# coverage_scanner_flat

Fig. 1: coverage_scanner_flat, the metal 4 layer
Bar = 20 um. Supply wires on this layer in gray.
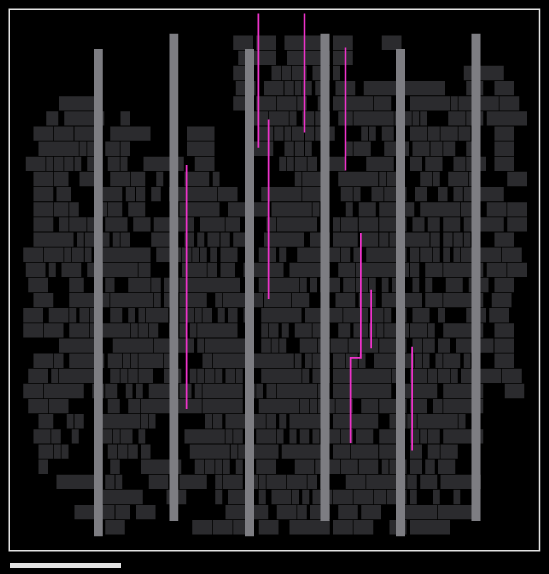
Fig. 2: coverage_scanner_flat, metal 1
Supply wires on this layer in gray.
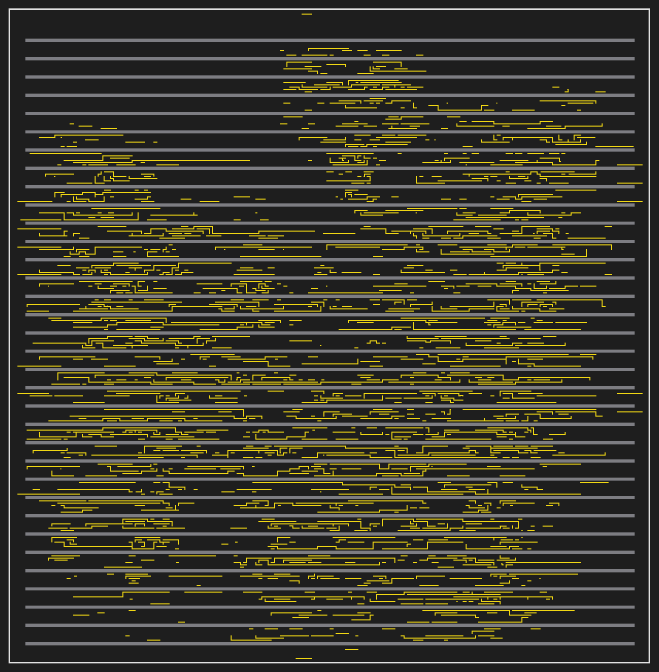
[src/rtl/scanner_pkg.sv]
// rtl/scanner_pkg.sv - shared state encoding and width helpers for the coverage scanner
// Purpose: scan FSM state type plus width helpers for coordinate, counter and id buses.
// Ports: none (package).
package scanner_pkg;

  typedef enum logic [1:0] {
    ST_IDLE  = 2'd0,
    ST_SCAN  = 2'd1,
    ST_DRAIN = 2'd2,
    ST_DONE  = 2'd3
  } scan_state_t;

  // Bits needed to count 0..w*h inclusive, so a full frame never wraps.
  function automatic int cnt_bits(input int w, input int h);
    return $clog2(w * h + 1);
  endfunction

  // Bits needed to index 0..n-1; at least one bit so degenerate sizes stay legal.
  function automatic int coord_bits(input int n);
    return (n > 1) ? $clog2(n) : 1;
  endfunction

endpackage

[src/rtl/coverage_scanner_if.sv]
// rtl/coverage_scanner_if.sv - coordinate/coverage bus between scanner and coverage datapath
// Purpose: carries issued pixel coordinates out and per-shape coverage back.
// Ports: px_valid, px_x, px_y (scanner -> datapath); en_in (datapath -> scanner).
// Modports: master = scanner side, slave = coverage datapath side.
interface coverage_scanner_if
  import scanner_pkg::*;
#(
  parameter int MAXSHP = 16,
  parameter int WIDTH  = 640,
  parameter int HEIGHT = 480
) ();

  localparam int XW = coord_bits(WIDTH);
  localparam int YW = coord_bits(HEIGHT);

  logic              px_valid;
  logic [XW-1:0]     px_x;
  logic [YW-1:0]     px_y;
  logic [MAXSHP-1:0] en_in;

  modport master (output px_valid, output px_x, output px_y, input en_in);
  modport slave  (input px_valid, input px_x, input px_y, output en_in);

endinterface

[src/rtl/pixel_selector.sv]
// rtl/pixel_selector.sv - decodes a shape-enable vector into overlap, black and lowest-id flags
// Purpose: classify one pixel's shape coverage.
// Ports: en (shape enables in); multiple (>=2 set), black (none set), id (lowest set index).
module pixel_selector
  import scanner_pkg::*;
#(
  parameter int MAXSHP = 16
) (
  input  logic [MAXSHP-1:0]                 en,
  output logic                              multiple,
  output logic                              black,
  output logic [coord_bits(MAXSHP)-1:0]     id
);

  localparam int IDW = coord_bits(MAXSHP);
  localparam logic [MAXSHP-1:0] ONE = MAXSHP'(1);

  assign black = (en == '0);

  // Clearing the lowest set bit leaves something only if two or more were set.
  assign multiple = ((en & (en - ONE)) != '0);

  always_comb begin
    id = '0;
    for (int i = MAXSHP - 1; i >= 0; i--) begin
      if (en[i]) id = IDW'(i);
    end
  end

endmodule

[src/rtl/coverage_scanner.sv]
// rtl/coverage_scanner.sv - raster-scans a frame and counts covered and overlapping pixels
// Purpose: issue every pixel once in raster order, accumulate coverage returned LAT cycles later.
// Ports: clk, rst (sync active-high); start, hold, target_area (control in);
//        px (coverage bus, master); busy, done, covered_cnt, overlap_cnt, solved (status out).
module coverage_scanner
  import scanner_pkg::*;
#(
  parameter  int MAXSHP = 16,
  parameter  int WIDTH  = 640,
  parameter  int HEIGHT = 480,
  parameter  int LAT    = 2,
  localparam int CW     = cnt_bits(WIDTH, HEIGHT)
) (
  input  logic                clk,
  input  logic                rst,
  input  logic                start,
  input  logic                hold,
  input  logic [CW-1:0]       target_area,
  coverage_scanner_if.master  px,
  output logic                busy,
  output logic                done,
  output logic [CW-1:0]       covered_cnt,
  output logic [CW-1:0]       overlap_cnt,
  output logic                solved
);

  localparam int XW = coord_bits(WIDTH);
  localparam int YW = coord_bits(HEIGHT);
  localparam logic [XW-1:0] X_LAST = XW'(WIDTH - 1);
  localparam logic [YW-1:0] Y_LAST = YW'(HEIGHT - 1);

  scan_state_t   state, state_nx;
  logic [XW-1:0] x_q;
  logic [YW-1:0] y_q;
  logic [LAT-1:0] dly;
  logic [LAT-1:0] dly_sh;
  logic [CW-1:0] tgt_q;
  logic          sol_valid;
  logic          issue, last_px, dv;
  logic          multiple, black;

  assign issue   = (state == ST_SCAN) && !hold;
  assign last_px = (x_q == X_LAST) && (y_q == Y_LAST);
  // Oldest tap lines up with the en_in returned for that issue.
  assign dv      = dly[LAT-1];
  // Delay line contents after the next shift, ignoring any new issue.
  assign dly_sh  = dly << 1;

  assign px.px_valid = issue;
  assign px.px_x     = x_q;
  assign px.px_y     = y_q;

  pixel_selector #(.MAXSHP(MAXSHP)) u_sel (
    .en       (px.en_in),
    .multiple (multiple),
    .black    (black),
    .id       ()
  );

  always_comb begin
    state_nx = state;
    busy     = 1'b0;
    done     = 1'b0;
    case (state)
      ST_IDLE: begin
        if (start) state_nx = ST_SCAN;
      end
      ST_SCAN: begin
        busy = 1'b1;
        if (issue && last_px) state_nx = ST_DRAIN;
      end
      ST_DRAIN: begin
        busy = 1'b1;
        if (dly_sh == '0) state_nx = ST_DONE;
      end
      ST_DONE: begin
        done     = 1'b1;
        state_nx = ST_IDLE;
      end
      default: state_nx = ST_IDLE;
    endcase
  end

  always_ff @(posedge clk) begin
    if (rst) begin
      state       <= ST_IDLE;
      x_q         <= '0;
      y_q         <= '0;
      dly         <= '0;
      tgt_q       <= '0;
      covered_cnt <= '0;
      overlap_cnt <= '0;
      sol_valid   <= 1'b0;
    end else begin
      state <= state_nx;
      dly   <= dly_sh | LAT'(issue);

      if (state == ST_IDLE && start) begin
        x_q         <= '0;
        y_q         <= '0;
        tgt_q       <= target_area;
        covered_cnt <= '0;
        overlap_cnt <= '0;
        sol_valid   <= 1'b0;
      end else begin
        if (dv) begin
          covered_cnt <= covered_cnt + CW'(!black);
          overlap_cnt <= overlap_cnt + CW'(multiple);
        end
        if (state == ST_DRAIN && state_nx == ST_DONE) sol_valid <= 1'b1;
      end

      if (issue) begin
        if (x_q == X_LAST) begin
          x_q <= '0;
          y_q <= (y_q == Y_LAST) ? '0 : y_q + YW'(1);
        end else begin
          x_q <= x_q + XW'(1);
        end
      end
    end
  end

  // solved reads the final counts once the frame has fully drained.
  assign solved = sol_valid && (overlap_cnt == '0) && (covered_cnt == tgt_q);

endmodule
[src/flat_wrapper.sv]
// flat-port wrapper written by rule: the top's interface ports become plain ports
module coverage_scanner_flat import scanner_pkg::*;
#(
  parameter  int MAXSHP = 16,
  parameter  int WIDTH  = 640,
  parameter  int HEIGHT = 480,
  parameter  int LAT    = 2,
  localparam int CW     = cnt_bits(WIDTH, HEIGHT)
)
  (clk, rst, start, hold, target_area, busy, done, covered_cnt, overlap_cnt, solved, px_px_valid, px_px_x, px_px_y, px_en_in);
  coverage_scanner_if #(.MAXSHP(MAXSHP), .WIDTH(WIDTH), .HEIGHT(HEIGHT)) px_i ();
  input  logic clk;
  input  logic rst;
  input  logic start;
  input  logic hold;
  input  logic [CW-1:0] target_area;
  output logic busy;
  output logic done;
  output logic [CW-1:0] covered_cnt;
  output logic [CW-1:0] overlap_cnt;
  output logic solved;
  output wire logic [$bits(px_i.px_valid)-1:0] px_px_valid;
  output wire logic [$bits(px_i.px_x)-1:0] px_px_x;
  output wire logic [$bits(px_i.px_y)-1:0] px_px_y;
  input wire logic [$bits(px_i.en_in)-1:0] px_en_in;
  assign px_px_valid = px_i.px_valid;
  assign px_px_x = px_i.px_x;
  assign px_px_y = px_i.px_y;
  assign px_i.en_in = px_en_in;
  coverage_scanner #(.MAXSHP(MAXSHP), .WIDTH(WIDTH), .HEIGHT(HEIGHT), .LAT(LAT)) u_core (.clk(clk), .rst(rst), .start(start), .hold(hold), .target_area(target_area), .px(px_i), .busy(busy), .done(done), .covered_cnt(covered_cnt), .overlap_cnt(overlap_cnt), .solved(solved));
endmodule
[config.mk]
export PLATFORM = sky130hd
export DESIGN_NAME = coverage_scanner_flat
export DESIGN_NICKNAME = d
export VERILOG_FILES = /design/src/rtl/scanner_pkg.sv /design/src/rtl/coverage_scanner_if.sv /design/src/rtl/pixel_selector.sv /design/src/rtl/coverage_scanner.sv /design/src/flat_wrapper.sv
export SDC_FILE = /design/constraint.sdc
export NUM_CORES = 1
export LEC_CHECK = 0
export ABC_CLOCK_PERIOD_IN_PS = 4300
export CAP_MARGIN = 20
export CORE_AREA = 2 2 93 95
export DETAILED_ROUTE_END_ITERATION = 16
export DIE_AREA = 0 0 95 97
export GPL_ROUTABILITY_DRIVEN = 0
export GPL_TIMING_DRIVEN = 0
export PLACE_DENSITY = 0.87
export SLEW_MARGIN = 0
export SYNTH_ARGS = -nofsm -noshare
export SYNTH_HDL_FRONTEND = slang
export SYNTH_SLANG_ARGS = --single-unit
[constraint.sdc]
create_clock -name clk -period 4.3 [get_ports clk]
set_input_delay 1.29 -clock clk [delete_from_list [all_inputs] [get_ports clk]]
set_output_delay 1.29 -clock clk [all_outputs]
set_load 0.01 [all_outputs]
==> results.py <==
# Physical implementation metrics
metrics = {
    "synthesis": {
        "area_leaders": "dfxtp_1 (40%), xor2_1 (6.5%), nand2_1 (6.1%), nor2_1 (6.0%), a21oi_1 (4.7%)",
        "ys_seq_frac": 0.402,
        "ys_async_sr_fraction": 0,
        "yosysTopAreaCell": "dfxtp_1",
        "ys.flop_type": "dfxtp_1",
        "yosys_cells": 486,
    },
    "global_routing": {
        "grt_first_pass_wirelength_um": 17000,
        "met3_usage": 0.0389,
    },
    "final_layout": {
        "largest_cell_class": "multi-input combinational cells",
        "final_common_cell": "clkdlybuf4s50_1",
        "num-clock-buffers": 14,
        "finalNonFillerCells": 707,
    },
    "min_path": {
        "hold_depth": 2,
    },
    "final_timing": {
        "final.setup.tns_ps": 0,
        "hold_viol": 0,
    },
    "clock_network": {
        "cts_buffers": 9,
        "cts_hold_buf": 0,
    },
    "floorplan": {
        "dieArea_sq_mm": 0.00922,
        "num_tap_cells": 105,
    },
    "outcome": {
        "status": "complete, no violations",
    },
    "run": {
        "drv_cap": 0,
    },
    "power": {
        "p_leak_nw": 2.03,
        "seq_cell_power_uw": 841,
        "swShare": 0.309,
    },
}
About Fig. 1:
longest straight run: 43.5 um
share of all routed wire: 2.0%
nets with wire on the layer: 7
main direction: vertical
wire length on this layer: 210 um
DR vias: 3934
WL final: 10300 um

About Fig. 2:
wire length on this layer: 4470 um
main direction: horizontal
nets with wire on the layer: 576
share of all routed wire: 43%
Global Route met1 Usage: 0.299

==> sequential cells by signal (all words and copies together) (netlist names) <==
name and cells:
u_core.px.px_x 10, u_core.dly 2, u_core.sol_valid 1, u_core.overlap_cnt 19, u_core.state 2, u_core.tgt_q 19, u_core.px.px_y 9, u_core.covered_cnt 19
==> logic make-up after synthesis <==
logic type / synth area share
AOI/OAI and AO/OA: 0.113
xor gates and xnor gates: 0.111
adders and majority gates: 0.0366
buffers and inverters: 0.0229
DFF: 0.402
muxes: 0.0124
and+or+nand+nor: 0.303

# uart_tx_arbiter

Fig. 3: uart_tx_arbiter, track usage over the die
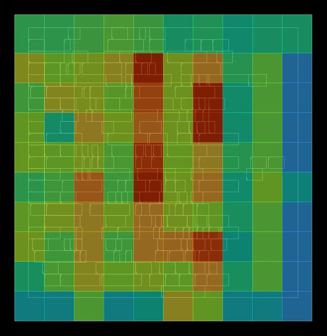
Fig. 4: uart_tx_arbiter, placement density heat map
The die is cut into 7 by 7 equal tiles; white is low, dark blue is high, 0 to 100% covered.
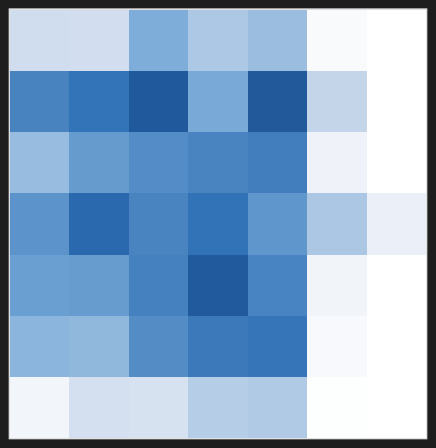
Fig. 5: uart_tx_arbiter, metal 1
Supply wires on this layer in gray.
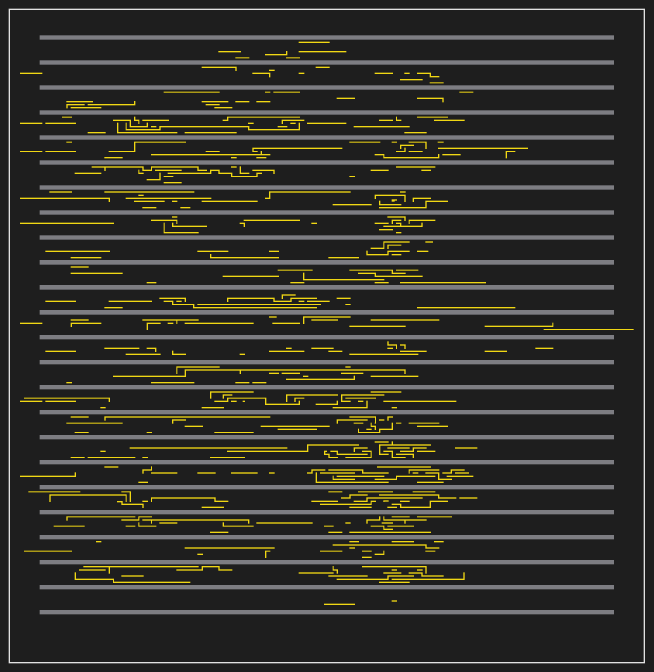
===== src/rtl/uart_pkg.sv =====
// Shared UART-side types and the rotating-priority pick used by the byte arbiters.
package uart_pkg;

    localparam int UART_BYTE_W = 8;
    localparam int RR_MAX_N    = 8;

    typedef enum logic [1:0] {
        IDLE,
        WAIT_DONE,
        GAP
    } arb_state_t;

    typedef struct packed {
        logic [2:0] idx;
        logic       found;
    } rr_pick_t;

    // First set bit of valid at or above ptr, wrapping at n; lower offsets win.
    function automatic rr_pick_t rr_pick(input logic [RR_MAX_N-1:0] valid,
                                         input logic [2:0]          ptr,
                                         input int                  n = RR_MAX_N);
        rr_pick_t r;
        int       j;
        r = '0;
        for (int k = RR_MAX_N - 1; k >= 0; k--) begin
            if (k < n) begin
                j = int'(ptr) + k;
                if (j >= n) j = j - n;
                if (valid[j[2:0]]) begin
                    r.idx   = j[2:0];
                    r.found = 1'b1;
                end
            end
        end
        return r;
    endfunction

endpackage


===== src/rtl/uart_rr_pick.sv =====
// Combinational rotating-priority encoder over N request bits.
module uart_rr_pick
    import uart_pkg::*;
#(
    parameter  int N = 4,
    localparam int W = $clog2(N)
) (
    input  logic [N-1:0] valid,
    input  logic [W-1:0] ptr,
    output logic [W-1:0] idx,
    output logic         found
);

    rr_pick_t res;

    always_comb begin
        res = rr_pick(RR_MAX_N'(valid), 3'(ptr), N);
    end

    assign idx   = W'(res.idx);
    assign found = res.found;

endmodule


===== src/rtl/uart_tx_arbiter.sv =====
// Round-robin share of one byte transmitter among NREQ producers, with
// optional post-byte gap and a done-watchdog that drops the stuck byte.
module uart_tx_arbiter
    import uart_pkg::*;
#(
    parameter  int NREQ           = 4,
    parameter  int GAP_CYCLES     = 0,
    parameter  int TIMEOUT_CYCLES = 0,
    localparam int GID_W          = $clog2(NREQ)
) (
    input  logic                         hwclk,
    input  logic                         reset_n,
    input  logic [NREQ-1:0]              req_valid,
    input  logic [NREQ*UART_BYTE_W-1:0]  req_data,
    output logic [NREQ-1:0]              req_ready,
    output logic                         tx_send,
    output logic [UART_BYTE_W-1:0]       tx_byte,
    input  logic                         tx_done,
    output logic                         busy,
    output logic [GID_W-1:0]             grant_id,
    output logic                         err_timeout,
    input  logic                         err_clear
);

    localparam int CNT_MAX = (GAP_CYCLES > TIMEOUT_CYCLES) ? GAP_CYCLES : TIMEOUT_CYCLES;
    localparam int CNT_W   = (CNT_MAX > 0) ? $clog2(CNT_MAX + 1) : 1;
    localparam bit HAS_GAP = GAP_CYCLES > 0;
    localparam bit HAS_WD  = TIMEOUT_CYCLES > 0;
    localparam logic [CNT_W-1:0] GAP_LAST = CNT_W'(HAS_GAP ? GAP_CYCLES - 1 : 0);
    localparam logic [CNT_W-1:0] TO_LAST  = CNT_W'(HAS_WD ? TIMEOUT_CYCLES - 1 : 0);

    arb_state_t             state_q, state_d;
    logic [CNT_W-1:0]       cnt_q, cnt_d;
    logic [GID_W-1:0]       ptr_q, ptr_d;
    logic [NREQ-1:0]        ready_d;
    logic                   send_d, busy_d, err_d;
    logic [UART_BYTE_W-1:0] byte_d;
    logic [GID_W-1:0]       gid_d;
    logic [GID_W-1:0]       pick_idx;
    logic                   pick_found;

    uart_rr_pick #(.N(NREQ)) u_pick (
        .valid (req_valid),
        .ptr   (ptr_q),
        .idx   (pick_idx),
        .found (pick_found)
    );

    always_comb begin
        state_d = state_q;
        cnt_d   = cnt_q;
        ptr_d   = ptr_q;
        ready_d = '0;
        send_d  = tx_send;
        byte_d  = tx_byte;
        gid_d   = grant_id;
        err_d   = err_timeout;
        if (err_clear) err_d = 1'b0;
        case (state_q)
            IDLE: begin
                if (pick_found) begin
                    state_d           = WAIT_DONE;
                    cnt_d             = '0;
                    ready_d[pick_idx] = 1'b1;
                    send_d            = 1'b1;
                    byte_d            = req_data[pick_idx*UART_BYTE_W +: UART_BYTE_W];
                    gid_d             = pick_idx;
                    ptr_d             = (pick_idx == GID_W'(NREQ - 1)) ? '0 : pick_idx + 1'b1;
                end
            end
            WAIT_DONE: begin
                cnt_d = cnt_q + 1'b1;
                // A real done in the expiry cycle wins over the watchdog.
                if (tx_done || (HAS_WD && cnt_q == TO_LAST)) begin
                    if (!tx_done) err_d = 1'b1;
                    send_d  = 1'b0;
                    cnt_d   = '0;
                    state_d = HAS_GAP ? GAP : IDLE;
                end
            end
            GAP: begin
                cnt_d = cnt_q + 1'b1;
                if (cnt_q == GAP_LAST) begin
                    cnt_d   = '0;
                    state_d = IDLE;
                end
            end
            default: state_d = IDLE;
        endcase
        busy_d = (state_d != IDLE);
    end

    always_ff @(posedge hwclk or negedge reset_n) begin
        if (!reset_n) begin
            state_q     <= IDLE;
            cnt_q       <= '0;
            ptr_q       <= '0;
            req_ready   <= '0;
            tx_send     <= 1'b0;
            tx_byte     <= '0;
            busy        <= 1'b0;
            grant_id    <= '0;
            err_timeout <= 1'b0;
        end else begin
            state_q     <= state_d;
            cnt_q       <= cnt_d;
            ptr_q       <= ptr_d;
            req_ready   <= ready_d;
            tx_send     <= send_d;
            tx_byte     <= byte_d;
            busy        <= busy_d;
            grant_id    <= gid_d;
            err_timeout <= err_d;
        end
    end

endmodule


===== config.mk =====
export PLATFORM = sky130hd
export DESIGN_NAME = uart_tx_arbiter
export DESIGN_NICKNAME = d
export VERILOG_FILES = /design/src/rtl/uart_pkg.sv /design/src/rtl/uart_rr_pick.sv /design/src/rtl/uart_tx_arbiter.sv
export SDC_FILE = /design/constraint.sdc
export NUM_CORES = 1
export LEC_CHECK = 0
export ABC_CLOCK_PERIOD_IN_PS = 3200
export CAP_MARGIN = 10
export CORE_AREA = 3 3 66 68
export DETAILED_ROUTE_END_ITERATION = 6
export DIE_AREA = 0 0 69 71
export GPL_TIMING_DRIVEN = 0
export PLACE_DENSITY = 0.67
export SLEW_MARGIN = 20
export SYNTH_ARGS = -nofsm -noshare
export SYNTH_HDL_FRONTEND = slang
export SYNTH_HIERARCHICAL = 1
export SYNTH_SLANG_ARGS = --single-unit

===== constraint.sdc =====
create_clock -name hwclk -period 3.2 [get_ports hwclk]
set_input_delay 0.8 -clock hwclk [delete_from_list [all_inputs] [get_ports hwclk]]
set_output_delay 0.8 -clock hwclk [all_outputs]
set_load 0.01 [all_outputs]

==> results.py <==
# Physical implementation metrics
metrics = {
    "outcome": {
        "status": "complete, no violations",
    },
    "final_layout": {
        "seq_share": 0.261,
        "antennaDiodeCount": 0,
        "flops": 21,
        "layout_top_cells": "clkdlybuf4s50_1 (54), nand2_1 (31), dfrtp_1 (20), mux4_2 (8), o21ai_0 (8)",
    },
    "synthesis": {
        "ys_async_sr_fraction": 1.00,
        "avgSynthCellArea_sq_um": 10.3,
        "yosys_warnings": 6,
        "most_common_cell": "nand2_1",
        "top_cell_area_share": 0.391,
        "ys_types": 35,
        "ys.flop_type": "dfrtp_1",
    },
    "final_timing": {
        "slew_headroom": 0.380,
        "tightest_slew_ps": 928,
        "final.setup.tns_ps": 0,
        "period_minus_slack_ps": 3050,
        "drv_slew": 0,
    },
    "detailed_routing": {
        "via_per_inst": 5.00,
        "drc": 0,
        "wl_met1_um": 1320,
    },
    "floorplan": {
        "io_pins": 57,
        "dieArea_sq_mm": 0.00490,
    },
    "worst_setup_path": {
        "path_class": "in -> reg",
        "rr_worst_depth": 12,
        "reg2reg_from": "ptr_q[0]",
        "max_stage_delay_ps": 640,
    },
    "power": {
        "power_mw": 1.72,
    },
    "placement": {
        "numPortBuffers": 54,
    },
}
About Fig. 3:
drt wl/cell: 13.3 um
Total GRT Usage: 0.138

About Fig. 4:
emptiest ninth of the die: south-east
mean over tiles: 40%
fullest tile: 83%
nearly empty tiles: 14%
starting density of the core: 0.343
area of the core: 0.00391 sq mm
Final Util: 0.517

About Fig. 5:
wire length on this layer: 1320 um
share of all routed wire: 41%
Global Route met1 Usage: 0.161
WL final: 3210 um
DR vias: 1205

[power by group through the flow]
| stage | logic, mW | registers (mW) | clock network [mW] |
|---|---|---|---|
| floorplan | 0.672 | 0.465 | 0 |
| global placement | 1.04 | 0.430 | 0 |
| detailed placement | 1.07 | 0.431 | 0 |
| CTS | 1.08 | 0.428 | 0.183 |
| global route | 1.22 | 0.443 | 0.196 |
| finish | 1.12 | 0.427 | 0.176 |
[what timing repair did]
item | CTS | global route
setup endpoints to repair | 8 | 11
gates resized | 1 | 8
buffers inserted | 0 | 1
cloned | 0 | 1
hold buffers | 0 | 0

# range_window_sequencer

Fig. 6: range_window_sequencer, cells colored by class
Bar = 20 um. Fill, decap, tap and diode cells in gray.
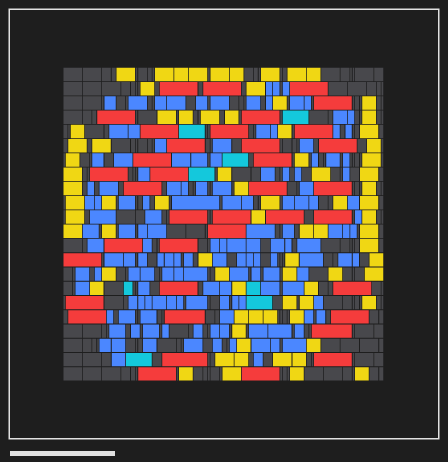
Fig. 7: range_window_sequencer, nets reached from selected ports
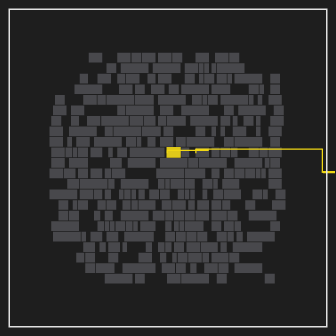
$ cat src/rtl/range_seq_pkg.sv
// Shared types and helpers for the range-finder window sequencer.
package range_seq_pkg;

    typedef enum logic [2:0] {
        IDLE,
        ARMED,
        RUN,
        WAIT,
        CAPT
    } seq_state_t;

    // Shortest legal window; keeps rf_go and rf_finish on separate cycles.
    localparam int MIN_LEN = 2;

    function automatic int clamp_len(input int len, input int max_len);
        if (len < MIN_LEN) begin
            return MIN_LEN;
        end else if (len > max_len) begin
            return max_len;
        end else begin
            return len;
        end
    endfunction

endpackage

$ cat src/rtl/range_window_sequencer.sv
// Frames a valid/ready sample stream into go/finish windows for the range-finder
// core and holds each window's result in a one-entry valid/ready register.
module range_window_sequencer
    import range_seq_pkg::*;
#(
    parameter int WIDTH   = 8,
    parameter int MAX_LEN = 16,
    localparam int LW     = $clog2(MAX_LEN + 1)
) (
    input  logic             clk,
    input  logic             rst_n,
    input  logic             start,
    input  logic             abort,
    input  logic [LW-1:0]    cfg_len,
    input  logic             cfg_cont,
    input  logic             s_valid,
    input  logic [WIDTH-1:0] s_data,
    output logic             s_ready,
    output logic [WIDTH-1:0] rf_data,
    output logic             rf_go,
    output logic             rf_finish,
    output logic             rf_rst,
    input  logic [WIDTH-1:0] rf_range,
    input  logic             rf_error,
    output logic             res_valid,
    input  logic             res_ready,
    output logic [WIDTH-1:0] res_range,
    output logic             res_error,
    output logic             busy,
    output logic             overrun
);

    seq_state_t    state;
    logic [LW-1:0] cnt;
    logic [LW-1:0] cnt_inc;
    logic [LW-1:0] len_q;
    logic          cont_q;
    logic          accept;

    assign accept  = s_valid && s_ready;
    // cnt stays below len_q inside a window, so the increment cannot wrap.
    assign cnt_inc = cnt + LW'(1);

    always_ff @(posedge clk) begin
        if (!rst_n) begin
            state     <= IDLE;
            cnt       <= '0;
            len_q     <= LW'(MIN_LEN);
            cont_q    <= 1'b0;
            s_ready   <= 1'b0;
            rf_data   <= '0;
            rf_go     <= 1'b0;
            rf_finish <= 1'b0;
            rf_rst    <= 1'b1;
            res_valid <= 1'b0;
            res_range <= '0;
            res_error <= 1'b0;
            busy      <= 1'b0;
            overrun   <= 1'b0;
        end else begin
            rf_go     <= 1'b0;
            rf_finish <= 1'b0;
            rf_rst    <= 1'b0;

            // A capture later in this block overrides the consume.
            if (res_valid && res_ready) begin
                res_valid <= 1'b0;
            end

            if (abort && state != IDLE) begin
                state   <= IDLE;
                cnt     <= '0;
                rf_rst  <= 1'b1;
                s_ready <= 1'b0;
                busy    <= 1'b0;
            end else begin
                case (state)
                    IDLE: begin
                        if (start) begin
                            len_q   <= LW'(clamp_len(int'(cfg_len), MAX_LEN));
                            cont_q  <= cfg_cont;
                            cnt     <= '0;
                            state   <= ARMED;
                            s_ready <= 1'b1;
                            busy    <= 1'b1;
                        end
                    end
                    ARMED: begin
                        if (accept) begin
                            rf_data <= s_data;
                            rf_go   <= 1'b1;
                            cnt     <= LW'(1);
                            state   <= RUN;
                        end
                    end
                    RUN: begin
                        if (accept) begin
                            rf_data <= s_data;
                            cnt     <= cnt_inc;
                            if (cnt_inc == len_q) begin
                                rf_finish <= 1'b1;
                                state     <= WAIT;
                                s_ready   <= 1'b0;
                            end
                        end
                    end
                    WAIT: begin
                        state <= CAPT;
                    end
                    CAPT: begin
                        res_range <= rf_range;
                        res_error <= rf_error;
                        res_valid <= 1'b1;
                        if (res_valid && !res_ready) begin
                            overrun <= 1'b1;
                        end
                        if (cont_q) begin
                            state   <= ARMED;
                            s_ready <= 1'b1;
                        end else begin
                            state   <= IDLE;
                            s_ready <= 1'b0;
                            busy    <= 1'b0;
                        end
                    end
                    default: begin
                        state   <= IDLE;
                        s_ready <= 1'b0;
                        busy    <= 1'b0;
                    end
                endcase
            end
        end
    end

endmodule

$ cat config.mk
export PLATFORM = sky130hd
export DESIGN_NAME = range_window_sequencer
export DESIGN_NICKNAME = d
export VERILOG_FILES = /design/src/rtl/range_seq_pkg.sv /design/src/rtl/range_window_sequencer.sv
export SDC_FILE = /design/constraint.sdc
export NUM_CORES = 1
export LEC_CHECK = 0
export ABC_CLOCK_PERIOD_IN_PS = 1600
export CORE_MARGIN = 10
export CORE_UTILIZATION = 46
export DETAILED_ROUTE_END_ITERATION = 7
export PLACE_DENSITY = 0.79
export SYNTH_ARGS = -nofsm -noshare
export SYNTH_HDL_FRONTEND = slang
export SYNTH_SLANG_ARGS = --single-unit
$ cat constraint.sdc
create_clock -name clk -period 1.6 [get_ports clk]
set_input_delay 0.24 -clock clk [delete_from_list [all_inputs] [get_ports clk]]
set_output_delay 0.24 -clock clk [all_outputs]
set_load 0.05 [all_outputs]
==> results.py <==
# Physical implementation metrics
metrics = {
    "final_timing": {
        "drv_slew": 0,
    },
    "detailed_routing": {
        "top_layer": "met4",
        "drt-initial-drc-count": 94,
        "via_per_inst": 5.17,
        "first_pass_iters": 4,
    },
    "outcome": {
        "status": "complete, no violations",
    },
    "final_layout": {
        "antennaDiodeCount": 0,
        "comb_area_frac": 0.381,
        "buffers": 78,
        "nNonClkInverters": 3,
    },
    "floorplan": {
        "num_tap_cells": 48,
    },
    "power": {
        "p_int_mw": 1.52,
    },
    "synthesis": {
        "ys_area_sq_mm": 0.00175,
        "ys.flops": 38,
        "syn_area_sq_mm": 0.00175,
    },
}
Notes on Fig. 6 above:
legend:
  blue:
    class: combinational and other logic
    cells: 146
    share_of_their_area: 39%
  red:
    class: sequential cells
    cells: 38
    share_of_their_area: 31%
  cyan:
    class: clock drivers and dummy loads
    cells: 8
    share_of_their_area: 3.8%
  yellow:
    class: remaining buffers and delay cells
    cells: 78
    share_of_their_area: 26%
Rows: 22
Final Util: 0.701
Seq/total area: 0.299
Finished Cell Area: 0.00257 sq mm
area of the core: 0.00366 sq mm

Notes on Fig. 7 above:
legend:
  yellow:
    port: `cfg_cont`
    bits: 1
    direction: input
    edge: east
    end_cells: 1
    buffers: 1
    wire: 51.6 um
PortBufs: 52
Ports: 53

-- kinds of logic after synthesis --
family / Yosys count / synth area share
and+or+nand+nor: 82 / 0.264
AOI/OAI and AO/OA: 43 / 0.169
DFF: 38 / 0.435
buffers and inverters: 12 / 0.0329
muxes: 10 / 0.0572
xor gates and xnor gates: 7 / 0.0350
adders and majority gates: 1 / 0.00715
-- flip-flops by register name, summed over array words and instances (netlist names) --
name       flops
res_range      8
rf_data        8
cnt            5
len_q          5
state          3
busy           1
cont_q         1
overrun        1
res_error      1
res_valid      1
rf_finish      1
rf_go          1
rf_rst         1
s_ready        1

# fwd_hazard_scoreboard

Fig. 8: fwd_hazard_scoreboard, cells colored by class
Bar = 20 um. Fill, decap, tap and diode cells in gray.
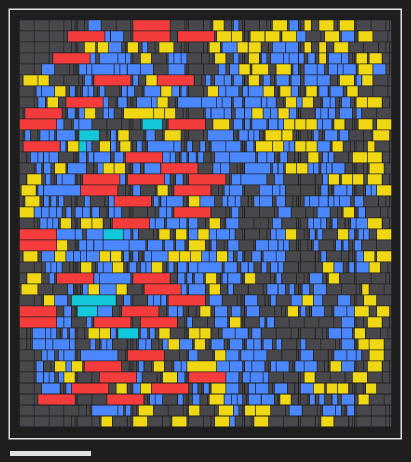
Fig. 9: fwd_hazard_scoreboard, placement density heat map
The die is cut into 10 by 11 equal tiles; white is low, dark blue is high, 0 to 100% covered.
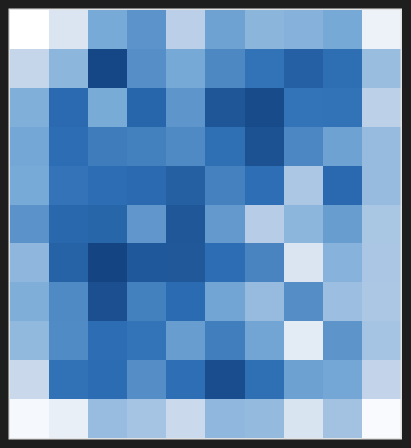
`src/rtl/fwd_hazard_scoreboard_pkg.sv`:
```
// Shared definitions for the EX-stage forwarding / hazard scoreboard.
// Select encodings used on fwd_sel_o:
//   SEL_REGFILE (0)    operand comes from the register file
//   sel_stage(k)       operand comes from pipeline stage k (k+1)
//   sel_mc(NUM_STAGES) operand comes from the multi-cycle result bus
// sb_entry_t is a debug view of one scoreboard slot in the default configuration.
package fwd_pkg;

  localparam int SEL_REGFILE = 0;

  localparam int DEF_REG_AW  = 5;
  localparam int DEF_MAX_LAT = 8;
  localparam int DEF_CNT_W   = $clog2(DEF_MAX_LAT + 1);

  typedef struct packed {
    logic                  valid;
    logic [DEF_REG_AW-1:0] rd;
    logic [DEF_CNT_W-1:0]  cnt;
  } sb_entry_t;

  function automatic int sel_stage(input int k);
    return k + 1;
  endfunction

  function automatic int sel_mc(input int num_stages);
    return num_stages + 1;
  endfunction

  // A latency of 0 still needs one cycle; anything beyond the table's
  // counter range is treated as the maximum.
  function automatic int clamp_lat(input int lat, input int max_lat);
    if (lat < 1) return 1;
    if (lat > max_lat) return max_lat;
    return lat;
  endfunction

endpackage

```
`src/rtl/fwd_hazard_scoreboard_sb_entry.sv`:
```
// One scoreboard slot for an outstanding multi-cycle write.
// Ports:
//   clk, rst            clock, asynchronous active-high reset
//   alloc, alloc_rd,    load the slot with a new op (wins over everything)
//   alloc_cnt
//   grant               this slot's completion is accepted this cycle
//   chk_rs, chk_rd      ID source / destination addresses to compare against
//   valid, rd           slot contents
//   ready               slot has reached its last cycle (cnt==1)
//   rs_hit, rd_hit      slot is pending (valid, not completing now, rd!=0) and
//                       its rd equals the corresponding ID address
module sb_entry #(
  parameter int NUM_SRC = 2,
  parameter int REG_AW  = 5,
  parameter int CNT_W   = 4
) (
  input  logic                      clk,
  input  logic                      rst,
  input  logic                      alloc,
  input  logic [REG_AW-1:0]         alloc_rd,
  input  logic [CNT_W-1:0]          alloc_cnt,
  input  logic                      grant,
  input  logic [NUM_SRC*REG_AW-1:0] chk_rs,
  input  logic [REG_AW-1:0]         chk_rd,
  output logic                      valid,
  output logic [REG_AW-1:0]         rd,
  output logic                      ready,
  output logic [NUM_SRC-1:0]        rs_hit,
  output logic                      rd_hit
);

  logic [CNT_W-1:0] cnt;
  logic             pending;

  always_ff @(posedge clk or posedge rst) begin
    if (rst) begin
      valid <= 1'b0;
      rd    <= '0;
      cnt   <= '0;
    end else if (alloc) begin
      valid <= 1'b1;
      rd    <= alloc_rd;
      cnt   <= alloc_cnt;
    end else if (grant) begin
      valid <= 1'b0;
    end else if (valid && cnt > CNT_W'(1)) begin
      cnt <= cnt - CNT_W'(1);
    end
  end

  // A ready slot that lost arbitration simply sits at cnt==1 until granted.
  assign ready   = valid && (cnt == CNT_W'(1));
  // Register 0 is never a real dependency, and a completing slot's value is
  // already on the MC bus, so neither counts as pending.
  assign pending = valid && !grant && (rd != '0);
  assign rd_hit  = pending && (rd == chk_rd);

  always_comb begin
    rs_hit = '0;
    for (int n = 0; n < NUM_SRC; n++) begin
      rs_hit[n] = pending && (rd == chk_rs[n*REG_AW +: REG_AW]);
    end
  end

endmodule

```
`src/rtl/fwd_hazard_scoreboard.sv`:
```
// EX-stage forwarding unit with hazard detection and a scoreboard of
// outstanding multi-cycle (MUL/DIV) writes.
// Ports:
//   clk_i, rst_i       clock, asynchronous active-high reset
//   ex_rs_i            EX source addresses (operand n at [n*REG_AW +: REG_AW])
//   stg_wen_i/rd_i/rdy_i  per forwarding stage: writes, destination, result ready
//   id_rs_i, id_wen_i, id_rd_i  ID sources and destination
//   mc_issue_i, mc_rd_i, mc_lat_i  multi-cycle issue from ID
//   fwd_sel_o          per-operand select (0 regfile, k+1 stage k, NUM_STAGES+1 MC bus)
//   stall_o            hold IF/ID, bubble into EX
//   mc_done_o, mc_done_rd_o  one entry completes this cycle, and its rd
//   mc_full_o          no entry free once this cycle's completion is counted
//   mc_ovf_o           sticky: an issue was attempted while full
// Issue contract: mc_issue_i is a one-cycle request; it is accepted exactly
// when mc_full_o is low in the same cycle, otherwise dropped and recorded in
// mc_ovf_o. stall_o is advisory to ID and does not gate acceptance.
module fwd_hazard_scoreboard
  import fwd_pkg::*;
#(
  parameter int  NUM_SRC    = 2,
  parameter int  NUM_STAGES = 2,
  parameter int  REG_AW     = 5,
  parameter int  NUM_MC     = 4,
  parameter int  MAX_LAT    = 8,
  localparam int SEL_W      = $clog2(NUM_STAGES + 2),
  localparam int LAT_W      = $clog2(MAX_LAT + 1)
) (
  input  logic                          clk_i,
  input  logic                          rst_i,
  input  logic [NUM_SRC*REG_AW-1:0]     ex_rs_i,
  input  logic [NUM_STAGES-1:0]         stg_wen_i,
  input  logic [NUM_STAGES*REG_AW-1:0]  stg_rd_i,
  input  logic [NUM_STAGES-1:0]         stg_rdy_i,
  input  logic [NUM_SRC*REG_AW-1:0]     id_rs_i,
  input  logic                          id_wen_i,
  input  logic [REG_AW-1:0]             id_rd_i,
  input  logic                          mc_issue_i,
  input  logic [REG_AW-1:0]             mc_rd_i,
  input  logic [LAT_W-1:0]              mc_lat_i,
  output logic [NUM_SRC*SEL_W-1:0]      fwd_sel_o,
  output logic                          stall_o,
  output logic                          mc_done_o,
  output logic [REG_AW-1:0]             mc_done_rd_o,
  output logic                          mc_full_o,
  output logic                          mc_ovf_o
);

  logic [NUM_MC-1:0]  valid, ready, grant, free, alloc, rd_hit;
  logic [REG_AW-1:0]  ent_rd [NUM_MC];
  logic [NUM_SRC-1:0] rs_hit [NUM_MC];
  logic [LAT_W-1:0]   alloc_cnt;
  logic               done, full, accept, taken;
  logic [REG_AW-1:0]  done_rd;

  for (genvar i = 0; i < NUM_MC; i++) begin : g_entry
    sb_entry #(
      .NUM_SRC (NUM_SRC),
      .REG_AW  (REG_AW),
      .CNT_W   (LAT_W)
    ) u_entry (
      .clk       (clk_i),
      .rst       (rst_i),
      .alloc     (alloc[i]),
      .alloc_rd  (mc_rd_i),
      .alloc_cnt (alloc_cnt),
      .grant     (grant[i]),
      .chk_rs    (id_rs_i),
      .chk_rd    (id_rd_i),
      .valid     (valid[i]),
      .rd        (ent_rd[i]),
      .ready     (ready[i]),
      .rs_hit    (rs_hit[i]),
      .rd_hit    (rd_hit[i])
    );
  end

  // Completion arbitration: only one result bus, lowest ready slot wins.
  always_comb begin
    grant   = '0;
    done    = 1'b0;
    done_rd = '0;
    for (int i = 0; i < NUM_MC; i++) begin
      if (ready[i] && !done) begin
        grant[i] = 1'b1;
        done     = 1'b1;
        done_rd  = ent_rd[i];
      end
    end
  end

  // The slot completing this cycle can be refilled in the same cycle.
  assign free      = ~valid | grant;
  assign full      = ~|free;
  assign accept    = mc_issue_i && !full;
  assign alloc_cnt = LAT_W'(clamp_lat(int'(mc_lat_i), MAX_LAT));

  always_comb begin
    alloc = '0;
    taken = 1'b0;
    for (int i = 0; i < NUM_MC; i++) begin
      if (free[i] && !taken) begin
        alloc[i] = accept;
        taken    = 1'b1;
      end
    end
  end

  always_ff @(posedge clk_i or posedge rst_i) begin
    if (rst_i) begin
      mc_ovf_o <= 1'b0;
    end else if (mc_issue_i && full) begin
      mc_ovf_o <= 1'b1;
    end
  end

  assign mc_done_o    = done;
  assign mc_done_rd_o = done_rd;
  assign mc_full_o    = full;

  // Forwarding mux select. The MC bus beats every stage: a later same-rd
  // producer cannot exist because ID stalls on WAW against pending entries.
  logic [REG_AW-1:0] ex_src;
  logic              sel_busy;
  logic              proto_err;

  always_comb begin
    fwd_sel_o = {NUM_SRC{SEL_W'(SEL_REGFILE)}};
    ex_src    = '0;
    sel_busy  = 1'b0;
    proto_err = 1'b0;
    for (int n = 0; n < NUM_SRC; n++) begin
      ex_src   = ex_rs_i[n*REG_AW +: REG_AW];
      sel_busy = 1'b0;
      if (ex_src != '0) begin
        // Walk oldest to youngest so the youngest matching stage is left.
        for (int k = NUM_STAGES - 1; k >= 0; k--) begin
          if (stg_wen_i[k] && (stg_rd_i[k*REG_AW +: REG_AW] == ex_src)) begin
            fwd_sel_o[n*SEL_W +: SEL_W] = SEL_W'(sel_stage(k));
            sel_busy = !stg_rdy_i[k];
          end
        end
        if (done && (done_rd == ex_src)) begin
          fwd_sel_o[n*SEL_W +: SEL_W] = SEL_W'(sel_mc(NUM_STAGES));
          sel_busy = 1'b0;
        end
      end
      proto_err = proto_err | sel_busy;
    end
  end

  // Hazard detection for the instruction sitting in ID.
  logic [REG_AW-1:0] id_src;

  always_comb begin
    stall_o = full && mc_issue_i;
    id_src  = '0;
    if (id_wen_i && (id_rd_i != '0) && (|rd_hit)) begin
      stall_o = 1'b1;
    end
    for (int n = 0; n < NUM_SRC; n++) begin
      id_src = id_rs_i[n*REG_AW +: REG_AW];
      if ((id_src != '0) && stg_wen_i[0] && !stg_rdy_i[0] &&
          (stg_rd_i[0 +: REG_AW] == id_src)) begin
        stall_o = 1'b1;
      end
      for (int i = 0; i < NUM_MC; i++) begin
        if (rs_hit[i][n]) stall_o = 1'b1;
      end
    end
  end

  // An EX operand must never take its value from a stage whose result has
  // not arrived yet; ID should have stalled it.
  a_no_busy_fwd: assert property (@(posedge clk_i) disable iff (rst_i) !proto_err);

endmodule

```
`config.mk`:
```
export PLATFORM = sky130hd
export DESIGN_NAME = fwd_hazard_scoreboard
export DESIGN_NICKNAME = d
export VERILOG_FILES = /design/src/rtl/fwd_hazard_scoreboard_pkg.sv /design/src/rtl/fwd_hazard_scoreboard_sb_entry.sv /design/src/rtl/fwd_hazard_scoreboard.sv
export SDC_FILE = /design/constraint.sdc
export NUM_CORES = 1
export LEC_CHECK = 0
export ABC_AREA = 1
export CAP_MARGIN = 20
export CORE_ASPECT_RATIO = 1.1
export CORE_MARGIN = 2
export CORE_UTILIZATION = 40
export CTS_CLUSTER_SIZE = 10
export DETAILED_ROUTE_END_ITERATION = 16
export SETUP_SLACK_MARGIN = 0.1
export SLEW_MARGIN = 20
export SYNTH_ARGS = -nofsm -noshare
export SYNTH_HDL_FRONTEND = slang
export SYNTH_SLANG_ARGS = --single-unit
```
`constraint.sdc`:
```
create_clock -name clk_i -period 2.3 [get_ports clk_i]
set_input_delay 0.46 -clock clk_i [delete_from_list [all_inputs] [get_ports clk_i]]
set_output_delay 0.46 -clock clk_i [all_outputs]
set_load 0.005 [all_outputs]
```
==> results.py <==
# Physical implementation metrics
metrics = {
    "outcome": {
        "status": "complete, but fails checks",
        "violations": "setup timing",
    },
    "worst_setup_path": {
        "rr_worst_depth": 12,
        "endpoint_kind": "output pin",
        "r2r_end": "g_entry[2].u_entry.cnt[2]",
        "rrSetupSlack_ps": 330,
        "critPathMaxFanout": 6,
    },
    "detailed_routing": {
        "via_count": 4344,
    },
    "floorplan": {
        "num_tap_cells": 117,
        "io_pins": 65,
    },
    "final_timing": {
        "rsz0062_at_grt": "true",
        "worst_slack_ps": -401,
        "setup_viol": 11,
    },
    "final_layout": {
        "num-clock-buffers": 5,
        "logic_area_sq_mm": 0.00265,
        "clk_share": 0.0179,
        "drive_above_1_share": 0.302,
    },
    "global_routing": {
        "grt_use_met1": 0.315,
    },
    "run": {
        "drv_cap": 0,
        "warnings": 33,
    },
    "clock_network": {
        "post_cts_buffers": 15,
        "cts_root_buffer": "clkbuf_8",
    },
    "power": {
        "p_int_mw": 3.65,
    },
    "synthesis": {
        "ys_area_sq_mm": 0.00377,
        "topCombFamilyByArea": "simple AND/OR/NAND/NOR gates",
    },
}
Notes on Fig. 8 above:
legend:
  blue:
    class: combinational and other logic
    cells: 485
    share_of_their_area: 52%
  yellow:
    class: remaining buffers and delay cells
    cells: 188
    share_of_their_area: 28%
  red:
    class: sequential cells
    cells: 41
    share_of_their_area: 18%
  cyan:
    class: clock drivers and dummy loads
    cells: 7
    share_of_their_area: 1.8%
Finished Cell Area: 0.00579 sq mm
Final Util: 0.625

Notes on Fig. 9 above:
mean over tiles: 55%
fullest tile: 92%
emptiest ninth of the die: south-east
nearly empty tiles: 0.90%
starting density of the core: 0.407
area of the core: 0.00926 sq mm

## power groups by stage
stage / Combinational [mW] / Clock, mW / Sequential, mW
floorplan: 2.29 / 0 / 1.30
global placement: 3.86 / 0 / 1.47
detailed placement: 3.93 / 0 / 1.48
CTS: 4.33 / 0.575 / 1.50
global route: 4.99 / 0.598 / 1.56
finish: 4.51 / 0.564 / 1.52
## state kept, by name, indices dropped and copies added, names as in the netlist
signal,count
g_entry.u_entry.cnt,16
mc_ovf_o,1
g_entry.u_entry.rd,20
g_entry.u_entry.valid,4

# dbus_arbiter

Fig. 10: dbus_arbiter, metal 1
Supply wires on this layer in gray.
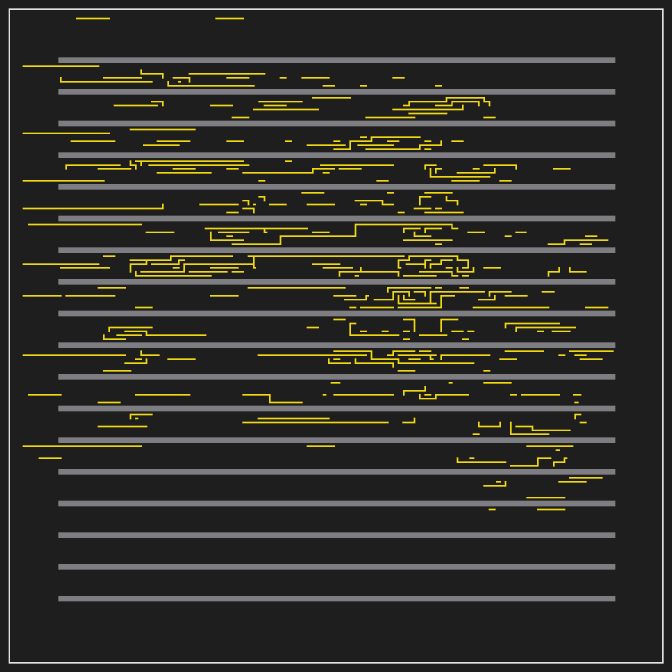
Fig. 11: dbus_arbiter, placement density heat map
The die is cut into 11 by 11 equal tiles; white is low, dark blue is high, 0 to 100% covered.
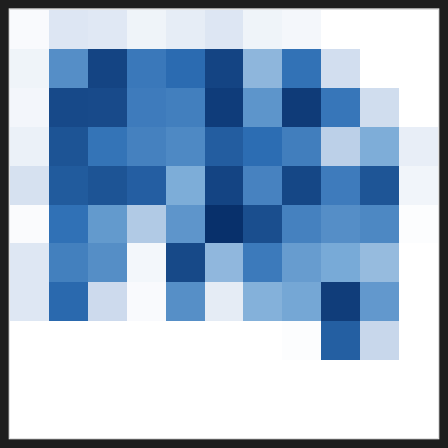
`config.mk`:
```
export PLATFORM = sky130hd
export DESIGN_NAME = dbus_arbiter
export DESIGN_NICKNAME = d
export VERILOG_FILES = /design/src/rtl/dbus_arbiter.sv
export SDC_FILE = /design/constraint.sdc
export NUM_CORES = 1
export LEC_CHECK = 0
export ABC_AREA = 1
export ABC_CLOCK_PERIOD_IN_PS = 3750
export CAP_MARGIN = 25
export CORE_MARGIN = 4
export CORE_UTILIZATION = 35
export CTS_CLUSTER_DIAMETER = 40
export DETAILED_ROUTE_END_ITERATION = 10
export PLACE_DENSITY = 0.89
export SKIP_CTS_REPAIR_TIMING = 1
export SYNTH_ARGS = -nofsm -noshare
export SYNTH_HDL_FRONTEND = slang
export SYNTH_SLANG_ARGS = --single-unit
```
`constraint.sdc`:
```
create_clock -name Clk -period 3.75 [get_ports Clk]
set_clock_uncertainty 0.2 [all_clocks]
set_input_delay 1.125 -clock Clk [delete_from_list [all_inputs] [get_ports Clk]]
set_output_delay 1.125 -clock Clk [all_outputs]
set_load 0.01 [all_outputs]
```
`src/rtl/dbus_arbiter.sv`:
```
// Two-master round-robin arbiter for the shared register data bus.
// Grants ownership via Req/Gnt, muxes the owner onto the bus and bounds hold time.
module dbus_arbiter #(
    parameter int unsigned DATA_WIDTH = 8,
    parameter int unsigned ADDR_WIDTH = 3,
    parameter int unsigned MAX_HOLD   = 8
) (
    input  logic                  Clk,
    input  logic                  Rst,
    input  logic                  M0_Req,
    output logic                  M0_Gnt,
    input  logic [ADDR_WIDTH-1:0] M0_Addr,
    input  logic [DATA_WIDTH-1:0] M0_Dout,
    input  logic                  M0_Wr,
    output logic [DATA_WIDTH-1:0] M0_Din,
    input  logic                  M1_Req,
    output logic                  M1_Gnt,
    input  logic [ADDR_WIDTH-1:0] M1_Addr,
    input  logic [DATA_WIDTH-1:0] M1_Dout,
    input  logic                  M1_Wr,
    output logic [DATA_WIDTH-1:0] M1_Din,
    output logic [ADDR_WIDTH-1:0] Addr,
    output logic [DATA_WIDTH-1:0] Dout,
    input  logic [DATA_WIDTH-1:0] Din,
    output logic                  Wr
);

    localparam int unsigned CNT_BITS = $clog2(MAX_HOLD + 1);
    localparam int unsigned CNT_W    = (CNT_BITS < 1) ? 1 : CNT_BITS;
    localparam int unsigned LIMIT    = (MAX_HOLD == 0) ? 0 : MAX_HOLD - 1;
    localparam logic [CNT_W-1:0] CNT_LIMIT = CNT_W'(LIMIT);
    localparam logic [CNT_W-1:0] CNT_MAX   = '1;

    typedef enum logic [1:0] {
        IDLE = 2'd0,
        OWN0 = 2'd1,
        OWN1 = 2'd2
    } state_t;

    state_t           state;
    logic             last;
    logic [CNT_W-1:0] hold_cnt;

    logic own_req;
    logic other_req;
    logic hold_expired;

    // Requests seen from the current owner's point of view.
    always_comb begin
        own_req   = 1'b0;
        other_req = 1'b0;
        case (state)
            OWN0: begin
                own_req   = M0_Req;
                other_req = M1_Req;
            end
            OWN1: begin
                own_req   = M1_Req;
                other_req = M0_Req;
            end
            default: begin
                own_req   = 1'b0;
                other_req = 1'b0;
            end
        endcase
    end

    assign hold_expired = (MAX_HOLD != 0) && (hold_cnt == CNT_LIMIT);

    // Ownership FSM; last remembers the most recent owner for tie-breaks.
    always_ff @(posedge Clk) begin
        if (Rst) begin
            state    <= IDLE;
            last     <= 1'b1;
            hold_cnt <= '0;
        end else begin
            case (state)
                IDLE: begin
                    hold_cnt <= '0;
                    if (M0_Req && (!M1_Req || last)) begin
                        state <= OWN0;
                        last  <= 1'b0;
                    end else if (M1_Req) begin
                        state <= OWN1;
                        last  <= 1'b1;
                    end
                end
                OWN0, OWN1: begin
                    if (!own_req || (other_req && hold_expired)) begin
                        hold_cnt <= '0;
                        if (other_req) begin
                            state <= (state == OWN0) ? OWN1 : OWN0;
                            last  <= (state == OWN0);
                        end else begin
                            state <= IDLE;
                        end
                    end else if (!other_req) begin
                        hold_cnt <= '0;
                    end else if (hold_cnt != CNT_MAX) begin
                        // Saturate so an unlimited hold never wraps.
                        hold_cnt <= hold_cnt + CNT_W'(1);
                    end
                end
                default: begin
                    state    <= IDLE;
                    hold_cnt <= '0;
                end
            endcase
        end
    end

    assign M0_Gnt = (state == OWN0);
    assign M1_Gnt = (state == OWN1);

    // Only the owner reaches the bus; idle drives zeros.
    always_comb begin
        Addr = '0;
        Dout = '0;
        Wr   = 1'b0;
        case (state)
            OWN0: begin
                Addr = M0_Addr;
                Dout = M0_Dout;
                Wr   = M0_Wr;
            end
            OWN1: begin
                Addr = M1_Addr;
                Dout = M1_Dout;
                Wr   = M1_Wr;
            end
            default: begin
                Addr = '0;
                Dout = '0;
                Wr   = 1'b0;
            end
        endcase
    end

    assign M0_Din = Din;
    assign M1_Din = Din;

endmodule

```
==> results.py <==
# Physical implementation metrics
metrics = {
    "outcome": {
        "status": "complete, no violations",
    },
    "final_timing": {
        "rsz0062_at_grt": "false",
        "post-route-period-util": 0.966,
    },
    "synthesis": {
        "ys.flops": 7,
        "ys_types": 24,
        "topCombFamilyByArea": "simple AND/OR/NAND/NOR gates",
        "ys.flop_type": "dfxtp_1",
        "yosys_cells": 109,
        "avgSynthCellArea_sq_um": 7.39,
        "xor_area_frac": 0.0109,
        "synthMuxAreaShare": 0,
    },
    "placement": {
        "numPortBuffers": 41,
    },
    "worst_setup_path": {
        "path_class": "in -> out",
        "r2r_end": "state[1]",
        "cp_slowest_cell": "clkdlybuf4s50_1",
    },
    "power": {
        "p_leak_nw": 0.456,
    },
    "final_layout": {
        "antennaDiodeCount": 0,
        "final_common_cell": "clkdlybuf4s50_1",
        "areaGrowthSynthToFinish_pct": 41.6,
    },
    "detailed_routing": {
        "drc": 0,
        "top_layer": "met4",
    },
    "global_routing": {
        "grt_max_degree": 16,
        "gr-total-overflow": 0,
        "grt_busiest_layer": "met2",
    },
    "min_path": {
        "min_to": "last",
    },
    "clock_network": {
        "tritoncts": "built",
    },
}
## Picture notes: Fig. 10
share of all routed wire: 35%
longest straight run: 13.3 um
main direction: horizontal
wire length on this layer: 748 um
Global Route met1 Usage: 0.129
WL final: 2130 um

## Picture notes: Fig. 11
fullest tile: 100%
emptiest ninth of the die: south-west
densest ninth of the die: center
area of the core: 0.00221 sq mm
Final Util: 0.516
starting density of the core: 0.364

==> report_power, final <==
group          switching [mW]  internal [mW]  total [mW]
Clock                  0.0278         0.0406      0.0684
Combinational           0.228          0.192       0.421
Sequential            0.00803         0.0877      0.0957
==> cell type report <==
class | instances | area [sq um] | area share
Multi-Input combinational cell | 71 | 478 | 0.419
Timing Repair Buffer | 42 | 418 | 0.366
Tap cell | 28 | 35.0 | 0.0307
Inverter | 11 | 43.8 | 0.0384
Clock buffer | 4 | 26.3 | 0.0230
Sequential cell | 7 | 140 | 0.123

# swing_drive_scheduler

Fig. 12: swing_drive_scheduler, metal 1
Supply wires on this layer in gray.
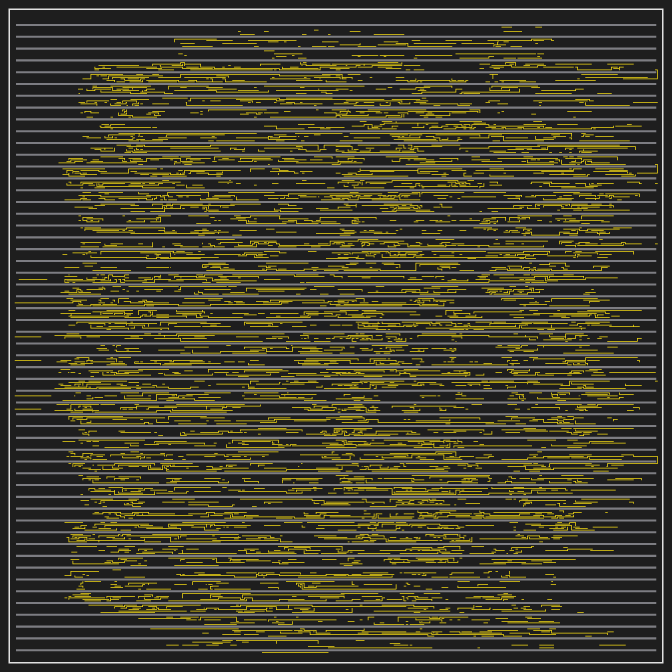
### src/rtl/swing_drive_scheduler.sv
// Pendulum coil sequencer: timestamps sensor rising edges, measures the swing period, fires a PULSE_US drive pulse at period>>PHASE_SHIFT.
// Latency: an edge acts 3 cycles after sensor_in rises, drive rises 1 cycle after the delay elapses; no backpressure, all strobes are single-cycle.
module swing_drive_scheduler #(
    parameter int unsigned PHASE_SHIFT   = 1,
    parameter int unsigned PULSE_US      = 2000,
    parameter int unsigned MIN_PERIOD_US = 100000,
    parameter int unsigned TIMEOUT_US    = 3000000
) (
    input  logic        CLK_50,
    input  logic        reset,
    input  logic        enable,
    input  logic [31:0] microseconds,
    input  logic        sensor_in,
    output logic        tb_clear_n,
    output logic        drive,
    output logic [31:0] period_us,
    output logic        period_valid,
    output logic        timeout,
    output logic [2:0]  state
);

    localparam logic [31:0] MIN_P   = 32'(MIN_PERIOD_US);
    localparam logic [31:0] PULSE_W = 32'(PULSE_US);
    localparam logic [31:0] TMO     = 32'(TIMEOUT_US);

    typedef enum logic [2:0] {
        ST_IDLE    = 3'd0,
        ST_ARM     = 3'd1,
        ST_MEASURE = 3'd2,
        ST_WAIT    = 3'd3,
        ST_FIRE    = 3'd4
    } state_t;

    state_t      state_q, state_d;
    logic        s_meta, s_sync, s_prev;
    logic        sensor_edge;
    logic [31:0] last_ts, last_ts_d;
    logic [31:0] fire_ts, fire_ts_d;
    logic [31:0] delay_q, delay_d;
    logic [31:0] period_d;
    logic        period_valid_d, timeout_d, drive_d, clear_n_d;
    logic [31:0] elapsed, pulse_el;
    logic        accept, expired;

    assign sensor_edge = s_sync & ~s_prev;
    // Modular differences keep every comparison correct across the 2^32 wrap.
    assign elapsed     = microseconds - last_ts;
    assign pulse_el    = microseconds - fire_ts;
    assign accept      = sensor_edge && (elapsed >= MIN_P);
    assign expired     = elapsed >= TMO;
    assign state       = state_q;

    always_comb begin
        state_d        = state_q;
        last_ts_d      = last_ts;
        fire_ts_d      = fire_ts;
        delay_d        = delay_q;
        period_d       = period_us;
        period_valid_d = 1'b0;
        timeout_d      = 1'b0;
        drive_d        = drive;
        clear_n_d      = 1'b1;
        if (!enable) begin
            state_d   = ST_IDLE;
            drive_d   = 1'b0;
            clear_n_d = 1'b0;
        end else begin
            case (state_q)
                ST_IDLE: begin
                    drive_d = 1'b0;
                    state_d = ST_ARM;
                end
                ST_ARM: begin
                    drive_d = 1'b0;
                    if (sensor_edge) begin
                        last_ts_d = microseconds;
                        state_d   = ST_MEASURE;
                    end
                end
                ST_MEASURE, ST_WAIT, ST_FIRE: begin
                    // Accepted edge outranks timeout, fire and pulse end; it truncates any pulse.
                    if (accept) begin
                        period_d       = elapsed;
                        period_valid_d = 1'b1;
                        last_ts_d      = microseconds;
                        delay_d        = elapsed >> PHASE_SHIFT;
                        drive_d        = 1'b0;
                        state_d        = ST_WAIT;
                    end else if (expired) begin
                        drive_d   = 1'b0;
                        timeout_d = 1'b1;
                        state_d   = ST_ARM;
                    end else if (state_q == ST_WAIT && elapsed >= delay_q) begin
                        drive_d   = 1'b1;
                        fire_ts_d = microseconds;
                        state_d   = ST_FIRE;
                    end else if (state_q == ST_FIRE && pulse_el >= PULSE_W) begin
                        drive_d = 1'b0;
                        state_d = ST_MEASURE;
                    end
                end
                default: begin
                    drive_d = 1'b0;
                    state_d = ST_IDLE;
                end
            endcase
        end
    end

    always_ff @(posedge CLK_50 or posedge reset) begin
        if (reset) begin
            state_q      <= ST_IDLE;
            s_meta       <= 1'b0;
            s_sync       <= 1'b0;
            s_prev       <= 1'b0;
            last_ts      <= '0;
            fire_ts      <= '0;
            delay_q      <= '0;
            period_us    <= '0;
            period_valid <= 1'b0;
            timeout      <= 1'b0;
            drive        <= 1'b0;
            tb_clear_n   <= 1'b0;
        end else begin
            state_q      <= state_d;
            s_meta       <= sensor_in;
            s_sync       <= s_meta;
            s_prev       <= s_sync;
            last_ts      <= last_ts_d;
            fire_ts      <= fire_ts_d;
            delay_q      <= delay_d;
            period_us    <= period_d;
            period_valid <= period_valid_d;
            timeout      <= timeout_d;
            drive        <= drive_d;
            tb_clear_n   <= clear_n_d;
        end
    end

endmodule

### config.mk
export PLATFORM = sky130hd
export DESIGN_NAME = swing_drive_scheduler
export DESIGN_NICKNAME = d
export VERILOG_FILES = /design/src/rtl/swing_drive_scheduler.sv
export SDC_FILE = /design/constraint.sdc
export NUM_CORES = 1
export LEC_CHECK = 0
export CAP_MARGIN = 20
export CELL_PAD_IN_SITES_DETAIL_PLACEMENT = 0
export CELL_PAD_IN_SITES_GLOBAL_PLACEMENT = 1
export CORE_UTILIZATION = 42
export CTS_BUF_LIST = sky130_fd_sc_hd__clkbuf_4 sky130_fd_sc_hd__clkbuf_8 sky130_fd_sc_hd__clkbuf_16
export DETAILED_ROUTE_END_ITERATION = 8
export MAX_ROUTING_LAYER = met4
export PLACE_DENSITY_LB_ADDON = 0.3
export SETUP_SLACK_MARGIN = 0.3
export SLEW_MARGIN = 20
export SYNTH_ARGS = -nofsm -noshare
export SYNTH_HDL_FRONTEND = slang
export SYNTH_SLANG_ARGS = --single-unit
export TNS_END_PERCENT = 1
### constraint.sdc
create_clock -name CLK_50 -period 4.2 [get_ports CLK_50]
set_input_delay 0.84 -clock CLK_50 [delete_from_list [all_inputs] [get_ports CLK_50]]
set_output_delay 0.84 -clock CLK_50 [all_outputs]
set_load 0.05 [all_outputs]
==> results.py <==
# Physical implementation metrics
metrics = {
    "detailed_routing": {
        "via_per_inst": 5.35,
        "via_count": 8789,
    },
    "outcome": {
        "status": "complete, but fails checks",
        "violations": "setup timing",
    },
    "final_layout": {
        "layout_top_cells": "buf_4 (297), inv_1 (111), dfrtp_1 (106), a21oi_1 (70), ha_1 (68)",
        "nNonClkInverters": 114,
    },
    "synthesis": {
        "ys_sh_adder": 0.129,
        "yosysTopAreaCell": "dfrtp_1",
        "top_cell_area_share": 0.287,
        "avgSynthCellArea_sq_um": 9.25,
    },
    "min_path": {
        "hold_path.startpoint": "s_meta",
    },
    "clock_network": {
        "cts_buffers": 9,
    },
    "power": {
        "peakVddDrop_uv": 309,
        "seq_cell_power_mw": 1.57,
        "powerClk_uw": 892,
        "top_power_group": "combinational logic",
    },
    "worst_setup_path": {
        "max_stage_delay_ps": 320,
        "cp_cell_sequence": "dlygate4sd2_1 -> ha_4 -> nand2_1 -> o21bai_2 -> buf_4 -> a211oi_2 -> buf_4 -> o311a_1 -> nor4_1 -> buf_4 -> ha_1 -> and4_1 -> nand2_2 -> nor3_4 -> o2111a_1 -> o41ai_2 -> o21ai_1 -> o311ai_2 -> nor3_4 -> buf_6 -> buf_12 -> mux2_4",
        "crit_arrival_ps": 4940,
    },
    "global_routing": {
        "grt_max_degree": 41,
    },
    "floorplan": {
        "io_pins": 75,
        "rows": 53,
    },
    "final_timing": {
        "period_minus_slack_ps": 4700,
        "setup_viol": 101,
        "worst_slack_ps": -497,
    },
}
## Picture notes: Fig. 12
nets with wire on the layer: 1407
share of all routed wire: 47%
main direction: horizontal
WL final: 27500 um
Global Route met1 Usage: 0.342

timing repair:
action	in CTS	in global routing
buffers inserted	17	2
hold endpoints to repair	0	0
resized	121	41
setup endpoints to repair	102	102
gates cloned	2	0
pin swaps	38	23
per-layer routing:
metal	vias to the layer above	global-route usage	routed length, um
met3	43	0.0233	909
li1	4391	-	-
met2	162	0.427	13000
met4	0	0.0879	666
met5	-	-	0
met1	4193	0.342	12900

# it_state_ctrl_flat

File: config.mk
export PLATFORM = sky130hd
export DESIGN_NAME = it_state_ctrl_flat
export DESIGN_NICKNAME = d
export VERILOG_FILES = /design/src/rtl/alu_pkg.sv /design/src/rtl/it_state_ctrl_if.sv /design/src/rtl/cond_check.sv /design/src/rtl/it_state_ctrl.sv /design/src/flat_wrapper.sv
export SDC_FILE = /design/constraint.sdc
export NUM_CORES = 1
export LEC_CHECK = 0
export ABC_CLOCK_PERIOD_IN_PS = 1600
export CAP_MARGIN = 15
export CORE_MARGIN = 1.5
export CORE_UTILIZATION = 35
export DETAILED_ROUTE_END_ITERATION = 10
export GPL_TIMING_DRIVEN = 0
export PLACE_DENSITY = 0.82
export SYNTH_ARGS = -nofsm -noshare
export SYNTH_HDL_FRONTEND = slang
export SYNTH_SLANG_ARGS = --single-unit
File: constraint.sdc
create_clock -name clk -period 1.6 [get_ports clk]
set_input_delay 0.32 -clock clk [delete_from_list [all_inputs] [get_ports clk]]
set_output_delay 0.32 -clock clk [all_outputs]
set_load 0.05 [all_outputs]
File: src/rtl/alu_pkg.sv
// Shared ALU flag types and the Thumb condition-code evaluator used by IT tracking
// and the conditional branch unit.
package alu_pkg;

   typedef struct packed {
      logic n;
      logic z;
      logic c;
      logic v;
   } alu_flags_t;

   typedef enum logic [3:0] {
      CondEq = 4'h0,
      CondNe = 4'h1,
      CondCs = 4'h2,
      CondCc = 4'h3,
      CondMi = 4'h4,
      CondPl = 4'h5,
      CondVs = 4'h6,
      CondVc = 4'h7,
      CondHi = 4'h8,
      CondLs = 4'h9,
      CondGe = 4'hA,
      CondLt = 4'hB,
      CondGt = 4'hC,
      CondLe = 4'hD,
      CondAl = 4'hE,
      CondNv = 4'hF
   } cond_e;

   localparam logic [3:0] IT_AL = 4'hE;

   function automatic logic cond_eval(cond_e cond, alu_flags_t f);
      logic pass;
      pass = 1'b1;
      unique case (cond)
         CondEq: pass = f.z;
         CondNe: pass = !f.z;
         CondCs: pass = f.c;
         CondCc: pass = !f.c;
         CondMi: pass = f.n;
         CondPl: pass = !f.n;
         CondVs: pass = f.v;
         CondVc: pass = !f.v;
         CondHi: pass = f.c && !f.z;
         CondLs: pass = !f.c || f.z;
         CondGe: pass = (f.n == f.v);
         CondLt: pass = (f.n != f.v);
         CondGt: pass = !f.z && (f.n == f.v);
         CondLe: pass = f.z || (f.n != f.v);
         CondAl: pass = 1'b1;
         CondNv: pass = 1'b1;
      endcase
      return pass;
   endfunction

endpackage

File: src/rtl/it_state_ctrl_if.sv
// Retire-side controls and IT status outputs of the IT-state tracker.
interface it_state_ctrl_if;
   import alu_pkg::*;

   alu_flags_t  flags;
   logic        it_load;
   logic [3:0]  it_firstcond;
   logic [3:0]  it_mask;
   logic        instr_adv;
   logic        flush;
   logic [7:0]  itstate;
   logic        in_it;
   logic        last_in_it;
   logic [3:0]  cur_cond;
   logic        cond_pass;
   logic        illegal_it;

   modport master (
      output flags, it_load, it_firstcond, it_mask, instr_adv, flush,
      input  itstate, in_it, last_in_it, cur_cond, cond_pass, illegal_it
   );

   modport slave (
      input  flags, it_load, it_firstcond, it_mask, instr_adv, flush,
      output itstate, in_it, last_in_it, cur_cond, cond_pass, illegal_it
   );

endinterface

File: src/rtl/cond_check.sv
// Combinational condition-code check of a 4-bit cond against APSR flags.
module cond_check
   import alu_pkg::*;
(
   input  logic [3:0] cond_i,
   input  alu_flags_t flags_i,
   output logic       pass_o
);

   assign pass_o = cond_eval(cond_e'(cond_i), flags_i);

endmodule

File: src/rtl/it_state_ctrl.sv
// Thumb ITSTATE tracker: loads on IT retire, advances per retired instruction and
// reports whether the current instruction's condition passes.
module it_state_ctrl
   import alu_pkg::*;
#(
   parameter bit CHECK_ILLEGAL = 1'b1
) (
   input  logic            clk,
   input  logic            rst_n,
   it_state_ctrl_if.slave  bus
);

   logic [7:0] itstate_q, itstate_d;
   logic       illegal_it_q, illegal_it_d;
   logic       in_it;
   logic       illegal_load;
   logic [7:0] itstate_adv;

   assign in_it = (itstate_q[3:0] != 4'b0000);

   // The final instruction of a block leaves no mask bits below the terminating 1.
   assign itstate_adv = (itstate_q[2:0] == 3'b000) ? 8'h00 :
                        {itstate_q[7:5], itstate_q[3:0], 1'b0};

   always_comb begin
      illegal_load = 1'b0;
      if (CHECK_ILLEGAL) begin
         illegal_load = in_it ||
                        (bus.it_mask == 4'b0000) ||
                        (bus.it_firstcond == 4'b1111) ||
                        ((bus.it_firstcond == IT_AL) && (bus.it_mask != 4'b1000));
      end
   end

   always_comb begin
      itstate_d    = itstate_q;
      illegal_it_d = 1'b0;
      if (bus.flush) begin
         itstate_d = 8'h00;
      end else if (bus.it_load && !illegal_load) begin
         // The retiring IT instruction is itself the advance, so instr_adv is ignored.
         itstate_d = {bus.it_firstcond, bus.it_mask};
      end else begin
         illegal_it_d = bus.it_load;
         if (bus.instr_adv && in_it) begin
            itstate_d = itstate_adv;
         end
      end
   end

   always_ff @(posedge clk or negedge rst_n) begin
      if (!rst_n) begin
         itstate_q    <= 8'h00;
         illegal_it_q <= 1'b0;
      end else begin
         itstate_q    <= itstate_d;
         illegal_it_q <= illegal_it_d;
      end
   end

   assign bus.itstate    = itstate_q;
   assign bus.in_it      = in_it;
   assign bus.last_in_it = (itstate_q[3:0] == 4'b1000);
   assign bus.cur_cond   = in_it ? itstate_q[7:4] : IT_AL;
   assign bus.illegal_it = illegal_it_q;

   cond_check u_cond_check (
      .cond_i  (bus.cur_cond),
      .flags_i (bus.flags),
      .pass_o  (bus.cond_pass)
   );

endmodule

File: src/flat_wrapper.sv
// flat-port wrapper written by rule: the top's interface ports become plain ports
module it_state_ctrl_flat import alu_pkg::*;
#(
   parameter bit CHECK_ILLEGAL = 1'b1
)
  (clk, rst_n, bus_flags, bus_it_load, bus_it_firstcond, bus_it_mask, bus_instr_adv, bus_flush, bus_itstate, bus_in_it, bus_last_in_it, bus_cur_cond, bus_cond_pass, bus_illegal_it);
  it_state_ctrl_if bus_i ();
  input  logic clk;
  input  logic rst_n;
  input wire logic [$bits(bus_i.flags)-1:0] bus_flags;
  input wire logic [$bits(bus_i.it_load)-1:0] bus_it_load;
  input wire logic [$bits(bus_i.it_firstcond)-1:0] bus_it_firstcond;
  input wire logic [$bits(bus_i.it_mask)-1:0] bus_it_mask;
  input wire logic [$bits(bus_i.instr_adv)-1:0] bus_instr_adv;
  input wire logic [$bits(bus_i.flush)-1:0] bus_flush;
  output wire logic [$bits(bus_i.itstate)-1:0] bus_itstate;
  output wire logic [$bits(bus_i.in_it)-1:0] bus_in_it;
  output wire logic [$bits(bus_i.last_in_it)-1:0] bus_last_in_it;
  output wire logic [$bits(bus_i.cur_cond)-1:0] bus_cur_cond;
  output wire logic [$bits(bus_i.cond_pass)-1:0] bus_cond_pass;
  output wire logic [$bits(bus_i.illegal_it)-1:0] bus_illegal_it;
  assign bus_i.flags = bus_flags;
  assign bus_i.it_load = bus_it_load;
  assign bus_i.it_firstcond = bus_it_firstcond;
  assign bus_i.it_mask = bus_it_mask;
  assign bus_i.instr_adv = bus_instr_adv;
  assign bus_i.flush = bus_flush;
  assign bus_itstate = bus_i.itstate;
  assign bus_in_it = bus_i.in_it;
  assign bus_last_in_it = bus_i.last_in_it;
  assign bus_cur_cond = bus_i.cur_cond;
  assign bus_cond_pass = bus_i.cond_pass;
  assign bus_illegal_it = bus_i.illegal_it;
  it_state_ctrl #(.CHECK_ILLEGAL(CHECK_ILLEGAL)) u_core (.clk(clk), .rst_n(rst_n), .bus(bus_i));
endmodule
Fig. 13: it_state_ctrl_flat, metal 1
Supply wires on this layer in gray.
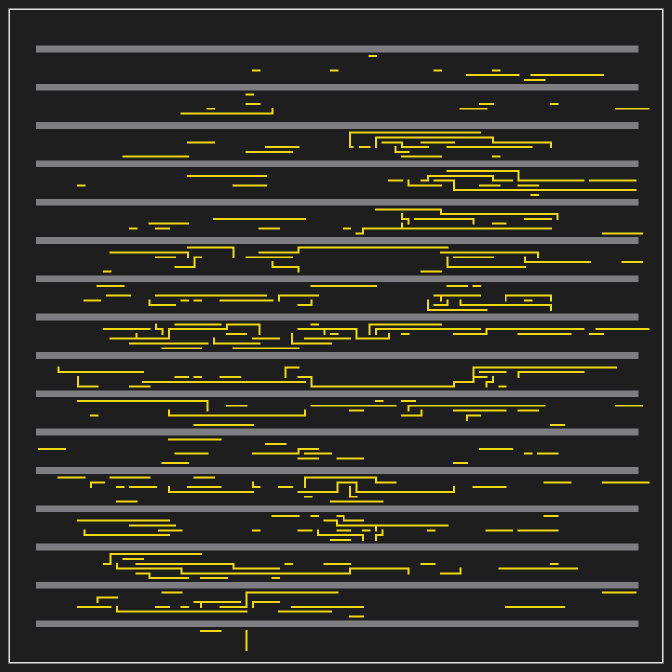
wire length on this layer: 728 um
longest straight run: 13.3 um
main direction: horizontal
WL final: 2010 um
Global Route met1 Usage: 0.208

Fig. 14: it_state_ctrl_flat, track usage over the die
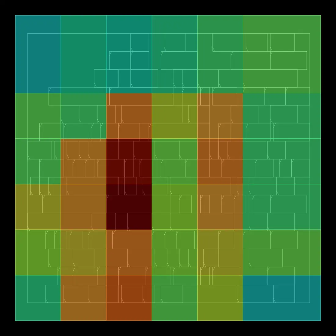
Final Util: 0.735
met3 Track Usage GR: 0.0510

==> results.py <==
# Physical implementation metrics
metrics = {
    "outcome": {
        "status": "complete, but fails checks",
        "violations": "setup timing",
    },
    "run": {
        "warnings": 29,
    },
    "floorplan": {
        "die_x_um": 46.3,
        "fp_util": 0.376,
    },
    "final_timing": {
        "setup_viol": 16,
        "worst_slack_ps": -493,
        "post-route-period-util": 1.31,
        "rsz0062_at_grt": "true",
        "fin_hold_ws_ps": 346,
    },
    "worst_setup_path": {
        "endpoint_kind": "output pin",
        "crit_arrival_ps": 1770,
        "crit_end": "bus_cond_pass",
    },
    "final_layout": {
        "layout_top_cells": "clkdlybuf4s50_1 (12), buf_4 (12), buf_6 (7), dlygate4sd2_1 (7), nand2_1 (6)",
        "seq_area_sq_um": 231,
        "nNonClkInverters": 2,
    },
    "detailed_routing": {
        "drt-initial-drc-count": 4,
    },
    "synthesis": {
        "yosysTopAreaCell": "dfrtp_1",
        "ys_async_sr_fraction": 1.00,
        "ys_area_sq_um": 656,
        "ys.flop_type": "dfrtp_1",
    },
    "clock_network": {
        "cts_hold_buf": 0,
        "tritoncts": "built",
        "cts_buffers": 3,
    },
}
Fig. 15: it_state_ctrl_flat, cells colored by class
Bar = 10 um. Fill, decap, tap and diode cells in gray.
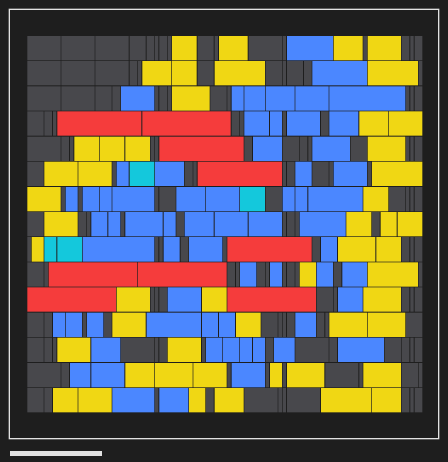
legend:
  blue:
    class: combinational and other logic
    cells: 64
    share_of_their_area: 42%
  yellow:
    class: remaining buffers and delay cells
    cells: 50
    share_of_their_area: 38%
  red:
    class: sequential cells
    cells: 9
    share_of_their_area: 18%
  cyan:
    class: clock drivers and dummy loads
    cells: 4
    share_of_their_area: 2.1%
Finished Cell Area: 0.00128 sq mm
Seq/total area: 0.180
Rows: 15
area of the core: 0.00175 sq mm

-- critical path: cells and delay by family, from the launching register on --
kind	cells	cell delay, ps
flops	1	430
buf+inv	2	290
compound gates	1	60
simple gates	4	740
-- power by group --
| part | internal (mW) | switching [mW] |
|---|---|---|
| combinational | 0.386 | 0.455 |
| clock | 0.0959 | 0.0767 |
| sequential | 0.252 | 0.0261 |
| total | 0.734 | 0.558 |
-- per-layer routing --
layer,GRT usage,share of wire,vias up
li1,-,-,379
met1,0.208,0.36,351
met2,0.383,0.57,35
met3,0.0510,0.060,3
met4,0.0400,0.0035,0
met5,0,0,-

# register_serializer

Fig. 16: register_serializer, metal 1
Supply wires on this layer in gray.
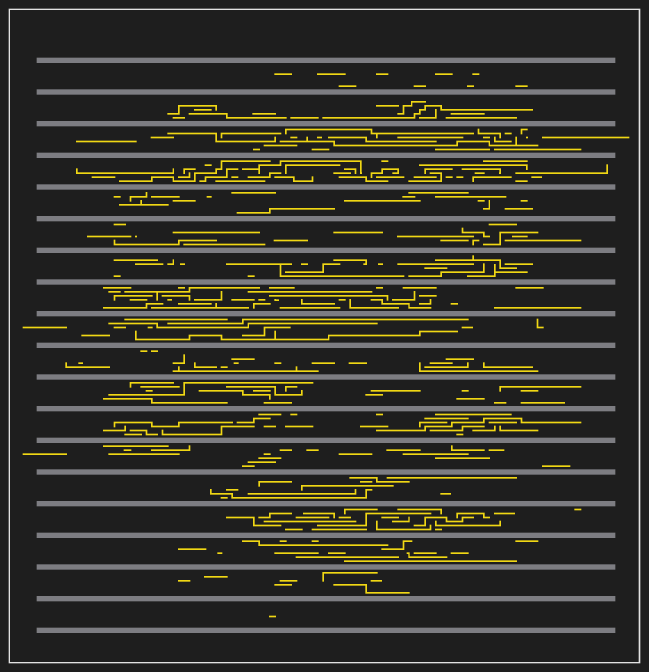
Fig. 17: register_serializer, placement density heat map
The die is cut into 11 by 11 equal tiles; white is low, dark blue is high, 0 to 100% covered.
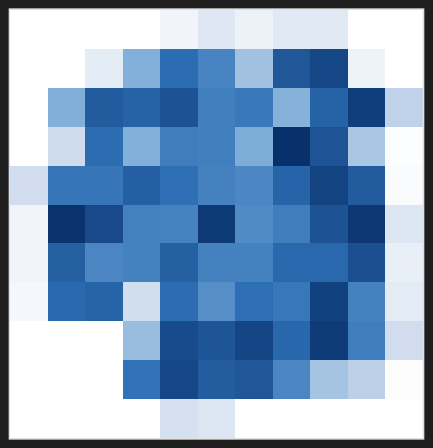
Fig. 18: register_serializer, track usage over the die
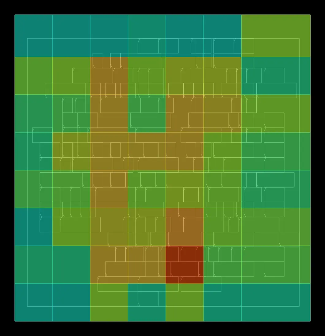
### src/rtl/register_serializer.sv
// Parallel-in, serial-out shifter: LOAD captures a word, then one bit leaves per SVALID/SREADY beat.
// LOAD to DONE takes WIDTH+1 edges at full rate; SREADY=0 freezes the frame; all outputs are registered.
module register_serializer #(
  parameter int WIDTH     = 16,
  parameter bit MSB_FIRST = 1'b1
) (
  input  logic             CLOCK,
  input  logic             RESET,
  input  logic             LOAD,
  input  logic [WIDTH-1:0] DATAIN,
  output logic             READY,
  output logic             SOUT,
  output logic             SVALID,
  input  logic             SREADY,
  output logic             DONE
);

  localparam int CW = $clog2(WIDTH + 1);
  localparam logic [CW-1:0] LAST = CW'(WIDTH - 1);

  typedef enum logic [1:0] {
    S_IDLE  = 2'd0,
    S_SHIFT = 2'd1,
    S_DONE  = 2'd2
  } state_t;

  state_t           state_q, state_d;
  logic [WIDTH-1:0] shreg_q, shreg_d;
  logic [CW-1:0]    cnt_q, cnt_d;
  logic             ready_d, sout_d, svalid_d, done_d;

  function automatic logic out_bit(input logic [WIDTH-1:0] w);
    return MSB_FIRST ? w[WIDTH-1] : w[0];
  endfunction

  // Shift toward the output end, back-filling with zero.
  function automatic logic [WIDTH-1:0] shift_word(input logic [WIDTH-1:0] w);
    return MSB_FIRST ? {w[WIDTH-2:0], 1'b0} : {1'b0, w[WIDTH-1:1]};
  endfunction

  always_comb begin
    state_d = state_q;
    shreg_d = shreg_q;
    cnt_d   = cnt_q;
    unique case (state_q)
      S_IDLE: begin
        if (LOAD) begin
          shreg_d = DATAIN;
          cnt_d   = '0;
          state_d = S_SHIFT;
        end
      end
      S_SHIFT: begin
        if (SREADY) begin
          shreg_d = shift_word(shreg_q);
          cnt_d   = cnt_q + CW'(1);
          if (cnt_q == LAST) state_d = S_DONE;
        end
      end
      S_DONE:  state_d = S_IDLE;
      default: state_d = S_IDLE;
    endcase

    // Outputs are registered copies of what the next state will present.
    ready_d  = (state_d == S_IDLE);
    svalid_d = (state_d == S_SHIFT);
    done_d   = (state_d == S_DONE);
    sout_d   = svalid_d & out_bit(shreg_d);
  end

  always_ff @(posedge CLOCK) begin
    if (RESET) begin
      state_q <= S_IDLE;
      shreg_q <= '0;
      cnt_q   <= '0;
      READY   <= 1'b1;
      SOUT    <= 1'b0;
      SVALID  <= 1'b0;
      DONE    <= 1'b0;
    end else begin
      state_q <= state_d;
      shreg_q <= shreg_d;
      cnt_q   <= cnt_d;
      READY   <= ready_d;
      SOUT    <= sout_d;
      SVALID  <= svalid_d;
      DONE    <= done_d;
    end
  end

endmodule

### config.mk
export PLATFORM = sky130hd
export DESIGN_NAME = register_serializer
export DESIGN_NICKNAME = d
export VERILOG_FILES = /design/src/rtl/register_serializer.sv
export SDC_FILE = /design/constraint.sdc
export NUM_CORES = 1
export LEC_CHECK = 0
export CAP_MARGIN = 20
export CORE_AREA = 2 2 52 54
export DETAILED_ROUTE_END_ITERATION = 16
export DIE_AREA = 0 0 54 56
export PLACE_DENSITY = 0.75
export SYNTH_ARGS = -nofsm -noshare
export SYNTH_HDL_FRONTEND = slang
export SYNTH_SLANG_ARGS = --single-unit
### constraint.sdc
create_clock -name CLOCK -period 2 [get_ports CLOCK]
set_input_delay 0.4 -clock CLOCK [delete_from_list [all_inputs] [get_ports CLOCK]]
set_output_delay 0.4 -clock CLOCK [all_outputs]
set_load 0.02 [all_outputs]
==> results.py <==
# Physical implementation metrics
metrics = {
    "outcome": {
        "status": "complete, no violations",
    },
    "worst_setup_path": {
        "max_stage_delay_ps": 600,
        "endpoint_kind": "output pin",
        "cp-startpoint": "READY",
        "worst-path-stages": 1,
        "cpLargestDelayFamily": "buffers and inverters",
        "worstPathBufferInverterCount": 1,
        "r2r_end": "cnt_q[4]",
    },
    "final_timing": {
        "setup_viol": 0,
    },
    "synthesis": {
        "ys_seq_frac": 0.466,
        "most_common_cell": "dfxtp_1",
        "yosys_warnings": 0,
    },
    "floorplan": {
        "num_tap_cells": 30,
    },
    "clock_network": {
        "clock-sinks": 27,
    },
    "min_path": {
        "hold_depth": 2,
    },
    "final_layout": {
        "layout_top_cells": "dfxtp_1 (27), clkdlybuf4s50_1 (23), nand3_1 (17), a21oi_1 (16), a22oi_1 (14)",
        "areaGrowthSynthToFinish_pct": 23.1,
    },
    "detailed_routing": {
        "wl_met1_um": 1140,
        "drc": 0,
    },
    "placement": {
        "numPortBuffers": 23,
    },
}
Notes on Fig. 16 above:
longest straight run: 19.3 um
nets with wire on the layer: 139
share of all routed wire: 49%
DR vias: 967
WL final: 2330 um
Global Route met1 Usage: 0.221

Notes on Fig. 17 above:
nearly empty tiles: 23%
tiles over 75% full: 31%
densest ninth of the die: center
emptiest ninth of the die: south-west
area of the core: 0.00243 sq mm
starting density of the core: 0.477
Final Util: 0.587

Notes on Fig. 18 above:
met3 Track Usage GR: 0.0269
GR met2 Demand/Resource: 0.242
drt wl/cell: 13.8 um
Total GRT Usage: 0.155
Top Usage Layer GRT: met2

flip-flops by register name, indices dropped and copies added, names as in the netlist:
register,count
SVALID,1
state_q,2
shreg_q,16
SOUT,1
DONE,1
READY,1
cnt_q,5
where the power goes:
group | total, mW | internal [mW] | switching, mW
registers | 0.583 | 0.566 | 0.0169
logic | 0.153 | 0.0808 | 0.0725
clock network | 0.236 | 0.0749 | 0.161
cell families after synthesis:
logic type | Yosys count
flip-flops | 27
adder cells (fa/ha/maj) | 2
AND-OR/OR-AND | 36
XOR/XNOR | 1
AND/OR/NAND/NOR | 38
buffers and inverters | 11

# rgb_mixer_core

Fig. 19: rgb_mixer_core, cells colored by class
Bar = 20 um. Fill, decap, tap and diode cells in gray.
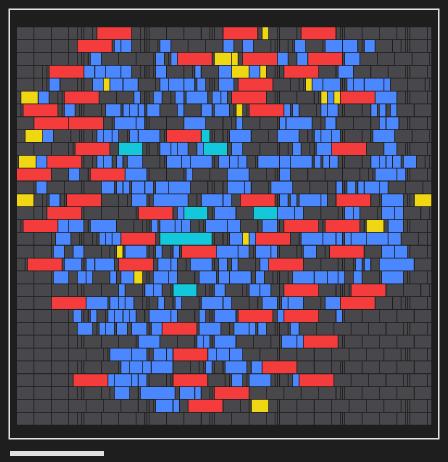
Fig. 20: rgb_mixer_core, metal 1
Supply wires on this layer in gray.
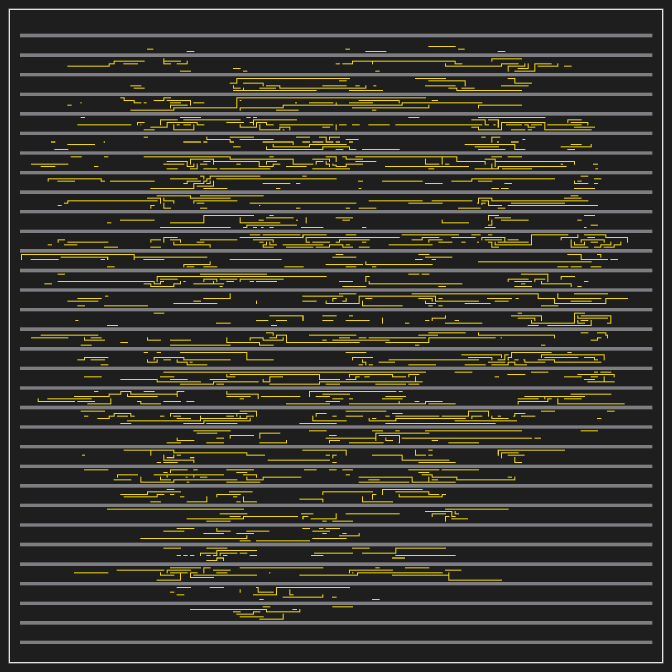
### src/rtl/rgb_mixer_core.sv
// Three-channel RGB mixer: quadrature encoders set 8-bit levels that drive per-channel PWM outputs.
// Optional debounce on the encoder phases is built when RGB_MIXER_DEBOUNCE_EN is defined.

module rgb_mixer_lane #(
  parameter int WIDTH    = 8,
  parameter int DEB_HIST = 8
) (
  input  logic             clk,
  input  logic             reset,
  input  logic             a_pin,
  input  logic             b_pin,
  input  logic [WIDTH-1:0] cnt,
  output logic [WIDTH-1:0] level,
  output logic             pwm_out
);
  localparam logic [WIDTH-1:0] ONE = WIDTH'(1);

  logic [1:0] sync_a, sync_b;
  logic       clean_a, clean_b;
  logic       a_q, b_q;

  always_ff @(posedge clk) begin
    if (reset) begin
      sync_a <= '0;
      sync_b <= '0;
    end else begin
      sync_a <= {sync_a[0], a_pin};
      sync_b <= {sync_b[0], b_pin};
    end
  end

`ifdef RGB_MIXER_DEBOUNCE_EN
  logic [DEB_HIST-1:0] hist_a, hist_b;

  // clean phase only moves once the whole history window agrees
  always_ff @(posedge clk) begin
    if (reset) begin
      hist_a  <= '0;
      hist_b  <= '0;
      clean_a <= 1'b0;
      clean_b <= 1'b0;
    end else begin
      hist_a <= {hist_a[DEB_HIST-2:0], sync_a[1]};
      hist_b <= {hist_b[DEB_HIST-2:0], sync_b[1]};
      if (&hist_a)       clean_a <= 1'b1;
      else if (~|hist_a) clean_a <= 1'b0;
      if (&hist_b)       clean_b <= 1'b1;
      else if (~|hist_b) clean_b <= 1'b0;
    end
  end
`else
  assign clean_a = sync_a[1];
  assign clean_b = sync_b[1];
`endif

  always_ff @(posedge clk) begin
    if (reset) begin
      a_q     <= 1'b0;
      b_q     <= 1'b0;
      level   <= '0;
      pwm_out <= 1'b0;
    end else begin
      a_q <= clean_a;
      b_q <= clean_b;
      // half-step decode: a edge with b steady low/high counts up, b edge counts down
      case ({clean_a, a_q, clean_b, b_q})
        4'b1000, 4'b0111: level <= level + ONE;
        4'b0010, 4'b1101: level <= level - ONE;
        default: ;
      endcase
      pwm_out <= (cnt < level);
    end
  end
endmodule

module rgb_mixer_core #(
  parameter int WIDTH    = 8,
  parameter int DEB_HIST = 8
) (
  input  logic clk,
  input  logic reset,
  input  logic enc0_a,
  input  logic enc0_b,
  input  logic enc1_a,
  input  logic enc1_b,
  input  logic enc2_a,
  input  logic enc2_b,
  output logic pwm0_out,
  output logic pwm1_out,
  output logic pwm2_out
);
  localparam int NUM_LANES = 3;
  localparam logic [WIDTH-1:0] ONE = WIDTH'(1);

  logic [NUM_LANES-1:0]            a_pins, b_pins, pwm;
  logic [NUM_LANES-1:0][WIDTH-1:0] level;
  logic [WIDTH-1:0]                cnt;

  assign a_pins = {enc2_a, enc1_a, enc0_a};
  assign b_pins = {enc2_b, enc1_b, enc0_b};
  assign {pwm2_out, pwm1_out, pwm0_out} = pwm;

  // one shared counter keeps all channels phase-aligned
  always_ff @(posedge clk) begin
    if (reset) cnt <= '0;
    else       cnt <= cnt + ONE;
  end

  for (genvar i = 0; i < NUM_LANES; i++) begin : g_lane
    rgb_mixer_lane #(.WIDTH(WIDTH), .DEB_HIST(DEB_HIST)) u_lane (
      .clk     (clk),
      .reset   (reset),
      .a_pin   (a_pins[i]),
      .b_pin   (b_pins[i]),
      .cnt     (cnt),
      .level   (level[i]),
      .pwm_out (pwm[i])
    );
  end
endmodule

### config.mk
export PLATFORM = sky130hd
export DESIGN_NAME = rgb_mixer_core
export DESIGN_NICKNAME = d
export VERILOG_FILES = /design/src/rtl/rgb_mixer_core.sv
export SDC_FILE = /design/constraint.sdc
export NUM_CORES = 1
export LEC_CHECK = 0
export CORE_UTILIZATION = 40
export CTS_CLUSTER_DIAMETER = 50
export DETAILED_ROUTE_END_ITERATION = 10
export GPL_TIMING_DRIVEN = 0
export SKIP_LAST_GASP = 1
export SLEW_MARGIN = 20
export SYNTH_ARGS = -nofsm -noshare
export SYNTH_HDL_FRONTEND = slang
export SYNTH_SLANG_ARGS = --single-unit
### constraint.sdc
create_clock -name clk -period 6.56 [get_ports clk]
set_input_delay 1.64 -clock clk [delete_from_list [all_inputs] [get_ports clk]]
set_output_delay 1.64 -clock clk [all_outputs]
set_load 0.01 [all_outputs]
==> results.py <==
# Physical implementation metrics
metrics = {
    "worst_setup_path": {
        "cp_cell_sequence": "or4b_1 -> nand2_2 -> ha_1 -> a211oi_1 -> o31ai_1 -> a211oi_1 -> mux2_2 -> mux2_4",
        "rrSetupSlack_ps": 3540,
        "crit_path_start_kind": "register",
        "max_stage_delay_ps": 540,
    },
    "clock_network": {
        "cts_resized": 0,
        "tritoncts": "built",
    },
    "detailed_routing": {
        "via_count": 2430,
    },
    "synthesis": {
        "syn_inst": 359,
        "area_leaders": "dfxtp_1 (34%), ha_1 (16%), nor2b_1 (4.4%), a21oi_1 (4.1%), nor2_1 (3.7%)",
        "ys_sh_adder": 0.179,
        "topCombFamilyByArea": "simple AND/OR/NAND/NOR gates",
        "synthMuxAreaShare": 0.0231,
        "yosysTopAreaCell": "dfxtp_1",
        "ys_types": 46,
    },
    "global_routing": {
        "met3_usage": 0.0236,
    },
    "final_layout": {
        "largest_cell_class": "multi-input combinational cells",
        "final_common_cell": "dfxtp_1",
        "areaGrowthSynthToFinish_pct": 10.1,
    },
    "floorplan": {
        "dieArea_sq_mm": 0.00821,
        "io_pins": 11,
    },
    "placement": {
        "place_congestion": 0.791,
    },
    "power": {
        "peakVddDrop_uv": 112,
        "seqPwrFrac": 0.523,
    },
    "outcome": {
        "status": "complete, no violations",
    },
    "final_timing": {
        "fin_worst_skew_ps": 2.36,
    },
}
Notes on Fig. 19 above:
legend:
  blue:
    class: combinational and other logic
    cells: 295
    share_of_their_area: 61%
  red:
    class: sequential cells
    cells: 53
    share_of_their_area: 32%
  cyan:
    class: clock drivers and dummy loads
    cells: 7
    share_of_their_area: 3.1%
  yellow:
    class: remaining buffers and delay cells
    cells: 20
    share_of_their_area: 4.0%
Final Util: 0.467
Rows: 31

Notes on Fig. 20 above:
nets with wire on the layer: 394
wire length on this layer: 3050 um
longest straight run: 36.3 um
share of all routed wire: 50%
Global Route met1 Usage: 0.205
WL final: 6160 um

## per-stage QoR
stage / setup slack, ps / cell area, sq um / utilization / hold slack, ps / power (mW)
6_report: 3540 / 3460 / 0.467 / 445 / 0.675
5_1_grt: 3410 / 3460 / 0.467 / 462 / 0.716
4_1_cts: 3530 / 3460 / 0.467 / 450 / 0.684
3_5_place_dp: 3350 / 3350 / 0.453 / 428 / 0.469
3_3_place_gp: 3340 / 3350 / 0.453 / 417 / 0.466
2_1_floorplan: 3840 / 3140 / - / 414 / 0.437

# data_tx_frame

Fig. 21: data_tx_frame, metal 1
Supply wires on this layer in gray.
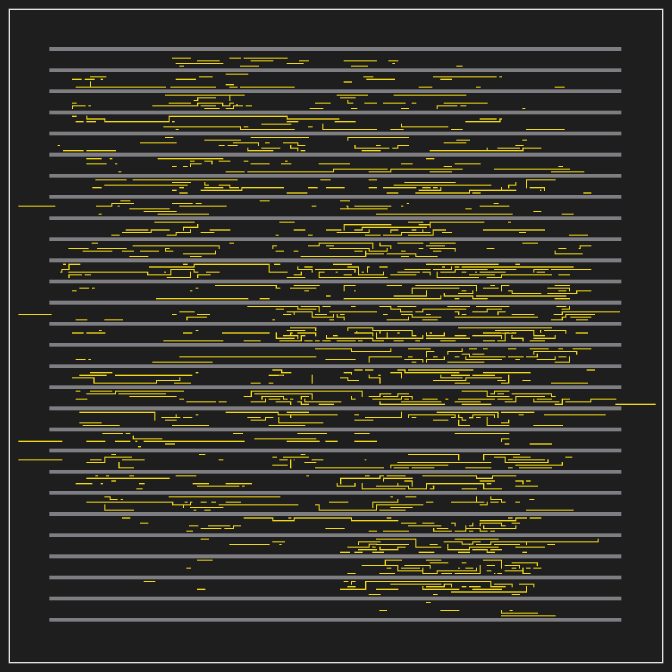
Fig. 22: data_tx_frame, cells colored by class
Bar = 20 um. Fill, decap, tap and diode cells in gray.
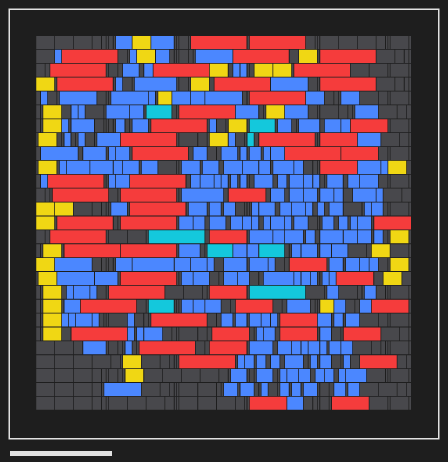
$ cat src/rtl/data_tx_frame.sv
// UART response transmitter: latches addr/func/payload and sends a 6-byte frame (header, addr, func, payload hi/lo, checksum) 8N1, LSB first.
// Latency: start bit 1 cycle after accept; frame 60*CLKS_PER_BIT cycles; o_tx_done 1 cycle after the last stop bit. Requests while busy are dropped.
module data_tx_frame #(
    parameter int          CLKS_PER_BIT = 434,
    parameter logic [7:0]  HEADER       = 8'hAA
) (
    input  logic        clk,
    input  logic        rst_n,
    input  logic        i_tx_req,
    input  logic [7:0]  i_addr,
    input  logic [2:0]  i_func,
    input  logic [15:0] i_payload,
    output logic        o_tx_busy,
    output logic        o_tx_done,
    output logic        tx_pin
);

    localparam int              CNT_W   = $clog2(CLKS_PER_BIT);
    localparam logic [CNT_W-1:0] CNT_MAX = CNT_W'(CLKS_PER_BIT - 1);

    typedef enum logic [1:0] {IDLE, START, DATA, STOP} state_t;

    state_t           state, state_nxt;
    logic [CNT_W-1:0] baud_cnt, baud_cnt_nxt;
    logic [2:0]       bit_idx, bit_idx_nxt;
    logic [2:0]       byte_idx, byte_idx_nxt;
    logic [5:0][7:0]  frame;
    logic [7:0]       cur_byte;
    logic [7:0]       chk;
    logic             tx_nxt, busy_nxt, done_nxt;
    logic             accept, bit_end;

    always_comb begin
        accept   = (state == IDLE) && i_tx_req;
        bit_end  = (baud_cnt == CNT_MAX);
        cur_byte = frame[byte_idx];
        // Header is not part of the checksum; sum wraps at 8 bits.
        chk      = i_addr + {5'b0, i_func} + i_payload[15:8] + i_payload[7:0];
    end

    always_comb begin
        state_nxt    = state;
        baud_cnt_nxt = baud_cnt;
        bit_idx_nxt  = bit_idx;
        byte_idx_nxt = byte_idx;
        tx_nxt       = tx_pin;
        busy_nxt     = o_tx_busy;
        done_nxt     = 1'b0;

        if (state != IDLE) begin
            baud_cnt_nxt = bit_end ? '0 : baud_cnt + CNT_W'(1);
        end

        case (state)
            IDLE: begin
                tx_nxt   = 1'b1;
                busy_nxt = 1'b0;
                if (accept) begin
                    state_nxt    = START;
                    tx_nxt       = 1'b0;
                    busy_nxt     = 1'b1;
                    baud_cnt_nxt = '0;
                    bit_idx_nxt  = 3'd0;
                    byte_idx_nxt = 3'd0;
                end
            end
            START: begin
                if (bit_end) begin
                    state_nxt   = DATA;
                    bit_idx_nxt = 3'd0;
                    tx_nxt      = cur_byte[0];
                end
            end
            DATA: begin
                if (bit_end) begin
                    if (bit_idx == 3'd7) begin
                        state_nxt = STOP;
                        tx_nxt    = 1'b1;
                    end else begin
                        bit_idx_nxt = bit_idx + 3'd1;
                        tx_nxt      = cur_byte[bit_idx + 3'd1];
                    end
                end
            end
            STOP: begin
                if (bit_end) begin
                    if (byte_idx < 3'd5) begin
                        // Next start bit follows the stop bit with no idle gap.
                        byte_idx_nxt = byte_idx + 3'd1;
                        state_nxt    = START;
                        tx_nxt       = 1'b0;
                    end else begin
                        state_nxt = IDLE;
                        tx_nxt    = 1'b1;
                        busy_nxt  = 1'b0;
                        done_nxt  = 1'b1;
                    end
                end
            end
            default: begin
                state_nxt = IDLE;
                tx_nxt    = 1'b1;
                busy_nxt  = 1'b0;
            end
        endcase
    end

    always_ff @(posedge clk) begin
        if (!rst_n) begin
            state     <= IDLE;
            baud_cnt  <= '0;
            bit_idx   <= 3'd0;
            byte_idx  <= 3'd0;
            tx_pin    <= 1'b1;
            o_tx_busy <= 1'b0;
            o_tx_done <= 1'b0;
        end else begin
            state     <= state_nxt;
            baud_cnt  <= baud_cnt_nxt;
            bit_idx   <= bit_idx_nxt;
            byte_idx  <= byte_idx_nxt;
            tx_pin    <= tx_nxt;
            o_tx_busy <= busy_nxt;
            o_tx_done <= done_nxt;
        end
    end

    // Frame contents only matter while busy, so no reset is needed.
    always_ff @(posedge clk) begin
        if (rst_n && accept) begin
            frame <= {chk, i_payload[7:0], i_payload[15:8], {5'b0, i_func}, i_addr, HEADER};
        end
    end

endmodule

$ cat config.mk
export PLATFORM = sky130hd
export DESIGN_NAME = data_tx_frame
export DESIGN_NICKNAME = d
export VERILOG_FILES = /design/src/rtl/data_tx_frame.sv
export SDC_FILE = /design/constraint.sdc
export NUM_CORES = 1
export LEC_CHECK = 0
export CORE_MARGIN = 5
export CORE_UTILIZATION = 59
export CTS_BUF_LIST = sky130_fd_sc_hd__clkbuf_8
export DETAILED_ROUTE_END_ITERATION = 16
export HOLD_SLACK_MARGIN = 0.08
export PLACE_DENSITY = 0.89
export SETUP_SLACK_MARGIN = 0.02
export SLEW_MARGIN = 20
export SYNTH_ARGS = -nofsm -noshare
export SYNTH_HDL_FRONTEND = slang
export SYNTH_SLANG_ARGS = --single-unit
$ cat constraint.sdc
create_clock -name clk -period 3.75 [get_ports clk]
set_input_delay 0.75 -clock clk [delete_from_list [all_inputs] [get_ports clk]]
set_output_delay 0.75 -clock clk [all_outputs]
set_load 0.02 [all_outputs]
==> results.py <==
# Physical implementation metrics
metrics = {
    "synthesis": {
        "ys_async_sr_fraction": 0,
        "aoi_share": 0.143,
        "syn_inst": 297,
        "top_cell_area_share": 0.326,
        "ys_seq_frac": 0.450,
    },
    "worst_setup_path": {
        "crit_required_ps": 3820,
        "critPathMaxFanout": 2,
        "rr_worst_depth": 6,
    },
    "floorplan": {
        "fp_util": 0.596,
    },
    "final_timing": {
        "slew_headroom": 0.491,
    },
    "detailed_routing": {
        "wl_per_cell_um": 16.3,
        "ant_nets": 0,
        "wl_met3_um": 355,
        "via_per_inst": 5.87,
        "top_layer": "met4",
    },
    "final_layout": {
        "final_common_cell": "inv_1",
        "nNetsFinal": 384,
    },
    "outcome": {
        "status": "complete, no violations",
    },
    "placement": {
        "dp_hpwl_um": 4700,
        "place_ws_ps": -369,
    },
    "power": {
        "seqPwrFrac": 0.422,
        "combinationalPowerShare": 0.337,
    },
    "clock_network": {
        "cts_resized": 1,
    },
    "global_routing": {
        "antenna_found_initial": 0,
        "grt_first_pass_wirelength_um": 11000,
    },
}
Notes on Fig. 21 above:
main direction: horizontal
wire length on this layer: 2480 um
Global Route met1 Usage: 0.224
WL final: 6470 um
DR vias: 2332

Notes on Fig. 22 above:
legend:
  cyan:
    class: clock drivers and dummy loads
    cells: 8
    share_of_their_area: 3.6%
  red:
    class: sequential cells
    cells: 55
    share_of_their_area: 40%
  yellow:
    class: remaining buffers and delay cells
    cells: 34
    share_of_their_area: 9.2%
  blue:
    class: combinational and other logic
    cells: 228
    share_of_their_area: 47%
Rows: 27
Seq/total area: 0.389
Finished Cell Area: 0.00373 sq mm
Final Util: 0.690

[per-stage QoR]
step / TNS [ps] / util / std cells
after global routing: 0 / 0.690 / 397
after global placement: -186 / 0.664 / 389
final: 0 / 0.690 / 397
after CTS: 0 / 0.690 / 397
after floorplan: 0 / - / 297
after detailed placement: -477 / 0.664 / 389
[worst max path at each step]
stage,start,end,slack (ps),cells after the start
floorplan,i_addr[1],frame[47],390,11
global placement,i_addr[1],frame[47],-190,12
detailed placement,i_addr[1],frame[47],-370,12
CTS,i_addr[1],frame[47],30,12
global route,i_addr[1],frame[47],30,12
finish,i_addr[1],frame[47],80,12

# stim_pattern_gen

[src/rtl/stim_pattern_gen.sv]
// rtl/stim_pattern_gen.sv - stimulus sweep generator (binary up/down, Gray, walking-one)
module stim_pattern_gen #(
    parameter int WIDTH = 5,
    parameter int GAP   = 0
) (
    input  logic             clk,
    input  logic             rst,
    input  logic             start,
    input  logic             abort,
    input  logic [1:0]       mode,
    input  logic             ready,
    output logic [WIDTH-1:0] vec,
    output logic             valid,
    output logic             busy,
    output logic             done,
    output logic [WIDTH:0]   count
);

    typedef enum logic [1:0] {
        S_IDLE    = 2'd0,
        S_PRESENT = 2'd1,
        S_GAP     = 2'd2,
        S_DONE    = 2'd3
    } state_t;

    localparam logic [1:0]   MODE_UP   = 2'b00;
    localparam logic [1:0]   MODE_GRAY = 2'b01;
    localparam logic [1:0]   MODE_WALK = 2'b10;
    localparam logic [WIDTH:0] ONE     = {{WIDTH{1'b0}}, 1'b1};
    localparam logic [WIDTH:0] N_POW   = {1'b1, {WIDTH{1'b0}}};
    localparam logic [WIDTH:0] N_WALK  = (WIDTH + 1)'(WIDTH);
    localparam bit             HAS_GAP = (GAP > 0);
    localparam int             GAP_LAST = (GAP > 0) ? GAP - 1 : 0;
    localparam logic [7:0]     GAP_LAST_V = GAP_LAST[7:0];

    state_t           r_state;
    state_t           w_state_nxt;
    logic [1:0]       r_mode;
    logic [WIDTH:0]   r_idx;
    logic [WIDTH:0]   r_count;
    logic [WIDTH-1:0] r_vec;
    logic [7:0]       r_gap_cnt;

    logic             w_xfer;
    logic [WIDTH:0]   w_count_inc;
    logic [WIDTH:0]   w_idx_inc;
    logic [WIDTH:0]   w_n;
    logic             w_final;
    logic             w_gap_end;

    // Down mode uses ~i, which equals N-1-i because N is 2^WIDTH there.
    function automatic logic [WIDTH-1:0] f_pattern(input logic [1:0] m,
                                                   input logic [WIDTH-1:0] i);
        logic [WIDTH-1:0] v;
        case (m)
            MODE_UP:   v = i;
            MODE_GRAY: v = i ^ (i >> 1);
            MODE_WALK: v = {{(WIDTH-1){1'b0}}, 1'b1} << i;
            default:   v = ~i;
        endcase
        return v;
    endfunction

    assign w_xfer      = (r_state == S_PRESENT) && ready;
    assign w_count_inc = r_count + ONE;
    assign w_idx_inc   = r_idx + ONE;
    assign w_n         = (r_mode == MODE_WALK) ? N_WALK : N_POW;
    assign w_final     = (w_count_inc == w_n);
    assign w_gap_end   = (r_gap_cnt == GAP_LAST_V);

    always_ff @(posedge clk or posedge rst) begin
        if (rst) begin
            r_state <= S_IDLE;
        end else begin
            r_state <= w_state_nxt;
        end
    end

    always_comb begin
        w_state_nxt = r_state;
        case (r_state)
            S_IDLE: begin
                if (start) begin
                    w_state_nxt = S_PRESENT;
                end
            end
            S_PRESENT: begin
                if (abort) begin
                    w_state_nxt = S_IDLE;
                end else if (w_xfer) begin
                    if (w_final) begin
                        w_state_nxt = S_DONE;
                    end else if (HAS_GAP) begin
                        w_state_nxt = S_GAP;
                    end
                end
            end
            S_GAP: begin
                if (abort) begin
                    w_state_nxt = S_IDLE;
                end else if (w_gap_end) begin
                    w_state_nxt = S_PRESENT;
                end
            end
            default: begin
                w_state_nxt = S_IDLE;
            end
        endcase
    end

    always_comb begin
        valid = (r_state == S_PRESENT);
        busy  = (r_state == S_PRESENT) || (r_state == S_GAP);
        done  = (r_state == S_DONE);
        vec   = r_vec;
        count = r_count;
    end

    // A transfer that coincides with abort has completed, so it is still counted.
    always_ff @(posedge clk or posedge rst) begin
        if (rst) begin
            r_mode    <= MODE_UP;
            r_idx     <= '0;
            r_count   <= '0;
            r_vec     <= '0;
            r_gap_cnt <= '0;
        end else begin
            case (r_state)
                S_IDLE: begin
                    if (start) begin
                        r_mode    <= mode;
                        r_idx     <= '0;
                        r_count   <= '0;
                        r_gap_cnt <= '0;
                        r_vec     <= f_pattern(mode, '0);
                    end
                end
                S_PRESENT: begin
                    if (w_xfer) begin
                        r_count <= w_count_inc;
                        if (!abort && !w_final) begin
                            r_idx     <= w_idx_inc;
                            r_gap_cnt <= '0;
                            if (!HAS_GAP) begin
                                r_vec <= f_pattern(r_mode, w_idx_inc[WIDTH-1:0]);
                            end
                        end
                    end
                end
                S_GAP: begin
                    if (!abort) begin
                        r_gap_cnt <= r_gap_cnt + 8'd1;
                        if (w_gap_end) begin
                            r_vec <= f_pattern(r_mode, r_idx[WIDTH-1:0]);
                        end
                    end
                end
                default: begin
                end
            endcase
        end
    end

endmodule

[config.mk]
export PLATFORM = sky130hd
export DESIGN_NAME = stim_pattern_gen
export DESIGN_NICKNAME = d
export VERILOG_FILES = /design/src/rtl/stim_pattern_gen.sv
export SDC_FILE = /design/constraint.sdc
export NUM_CORES = 1
export LEC_CHECK = 0
export CAP_MARGIN = 20
export CORE_UTILIZATION = 52
export DETAILED_ROUTE_END_ITERATION = 7
export GPL_ROUTABILITY_DRIVEN = 0
export PLACE_DENSITY = 0.81
export SKIP_CTS_REPAIR_TIMING = 1
export SYNTH_ARGS = -nofsm -noshare
export SYNTH_HDL_FRONTEND = slang
export SYNTH_SLANG_ARGS = --single-unit
export TNS_END_PERCENT = 1
[constraint.sdc]
create_clock -name clk -period 2.3 [get_ports clk]
set_clock_uncertainty 0.15 [all_clocks]
set_input_delay 0.345 -clock clk [delete_from_list [all_inputs] [get_ports clk]]
set_output_delay 0.345 -clock clk [all_outputs]
set_load 0.01 [all_outputs]
Fig. 23: stim_pattern_gen, track usage over the die
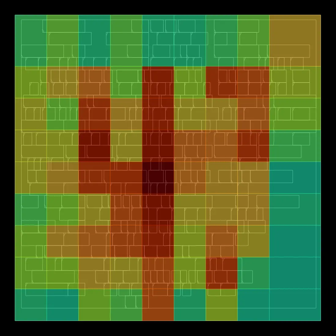
drt wl/cell: 16.2 um
Total GRT Usage: 0.278

==> registers in the layout (all words and copies together), names as in the netlist <==
| signal | flops |
|---|---|
| r_gap_cnt | 8 |
| count | 6 |
| r_idx | 5 |
| vec | 5 |
| r_mode | 2 |
| r_state | 2 |
==> cell families (layout without fill, tap and decap cells) <==
kind of cell | after synthesis | after routing
and+or+nand+nor | 81 | 81
xor gates and xnor gates | 7 | 7
adders and majority gates | 10 | 10
AOI/OAI and AO/OA | 86 | 86
DFF | 28 | 28
buffers and inverters | 33 | 77
muxes | 10 | 10
==> results.py <==
# Physical implementation metrics
metrics = {
    "outcome": {
        "status": "complete, but fails checks",
        "violations": "setup timing",
    },
    "synthesis": {
        "top_cell_area_share": 0.326,
        "synth-edff-count": 0,
        "ys_async_sr_fraction": 1.00,
    },
    "final_timing": {
        "worst_slack_ps": -78.2,
        "post-route-period-util": 1.03,
        "setup_viol": 7,
    },
    "power": {
        "p_sw_mw": 1.30,
        "power.share.clock": 0.099,
    },
    "floorplan": {
        "io_pins": 21,
        "fp.dieH_um": 66.3,
    },
    "clock_network": {
        "clk_pin_slew_ps": 100,
    },
    "final_layout": {
        "final_util": 0.682,
    },
    "global_routing": {
        "grt_first_pass_wirelength_um": 9480,
    },
    "detailed_routing": {
        "via_per_inst": 6.23,
    },
}

# ex_mem_reg

$ cat src/rtl/pipe_pkg.sv
`default_nettype none
// ============================================================================
//  Module      : pipe_pkg
//  Description : Shared definitions for the 16-bit 5-stage pipeline: branch
//                condition codes, M/WB control-bit positions and flag-bit
//                positions. Used by EX, the EX->MEM register and MEM_slice.
//  Revision    : 1.0 - initial release
// ============================================================================
package pipe_pkg;

   // Branch condition codes evaluated in MEM against the flag register.
   typedef enum logic [2:0] {
      COND_EQ     = 3'h0,
      COND_NE     = 3'h1,
      COND_LT     = 3'h2,
      COND_GE     = 3'h3,
      COND_GT     = 3'h4,
      COND_LE     = 3'h5,
      COND_VS     = 3'h6,
      COND_UNCOND = 3'h7
   } cond_t;

   // M control vector {branch, MemWrite, MemRead}
   localparam int M_MEMREAD  = 0;
   localparam int M_MEMWRITE = 1;
   localparam int M_BRANCH   = 2;
   localparam int M_W        = 3;

   // WB control vector {MemToReg, RegWrite}
   localparam int WB_REGWRITE = 0;
   localparam int WB_MEMTOREG = 1;
   localparam int WB_W        = 2;

   // Flag vector {ov, neg, zr}
   localparam int FLAG_ZR  = 0;
   localparam int FLAG_NEG = 1;
   localparam int FLAG_OV  = 2;
   localparam int FLAG_W   = 3;

   // Masked merge: bits selected by we take new value, others keep old.
   function automatic logic [FLAG_W-1:0] flag_merge(
      input logic [FLAG_W-1:0] old_val,
      input logic [FLAG_W-1:0] new_val,
      input logic [FLAG_W-1:0] we
   );
      return (old_val & ~we) | (new_val & we);
   endfunction

endpackage : pipe_pkg
`default_nettype wire

$ cat src/rtl/flag_reg.sv
`default_nettype none
// ============================================================================
//  Module      : flag_reg
//  Description : Architectural Z/N/V flag register with per-bit write mask.
//                When en is high, bits selected by we load d; all other
//                bits (and all bits when en is low) hold.
//  Ports       : clk, rst (sync, active-high), en, we[2:0], d[2:0] -> q[2:0]
//  Revision    : 1.0 - initial release
// ============================================================================
module flag_reg
   import pipe_pkg::*;
(
   input  logic              clk,
   input  logic              rst,
   input  logic              en,
   input  logic [FLAG_W-1:0] we,
   input  logic [FLAG_W-1:0] d,
   output logic [FLAG_W-1:0] q
);

   logic [FLAG_W-1:0] flags_d;
   logic [FLAG_W-1:0] flags_q;

   always_comb begin
      flags_d = flags_q;
      if (en) begin
         flags_d = flag_merge(flags_q, d, we);
      end
   end

   always_ff @(posedge clk) begin
      if (rst) begin
         flags_q <= '0;
      end else begin
         flags_q <= flags_d;
      end
   end

   assign q = flags_q;

endmodule : flag_reg
`default_nettype wire

$ cat src/rtl/ex_mem_reg.sv
`default_nettype none
// ============================================================================
//  Module      : ex_mem_reg
//  Description : EX->MEM pipeline register. Carries control/data of the EX
//                instruction into MEM with one cycle latency, owns the flag
//                register, supports stall (hold) and flush (bubble), exposes
//                MEM-stage forwarding info and a combinational load-use
//                hazard for ID, and counts inserted bubbles (saturating).
//  Ports       : clk, rst, stall, flush, ex_* (EX instr), id_src1/2 (hazard)
//                -> mem_valid, M, WB, flags, bcond, addr, alu, wdata,
//                   pcbranch, dst, fwd_valid, load_use, bubble_cnt
//  Revision    : 1.0 - initial release
// ============================================================================
module ex_mem_reg
   import pipe_pkg::*;
#(
   parameter int DW   = 16,
   parameter int RW   = 4,
   parameter int CNTW = 16
)(
   input  logic              clk,
   input  logic              rst,
   input  logic              stall,
   input  logic              flush,
   input  logic              ex_valid,
   input  logic [M_W-1:0]    ex_M,
   input  logic [WB_W-1:0]   ex_WB,
   input  logic [FLAG_W-1:0] ex_flags,
   input  logic [FLAG_W-1:0] ex_flag_we,
   input  logic [2:0]        ex_bcond,
   input  logic [DW-1:0]     ex_alu,
   input  logic [DW-1:0]     ex_wdata,
   input  logic [DW-1:0]     ex_pcbranch,
   input  logic [RW-1:0]     ex_dst,
   input  logic [RW-1:0]     id_src1,
   input  logic [RW-1:0]     id_src2,
   output logic              mem_valid,
   output logic [M_W-1:0]    M,
   output logic [WB_W-1:0]   WB,
   output logic [FLAG_W-1:0] flags,
   output logic [2:0]        bcond,
   output logic [DW-1:0]     addr,
   output logic [DW-1:0]     alu,
   output logic [DW-1:0]     wdata,
   output logic [DW-1:0]     pcbranch,
   output logic [RW-1:0]     dst,
   output logic              fwd_valid,
   output logic              load_use,
   output logic [CNTW-1:0]   bubble_cnt
);

   // ------------------------------------------------------------------
   // Pipeline state
   // ------------------------------------------------------------------
   logic              valid_d,    valid_q;
   logic [M_W-1:0]    m_d,        m_q;
   logic [WB_W-1:0]   wb_d,       wb_q;
   cond_t             bcond_d,    bcond_q;
   logic [DW-1:0]     alu_d,      alu_q;
   logic [DW-1:0]     wdata_d,    wdata_q;
   logic [DW-1:0]     pcbranch_d, pcbranch_q;
   logic [RW-1:0]     dst_d,      dst_q;
   logic [CNTW-1:0]   bcnt_d,     bcnt_q;

   logic advance;
   logic bubble;

   // advance: EX instruction (real or not) moves into MEM.
   // bubble : MEM receives a non-instruction this edge (flush, or an
   //          empty EX slot advancing).
   assign advance = !stall && !flush;
   assign bubble  = !stall && (flush || !ex_valid);

   always_comb begin
      valid_d    = valid_q;
      m_d        = m_q;
      wb_d       = wb_q;
      bcond_d    = bcond_q;
      alu_d      = alu_q;
      wdata_d    = wdata_q;
      pcbranch_d = pcbranch_q;
      dst_d      = dst_q;
      bcnt_d     = bcnt_q;

      if (!stall) begin
         if (flush) begin
            // Bubble: kill control, leave data registers as they were.
            valid_d = 1'b0;
            m_d     = '0;
            wb_d    = '0;
            bcond_d = COND_EQ;
         end else begin
            valid_d    = ex_valid;
            m_d        = ex_valid ? ex_M  : '0;
            wb_d       = ex_valid ? ex_WB : '0;
            bcond_d    = cond_t'(ex_bcond);
            alu_d      = ex_alu;
            wdata_d    = ex_wdata;
            pcbranch_d = ex_pcbranch;
            dst_d      = ex_dst;
         end
      end

      if (bubble && (bcnt_q != {CNTW{1'b1}})) begin
         bcnt_d = bcnt_q + 1'b1;
      end
   end

   always_ff @(posedge clk) begin
      if (rst) begin
         valid_q    <= 1'b0;
         m_q        <= '0;
         wb_q       <= '0;
         bcond_q    <= COND_EQ;
         alu_q      <= '0;
         wdata_q    <= '0;
         pcbranch_q <= '0;
         dst_q      <= '0;
         bcnt_q     <= '0;
      end else begin
         valid_q    <= valid_d;
         m_q        <= m_d;
         wb_q       <= wb_d;
         bcond_q    <= bcond_d;
         alu_q      <= alu_d;
         wdata_q    <= wdata_d;
         pcbranch_q <= pcbranch_d;
         dst_q      <= dst_d;
         bcnt_q     <= bcnt_d;
      end
   end

   // ------------------------------------------------------------------
   // Flag register: only a real instruction that advances may update it,
   // so a branch reaching MEM sees the most recent preceding flag-setter.
   // ------------------------------------------------------------------
   flag_reg u_flag_reg (
      .clk (clk),
      .rst (rst),
      .en  (advance && ex_valid),
      .we  (ex_flag_we),
      .d   (ex_flags),
      .q   (flags)
   );

   // ------------------------------------------------------------------
   // Hazard / forwarding. R0 is hardwired zero, so it is never a source.
   // ------------------------------------------------------------------
   logic src_match;
   assign src_match = (ex_dst == id_src1) || (ex_dst == id_src2);

   assign load_use = ex_valid && ex_M[M_MEMREAD] && ex_WB[WB_REGWRITE] &&
                     (ex_dst != '0) && src_match && !flush;

   // A load's alu field is only the address, so MemToReg blocks forwarding.
   assign fwd_valid = valid_q && wb_q[WB_REGWRITE] && !wb_q[WB_MEMTOREG] &&
                      (dst_q != '0);

   // ------------------------------------------------------------------
   // Outputs: addr and alu are the same registered ALU result.
   // ------------------------------------------------------------------
   assign mem_valid  = valid_q;
   assign M          = m_q;
   assign WB         = wb_q;
   assign bcond      = bcond_q;
   assign addr       = alu_q;
   assign alu        = alu_q;
   assign wdata      = wdata_q;
   assign pcbranch   = pcbranch_q;
   assign dst        = dst_q;
   assign bubble_cnt = bcnt_q;

endmodule : ex_mem_reg
`default_nettype wire

$ cat config.mk
export PLATFORM = sky130hd
export DESIGN_NAME = ex_mem_reg
export DESIGN_NICKNAME = d
export VERILOG_FILES = /design/src/rtl/pipe_pkg.sv /design/src/rtl/flag_reg.sv /design/src/rtl/ex_mem_reg.sv
export SDC_FILE = /design/constraint.sdc
export NUM_CORES = 1
export LEC_CHECK = 0
export CORE_MARGIN = 1
export CORE_UTILIZATION = 32
export CTS_CLUSTER_DIAMETER = 50
export DETAILED_ROUTE_END_ITERATION = 7
export GPL_ROUTABILITY_DRIVEN = 0
export GPL_TIMING_DRIVEN = 0
export MAX_ROUTING_LAYER = met4
export PLACE_DENSITY = 0.78
export SYNTH_ARGS = -nofsm -noshare
export SYNTH_HDL_FRONTEND = slang
export SYNTH_HIERARCHICAL = 1
export SYNTH_SLANG_ARGS = --single-unit
$ cat constraint.sdc
create_clock -name clk -period 2.15 [get_ports clk]
set_input_delay 0.215 -clock clk [delete_from_list [all_inputs] [get_ports clk]]
set_output_delay 0.215 -clock clk [all_outputs]
set_load 0.05 [all_outputs]
Fig. 24: ex_mem_reg, metal 1
Supply wires on this layer in gray.
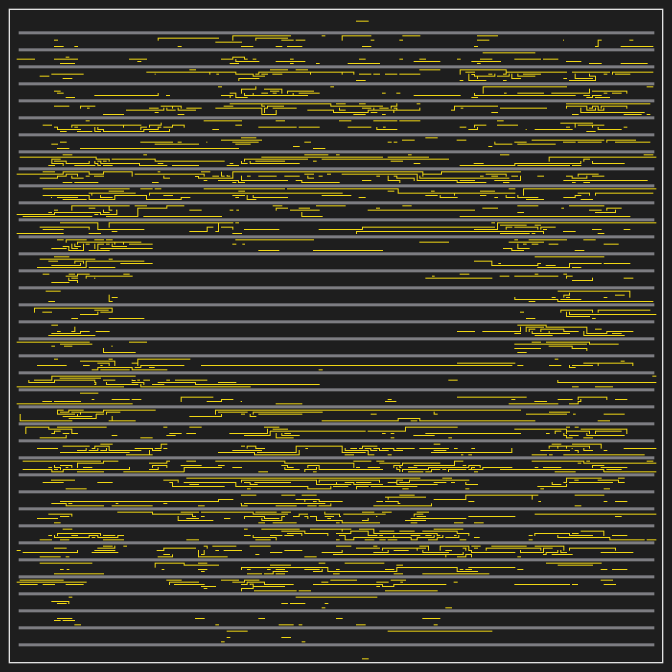
share of all routed wire: 44%
nets with wire on the layer: 566
wire length on this layer: 4530 um
Global Route met1 Usage: 0.238
WL final: 10300 um

Fig. 25: ex_mem_reg, nets reached from selected ports
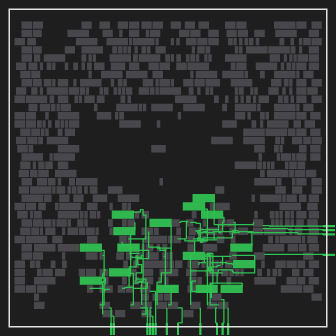
legend:
  green:
    port: `bubble_cnt`
    bits: 16
    direction: output
    edge: 12 south, 4 east
    end_cells: 16
    buffers: 16
    wire: 752 um
PortBufs: 176
Ports: 177

==> results.py <==
# Physical implementation metrics
metrics = {
    "worst_setup_path": {
        "crit_required_ps": 1930,
        "reg2reg_from": "bubble_cnt[13]",
        "crit_arrival_ps": 1720,
        "rrSetupSlack_ps": 310,
        "cp_cell_sequence": "clkdlybuf4s50_1 -> or4_1 -> nand4_1 -> a21oi_1 -> clkbuf_2",
    },
    "synthesis": {
        "yosys_warnings": 6,
        "yosys_cells": 404,
        "ys.flop_type": "dfxtp_1",
    },
    "power": {
        "top_power_group": "registers",
        "swShare": 0.305,
    },
    "min_path": {
        "hold_path.startpoint": "ex_pcbranch[1]",
        "min_to": "pcbranch[1]",
    },
    "final_layout": {
        "layout_top_cells": "clkdlybuf4s50_1 (174), nand2_1 (109), dfxtp_1 (80), a21oi_1 (68), clkbuf_1 (23)",
    },
    "clock_network": {
        "cts_resized": 2,
    },
    "run": {
        "warnings": 26,
        "drv_cap": 0,
    },
    "global_routing": {
        "grt_pass1_vias": 3376,
    },
    "outcome": {
        "status": "complete, no violations",
    },
}
Fig. 26: ex_mem_reg, cells colored by class
Bar = 20 um. Fill, decap, tap and diode cells in gray.
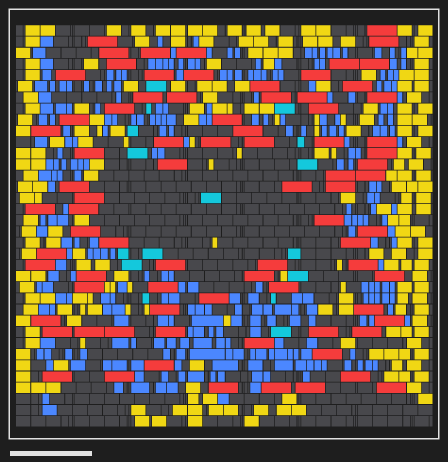
legend:
  red:
    class: sequential cells
    cells: 80
    share_of_their_area: 30%
  yellow:
    class: remaining buffers and delay cells
    cells: 216
    share_of_their_area: 37%
  blue:
    class: combinational and other logic
    cells: 284
    share_of_their_area: 29%
  cyan:
    class: clock drivers and dummy loads
    cells: 16
    share_of_their_area: 3.1%
area of the core: 0.00995 sq mm
Final Util: 0.546

## synth_stat cells, drive strengths merged (4+ instances only)
cell    count  area [sq um]
or3         6          41.3
o31ai      10          75.1
nor2       14          52.6
a22oi       8          60.1
a21oi      68           340
nand4       7          50.1
clkbuf     21          78.8
or4         8          60.1
nand3       7          47.6
dfxtp      80          1600
nand2     109           409
buf        19           133
xnor2       8          70.1
nor3        4          25.0
## flip-flops by register name (all words and copies together) (netlist names), named ones only
name	cells
mem_valid	1
pcbranch	16
M	3
dst	4
bcond	3
bubble_cnt	16
WB	2
addr	16
wdata	16

# dt_param

Fig. 27: dt_param, cells colored by class
Bar = 20 um. Fill, decap, tap and diode cells in gray.
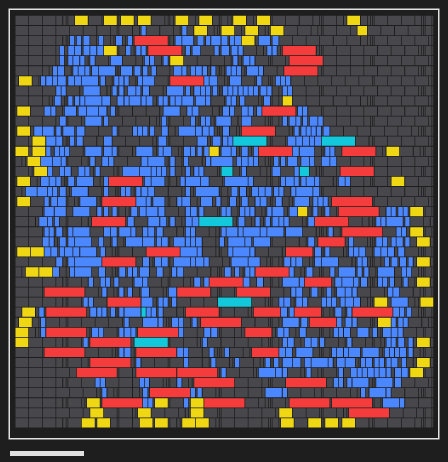
`config.mk`:
```
export PLATFORM = sky130hd
export DESIGN_NAME = dt_param
export DESIGN_NICKNAME = d
export VERILOG_FILES = /design/src/rtl/dt_param.sv
export SDC_FILE = /design/constraint.sdc
export NUM_CORES = 1
export LEC_CHECK = 0
export ABC_AREA = 1
export CAP_MARGIN = 10
export CORE_UTILIZATION = 40
export DETAILED_ROUTE_END_ITERATION = 7
export HOLD_SLACK_MARGIN = 0.12
export PLACE_DENSITY = 0.66
export SKIP_LAST_GASP = 1
export SYNTH_ARGS = -nofsm -noshare
export SYNTH_HDL_FRONTEND = slang
export SYNTH_SLANG_ARGS = --single-unit
```
`constraint.sdc`:
```
create_clock -name clk -period 8 [get_ports clk]
set_clock_uncertainty 0.05 [all_clocks]
set_input_delay 1.2 -clock clk [delete_from_list [all_inputs] [get_ports clk]]
set_output_delay 1.2 -clock clk [all_outputs]
set_load 0.03 [all_outputs]
```
`src/rtl/dt_param.sv`:
```
// Two-pass chamfer distance transform (chessboard or city-block) of a 1-bit ROM image
// into an external result RAM, with saturating distances.
module dt_param #(
  parameter int IMG_W  = 128,
  parameter int IMG_H  = 128,
  parameter int WORD_W = 16,
  parameter int DIST_W = 8
) (
  input  logic                                   clk,
  input  logic                                   reset,
  input  logic                                   start,
  input  logic                                   mode,
  output logic                                   busy,
  output logic                                   done,
  output logic                                   sti_rd,
  output logic [$clog2(IMG_W*IMG_H/WORD_W)-1:0]  sti_addr,
  input  logic [WORD_W-1:0]                      sti_di,
  output logic                                   res_rd,
  output logic                                   res_wr,
  output logic [$clog2(IMG_W*IMG_H)-1:0]         res_addr,
  output logic [DIST_W-1:0]                      res_do,
  input  logic [DIST_W-1:0]                      res_di
);
  localparam int CW  = $clog2(IMG_W);
  localparam int RW  = $clog2(IMG_H);
  localparam int LW  = $clog2(WORD_W);
  localparam int AW  = CW + RW;
  localparam int SAW = AW - LW;

  localparam logic [RW-1:0]     R_ONE   = RW'(1);
  localparam logic [RW-1:0]     R_LAST  = RW'(IMG_H - 1);
  localparam logic [RW-1:0]     R_BLAST = RW'(IMG_H - 2);
  localparam logic [CW-1:0]     C_ONE   = CW'(1);
  localparam logic [CW-1:0]     C_LAST  = CW'(IMG_W - 1);
  localparam logic [CW-1:0]     C_BLAST = CW'(IMG_W - 2);
  localparam logic [CW-1:0]     C_LMASK = CW'(WORD_W - 1);
  localparam logic [AW-1:0]     A_ONE   = AW'(1);
  localparam logic [AW-1:0]     A_ROW   = AW'(IMG_W);
  localparam logic [SAW-1:0]    S_ONE   = SAW'(1);
  localparam logic [DIST_W-1:0] D_ONE   = DIST_W'(1);

  typedef enum logic [2:0] {
    S_IDLE, S_FWD_LOAD, S_FWD_RD, S_FWD_WR, S_BWD_LOAD, S_BWD_RD, S_BWD_WR, S_FINISH
  } state_t;

  function automatic logic [DIST_W-1:0] sat_inc(input logic [DIST_W-1:0] x);
    return (&x) ? x : x + D_ONE;
  endfunction

  function automatic logic [DIST_W-1:0] dmin(input logic [DIST_W-1:0] a, input logic [DIST_W-1:0] b);
    return (a < b) ? a : b;
  endfunction

  // Neighbour offsets in read order: fwd W,NW,N,NE / W,N; bwd self,E,SE,S,SW / self,E,S.
  function automatic logic [AW-1:0] nbr_off(input logic bwd, input logic m, input logic [2:0] k);
    logic [AW-1:0] off;
    off = '0;
    case ({bwd, m, k})
      5'b00_000, 5'b01_000: off = -A_ONE;
      5'b00_001:            off = -(A_ROW + A_ONE);
      5'b00_010, 5'b01_001: off = -A_ROW;
      5'b00_011:            off = A_ONE - A_ROW;
      5'b10_001, 5'b11_001: off = A_ONE;
      5'b10_010:            off = A_ROW + A_ONE;
      5'b10_011, 5'b11_010: off = A_ROW;
      5'b10_100:            off = A_ROW - A_ONE;
      default:              off = '0;
    endcase
    return off;
  endfunction

  state_t              r_state, w_next;
  logic [RW-1:0]       r_r;
  logic [CW-1:0]       r_c;
  logic [2:0]          r_k;
  logic                r_rvld, r_ld, r_mode;
  logic [WORD_W-1:0]   r_word;
  logic [DIST_W-1:0]   r_min, r_self;

  logic                w_fwd_rd, w_bwd_rd, w_rd, w_obj, w_issue, w_rd_done, w_wnz;
  logic [2:0]          w_nrd;
  logic [AW-1:0]       w_pix;
  logic [SAW-1:0]      w_waddr;
  logic [LW-1:0]       w_off;
  logic                w_f_last, w_f_wend, w_c_first, w_b_end, w_b_load, w_bw_first, w_bw_end;
  logic [RW-1:0]       w_br_nxt, w_bwr_nxt;
  logic [CW-1:0]       w_bc_nxt, w_bwc_nxt;

  assign w_pix     = {r_r, r_c};
  assign w_waddr   = w_pix[AW-1:LW];
  assign w_off     = ~r_c[LW-1:0];
  assign w_obj     = r_word[w_off] && (r_r != '0) && (r_r != R_LAST) && (r_c != '0) && (r_c != C_LAST);
  assign w_fwd_rd  = (r_state == S_FWD_RD);
  assign w_bwd_rd  = (r_state == S_BWD_RD);
  assign w_rd      = w_fwd_rd || w_bwd_rd;
  assign w_nrd     = w_bwd_rd ? (r_mode ? 3'd3 : 3'd5) : (r_mode ? 3'd2 : 3'd4);
  assign w_rd_done = (r_k == w_nrd);
  assign w_issue   = w_rd && w_obj && !w_rd_done;
  assign w_wnz     = |sti_di;
  assign w_f_last  = (r_r == R_LAST) && (r_c == C_LAST);
  assign w_f_wend  = ((r_c & C_LMASK) == C_LMASK);
  // Backward stepping: per pixel (w_b*) and per skipped all-zero word (w_bw*).
  assign w_c_first  = (r_c == C_ONE);
  assign w_b_end    = w_c_first && (r_r == R_ONE);
  assign w_b_load   = w_c_first || ((r_c & C_LMASK) == '0);
  assign w_br_nxt   = w_c_first ? r_r - R_ONE : r_r;
  assign w_bc_nxt   = w_c_first ? C_BLAST : r_c - C_ONE;
  assign w_bw_first = ((r_c & ~C_LMASK) == '0);
  assign w_bw_end   = w_bw_first && (r_r == R_ONE);
  assign w_bwr_nxt  = w_bw_first ? r_r - R_ONE : r_r;
  assign w_bwc_nxt  = w_bw_first ? C_BLAST : (r_c & ~C_LMASK) - C_ONE;

  always_ff @(posedge clk or negedge reset) begin
    if (!reset) r_state <= S_IDLE;
    else        r_state <= w_next;
  end

  always_comb begin
    w_next = r_state;
    case (r_state)
      S_IDLE:     if (start) w_next = S_FWD_LOAD;
      S_FWD_LOAD: if (r_ld) w_next = S_FWD_RD;
      S_FWD_RD:   if (!w_obj || w_rd_done) w_next = S_FWD_WR;
      S_FWD_WR:   w_next = w_f_last ? S_BWD_LOAD : (w_f_wend ? S_FWD_LOAD : S_FWD_RD);
      S_BWD_LOAD: if (r_ld) begin
                    if (w_wnz)         w_next = S_BWD_RD;
                    else if (w_bw_end) w_next = S_FINISH;
                  end
      S_BWD_RD:   if (!w_obj)         w_next = w_b_end ? S_FINISH : (w_b_load ? S_BWD_LOAD : S_BWD_RD);
                  else if (w_rd_done) w_next = S_BWD_WR;
      S_BWD_WR:   w_next = w_b_end ? S_FINISH : (w_b_load ? S_BWD_LOAD : S_BWD_RD);
      S_FINISH:   w_next = S_IDLE;
      default:    w_next = S_IDLE;
    endcase
  end

  always_comb begin
    busy     = (r_state != S_IDLE);
    done     = (r_state == S_FINISH);
    sti_rd   = 1'b0;
    sti_addr = '0;
    res_rd   = 1'b0;
    res_wr   = 1'b0;
    res_addr = '0;
    res_do   = '0;
    case (r_state)
      S_FWD_LOAD: begin
        sti_rd   = !r_ld;
        sti_addr = w_waddr;
      end
      S_BWD_LOAD: begin
        sti_rd   = !r_ld || (!w_wnz && !w_bw_end);
        sti_addr = r_ld ? w_waddr - S_ONE : w_waddr;
      end
      S_FWD_RD, S_BWD_RD: if (w_issue) begin
        res_rd   = 1'b1;
        res_addr = w_pix + nbr_off(w_bwd_rd, r_mode, r_k);
      end
      S_FWD_WR: begin
        res_wr   = 1'b1;
        res_addr = w_pix;
        res_do   = w_obj ? sat_inc(r_min) : '0;
      end
      S_BWD_WR: begin
        res_wr   = 1'b1;
        res_addr = w_pix;
        res_do   = dmin(r_self, sat_inc(r_min));
      end
      default: ;
    endcase
  end

  always_ff @(posedge clk or negedge reset) begin
    if (!reset) begin
      r_r    <= '0;
      r_c    <= '0;
      r_k    <= '0;
      r_rvld <= 1'b0;
      r_ld   <= 1'b0;
      r_mode <= 1'b0;
    end else begin
      case (r_state)
        S_IDLE: if (start) begin
          r_mode <= mode;
          r_r    <= '0;
          r_c    <= '0;
          r_k    <= '0;
          r_rvld <= 1'b0;
          r_ld   <= 1'b0;
        end
        S_FWD_LOAD: begin
          r_ld   <= !r_ld;
          r_k    <= '0;
          r_rvld <= 1'b0;
        end
        S_FWD_RD: begin
          r_k    <= w_issue ? r_k + 3'd1 : r_k;
          r_rvld <= w_issue;
        end
        S_FWD_WR: begin
          r_k    <= '0;
          r_rvld <= 1'b0;
          r_ld   <= 1'b0;
          if (w_f_last) begin
            r_r <= R_BLAST;
            r_c <= C_BLAST;
          end else begin
            r_c <= r_c + C_ONE;
            if (r_c == C_LAST) r_r <= r_r + R_ONE;
          end
        end
        S_BWD_LOAD: begin
          r_k    <= '0;
          r_rvld <= 1'b0;
          if (!r_ld)      r_ld <= 1'b1;
          else if (w_wnz) r_ld <= 1'b0;
          else begin
            r_r <= w_bwr_nxt;
            r_c <= w_bwc_nxt;
          end
        end
        S_BWD_RD: begin
          r_k    <= w_issue ? r_k + 3'd1 : r_k;
          r_rvld <= w_issue;
          if (!w_obj) begin
            r_r <= w_br_nxt;
            r_c <= w_bc_nxt;
          end
        end
        S_BWD_WR: begin
          r_k    <= '0;
          r_rvld <= 1'b0;
          r_r    <= w_br_nxt;
          r_c    <= w_bc_nxt;
        end
        default: ;
      endcase
    end
  end

  // Read data lands one cycle after its strobe; the first backward read is the pixel itself.
  always_ff @(posedge clk) begin
    if ((r_state == S_FWD_LOAD || r_state == S_BWD_LOAD) && r_ld) r_word <= sti_di;
    if (w_rd) begin
      if (r_rvld) begin
        if (w_bwd_rd && r_k == 3'd1) r_self <= res_di;
        else                         r_min  <= dmin(r_min, res_di);
      end
    end else begin
      r_min <= '1;
    end
  end

endmodule
```
==> results.py <==
# Physical implementation metrics
metrics = {
    "outcome": {
        "status": "complete, no violations",
    },
    "clock_network": {
        "cts_buffers": 5,
        "clk_pin_slew_ps": 70,
        "post_cts_buffers": 0,
        "tritoncts": "built",
        "cts_max_level": 2,
    },
    "power": {
        "power_uw": 547,
        "swShare": 0.220,
        "power.share.clock": 0.416,
        "seq_cell_power_uw": 294,
    },
    "final_layout": {
        "fillCellCount": 1322,
        "areaGrowthSynthToFinish_pct": 18.4,
        "finalNonFillerCells": 995,
        "antennaDiodeCount": 0,
    },
    "synthesis": {
        "yosys_cells": 759,
        "top_cell_area_share": 0.146,
        "area_leaders": "nand2_1 (15%), edfxtp_1 (14%), dfrtp_1 (11%), ha_1 (11%), inv_1 (7.2%)",
        "most_common_cell": "nand2_1",
    },
    "final_timing": {
        "drv_slew": 0,
        "setup_viol": 0,
    },
    "detailed_routing": {
        "via_per_inst": 5.27,
        "wl_met3_um": 807,
        "drc": 0,
    },
    "placement": {
        "dp_cells": 987,
        "dp_hpwl_um": 10900,
        "numPortBuffers": 64,
    },
    "global_routing": {
        "grtUsageMet2": 0.365,
        "grt_pass1_vias": 4746,
    },
    "min_path": {
        "min_to": "r_min[0]",
    },
}
## Picture notes: Fig. 27
legend:
  yellow:
    class: remaining buffers and delay cells
    cells: 68
    share_of_their_area: 11%
  blue:
    class: combinational and other logic
    cells: 692
    share_of_their_area: 62%
  red:
    class: sequential cells
    cells: 55
    share_of_their_area: 25%
  cyan:
    class: clock drivers and dummy loads
    cells: 8
    share_of_their_area: 2.5%
Finished Cell Area: 0.00613 sq mm
Seq/total area: 0.238
area of the core: 0.0126 sq mm

cell type report:
cell class | count | area share
clock buffers | 6 | 0.0210
clock inverters | 2 | 0.00266
inverters | 107 | 0.0660
multi-input cells | 585 | 0.528
flip-flops and latches | 55 | 0.238
well taps | 172 | 0.0351
repair buffers | 68 | 0.109
cell families after synthesis:
| group | after synthesis | synth area share |
|---|---|---|
| AND/OR/NAND/NOR | 391 | 0.335 |
| buffers and inverters | 119 | 0.0931 |
| XOR/XNOR | 22 | 0.0373 |
| AND-OR/OR-AND | 126 | 0.140 |
| flip-flops | 55 | 0.282 |
| adder cells (fa/ha/maj) | 46 | 0.113 |

# apb_cmd_master

`src/rtl/apb_cmd_master.sv`:
```
// APB requester driven by a simple valid/ready command channel.
// Each accepted command becomes one APB transfer (or an immediate error
// response when the byte address is not word aligned), and the result is
// returned on a valid/ready response channel. An optional wait-state
// limit aborts transfers whose slave never raises pready.
module apb_cmd_master #(
  parameter int DATA_WIDTH     = 32,
  parameter int ADDR_WIDTH     = 10,
  parameter int TIMEOUT_CYCLES = 16
) (
  input  logic                  pclk_i,
  input  logic                  prst_n_i,
  // command side
  input  logic                  cmd_valid_i,
  output logic                  cmd_ready_o,
  input  logic                  cmd_write_i,
  input  logic [ADDR_WIDTH+1:0] cmd_addr_i,
  input  logic [DATA_WIDTH-1:0] cmd_wdata_i,
  input  logic [3:0]            cmd_strb_i,
  // response side
  output logic                  rsp_valid_o,
  input  logic                  rsp_ready_i,
  output logic [DATA_WIDTH-1:0] rsp_rdata_o,
  output logic                  rsp_err_o,
  output logic                  rsp_timeout_o,
  // APB requester
  output logic [ADDR_WIDTH+1:0] paddr_o,
  output logic                  psel_o,
  output logic                  penable_o,
  output logic                  pwrite_o,
  output logic [3:0]            pstrb_o,
  output logic [DATA_WIDTH-1:0] pwdata_o,
  input  logic                  pready_i,
  input  logic [DATA_WIDTH-1:0] prdata_i,
  input  logic                  pslverr_i
);

  typedef enum logic [1:0] {
    S_IDLE   = 2'd0,
    S_SETUP  = 2'd1,
    S_ACCESS = 2'd2,
    S_RESP   = 2'd3
  } state_e;

  // Counter value seen in the last permitted wait cycle; unused when the
  // limit is disabled.
  localparam bit          TimeoutEn = (TIMEOUT_CYCLES != 0);
  localparam logic [15:0] WaitLast  = TimeoutEn ? 16'(TIMEOUT_CYCLES - 1) : 16'd0;

  state_e                state_q;
  logic [ADDR_WIDTH+1:0] paddr_q;
  logic                  pwrite_q;
  logic [3:0]            pstrb_q;
  logic [DATA_WIDTH-1:0] pwdata_q;
  logic [15:0]           wait_q;
  logic [DATA_WIDTH-1:0] rsp_rdata_q;
  logic                  rsp_err_q;
  logic                  rsp_timeout_q;

  logic                  addr_aligned;
  logic                  timeout_hit;

  assign addr_aligned = (cmd_addr_i[1:0] == 2'b00);
  // Only meaningful in ACCESS; pready in the same cycle wins over the abort.
  assign timeout_hit  = TimeoutEn && (wait_q == WaitLast) && !pready_i;

  // Transfer sequencer: command capture, APB phases, wait counting and
  // response capture all live in this one registered process.
  // NOTE: every register here uses <= so all of them update together from
  // the values present before the clock edge; mixing in = would make the
  // result depend on statement order.
  always_ff @(posedge pclk_i or negedge prst_n_i) begin
    if (!prst_n_i) begin
      // NOTE: every register, datapath included, is cleared here because all
      // outputs must read zero while reset is held.
      state_q       <= S_IDLE;
      paddr_q       <= '0;
      pwrite_q      <= 1'b0;
      pstrb_q       <= 4'b0000;
      pwdata_q      <= '0;
      wait_q        <= 16'd0;
      rsp_rdata_q   <= '0;
      rsp_err_q     <= 1'b0;
      rsp_timeout_q <= 1'b0;
    end else begin
      case (state_q)
        S_IDLE: begin
          if (cmd_valid_i) begin
            if (addr_aligned) begin
              // APB-side fields only change for commands that reach the bus,
              // so a rejected command leaves the bus outputs untouched.
              paddr_q  <= cmd_addr_i;
              pwrite_q <= cmd_write_i;
              pwdata_q <= cmd_wdata_i;
              pstrb_q  <= cmd_write_i ? cmd_strb_i : 4'b0000;
              wait_q   <= 16'd0;
              state_q  <= S_SETUP;
            end else begin
              rsp_rdata_q   <= '0;
              rsp_err_q     <= 1'b1;
              rsp_timeout_q <= 1'b0;
              state_q       <= S_RESP;
            end
          end
        end

        S_SETUP: begin
          state_q <= S_ACCESS;
        end

        S_ACCESS: begin
          if (pready_i) begin
            rsp_rdata_q   <= pwrite_q ? '0 : prdata_i;
            rsp_err_q     <= pslverr_i;
            rsp_timeout_q <= 1'b0;
            state_q       <= S_RESP;
          end else if (timeout_hit) begin
            rsp_rdata_q   <= '0;
            rsp_err_q     <= 1'b1;
            rsp_timeout_q <= 1'b1;
            state_q       <= S_RESP;
          end else begin
            wait_q <= wait_q + 16'd1;
          end
        end

        S_RESP: begin
          if (rsp_ready_i) begin
            state_q <= S_IDLE;
          end
        end

        default: begin
          state_q <= S_IDLE;
        end
      endcase
    end
  end

  // Handshake and phase strobes decode the state register directly, so they
  // drop the instant reset is asserted.
  assign cmd_ready_o   = (state_q == S_IDLE);
  assign psel_o        = (state_q == S_SETUP) || (state_q == S_ACCESS);
  assign penable_o     = (state_q == S_ACCESS);
  assign rsp_valid_o   = (state_q == S_RESP);

  assign paddr_o       = paddr_q;
  assign pwrite_o      = pwrite_q;
  assign pstrb_o       = pstrb_q;
  assign pwdata_o      = pwdata_q;

  assign rsp_rdata_o   = rsp_rdata_q;
  assign rsp_err_o     = rsp_err_q;
  assign rsp_timeout_o = rsp_timeout_q;

endmodule
```
`config.mk`:
```
export PLATFORM = sky130hd
export DESIGN_NAME = apb_cmd_master
export DESIGN_NICKNAME = d
export VERILOG_FILES = /design/src/rtl/apb_cmd_master.sv
export SDC_FILE = /design/constraint.sdc
export NUM_CORES = 1
export LEC_CHECK = 0
export CORE_UTILIZATION = 35
export DETAILED_ROUTE_END_ITERATION = 8
export HOLD_SLACK_MARGIN = 0.08
export MAX_ROUTING_LAYER = met4
export PLACE_DENSITY = 0.67
export SYNTH_ARGS = -nofsm -noshare
export SYNTH_HDL_FRONTEND = slang
export SYNTH_SLANG_ARGS = --single-unit
```
`constraint.sdc`:
```
create_clock -name pclk_i -period 2.9 [get_ports pclk_i]
set_clock_uncertainty 0.15 [all_clocks]
set_input_delay 0.435 -clock pclk_i [delete_from_list [all_inputs] [get_ports pclk_i]]
set_output_delay 0.435 -clock pclk_i [all_outputs]
set_load 0.005 [all_outputs]
```
==> results.py <==
# Physical implementation metrics
metrics = {
    "synthesis": {
        "ys_seq_frac": 0.584,
        "synth-edff-count": 0,
        "avgSynthCellArea_sq_um": 11.2,
        "netlist_top_cells_count": "dfrtp_1 (101), nand2_1 (85), mux2_2 (43)",
    },
    "final_layout": {
        "nNetsFinal": 649,
        "comb_cells": 258,
        "fillCellCount": 1038,
        "areaGrowthSynthToFinish_pct": 51.6,
        "buffers": 179,
        "buf_share": 0.275,
    },
    "detailed_routing": {
        "wl_per_cell_um": 15.1,
        "drc": 0,
    },
    "clock_network": {
        "clock.latency.late_pin_ps": 340,
        "cts_hold_buf": 1,
        "cts_root_buffer": "clkbuf_16",
        "tritoncts": "built",
    },
    "global_routing": {
        "grt_max_degree": 69,
        "grt_pass1_vias": 3473,
    },
    "final_timing": {
        "slew_headroom": 0.578,
        "drv_slew": 0,
        "worst_slack_ps": 475,
    },
    "run": {
        "warnings": 28,
    },
    "worst_setup_path": {
        "crit_arrival_ps": 2480,
        "rrSetupSlack_ps": 480,
        "rr_worst_depth": 7,
        "worstPathBufferInverterCount": 2,
        "max_stage_delay_ps": 490,
    },
    "power": {
        "power_mw": 6.02,
    },
    "outcome": {
        "status": "complete, no violations",
    },
    "floorplan": {
        "num_tap_cells": 147,
    },
}
## metal layers
layer,GRT usage,share of wire,up-vias
met5,-,0,-
met4,0.0570,0.015,0
met3,0.0396,0.053,16
met2,0.292,0.50,107
met1,0.216,0.43,1691
li1,-,-,1666
## cells by family after synthesis
kind of cell | synth area share
buf+inv | 0.0307
mux | 0.124
simple gates | 0.150
fa+ha+maj | 0.0116
xor+xnor | 0.00810
compound gates | 0.0917
flops | 0.584
## power by group
group          switching [mW]  internal, mW  leakage (nW)
Combinational           0.984          1.47          1.31
Clock                   0.524         0.783         0.160
Sequential              0.298          1.96          1.32
Total                    1.81          4.22          2.79
Fig. 28: apb_cmd_master, placement density heat map
The die is cut into 11 by 11 equal tiles; white is low, dark blue is high, 0 to 100% covered.
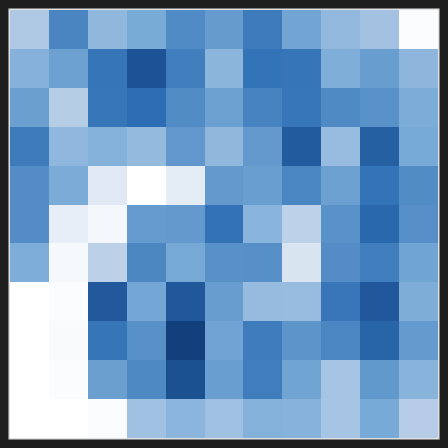
mean over tiles: 50%
emptiest ninth of the die: south-west
fullest tile: 94%
nearly empty tiles: 5.8%
tiles over 75% full: 9.1%
Final Util: 0.546
starting density of the core: 0.360
area of the core: 0.0120 sq mm

Fig. 29: apb_cmd_master, cells colored by class
Bar = 20 um. Fill, decap, tap and diode cells in gray.
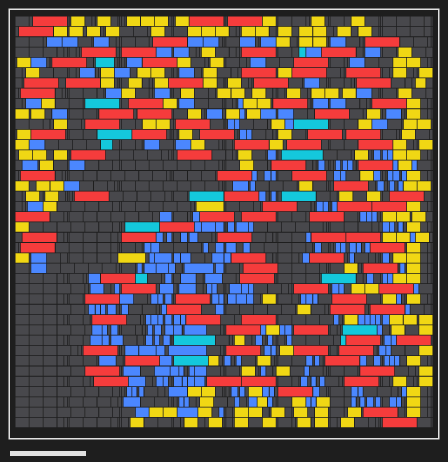
legend:
  blue:
    class: combinational and other logic
    cells: 267
    share_of_their_area: 27%
  cyan:
    class: clock drivers and dummy loads
    cells: 16
    share_of_their_area: 5.1%
  yellow:
    class: remaining buffers and delay cells
    cells: 179
    share_of_their_area: 28%
  red:
    class: sequential cells
    cells: 101
    share_of_their_area: 40%
Rows: 40
Seq/total area: 0.385
Finished Cell Area: 0.00656 sq mm

Fig. 30: apb_cmd_master, metal 1
Supply wires on this layer in gray.
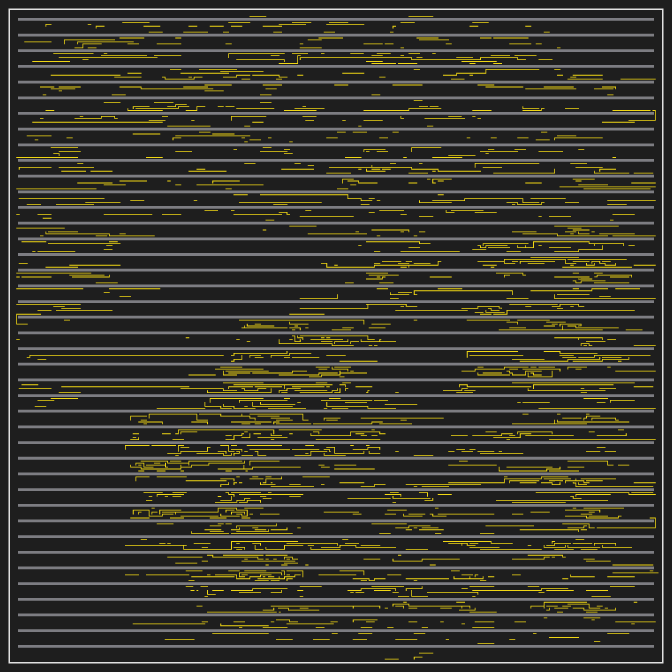
longest straight run: 33.6 um
share of all routed wire: 43%
wire length on this layer: 4580 um
main direction: horizontal
WL final: 10700 um
Global Route met1 Usage: 0.216


# ahb_rr_arbiter

Fig. 31: ahb_rr_arbiter, placement density heat map
The die is cut into 9 by 8 equal tiles; white is low, dark blue is high, 0 to 100% covered.
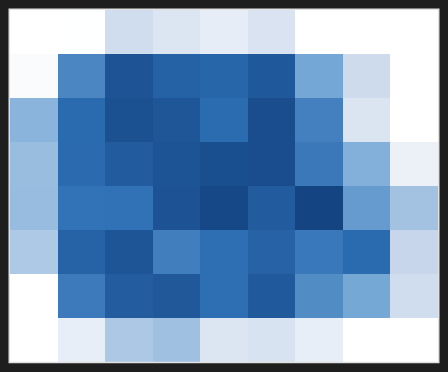
$ cat src/rtl/ahb_rr_arbiter.sv
// ---------------------------------------------------------------------------
// ahb_rr_arbiter
//
// Round-robin AHB bus arbiter for 16 masters with burst and locked-transfer
// awareness. The grant is a registered one-hot vector. The address-phase
// owner (hmaster) follows the grant by one hready edge.
//
// Parameters
//   DEFAULT_MASTER  index of the master parked on the bus when nobody requests
//
// Ports
//   hclk       in   bus clock, rising edge
//   hreset     in   synchronous active-high reset
//   hbusreq    in   [15:0] bus requests, one bit per master
//   hlock      in   [15:0] locked-transfer requests, one bit per master
//   htrans     in   [1:0]  transfer type of the current address-phase owner
//   hburst     in   [2:0]  burst type of the current address-phase owner
//   hready     in   transfer complete; all arbitration state advances only on it
//   hgrant     out  [15:0] one-hot grant
//   hmaster    out  [3:0]  index of the address-phase owner
//   hmastlock  out  current address-phase transfer is locked
// ---------------------------------------------------------------------------
module ahb_rr_arbiter #(
    parameter int unsigned DEFAULT_MASTER = 0
) (
    input  logic        hclk,
    input  logic        hreset,
    input  logic [15:0] hbusreq,
    input  logic [15:0] hlock,
    input  logic [1:0]  htrans,
    input  logic [2:0]  hburst,
    input  logic        hready,
    output logic [15:0] hgrant,
    output logic [3:0]  hmaster,
    output logic        hmastlock
);

    localparam logic [1:0] HTRANS_IDLE   = 2'b00;
    localparam logic [1:0] HTRANS_BUSY   = 2'b01;
    localparam logic [1:0] HTRANS_NONSEQ = 2'b10;
    localparam logic [1:0] HTRANS_SEQ    = 2'b11;

    localparam logic [3:0]  DEF_IDX   = 4'(DEFAULT_MASTER);
    localparam logic [15:0] DEF_GRANT = 16'(1) << DEF_IDX;

    logic [3:0]  gidx_q, gidx_d;
    logic [3:0]  hmaster_q;
    logic        hmastlock_q;
    logic [3:0]  bcnt_q, bcnt_d;
    logic [15:0] hgrant_q, hgrant_d;

    logic        open_w;
    logic [15:0] rot_req;
    logic [3:0]  pick_off;
    logic [3:0]  winner;

    // Beats still owed after the transfer completing on this edge. The
    // arbiter looks at this post-beat count so that a burst's own NONSEQ
    // already blocks rearbitration, and the final SEQ (or an aborting IDLE)
    // releases the bus on the same edge.
    always_comb begin
        bcnt_d = bcnt_q;
        case (htrans)
            HTRANS_IDLE: bcnt_d = 4'd0;
            HTRANS_BUSY: bcnt_d = bcnt_q;
            HTRANS_NONSEQ: begin
                case (hburst)
                    3'b010, 3'b011: bcnt_d = 4'd3;
                    3'b100, 3'b101: bcnt_d = 4'd7;
                    3'b110, 3'b111: bcnt_d = 4'd15;
                    default:        bcnt_d = 4'd0;
                endcase
            end
            HTRANS_SEQ: bcnt_d = (bcnt_q != 4'd0) ? bcnt_q - 4'd1 : 4'd0;
            default:    bcnt_d = bcnt_q;
        endcase
    end

    assign open_w = (bcnt_d == 4'd0) && !hlock[gidx_q] && !hmastlock_q;

    // Requests rotated so bit 0 is the master just after the current owner;
    // bit 15 is the owner itself, giving it lowest priority.
    generate
        for (genvar gi = 0; gi < 16; gi++) begin : g_rot
            assign rot_req[gi] = hbusreq[4'(gidx_q + 4'(gi + 1))];
        end
    endgenerate

    always_comb begin
        pick_off = 4'd0;
        for (int k = 15; k >= 0; k--) begin
            if (rot_req[k]) begin
                pick_off = 4'(k);
            end
        end
    end

    assign winner = gidx_q + 4'd1 + pick_off;

    always_comb begin
        gidx_d = gidx_q;
        if (hready && open_w) begin
            gidx_d = (|hbusreq) ? winner : DEF_IDX;
        end
    end

    generate
        for (genvar gi = 0; gi < 16; gi++) begin : g_dec
            assign hgrant_d[gi] = (gidx_d == 4'(gi));
        end
    endgenerate

    always_ff @(posedge hclk) begin
        if (hreset) begin
            gidx_q      <= DEF_IDX;
            hgrant_q    <= DEF_GRANT;
            hmaster_q   <= DEF_IDX;
            hmastlock_q <= 1'b0;
            bcnt_q      <= 4'd0;
        end else begin
            gidx_q   <= gidx_d;
            hgrant_q <= hgrant_d;
            if (hready) begin
                // Ownership and lock follow the grant as it stood before this edge.
                hmaster_q   <= gidx_q;
                hmastlock_q <= hlock[gidx_q];
                bcnt_q      <= bcnt_d;
            end
        end
    end

    assign hgrant    = hgrant_q;
    assign hmaster   = hmaster_q;
    assign hmastlock = hmastlock_q;

endmodule

$ cat config.mk
export PLATFORM = sky130hd
export DESIGN_NAME = ahb_rr_arbiter
export DESIGN_NICKNAME = d
export VERILOG_FILES = /design/src/rtl/ahb_rr_arbiter.sv
export SDC_FILE = /design/constraint.sdc
export NUM_CORES = 1
export LEC_CHECK = 0
export ABC_CLOCK_PERIOD_IN_PS = 6000
export CORE_ASPECT_RATIO = 0.8
export CORE_MARGIN = 5
export CORE_UTILIZATION = 51
export DETAILED_ROUTE_END_ITERATION = 16
export HOLD_SLACK_MARGIN = 0.1
export PLACE_DENSITY = 0.81
export SYNTH_ARGS = -nofsm -noshare
export SYNTH_HDL_FRONTEND = slang
export SYNTH_SLANG_ARGS = --single-unit
$ cat constraint.sdc
create_clock -name hclk -period 6 [get_ports hclk]
set_clock_uncertainty 0.2 [all_clocks]
set_input_delay 1.2 -clock hclk [delete_from_list [all_inputs] [get_ports hclk]]
set_output_delay 1.2 -clock hclk [all_outputs]
set_load 0.05 [all_outputs]
==> results.py <==
# Physical implementation metrics
metrics = {
    "outcome": {
        "status": "complete, no violations",
    },
    "clock_network": {
        "cts_root_buffer": "clkbuf_8",
    },
    "synthesis": {
        "syn_inst": 257,
        "ys_seq_frac": 0.213,
        "synthMuxAreaShare": 0.392,
        "synth-edff-count": 0,
        "avgSynthCellArea_sq_um": 10.6,
    },
    "worst_setup_path": {
        "cpLargestDelayFamily": "multiplexers",
        "critPathMaxFanout": 9,
        "reg2reg_from": "gidx_q[2]",
    },
    "final_layout": {
        "finalNonFillerCells": 375,
        "drive_above_1_share": 0.211,
    },
    "global_routing": {
        "grt_first_pass_wirelength_um": 11000,
        "grt_pass1_vias": 2256,
    },
    "detailed_routing": {
        "first_pass_iters": 4,
        "drc": 0,
    },
}
About Fig. 31:
mean over tiles: 49%
emptiest ninth of the die: north-east
tiles over 75% full: 35%
nearly empty tiles: 15%
Final Util: 0.683
starting density of the core: 0.535
area of the core: 0.00509 sq mm

-- area by class of cell --
type	count	area [sq um]	area share
clock buffer	5	68.8	0.0198
clock inverter	3	65.1	0.0187
inverter	14	52.6	0.0151
multi-input combinational	200	2020	0.581
sequential	29	581	0.167
tap	62	77.6	0.0223
timing repair buffer	62	613	0.176
-- power groups by stage --
stage               Clock (mW)  Sequential, mW  Combinational (mW)
floorplan                    0           0.225               0.245
global placement             0           0.211               0.338
global route             0.254           0.208               0.386
finish                   0.242           0.207               0.354
detailed placement           0           0.211               0.348
CTS                      0.242           0.207               0.351

# sdram_scheduler_flat

--- config.mk ---
export PLATFORM = sky130hd
export DESIGN_NAME = sdram_scheduler_flat
export DESIGN_NICKNAME = d
export VERILOG_FILES = /design/src/rtl/sdram_scheduler_if.sv /design/src/rtl/sdram_scheduler.sv /design/src/flat_wrapper.sv
export SDC_FILE = /design/constraint.sdc
export NUM_CORES = 1
export LEC_CHECK = 0
export ABC_CLOCK_PERIOD_IN_PS = 6000
export CAP_MARGIN = 5
export CORE_MARGIN = 3
export CORE_UTILIZATION = 55
export DETAILED_ROUTE_END_ITERATION = 16
export PLACE_DENSITY = 0.87
export SLEW_MARGIN = 20
export SYNTH_ARGS = -nofsm -noshare
export SYNTH_HDL_FRONTEND = slang
export SYNTH_SLANG_ARGS = --single-unit
export TNS_END_PERCENT = 100
--- constraint.sdc ---
create_clock -name CLK_48MHZ -period 6 [get_ports CLK_48MHZ]
set_input_delay 0.9 -clock CLK_48MHZ [delete_from_list [all_inputs] [get_ports CLK_48MHZ]]
set_output_delay 0.9 -clock CLK_48MHZ [all_outputs]
set_load 0.02 [all_outputs]
--- src/rtl/sdram_scheduler_if.sv ---
// Client/controller bundle of the sdram_scheduler.
// master = scheduler side, slave = clients and sdram_interface.
interface sdram_scheduler_if;
  logic        WR_REQ;
  logic [15:0] WR_DATA;
  logic        WR_ACK;
  logic        WR_DROP;
  logic        RD_REQ;
  logic [15:0] RD_DATA;
  logic        RD_VALID;
  logic        FULL;
  logic        EMPTY;
  logic        OVERFLOW;
  logic        ERR_TIMEOUT;
  logic        READY;
  logic [1:0]  CMD_OUT;
  logic [1:0]  A_OUT_BANK;
  logic [12:0] A_OUT_ROW;
  logic [8:0]  A_OUT_COL;
  logic [15:0] D_OUT;
  logic        SDRAM_STATUS;
  logic [15:0] SDRAM_DATA_IN;

  modport master (
    input  WR_REQ, WR_DATA, RD_REQ,
    input  SDRAM_STATUS, SDRAM_DATA_IN,
    output WR_ACK, WR_DROP,
    output RD_DATA, RD_VALID,
    output FULL, EMPTY, OVERFLOW,
    output ERR_TIMEOUT, READY,
    output CMD_OUT, A_OUT_BANK,
    output A_OUT_ROW, A_OUT_COL, D_OUT
  );

  modport slave (
    output WR_REQ, WR_DATA, RD_REQ,
    output SDRAM_STATUS, SDRAM_DATA_IN,
    input  WR_ACK, WR_DROP,
    input  RD_DATA, RD_VALID,
    input  FULL, EMPTY, OVERFLOW,
    input  ERR_TIMEOUT, READY,
    input  CMD_OUT, A_OUT_BANK,
    input  A_OUT_ROW, A_OUT_COL, D_OUT
  );
endinterface

--- src/rtl/sdram_scheduler.sv ---
// Shares one SDRAM command port between a logger writer
// and a telemetry reader over a circular buffer.
module sdram_scheduler #(
  parameter int DEPTH_WORDS   = 16777216,
  parameter int START_TIMEOUT = 16,
  parameter int INIT_IDLE     = 2
) (
  input logic               CLK_48MHZ,
  input logic               RESET,
  sdram_scheduler_if.master bus
);
  localparam int TW = $clog2(START_TIMEOUT + 1);
  localparam int IW = $clog2(INIT_IDLE + 1);
  localparam logic [24:0] DEPTH_C =
    25'(DEPTH_WORDS);
  localparam logic [23:0] PTR_LAST =
    24'(DEPTH_WORDS - 1);
  localparam logic [TW-1:0] T_LAST =
    TW'(START_TIMEOUT - 1);
  localparam logic [IW-1:0] I_LAST =
    IW'(INIT_IDLE - 1);
  localparam logic [1:0] CMD_IDLE = 2'd0;
  localparam logic [1:0] CMD_RD   = 2'd1;
  localparam logic [1:0] CMD_WR   = 2'd2;

  typedef enum logic [2:0] {
    S_INIT,
    S_IDLE,
    S_ISSUE,
    S_BUSY,
    S_DONE
  } state_t;

  state_t state;
  state_t state_d;

  logic [23:0]   wr_ptr;
  logic [23:0]   rd_ptr;
  logic [24:0]   count;
  logic [24:0]   count_d;
  logic [23:0]   addr;
  logic [15:0]   d_out;
  logic [15:0]   rd_data;
  logic [1:0]    cmd;
  logic          wr_ack;
  logic          wr_drop;
  logic          rd_valid;
  logic          full;
  logic          empty;
  logic          overflow;
  logic          err_timeout;
  logic          ready;
  logic          last_wr;
  logic [TW-1:0] timer;
  logic [IW-1:0] init_cnt;

  logic pulse;
  logic cand_w;
  logic cand_r;
  logic grant_w;
  logic grant_r;
  logic drop;
  logic done;
  logic tout;

  function automatic logic [23:0] ptr_inc(
    input logic [23:0] p
  );
    return (p == PTR_LAST) ? 24'd0 : p + 24'd1;
  endfunction

  // an ack/valid cycle is never a grant cycle, so a
  // requester still holding its line is not re-served
  assign pulse  = wr_ack | rd_valid;
  assign cand_w = bus.WR_REQ;
  assign cand_r = bus.RD_REQ && !empty;

  always_ff @(posedge CLK_48MHZ or posedge RESET) begin
    if (RESET) state <= S_INIT;
    else       state <= state_d;
  end

  always_comb begin
    state_d = state;
    grant_w = 1'b0;
    grant_r = 1'b0;
    drop    = 1'b0;
    done    = 1'b0;
    tout    = 1'b0;
    unique case (state)
      S_INIT: begin
        if (!bus.SDRAM_STATUS && init_cnt == I_LAST)
          state_d = S_IDLE;
      end
      S_IDLE: begin
        if (!pulse) begin
          grant_w = cand_w && (!cand_r || !last_wr);
          grant_r = cand_r && !grant_w;
        end
        drop = grant_w && full;
        if ((grant_w && !full) || grant_r)
          state_d = S_ISSUE;
      end
      S_ISSUE: begin
        if (bus.SDRAM_STATUS) begin
          state_d = S_BUSY;
        end else if (timer == T_LAST) begin
          tout    = 1'b1;
          state_d = S_IDLE;
        end
      end
      S_BUSY: begin
        if (!bus.SDRAM_STATUS) begin
          done    = 1'b1;
          state_d = S_DONE;
        end
      end
      S_DONE:  state_d = S_IDLE;
      default: state_d = S_INIT;
    endcase
  end

  always_comb begin
    count_d = count;
    if (done && last_wr)
      count_d = count + 25'd1;
    else if (done)
      count_d = count - 25'd1;
  end

  always_ff @(posedge CLK_48MHZ or posedge RESET) begin
    if (RESET) begin
      wr_ptr      <= '0;
      rd_ptr      <= '0;
      count       <= '0;
      addr        <= '0;
      d_out       <= '0;
      rd_data     <= '0;
      cmd         <= CMD_IDLE;
      wr_ack      <= 1'b0;
      wr_drop     <= 1'b0;
      rd_valid    <= 1'b0;
      full        <= 1'b0;
      empty       <= 1'b1;
      overflow    <= 1'b0;
      err_timeout <= 1'b0;
      ready       <= 1'b0;
      last_wr     <= 1'b0;
      timer       <= '0;
      init_cnt    <= '0;
    end else begin
      wr_ack   <= 1'b0;
      wr_drop  <= 1'b0;
      rd_valid <= 1'b0;
      count    <= count_d;
      full     <= (count_d == DEPTH_C);
      empty    <= (count_d == 25'd0);
      if (state == S_INIT)
        init_cnt <= bus.SDRAM_STATUS ? '0
                  : init_cnt + IW'(1);
      if (state == S_INIT && state_d == S_IDLE)
        ready <= 1'b1;
      if (grant_w || grant_r) begin
        last_wr <= grant_w;
        addr    <= grant_w ? wr_ptr : rd_ptr;
        timer   <= '0;
      end
      if (grant_w)
        d_out <= bus.WR_DATA;
      if (drop) begin
        wr_ack   <= 1'b1;
        wr_drop  <= 1'b1;
        overflow <= 1'b1;
      end
      if (grant_w && !full)
        cmd <= CMD_WR;
      else if (grant_r)
        cmd <= CMD_RD;
      else if (state == S_ISSUE && state_d != S_ISSUE)
        cmd <= CMD_IDLE;
      if (state == S_ISSUE)
        timer <= timer + TW'(1);
      // a stalled controller still completes the request
      if (tout) begin
        err_timeout <= 1'b1;
        if (last_wr) wr_ack   <= 1'b1;
        else         rd_valid <= 1'b1;
      end
      if (done && last_wr) begin
        wr_ptr <= ptr_inc(wr_ptr);
        wr_ack <= 1'b1;
      end
      if (done && !last_wr) begin
        rd_ptr   <= ptr_inc(rd_ptr);
        rd_data  <= bus.SDRAM_DATA_IN;
        rd_valid <= 1'b1;
      end
    end
  end

  assign bus.WR_ACK      = wr_ack;
  assign bus.WR_DROP     = wr_drop;
  assign bus.RD_DATA     = rd_data;
  assign bus.RD_VALID    = rd_valid;
  assign bus.FULL        = full;
  assign bus.EMPTY       = empty;
  assign bus.OVERFLOW    = overflow;
  assign bus.ERR_TIMEOUT = err_timeout;
  assign bus.READY       = ready;
  assign bus.CMD_OUT     = cmd;
  assign bus.A_OUT_BANK  = addr[23:22];
  assign bus.A_OUT_ROW   = addr[21:9];
  assign bus.A_OUT_COL   = addr[8:0];
  assign bus.D_OUT       = d_out;

endmodule

--- src/flat_wrapper.sv ---
// flat-port wrapper written by rule: the top's interface ports become plain ports
module sdram_scheduler_flat 
#(
  parameter int DEPTH_WORDS   = 16777216,
  parameter int START_TIMEOUT = 16,
  parameter int INIT_IDLE     = 2
)
  (CLK_48MHZ, RESET, bus_WR_REQ, bus_WR_DATA, bus_RD_REQ, bus_SDRAM_STATUS, bus_SDRAM_DATA_IN, bus_WR_ACK, bus_WR_DROP, bus_RD_DATA, bus_RD_VALID, bus_FULL, bus_EMPTY, bus_OVERFLOW, bus_ERR_TIMEOUT, bus_READY, bus_CMD_OUT, bus_A_OUT_BANK, bus_A_OUT_ROW, bus_A_OUT_COL, bus_D_OUT);
  sdram_scheduler_if bus_i ();
  input logic CLK_48MHZ;
  input logic RESET;
  input wire logic [$bits(bus_i.WR_REQ)-1:0] bus_WR_REQ;
  input wire logic [$bits(bus_i.WR_DATA)-1:0] bus_WR_DATA;
  input wire logic [$bits(bus_i.RD_REQ)-1:0] bus_RD_REQ;
  input wire logic [$bits(bus_i.SDRAM_STATUS)-1:0] bus_SDRAM_STATUS;
  input wire logic [$bits(bus_i.SDRAM_DATA_IN)-1:0] bus_SDRAM_DATA_IN;
  output wire logic [$bits(bus_i.WR_ACK)-1:0] bus_WR_ACK;
  output wire logic [$bits(bus_i.WR_DROP)-1:0] bus_WR_DROP;
  output wire logic [$bits(bus_i.RD_DATA)-1:0] bus_RD_DATA;
  output wire logic [$bits(bus_i.RD_VALID)-1:0] bus_RD_VALID;
  output wire logic [$bits(bus_i.FULL)-1:0] bus_FULL;
  output wire logic [$bits(bus_i.EMPTY)-1:0] bus_EMPTY;
  output wire logic [$bits(bus_i.OVERFLOW)-1:0] bus_OVERFLOW;
  output wire logic [$bits(bus_i.ERR_TIMEOUT)-1:0] bus_ERR_TIMEOUT;
  output wire logic [$bits(bus_i.READY)-1:0] bus_READY;
  output wire logic [$bits(bus_i.CMD_OUT)-1:0] bus_CMD_OUT;
  output wire logic [$bits(bus_i.A_OUT_BANK)-1:0] bus_A_OUT_BANK;
  output wire logic [$bits(bus_i.A_OUT_ROW)-1:0] bus_A_OUT_ROW;
  output wire logic [$bits(bus_i.A_OUT_COL)-1:0] bus_A_OUT_COL;
  output wire logic [$bits(bus_i.D_OUT)-1:0] bus_D_OUT;
  assign bus_i.WR_REQ = bus_WR_REQ;
  assign bus_i.WR_DATA = bus_WR_DATA;
  assign bus_i.RD_REQ = bus_RD_REQ;
  assign bus_i.SDRAM_STATUS = bus_SDRAM_STATUS;
  assign bus_i.SDRAM_DATA_IN = bus_SDRAM_DATA_IN;
  assign bus_WR_ACK = bus_i.WR_ACK;
  assign bus_WR_DROP = bus_i.WR_DROP;
  assign bus_RD_DATA = bus_i.RD_DATA;
  assign bus_RD_VALID = bus_i.RD_VALID;
  assign bus_FULL = bus_i.FULL;
  assign bus_EMPTY = bus_i.EMPTY;
  assign bus_OVERFLOW = bus_i.OVERFLOW;
  assign bus_ERR_TIMEOUT = bus_i.ERR_TIMEOUT;
  assign bus_READY = bus_i.READY;
  assign bus_CMD_OUT = bus_i.CMD_OUT;
  assign bus_A_OUT_BANK = bus_i.A_OUT_BANK;
  assign bus_A_OUT_ROW = bus_i.A_OUT_ROW;
  assign bus_A_OUT_COL = bus_i.A_OUT_COL;
  assign bus_D_OUT = bus_i.D_OUT;
  sdram_scheduler #(.DEPTH_WORDS(DEPTH_WORDS), .START_TIMEOUT(START_TIMEOUT), .INIT_IDLE(INIT_IDLE)) u_core (.CLK_48MHZ(CLK_48MHZ), .RESET(RESET), .bus(bus_i));
endmodule
==> results.py <==
# Physical implementation metrics
metrics = {
    "outcome": {
        "status": "complete, no violations",
    },
    "final_layout": {
        "logic_area_sq_mm": 0.00318,
        "nNonClkInverters": 15,
        "num-clock-buffers": 19,
    },
    "final_timing": {
        "fin_worst_skew_ps": 8.18,
    },
    "worst_setup_path": {
        "cp_cell_sequence": "clkdlybuf4s50_1 -> nand4bb_4 -> nor2_4 -> nand3_1 -> nor2_1 -> nand2_1 -> nor2_1 -> nor2_1",
        "crit_required_ps": 6260,
    },
    "placement": {
        "dp_cells": 965,
    },
    "min_path": {
        "hold_path.startpoint": "u_core.bus.D_OUT[12]",
    },
    "detailed_routing": {
        "wl_per_cell_um": 18.6,
        "wl_met3_um": 787,
        "via_per_inst": 5.98,
    },
    "synthesis": {
        "ys.flops": 150,
        "ys.flop_type": "dfrtp_1",
        "area_leaders": "dfrtp_1 (52%), nor2_1 (5.9%), nand2_1 (4.9%), xnor2_1 (4.8%), xor2_1 (3.6%)",
    },
    "global_routing": {
        "antenna_found_initial": 0,
    },
    "power": {
        "power_mw": 4.31,
    },
    "clock_network": {
        "clock.latency.late_pin_ps": 420,
        "cts_resized": 0,
    },
}
logic make-up after synthesis:
group           count (synthesis)  share of synthesized area
simple gates                  339                      0.234
flops                         150                      0.527
compound gates                 94                     0.0878
xor+xnor                       68                     0.0836
buf+inv                        47                     0.0267
mux                            18                     0.0283
fa+ha+maj                       7                     0.0123
sequential cells by signal, indices dropped and copies added (netlist names), 2 cells and up:
register	cells
u_core.bus.CMD_OUT	2
u_core.state	3
u_core.count	25
u_core.addr	24
u_core.bus.D_OUT	16
u_core.rd_ptr	24
u_core.init_cnt	2
u_core.wr_ptr	24
u_core.timer	5
u_core.bus.RD_DATA	16
Fig. 32: sdram_scheduler_flat, metal 1
Supply wires on this layer in gray.
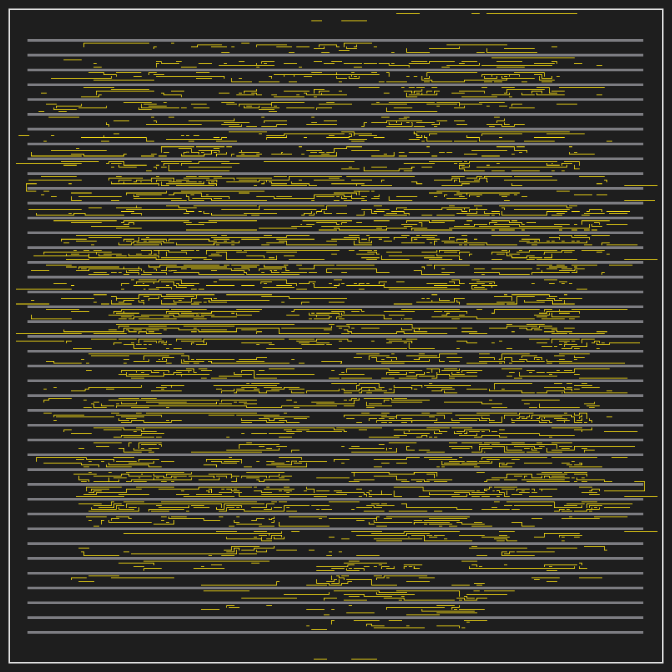
share of all routed wire: 40%
wire length on this layer: 7420 um
nets with wire on the layer: 792
WL final: 18500 um
Global Route met1 Usage: 0.324
DR vias: 5941

Fig. 33: sdram_scheduler_flat, track usage over the die
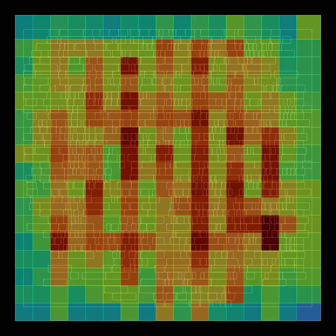
GR met2 Demand/Resource: 0.468
Final Util: 0.714
Total GRT Usage: 0.265
Top Usage Layer GRT: met2

Fig. 34: sdram_scheduler_flat, the metal 4 layer
Bar = 20 um. Supply wires on this layer in gray.
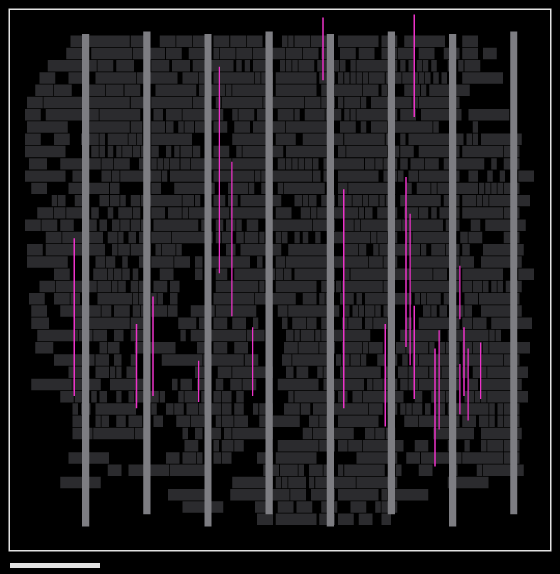
longest straight run: 48.3 um
nets with wire on the layer: 19
share of all routed wire: 2.6%
main direction: vertical


# rename_ckpt_ctrl

$ cat src/rtl/drac_pkg.sv
// Shared rename-stage types: checkpoint sizing, label type and the
// checkpoint controller state encoding.
package drac_pkg;

  localparam int NUM_CHECKPOINTS = 4;
  localparam int CKPT_W          = $clog2(NUM_CHECKPOINTS);

  typedef logic [CKPT_W-1:0] checkpoint_ptr;

  typedef enum logic [2:0] {
    ST_IDLE,
    ST_RECOVER,
    ST_REC_BLANK,
    ST_EXC_DRAIN,
    ST_EXC_RECOVER
  } rename_ckpt_state_t;

endpackage

$ cat src/rtl/rename_ckpt_ctrl_age_cmp.sv
// Age comparator for checkpoint labels: older is high when a was allocated
// before b, with ages measured from the tail checkpoint.
module ckpt_age_cmp #(
  parameter int CKPT_W = 2
) (
  input  logic [CKPT_W-1:0] a,
  input  logic [CKPT_W-1:0] b,
  input  logic [CKPT_W-1:0] tail,
  output logic              older
);
  import drac_pkg::*;

  logic [CKPT_W-1:0] age_a;
  logic [CKPT_W-1:0] age_b;

  assign age_a = a - tail;
  assign age_b = b - tail;
  assign older = age_a < age_b;

endmodule

$ cat src/rtl/rename_ckpt_ctrl.sv
// Checkpoint sequencing for the rename table: grants/frees checkpoints,
// drives mispredict and exception recovery, and stalls rename meanwhile.
module rename_ckpt_ctrl #(
  parameter int NUM_CHECKPOINTS = drac_pkg::NUM_CHECKPOINTS,
  parameter int CKPT_W          = $clog2(NUM_CHECKPOINTS)
) (
  input  logic              clk_i,
  input  logic              rstn_i,
  input  logic              rename_valid_i,
  input  logic              rename_is_branch_i,
  input  logic              br_valid_i,
  input  logic              br_mispredict_i,
  input  logic [CKPT_W-1:0] br_checkpoint_i,
  input  logic              commit_branch_i,
  input  logic              exc_flush_i,
  input  logic              rob_empty_i,
  output logic              do_checkpoint_o,
  output logic              do_recover_o,
  output logic [CKPT_W-1:0] recover_checkpoint_o,
  output logic              delete_checkpoint_o,
  output logic              recover_commit_o,
  output logic              stall_rename_o,
  output logic              flush_front_o,
  output logic [CKPT_W-1:0] ckpt_label_o
);
  import drac_pkg::*;

  // Handshake: every request input is a single-cycle qualifier sampled on
  // the rising edge; do_checkpoint_o/delete_checkpoint_o answer in the same
  // cycle, recovery outputs are registered and last exactly one cycle.

  rename_ckpt_state_t         state_q;
  logic [CKPT_W-1:0]          head_q, tail_q, rec_label_q;
  logic [CKPT_W:0]            count_q;
  logic [NUM_CHECKPOINTS-1:0] live_q;
  logic                       do_recover_q, flush_q, rec_commit_q;

  logic [CKPT_W-1:0]          head_n, tail_n;
  logic [CKPT_W:0]            count_n;
  logic [NUM_CHECKPOINTS-1:0] live_n;

  logic [CKPT_W-1:0] head_inc, tail_inc, age_l;
  logic              br_older, exc_acc, mp_acc, branch, at_cap, grant, del;

  assign head_inc = head_q + CKPT_W'(1);
  assign tail_inc = tail_q + CKPT_W'(1);
  assign age_l    = br_checkpoint_i - tail_q;

  ckpt_age_cmp #(.CKPT_W(CKPT_W)) u_age_cmp (
    .a     (br_checkpoint_i),
    .b     (rec_label_q),
    .tail  (tail_q),
    .older (br_older)
  );

  assign exc_acc = exc_flush_i & (state_q != ST_EXC_DRAIN) & (state_q != ST_EXC_RECOVER);
  assign mp_acc  = rstn_i & ~exc_acc & br_valid_i & br_mispredict_i & live_q[br_checkpoint_i]
                 & ((state_q == ST_IDLE) | ((state_q == ST_REC_BLANK) & br_older));
  assign branch  = rstn_i & rename_valid_i & rename_is_branch_i & (state_q == ST_IDLE);
  assign at_cap  = count_q == (CKPT_W+1)'(NUM_CHECKPOINTS-1);
  assign grant   = branch & ~at_cap & ~exc_acc & ~mp_acc;
  assign del     = rstn_i & commit_branch_i & (count_q != '0) & (state_q != ST_EXC_RECOVER);

  // Live checkpoints occupy tail+1 .. head; the one freed at commit is tail+1,
  // which then becomes the new tail.
  always_comb begin
    head_n  = head_q;
    tail_n  = tail_q;
    live_n  = live_q;
    count_n = count_q + {{CKPT_W{1'b0}}, grant} - {{CKPT_W{1'b0}}, del};
    if (mp_acc) begin
      for (int i = 0; i < NUM_CHECKPOINTS; i++) begin
        if ((CKPT_W'(i) - tail_q) > age_l) live_n[i] = 1'b0;
      end
    end
    if (del) begin
      live_n[tail_inc] = 1'b0;
      tail_n           = tail_inc;
    end
    if (grant) begin
      live_n[head_inc] = 1'b1;
      head_n           = head_inc;
    end
    if (mp_acc) count_n = {1'b0, br_checkpoint_i - tail_n};
    if (state_q == ST_RECOVER) head_n = rec_label_q;
    if (state_q == ST_EXC_RECOVER) begin
      head_n  = '0;
      tail_n  = '0;
      count_n = '0;
      live_n  = '0;
    end
  end

  always_ff @(posedge clk_i or negedge rstn_i) begin
    if (!rstn_i) begin
      state_q      <= ST_IDLE;
      head_q       <= '0;
      tail_q       <= '0;
      count_q      <= '0;
      live_q       <= '0;
      rec_label_q  <= '0;
      do_recover_q <= 1'b0;
      flush_q      <= 1'b0;
      rec_commit_q <= 1'b0;
    end else begin
      head_q       <= head_n;
      tail_q       <= tail_n;
      count_q      <= count_n;
      live_q       <= live_n;
      do_recover_q <= 1'b0;
      flush_q      <= 1'b0;
      rec_commit_q <= 1'b0;
      if (exc_acc) begin
        state_q <= ST_EXC_DRAIN;
        flush_q <= 1'b1;
      end else begin
        case (state_q)
          ST_IDLE, ST_REC_BLANK: begin
            if (mp_acc) begin
              state_q      <= ST_RECOVER;
              rec_label_q  <= br_checkpoint_i;
              do_recover_q <= 1'b1;
              flush_q      <= 1'b1;
            end else begin
              state_q <= ST_IDLE;
            end
          end
          ST_RECOVER: state_q <= ST_REC_BLANK;
          ST_EXC_DRAIN: begin
            if (rob_empty_i) begin
              state_q      <= ST_EXC_RECOVER;
              rec_commit_q <= 1'b1;
            end
          end
          ST_EXC_RECOVER: state_q <= ST_IDLE;
          default:        state_q <= ST_IDLE;
        endcase
      end
    end
  end

  assign do_checkpoint_o      = grant;
  assign ckpt_label_o         = grant ? head_inc : head_q;
  assign delete_checkpoint_o  = del;
  assign stall_rename_o       = rstn_i & ((state_q != ST_IDLE) | (branch & at_cap));
  assign do_recover_o         = do_recover_q;
  assign recover_checkpoint_o = rec_label_q;
  assign flush_front_o        = flush_q;
  assign recover_commit_o     = rec_commit_q;

  // Freeing a checkpoint when none is allocated means the ROB and this
  // mirror have diverged.
  a_commit_with_live : assert property (@(posedge clk_i) disable iff (!rstn_i)
    !(commit_branch_i && (count_q == '0) && (state_q != ST_EXC_RECOVER)))
    else $error("commit_branch_i with no allocated checkpoint");

endmodule
$ cat config.mk
export PLATFORM = sky130hd
export DESIGN_NAME = rename_ckpt_ctrl
export DESIGN_NICKNAME = d
export VERILOG_FILES = /design/src/rtl/drac_pkg.sv /design/src/rtl/rename_ckpt_ctrl_age_cmp.sv /design/src/rtl/rename_ckpt_ctrl.sv
export SDC_FILE = /design/constraint.sdc
export NUM_CORES = 1
export LEC_CHECK = 0
export ABC_AREA = 1
export CAP_MARGIN = 20
export CELL_PAD_IN_SITES_DETAIL_PLACEMENT = 1
export CELL_PAD_IN_SITES_GLOBAL_PLACEMENT = 2
export CORE_MARGIN = 2
export CORE_UTILIZATION = 34
export CTS_CLUSTER_DIAMETER = 50
export DETAILED_ROUTE_END_ITERATION = 12
export MAX_ROUTING_LAYER = met4
export PLACE_DENSITY_LB_ADDON = 0.1
export SYNTH_ARGS = -nofsm -noshare
export SYNTH_HDL_FRONTEND = slang
export SYNTH_HIERARCHICAL = 1
export SYNTH_SLANG_ARGS = --single-unit
$ cat constraint.sdc
create_clock -name clk_i -period 4.1 [get_ports clk_i]
set_input_delay 0.41 -clock clk_i [delete_from_list [all_inputs] [get_ports clk_i]]
set_output_delay 0.41 -clock clk_i [all_outputs]
set_load 0.03 [all_outputs]
==> results.py <==
# Physical implementation metrics
metrics = {
    "outcome": {
        "status": "complete, no violations",
    },
    "worst_setup_path": {
        "crit_path_frequent_cell": "nand2_1",
        "max_stage_delay_ps": 660,
        "cpLargestDelayFamily": "buffers and inverters",
        "crit_path_start_kind": "primary input",
    },
    "floorplan": {
        "fp.dieH_um": 70.5,
        "dieArea_sq_mm": 0.00498,
    },
    "synthesis": {
        "syn_area_sq_mm": 0.00151,
        "topCombFamilyByArea": "simple AND/OR/NAND/NOR gates",
    },
    "final_layout": {
        "final_common_cell": "nand2_1",
        "fillCellCount": 530,
        "seq_area_sq_um": 475,
    },
    "global_routing": {
        "antenna_found_initial": 0,
        "grt_max_degree": 20,
        "grt_pass1_vias": 1457,
        "grtUsageMet2": 0.309,
    },
    "power": {
        "p_comb_uw": 793,
        "seqPwrFrac": 0.283,
        "p_leak_nw": 0.960,
    },
    "clock_network": {
        "clock_path_buffers": 2,
    },
    "detailed_routing": {
        "finalWirelength_um": 3810,
        "dr_wl_met2_um": 1920,
    },
    "placement": {
        "place_congestion": 0.779,
    },
    "final_timing": {
        "post-route-period-util": 0.911,
    },
}
==> layout make-up <==
class | instances | share of cell area
clock buffer | 4 | 0.0248
inverter | 40 | 0.0825
multi-input combinational | 134 | 0.477
sequential | 19 | 0.261
tap | 52 | 0.0358
timing repair buffer | 22 | 0.118
==> Yosys cell counts, drive strengths merged <==
cell type  instances
a211oi             1
a21o               1
a21oi             11
buf                1
dfrtp             19
fa                 3
ha                19
inv               40
nand2             40
nand3             24
nand4              1
nor2              17
nor3               1
o21ai              9
o21bai             1
o22ai              2
xnor2              2
xor2               2
Fig. 35: rename_ckpt_ctrl, nets reached from selected ports
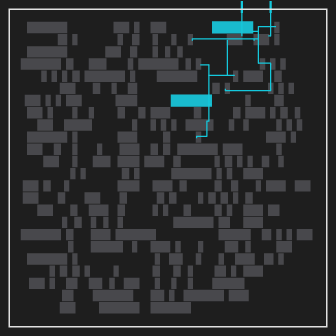
legend:
  cyan:
    port: `recover_checkpoint_o`
    bits: 2
    direction: output
    edge: north
    end_cells: 2
    buffers: 2
    wire: 94.7 um
PortBufs: 20
Ports: 21

Fig. 36: rename_ckpt_ctrl, track usage over the die
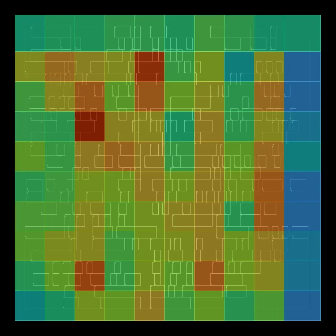
Total GRT Usage: 0.175
drt wl/cell: 14.1 um
Top Usage Layer GRT: met2
Final Util: 0.424

Fig. 37: rename_ckpt_ctrl, cells colored by class
Bar = 20 um. Fill, decap, tap and diode cells in gray.
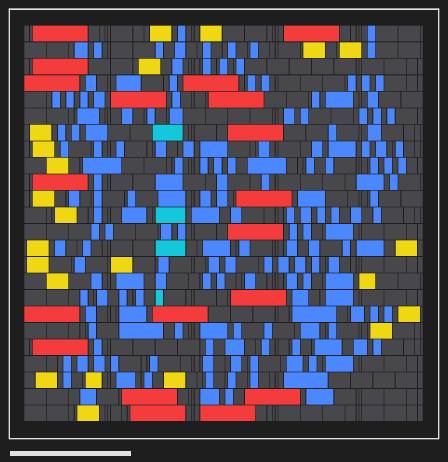
legend:
  blue:
    class: combinational and other logic
    cells: 174
    share_of_their_area: 58%
  red:
    class: sequential cells
    cells: 19
    share_of_their_area: 27%
  cyan:
    class: clock drivers and dummy loads
    cells: 4
    share_of_their_area: 2.6%
  yellow:
    class: remaining buffers and delay cells
    cells: 22
    share_of_their_area: 12%
Rows: 24
Seq/total area: 0.261
Finished Cell Area: 0.00182 sq mm
area of the core: 0.00429 sq mm



## Gallery

Metal 1.
Supply wires on this layer in gray.
(a)
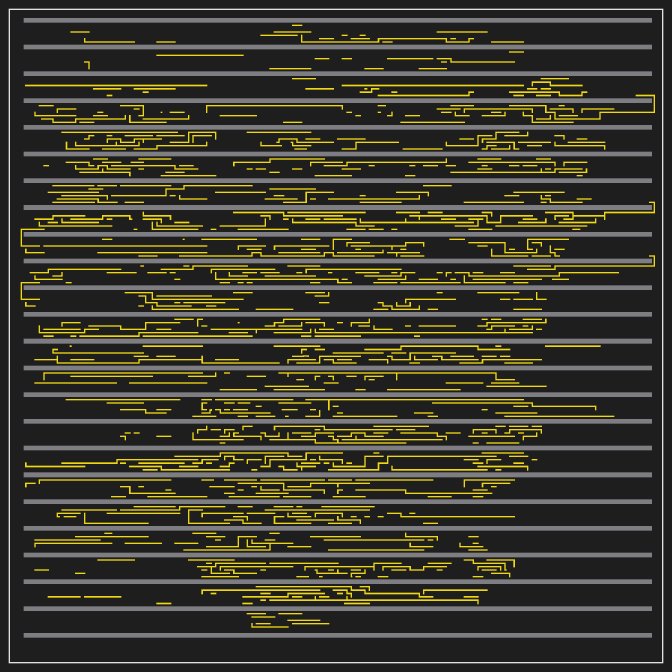
(b)
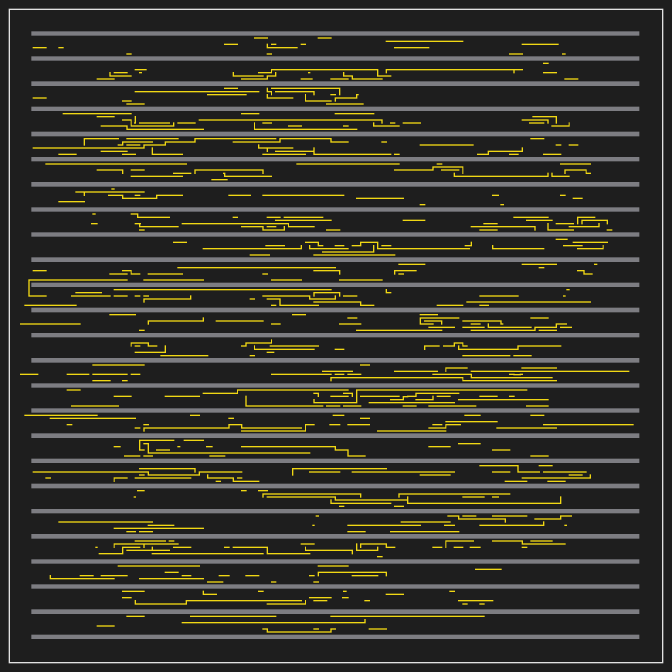
(c)
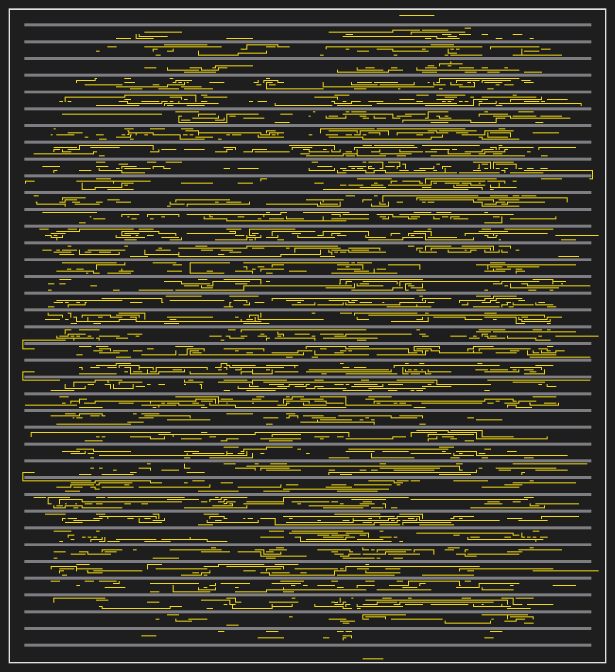
(d)
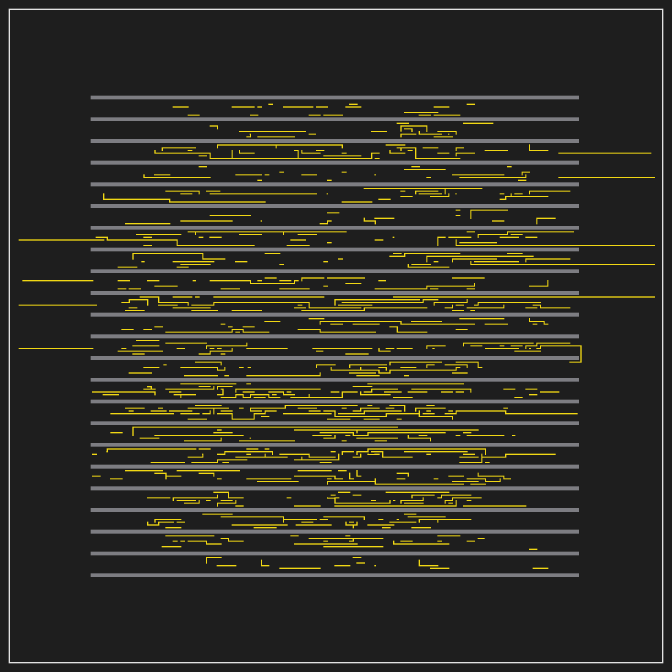
(e)
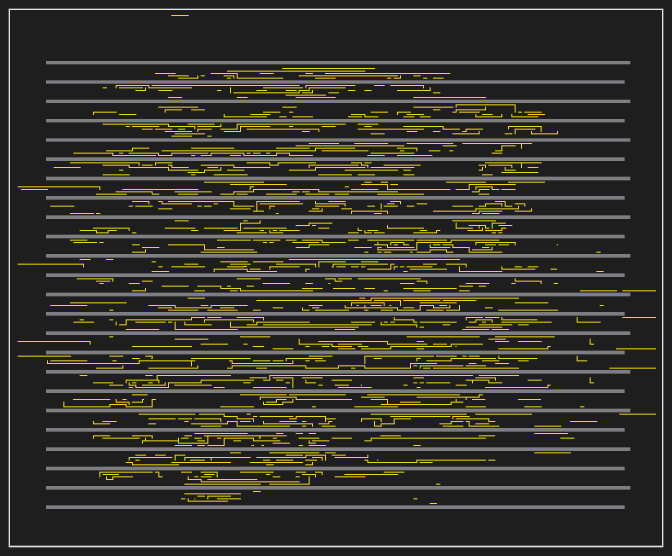
(f)
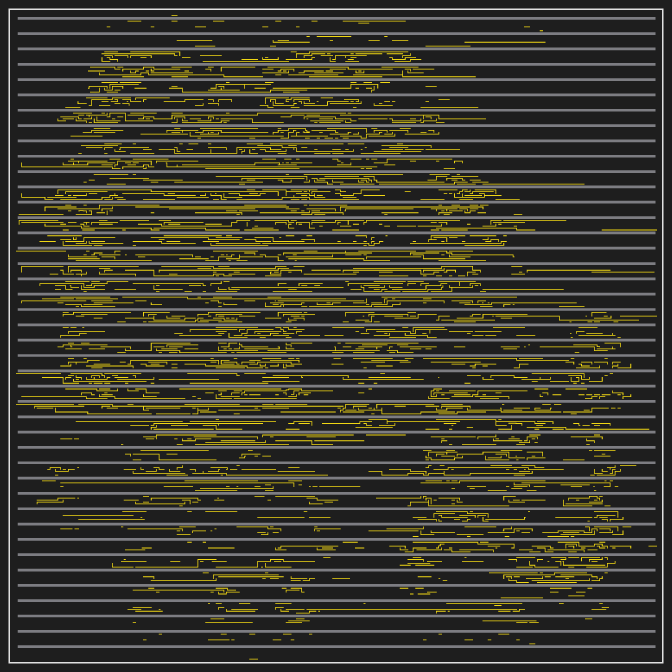
- ahb_rr_arbiter = (e)
- range_window_sequencer = (d)
- stim_pattern_gen = (a)
- rename_ckpt_ctrl = (b)
- fwd_hazard_scoreboard = (c)
- dt_param = (f)

Key to (e):
nets with wire on the layer: 324
longest straight run: 28.5 um
wire length on this layer: 2870 um
share of all routed wire: 42%


==> layout pictures side by side <==
Cells colored by class.
shot_01.png
Bar = 50 um. Fill, decap, tap and diode cells in gray.
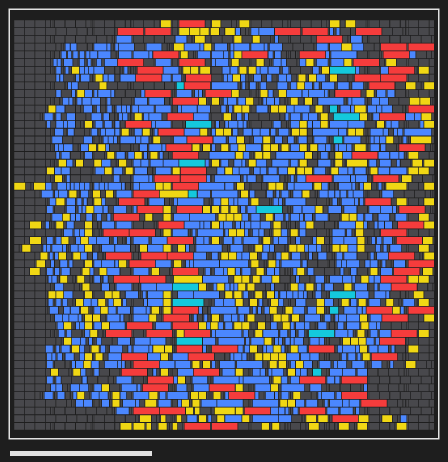
shot_02.png
Bar = 20 um. Fill, decap, tap and diode cells in gray.
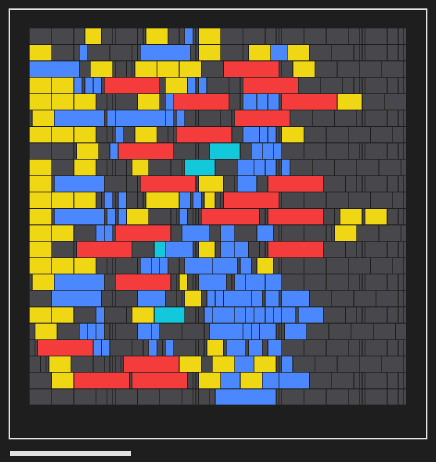
shot_03.png
Bar = 20 um. Fill, decap, tap and diode cells in gray.
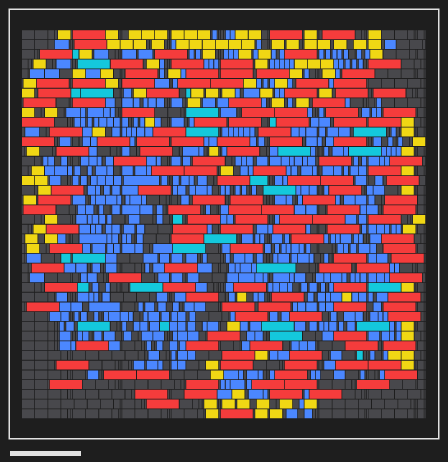
shot_04.png
Bar = 20 um. Fill, decap, tap and diode cells in gray.
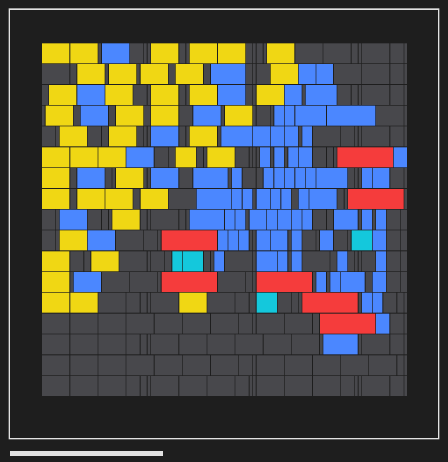
shot_05.png
Bar = 20 um. Fill, decap, tap and diode cells in gray.
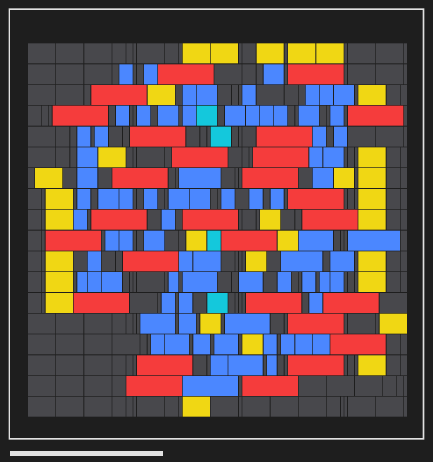
shot_06.png
Bar = 20 um. Fill, decap, tap and diode cells in gray.
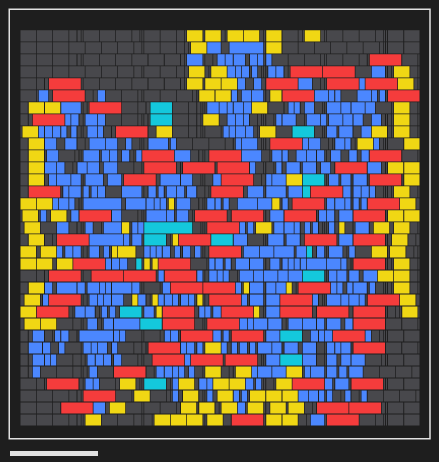
shot_06.png -> coverage_scanner_flat
shot_04.png -> dbus_arbiter
shot_02.png -> uart_tx_arbiter
shot_05.png -> register_serializer
shot_01.png -> swing_drive_scheduler
shot_03.png -> sdram_scheduler_flat
- most sequential cells: shot_03.png
- largest die: shot_01.png

Key to shot_06.png:
legend:
  yellow:
    class: remaining buffers and delay cells
    cells: 116
    share_of_their_area: 20%
  red:
    class: sequential cells
    cells: 81
    share_of_their_area: 31%
  blue:
    class: combinational and other logic
    cells: 389
    share_of_their_area: 45%
  cyan:
    class: clock drivers and dummy loads
    cells: 16
    share_of_their_area: 4.0%

Power is estimated from default activity; no workload was simulated.
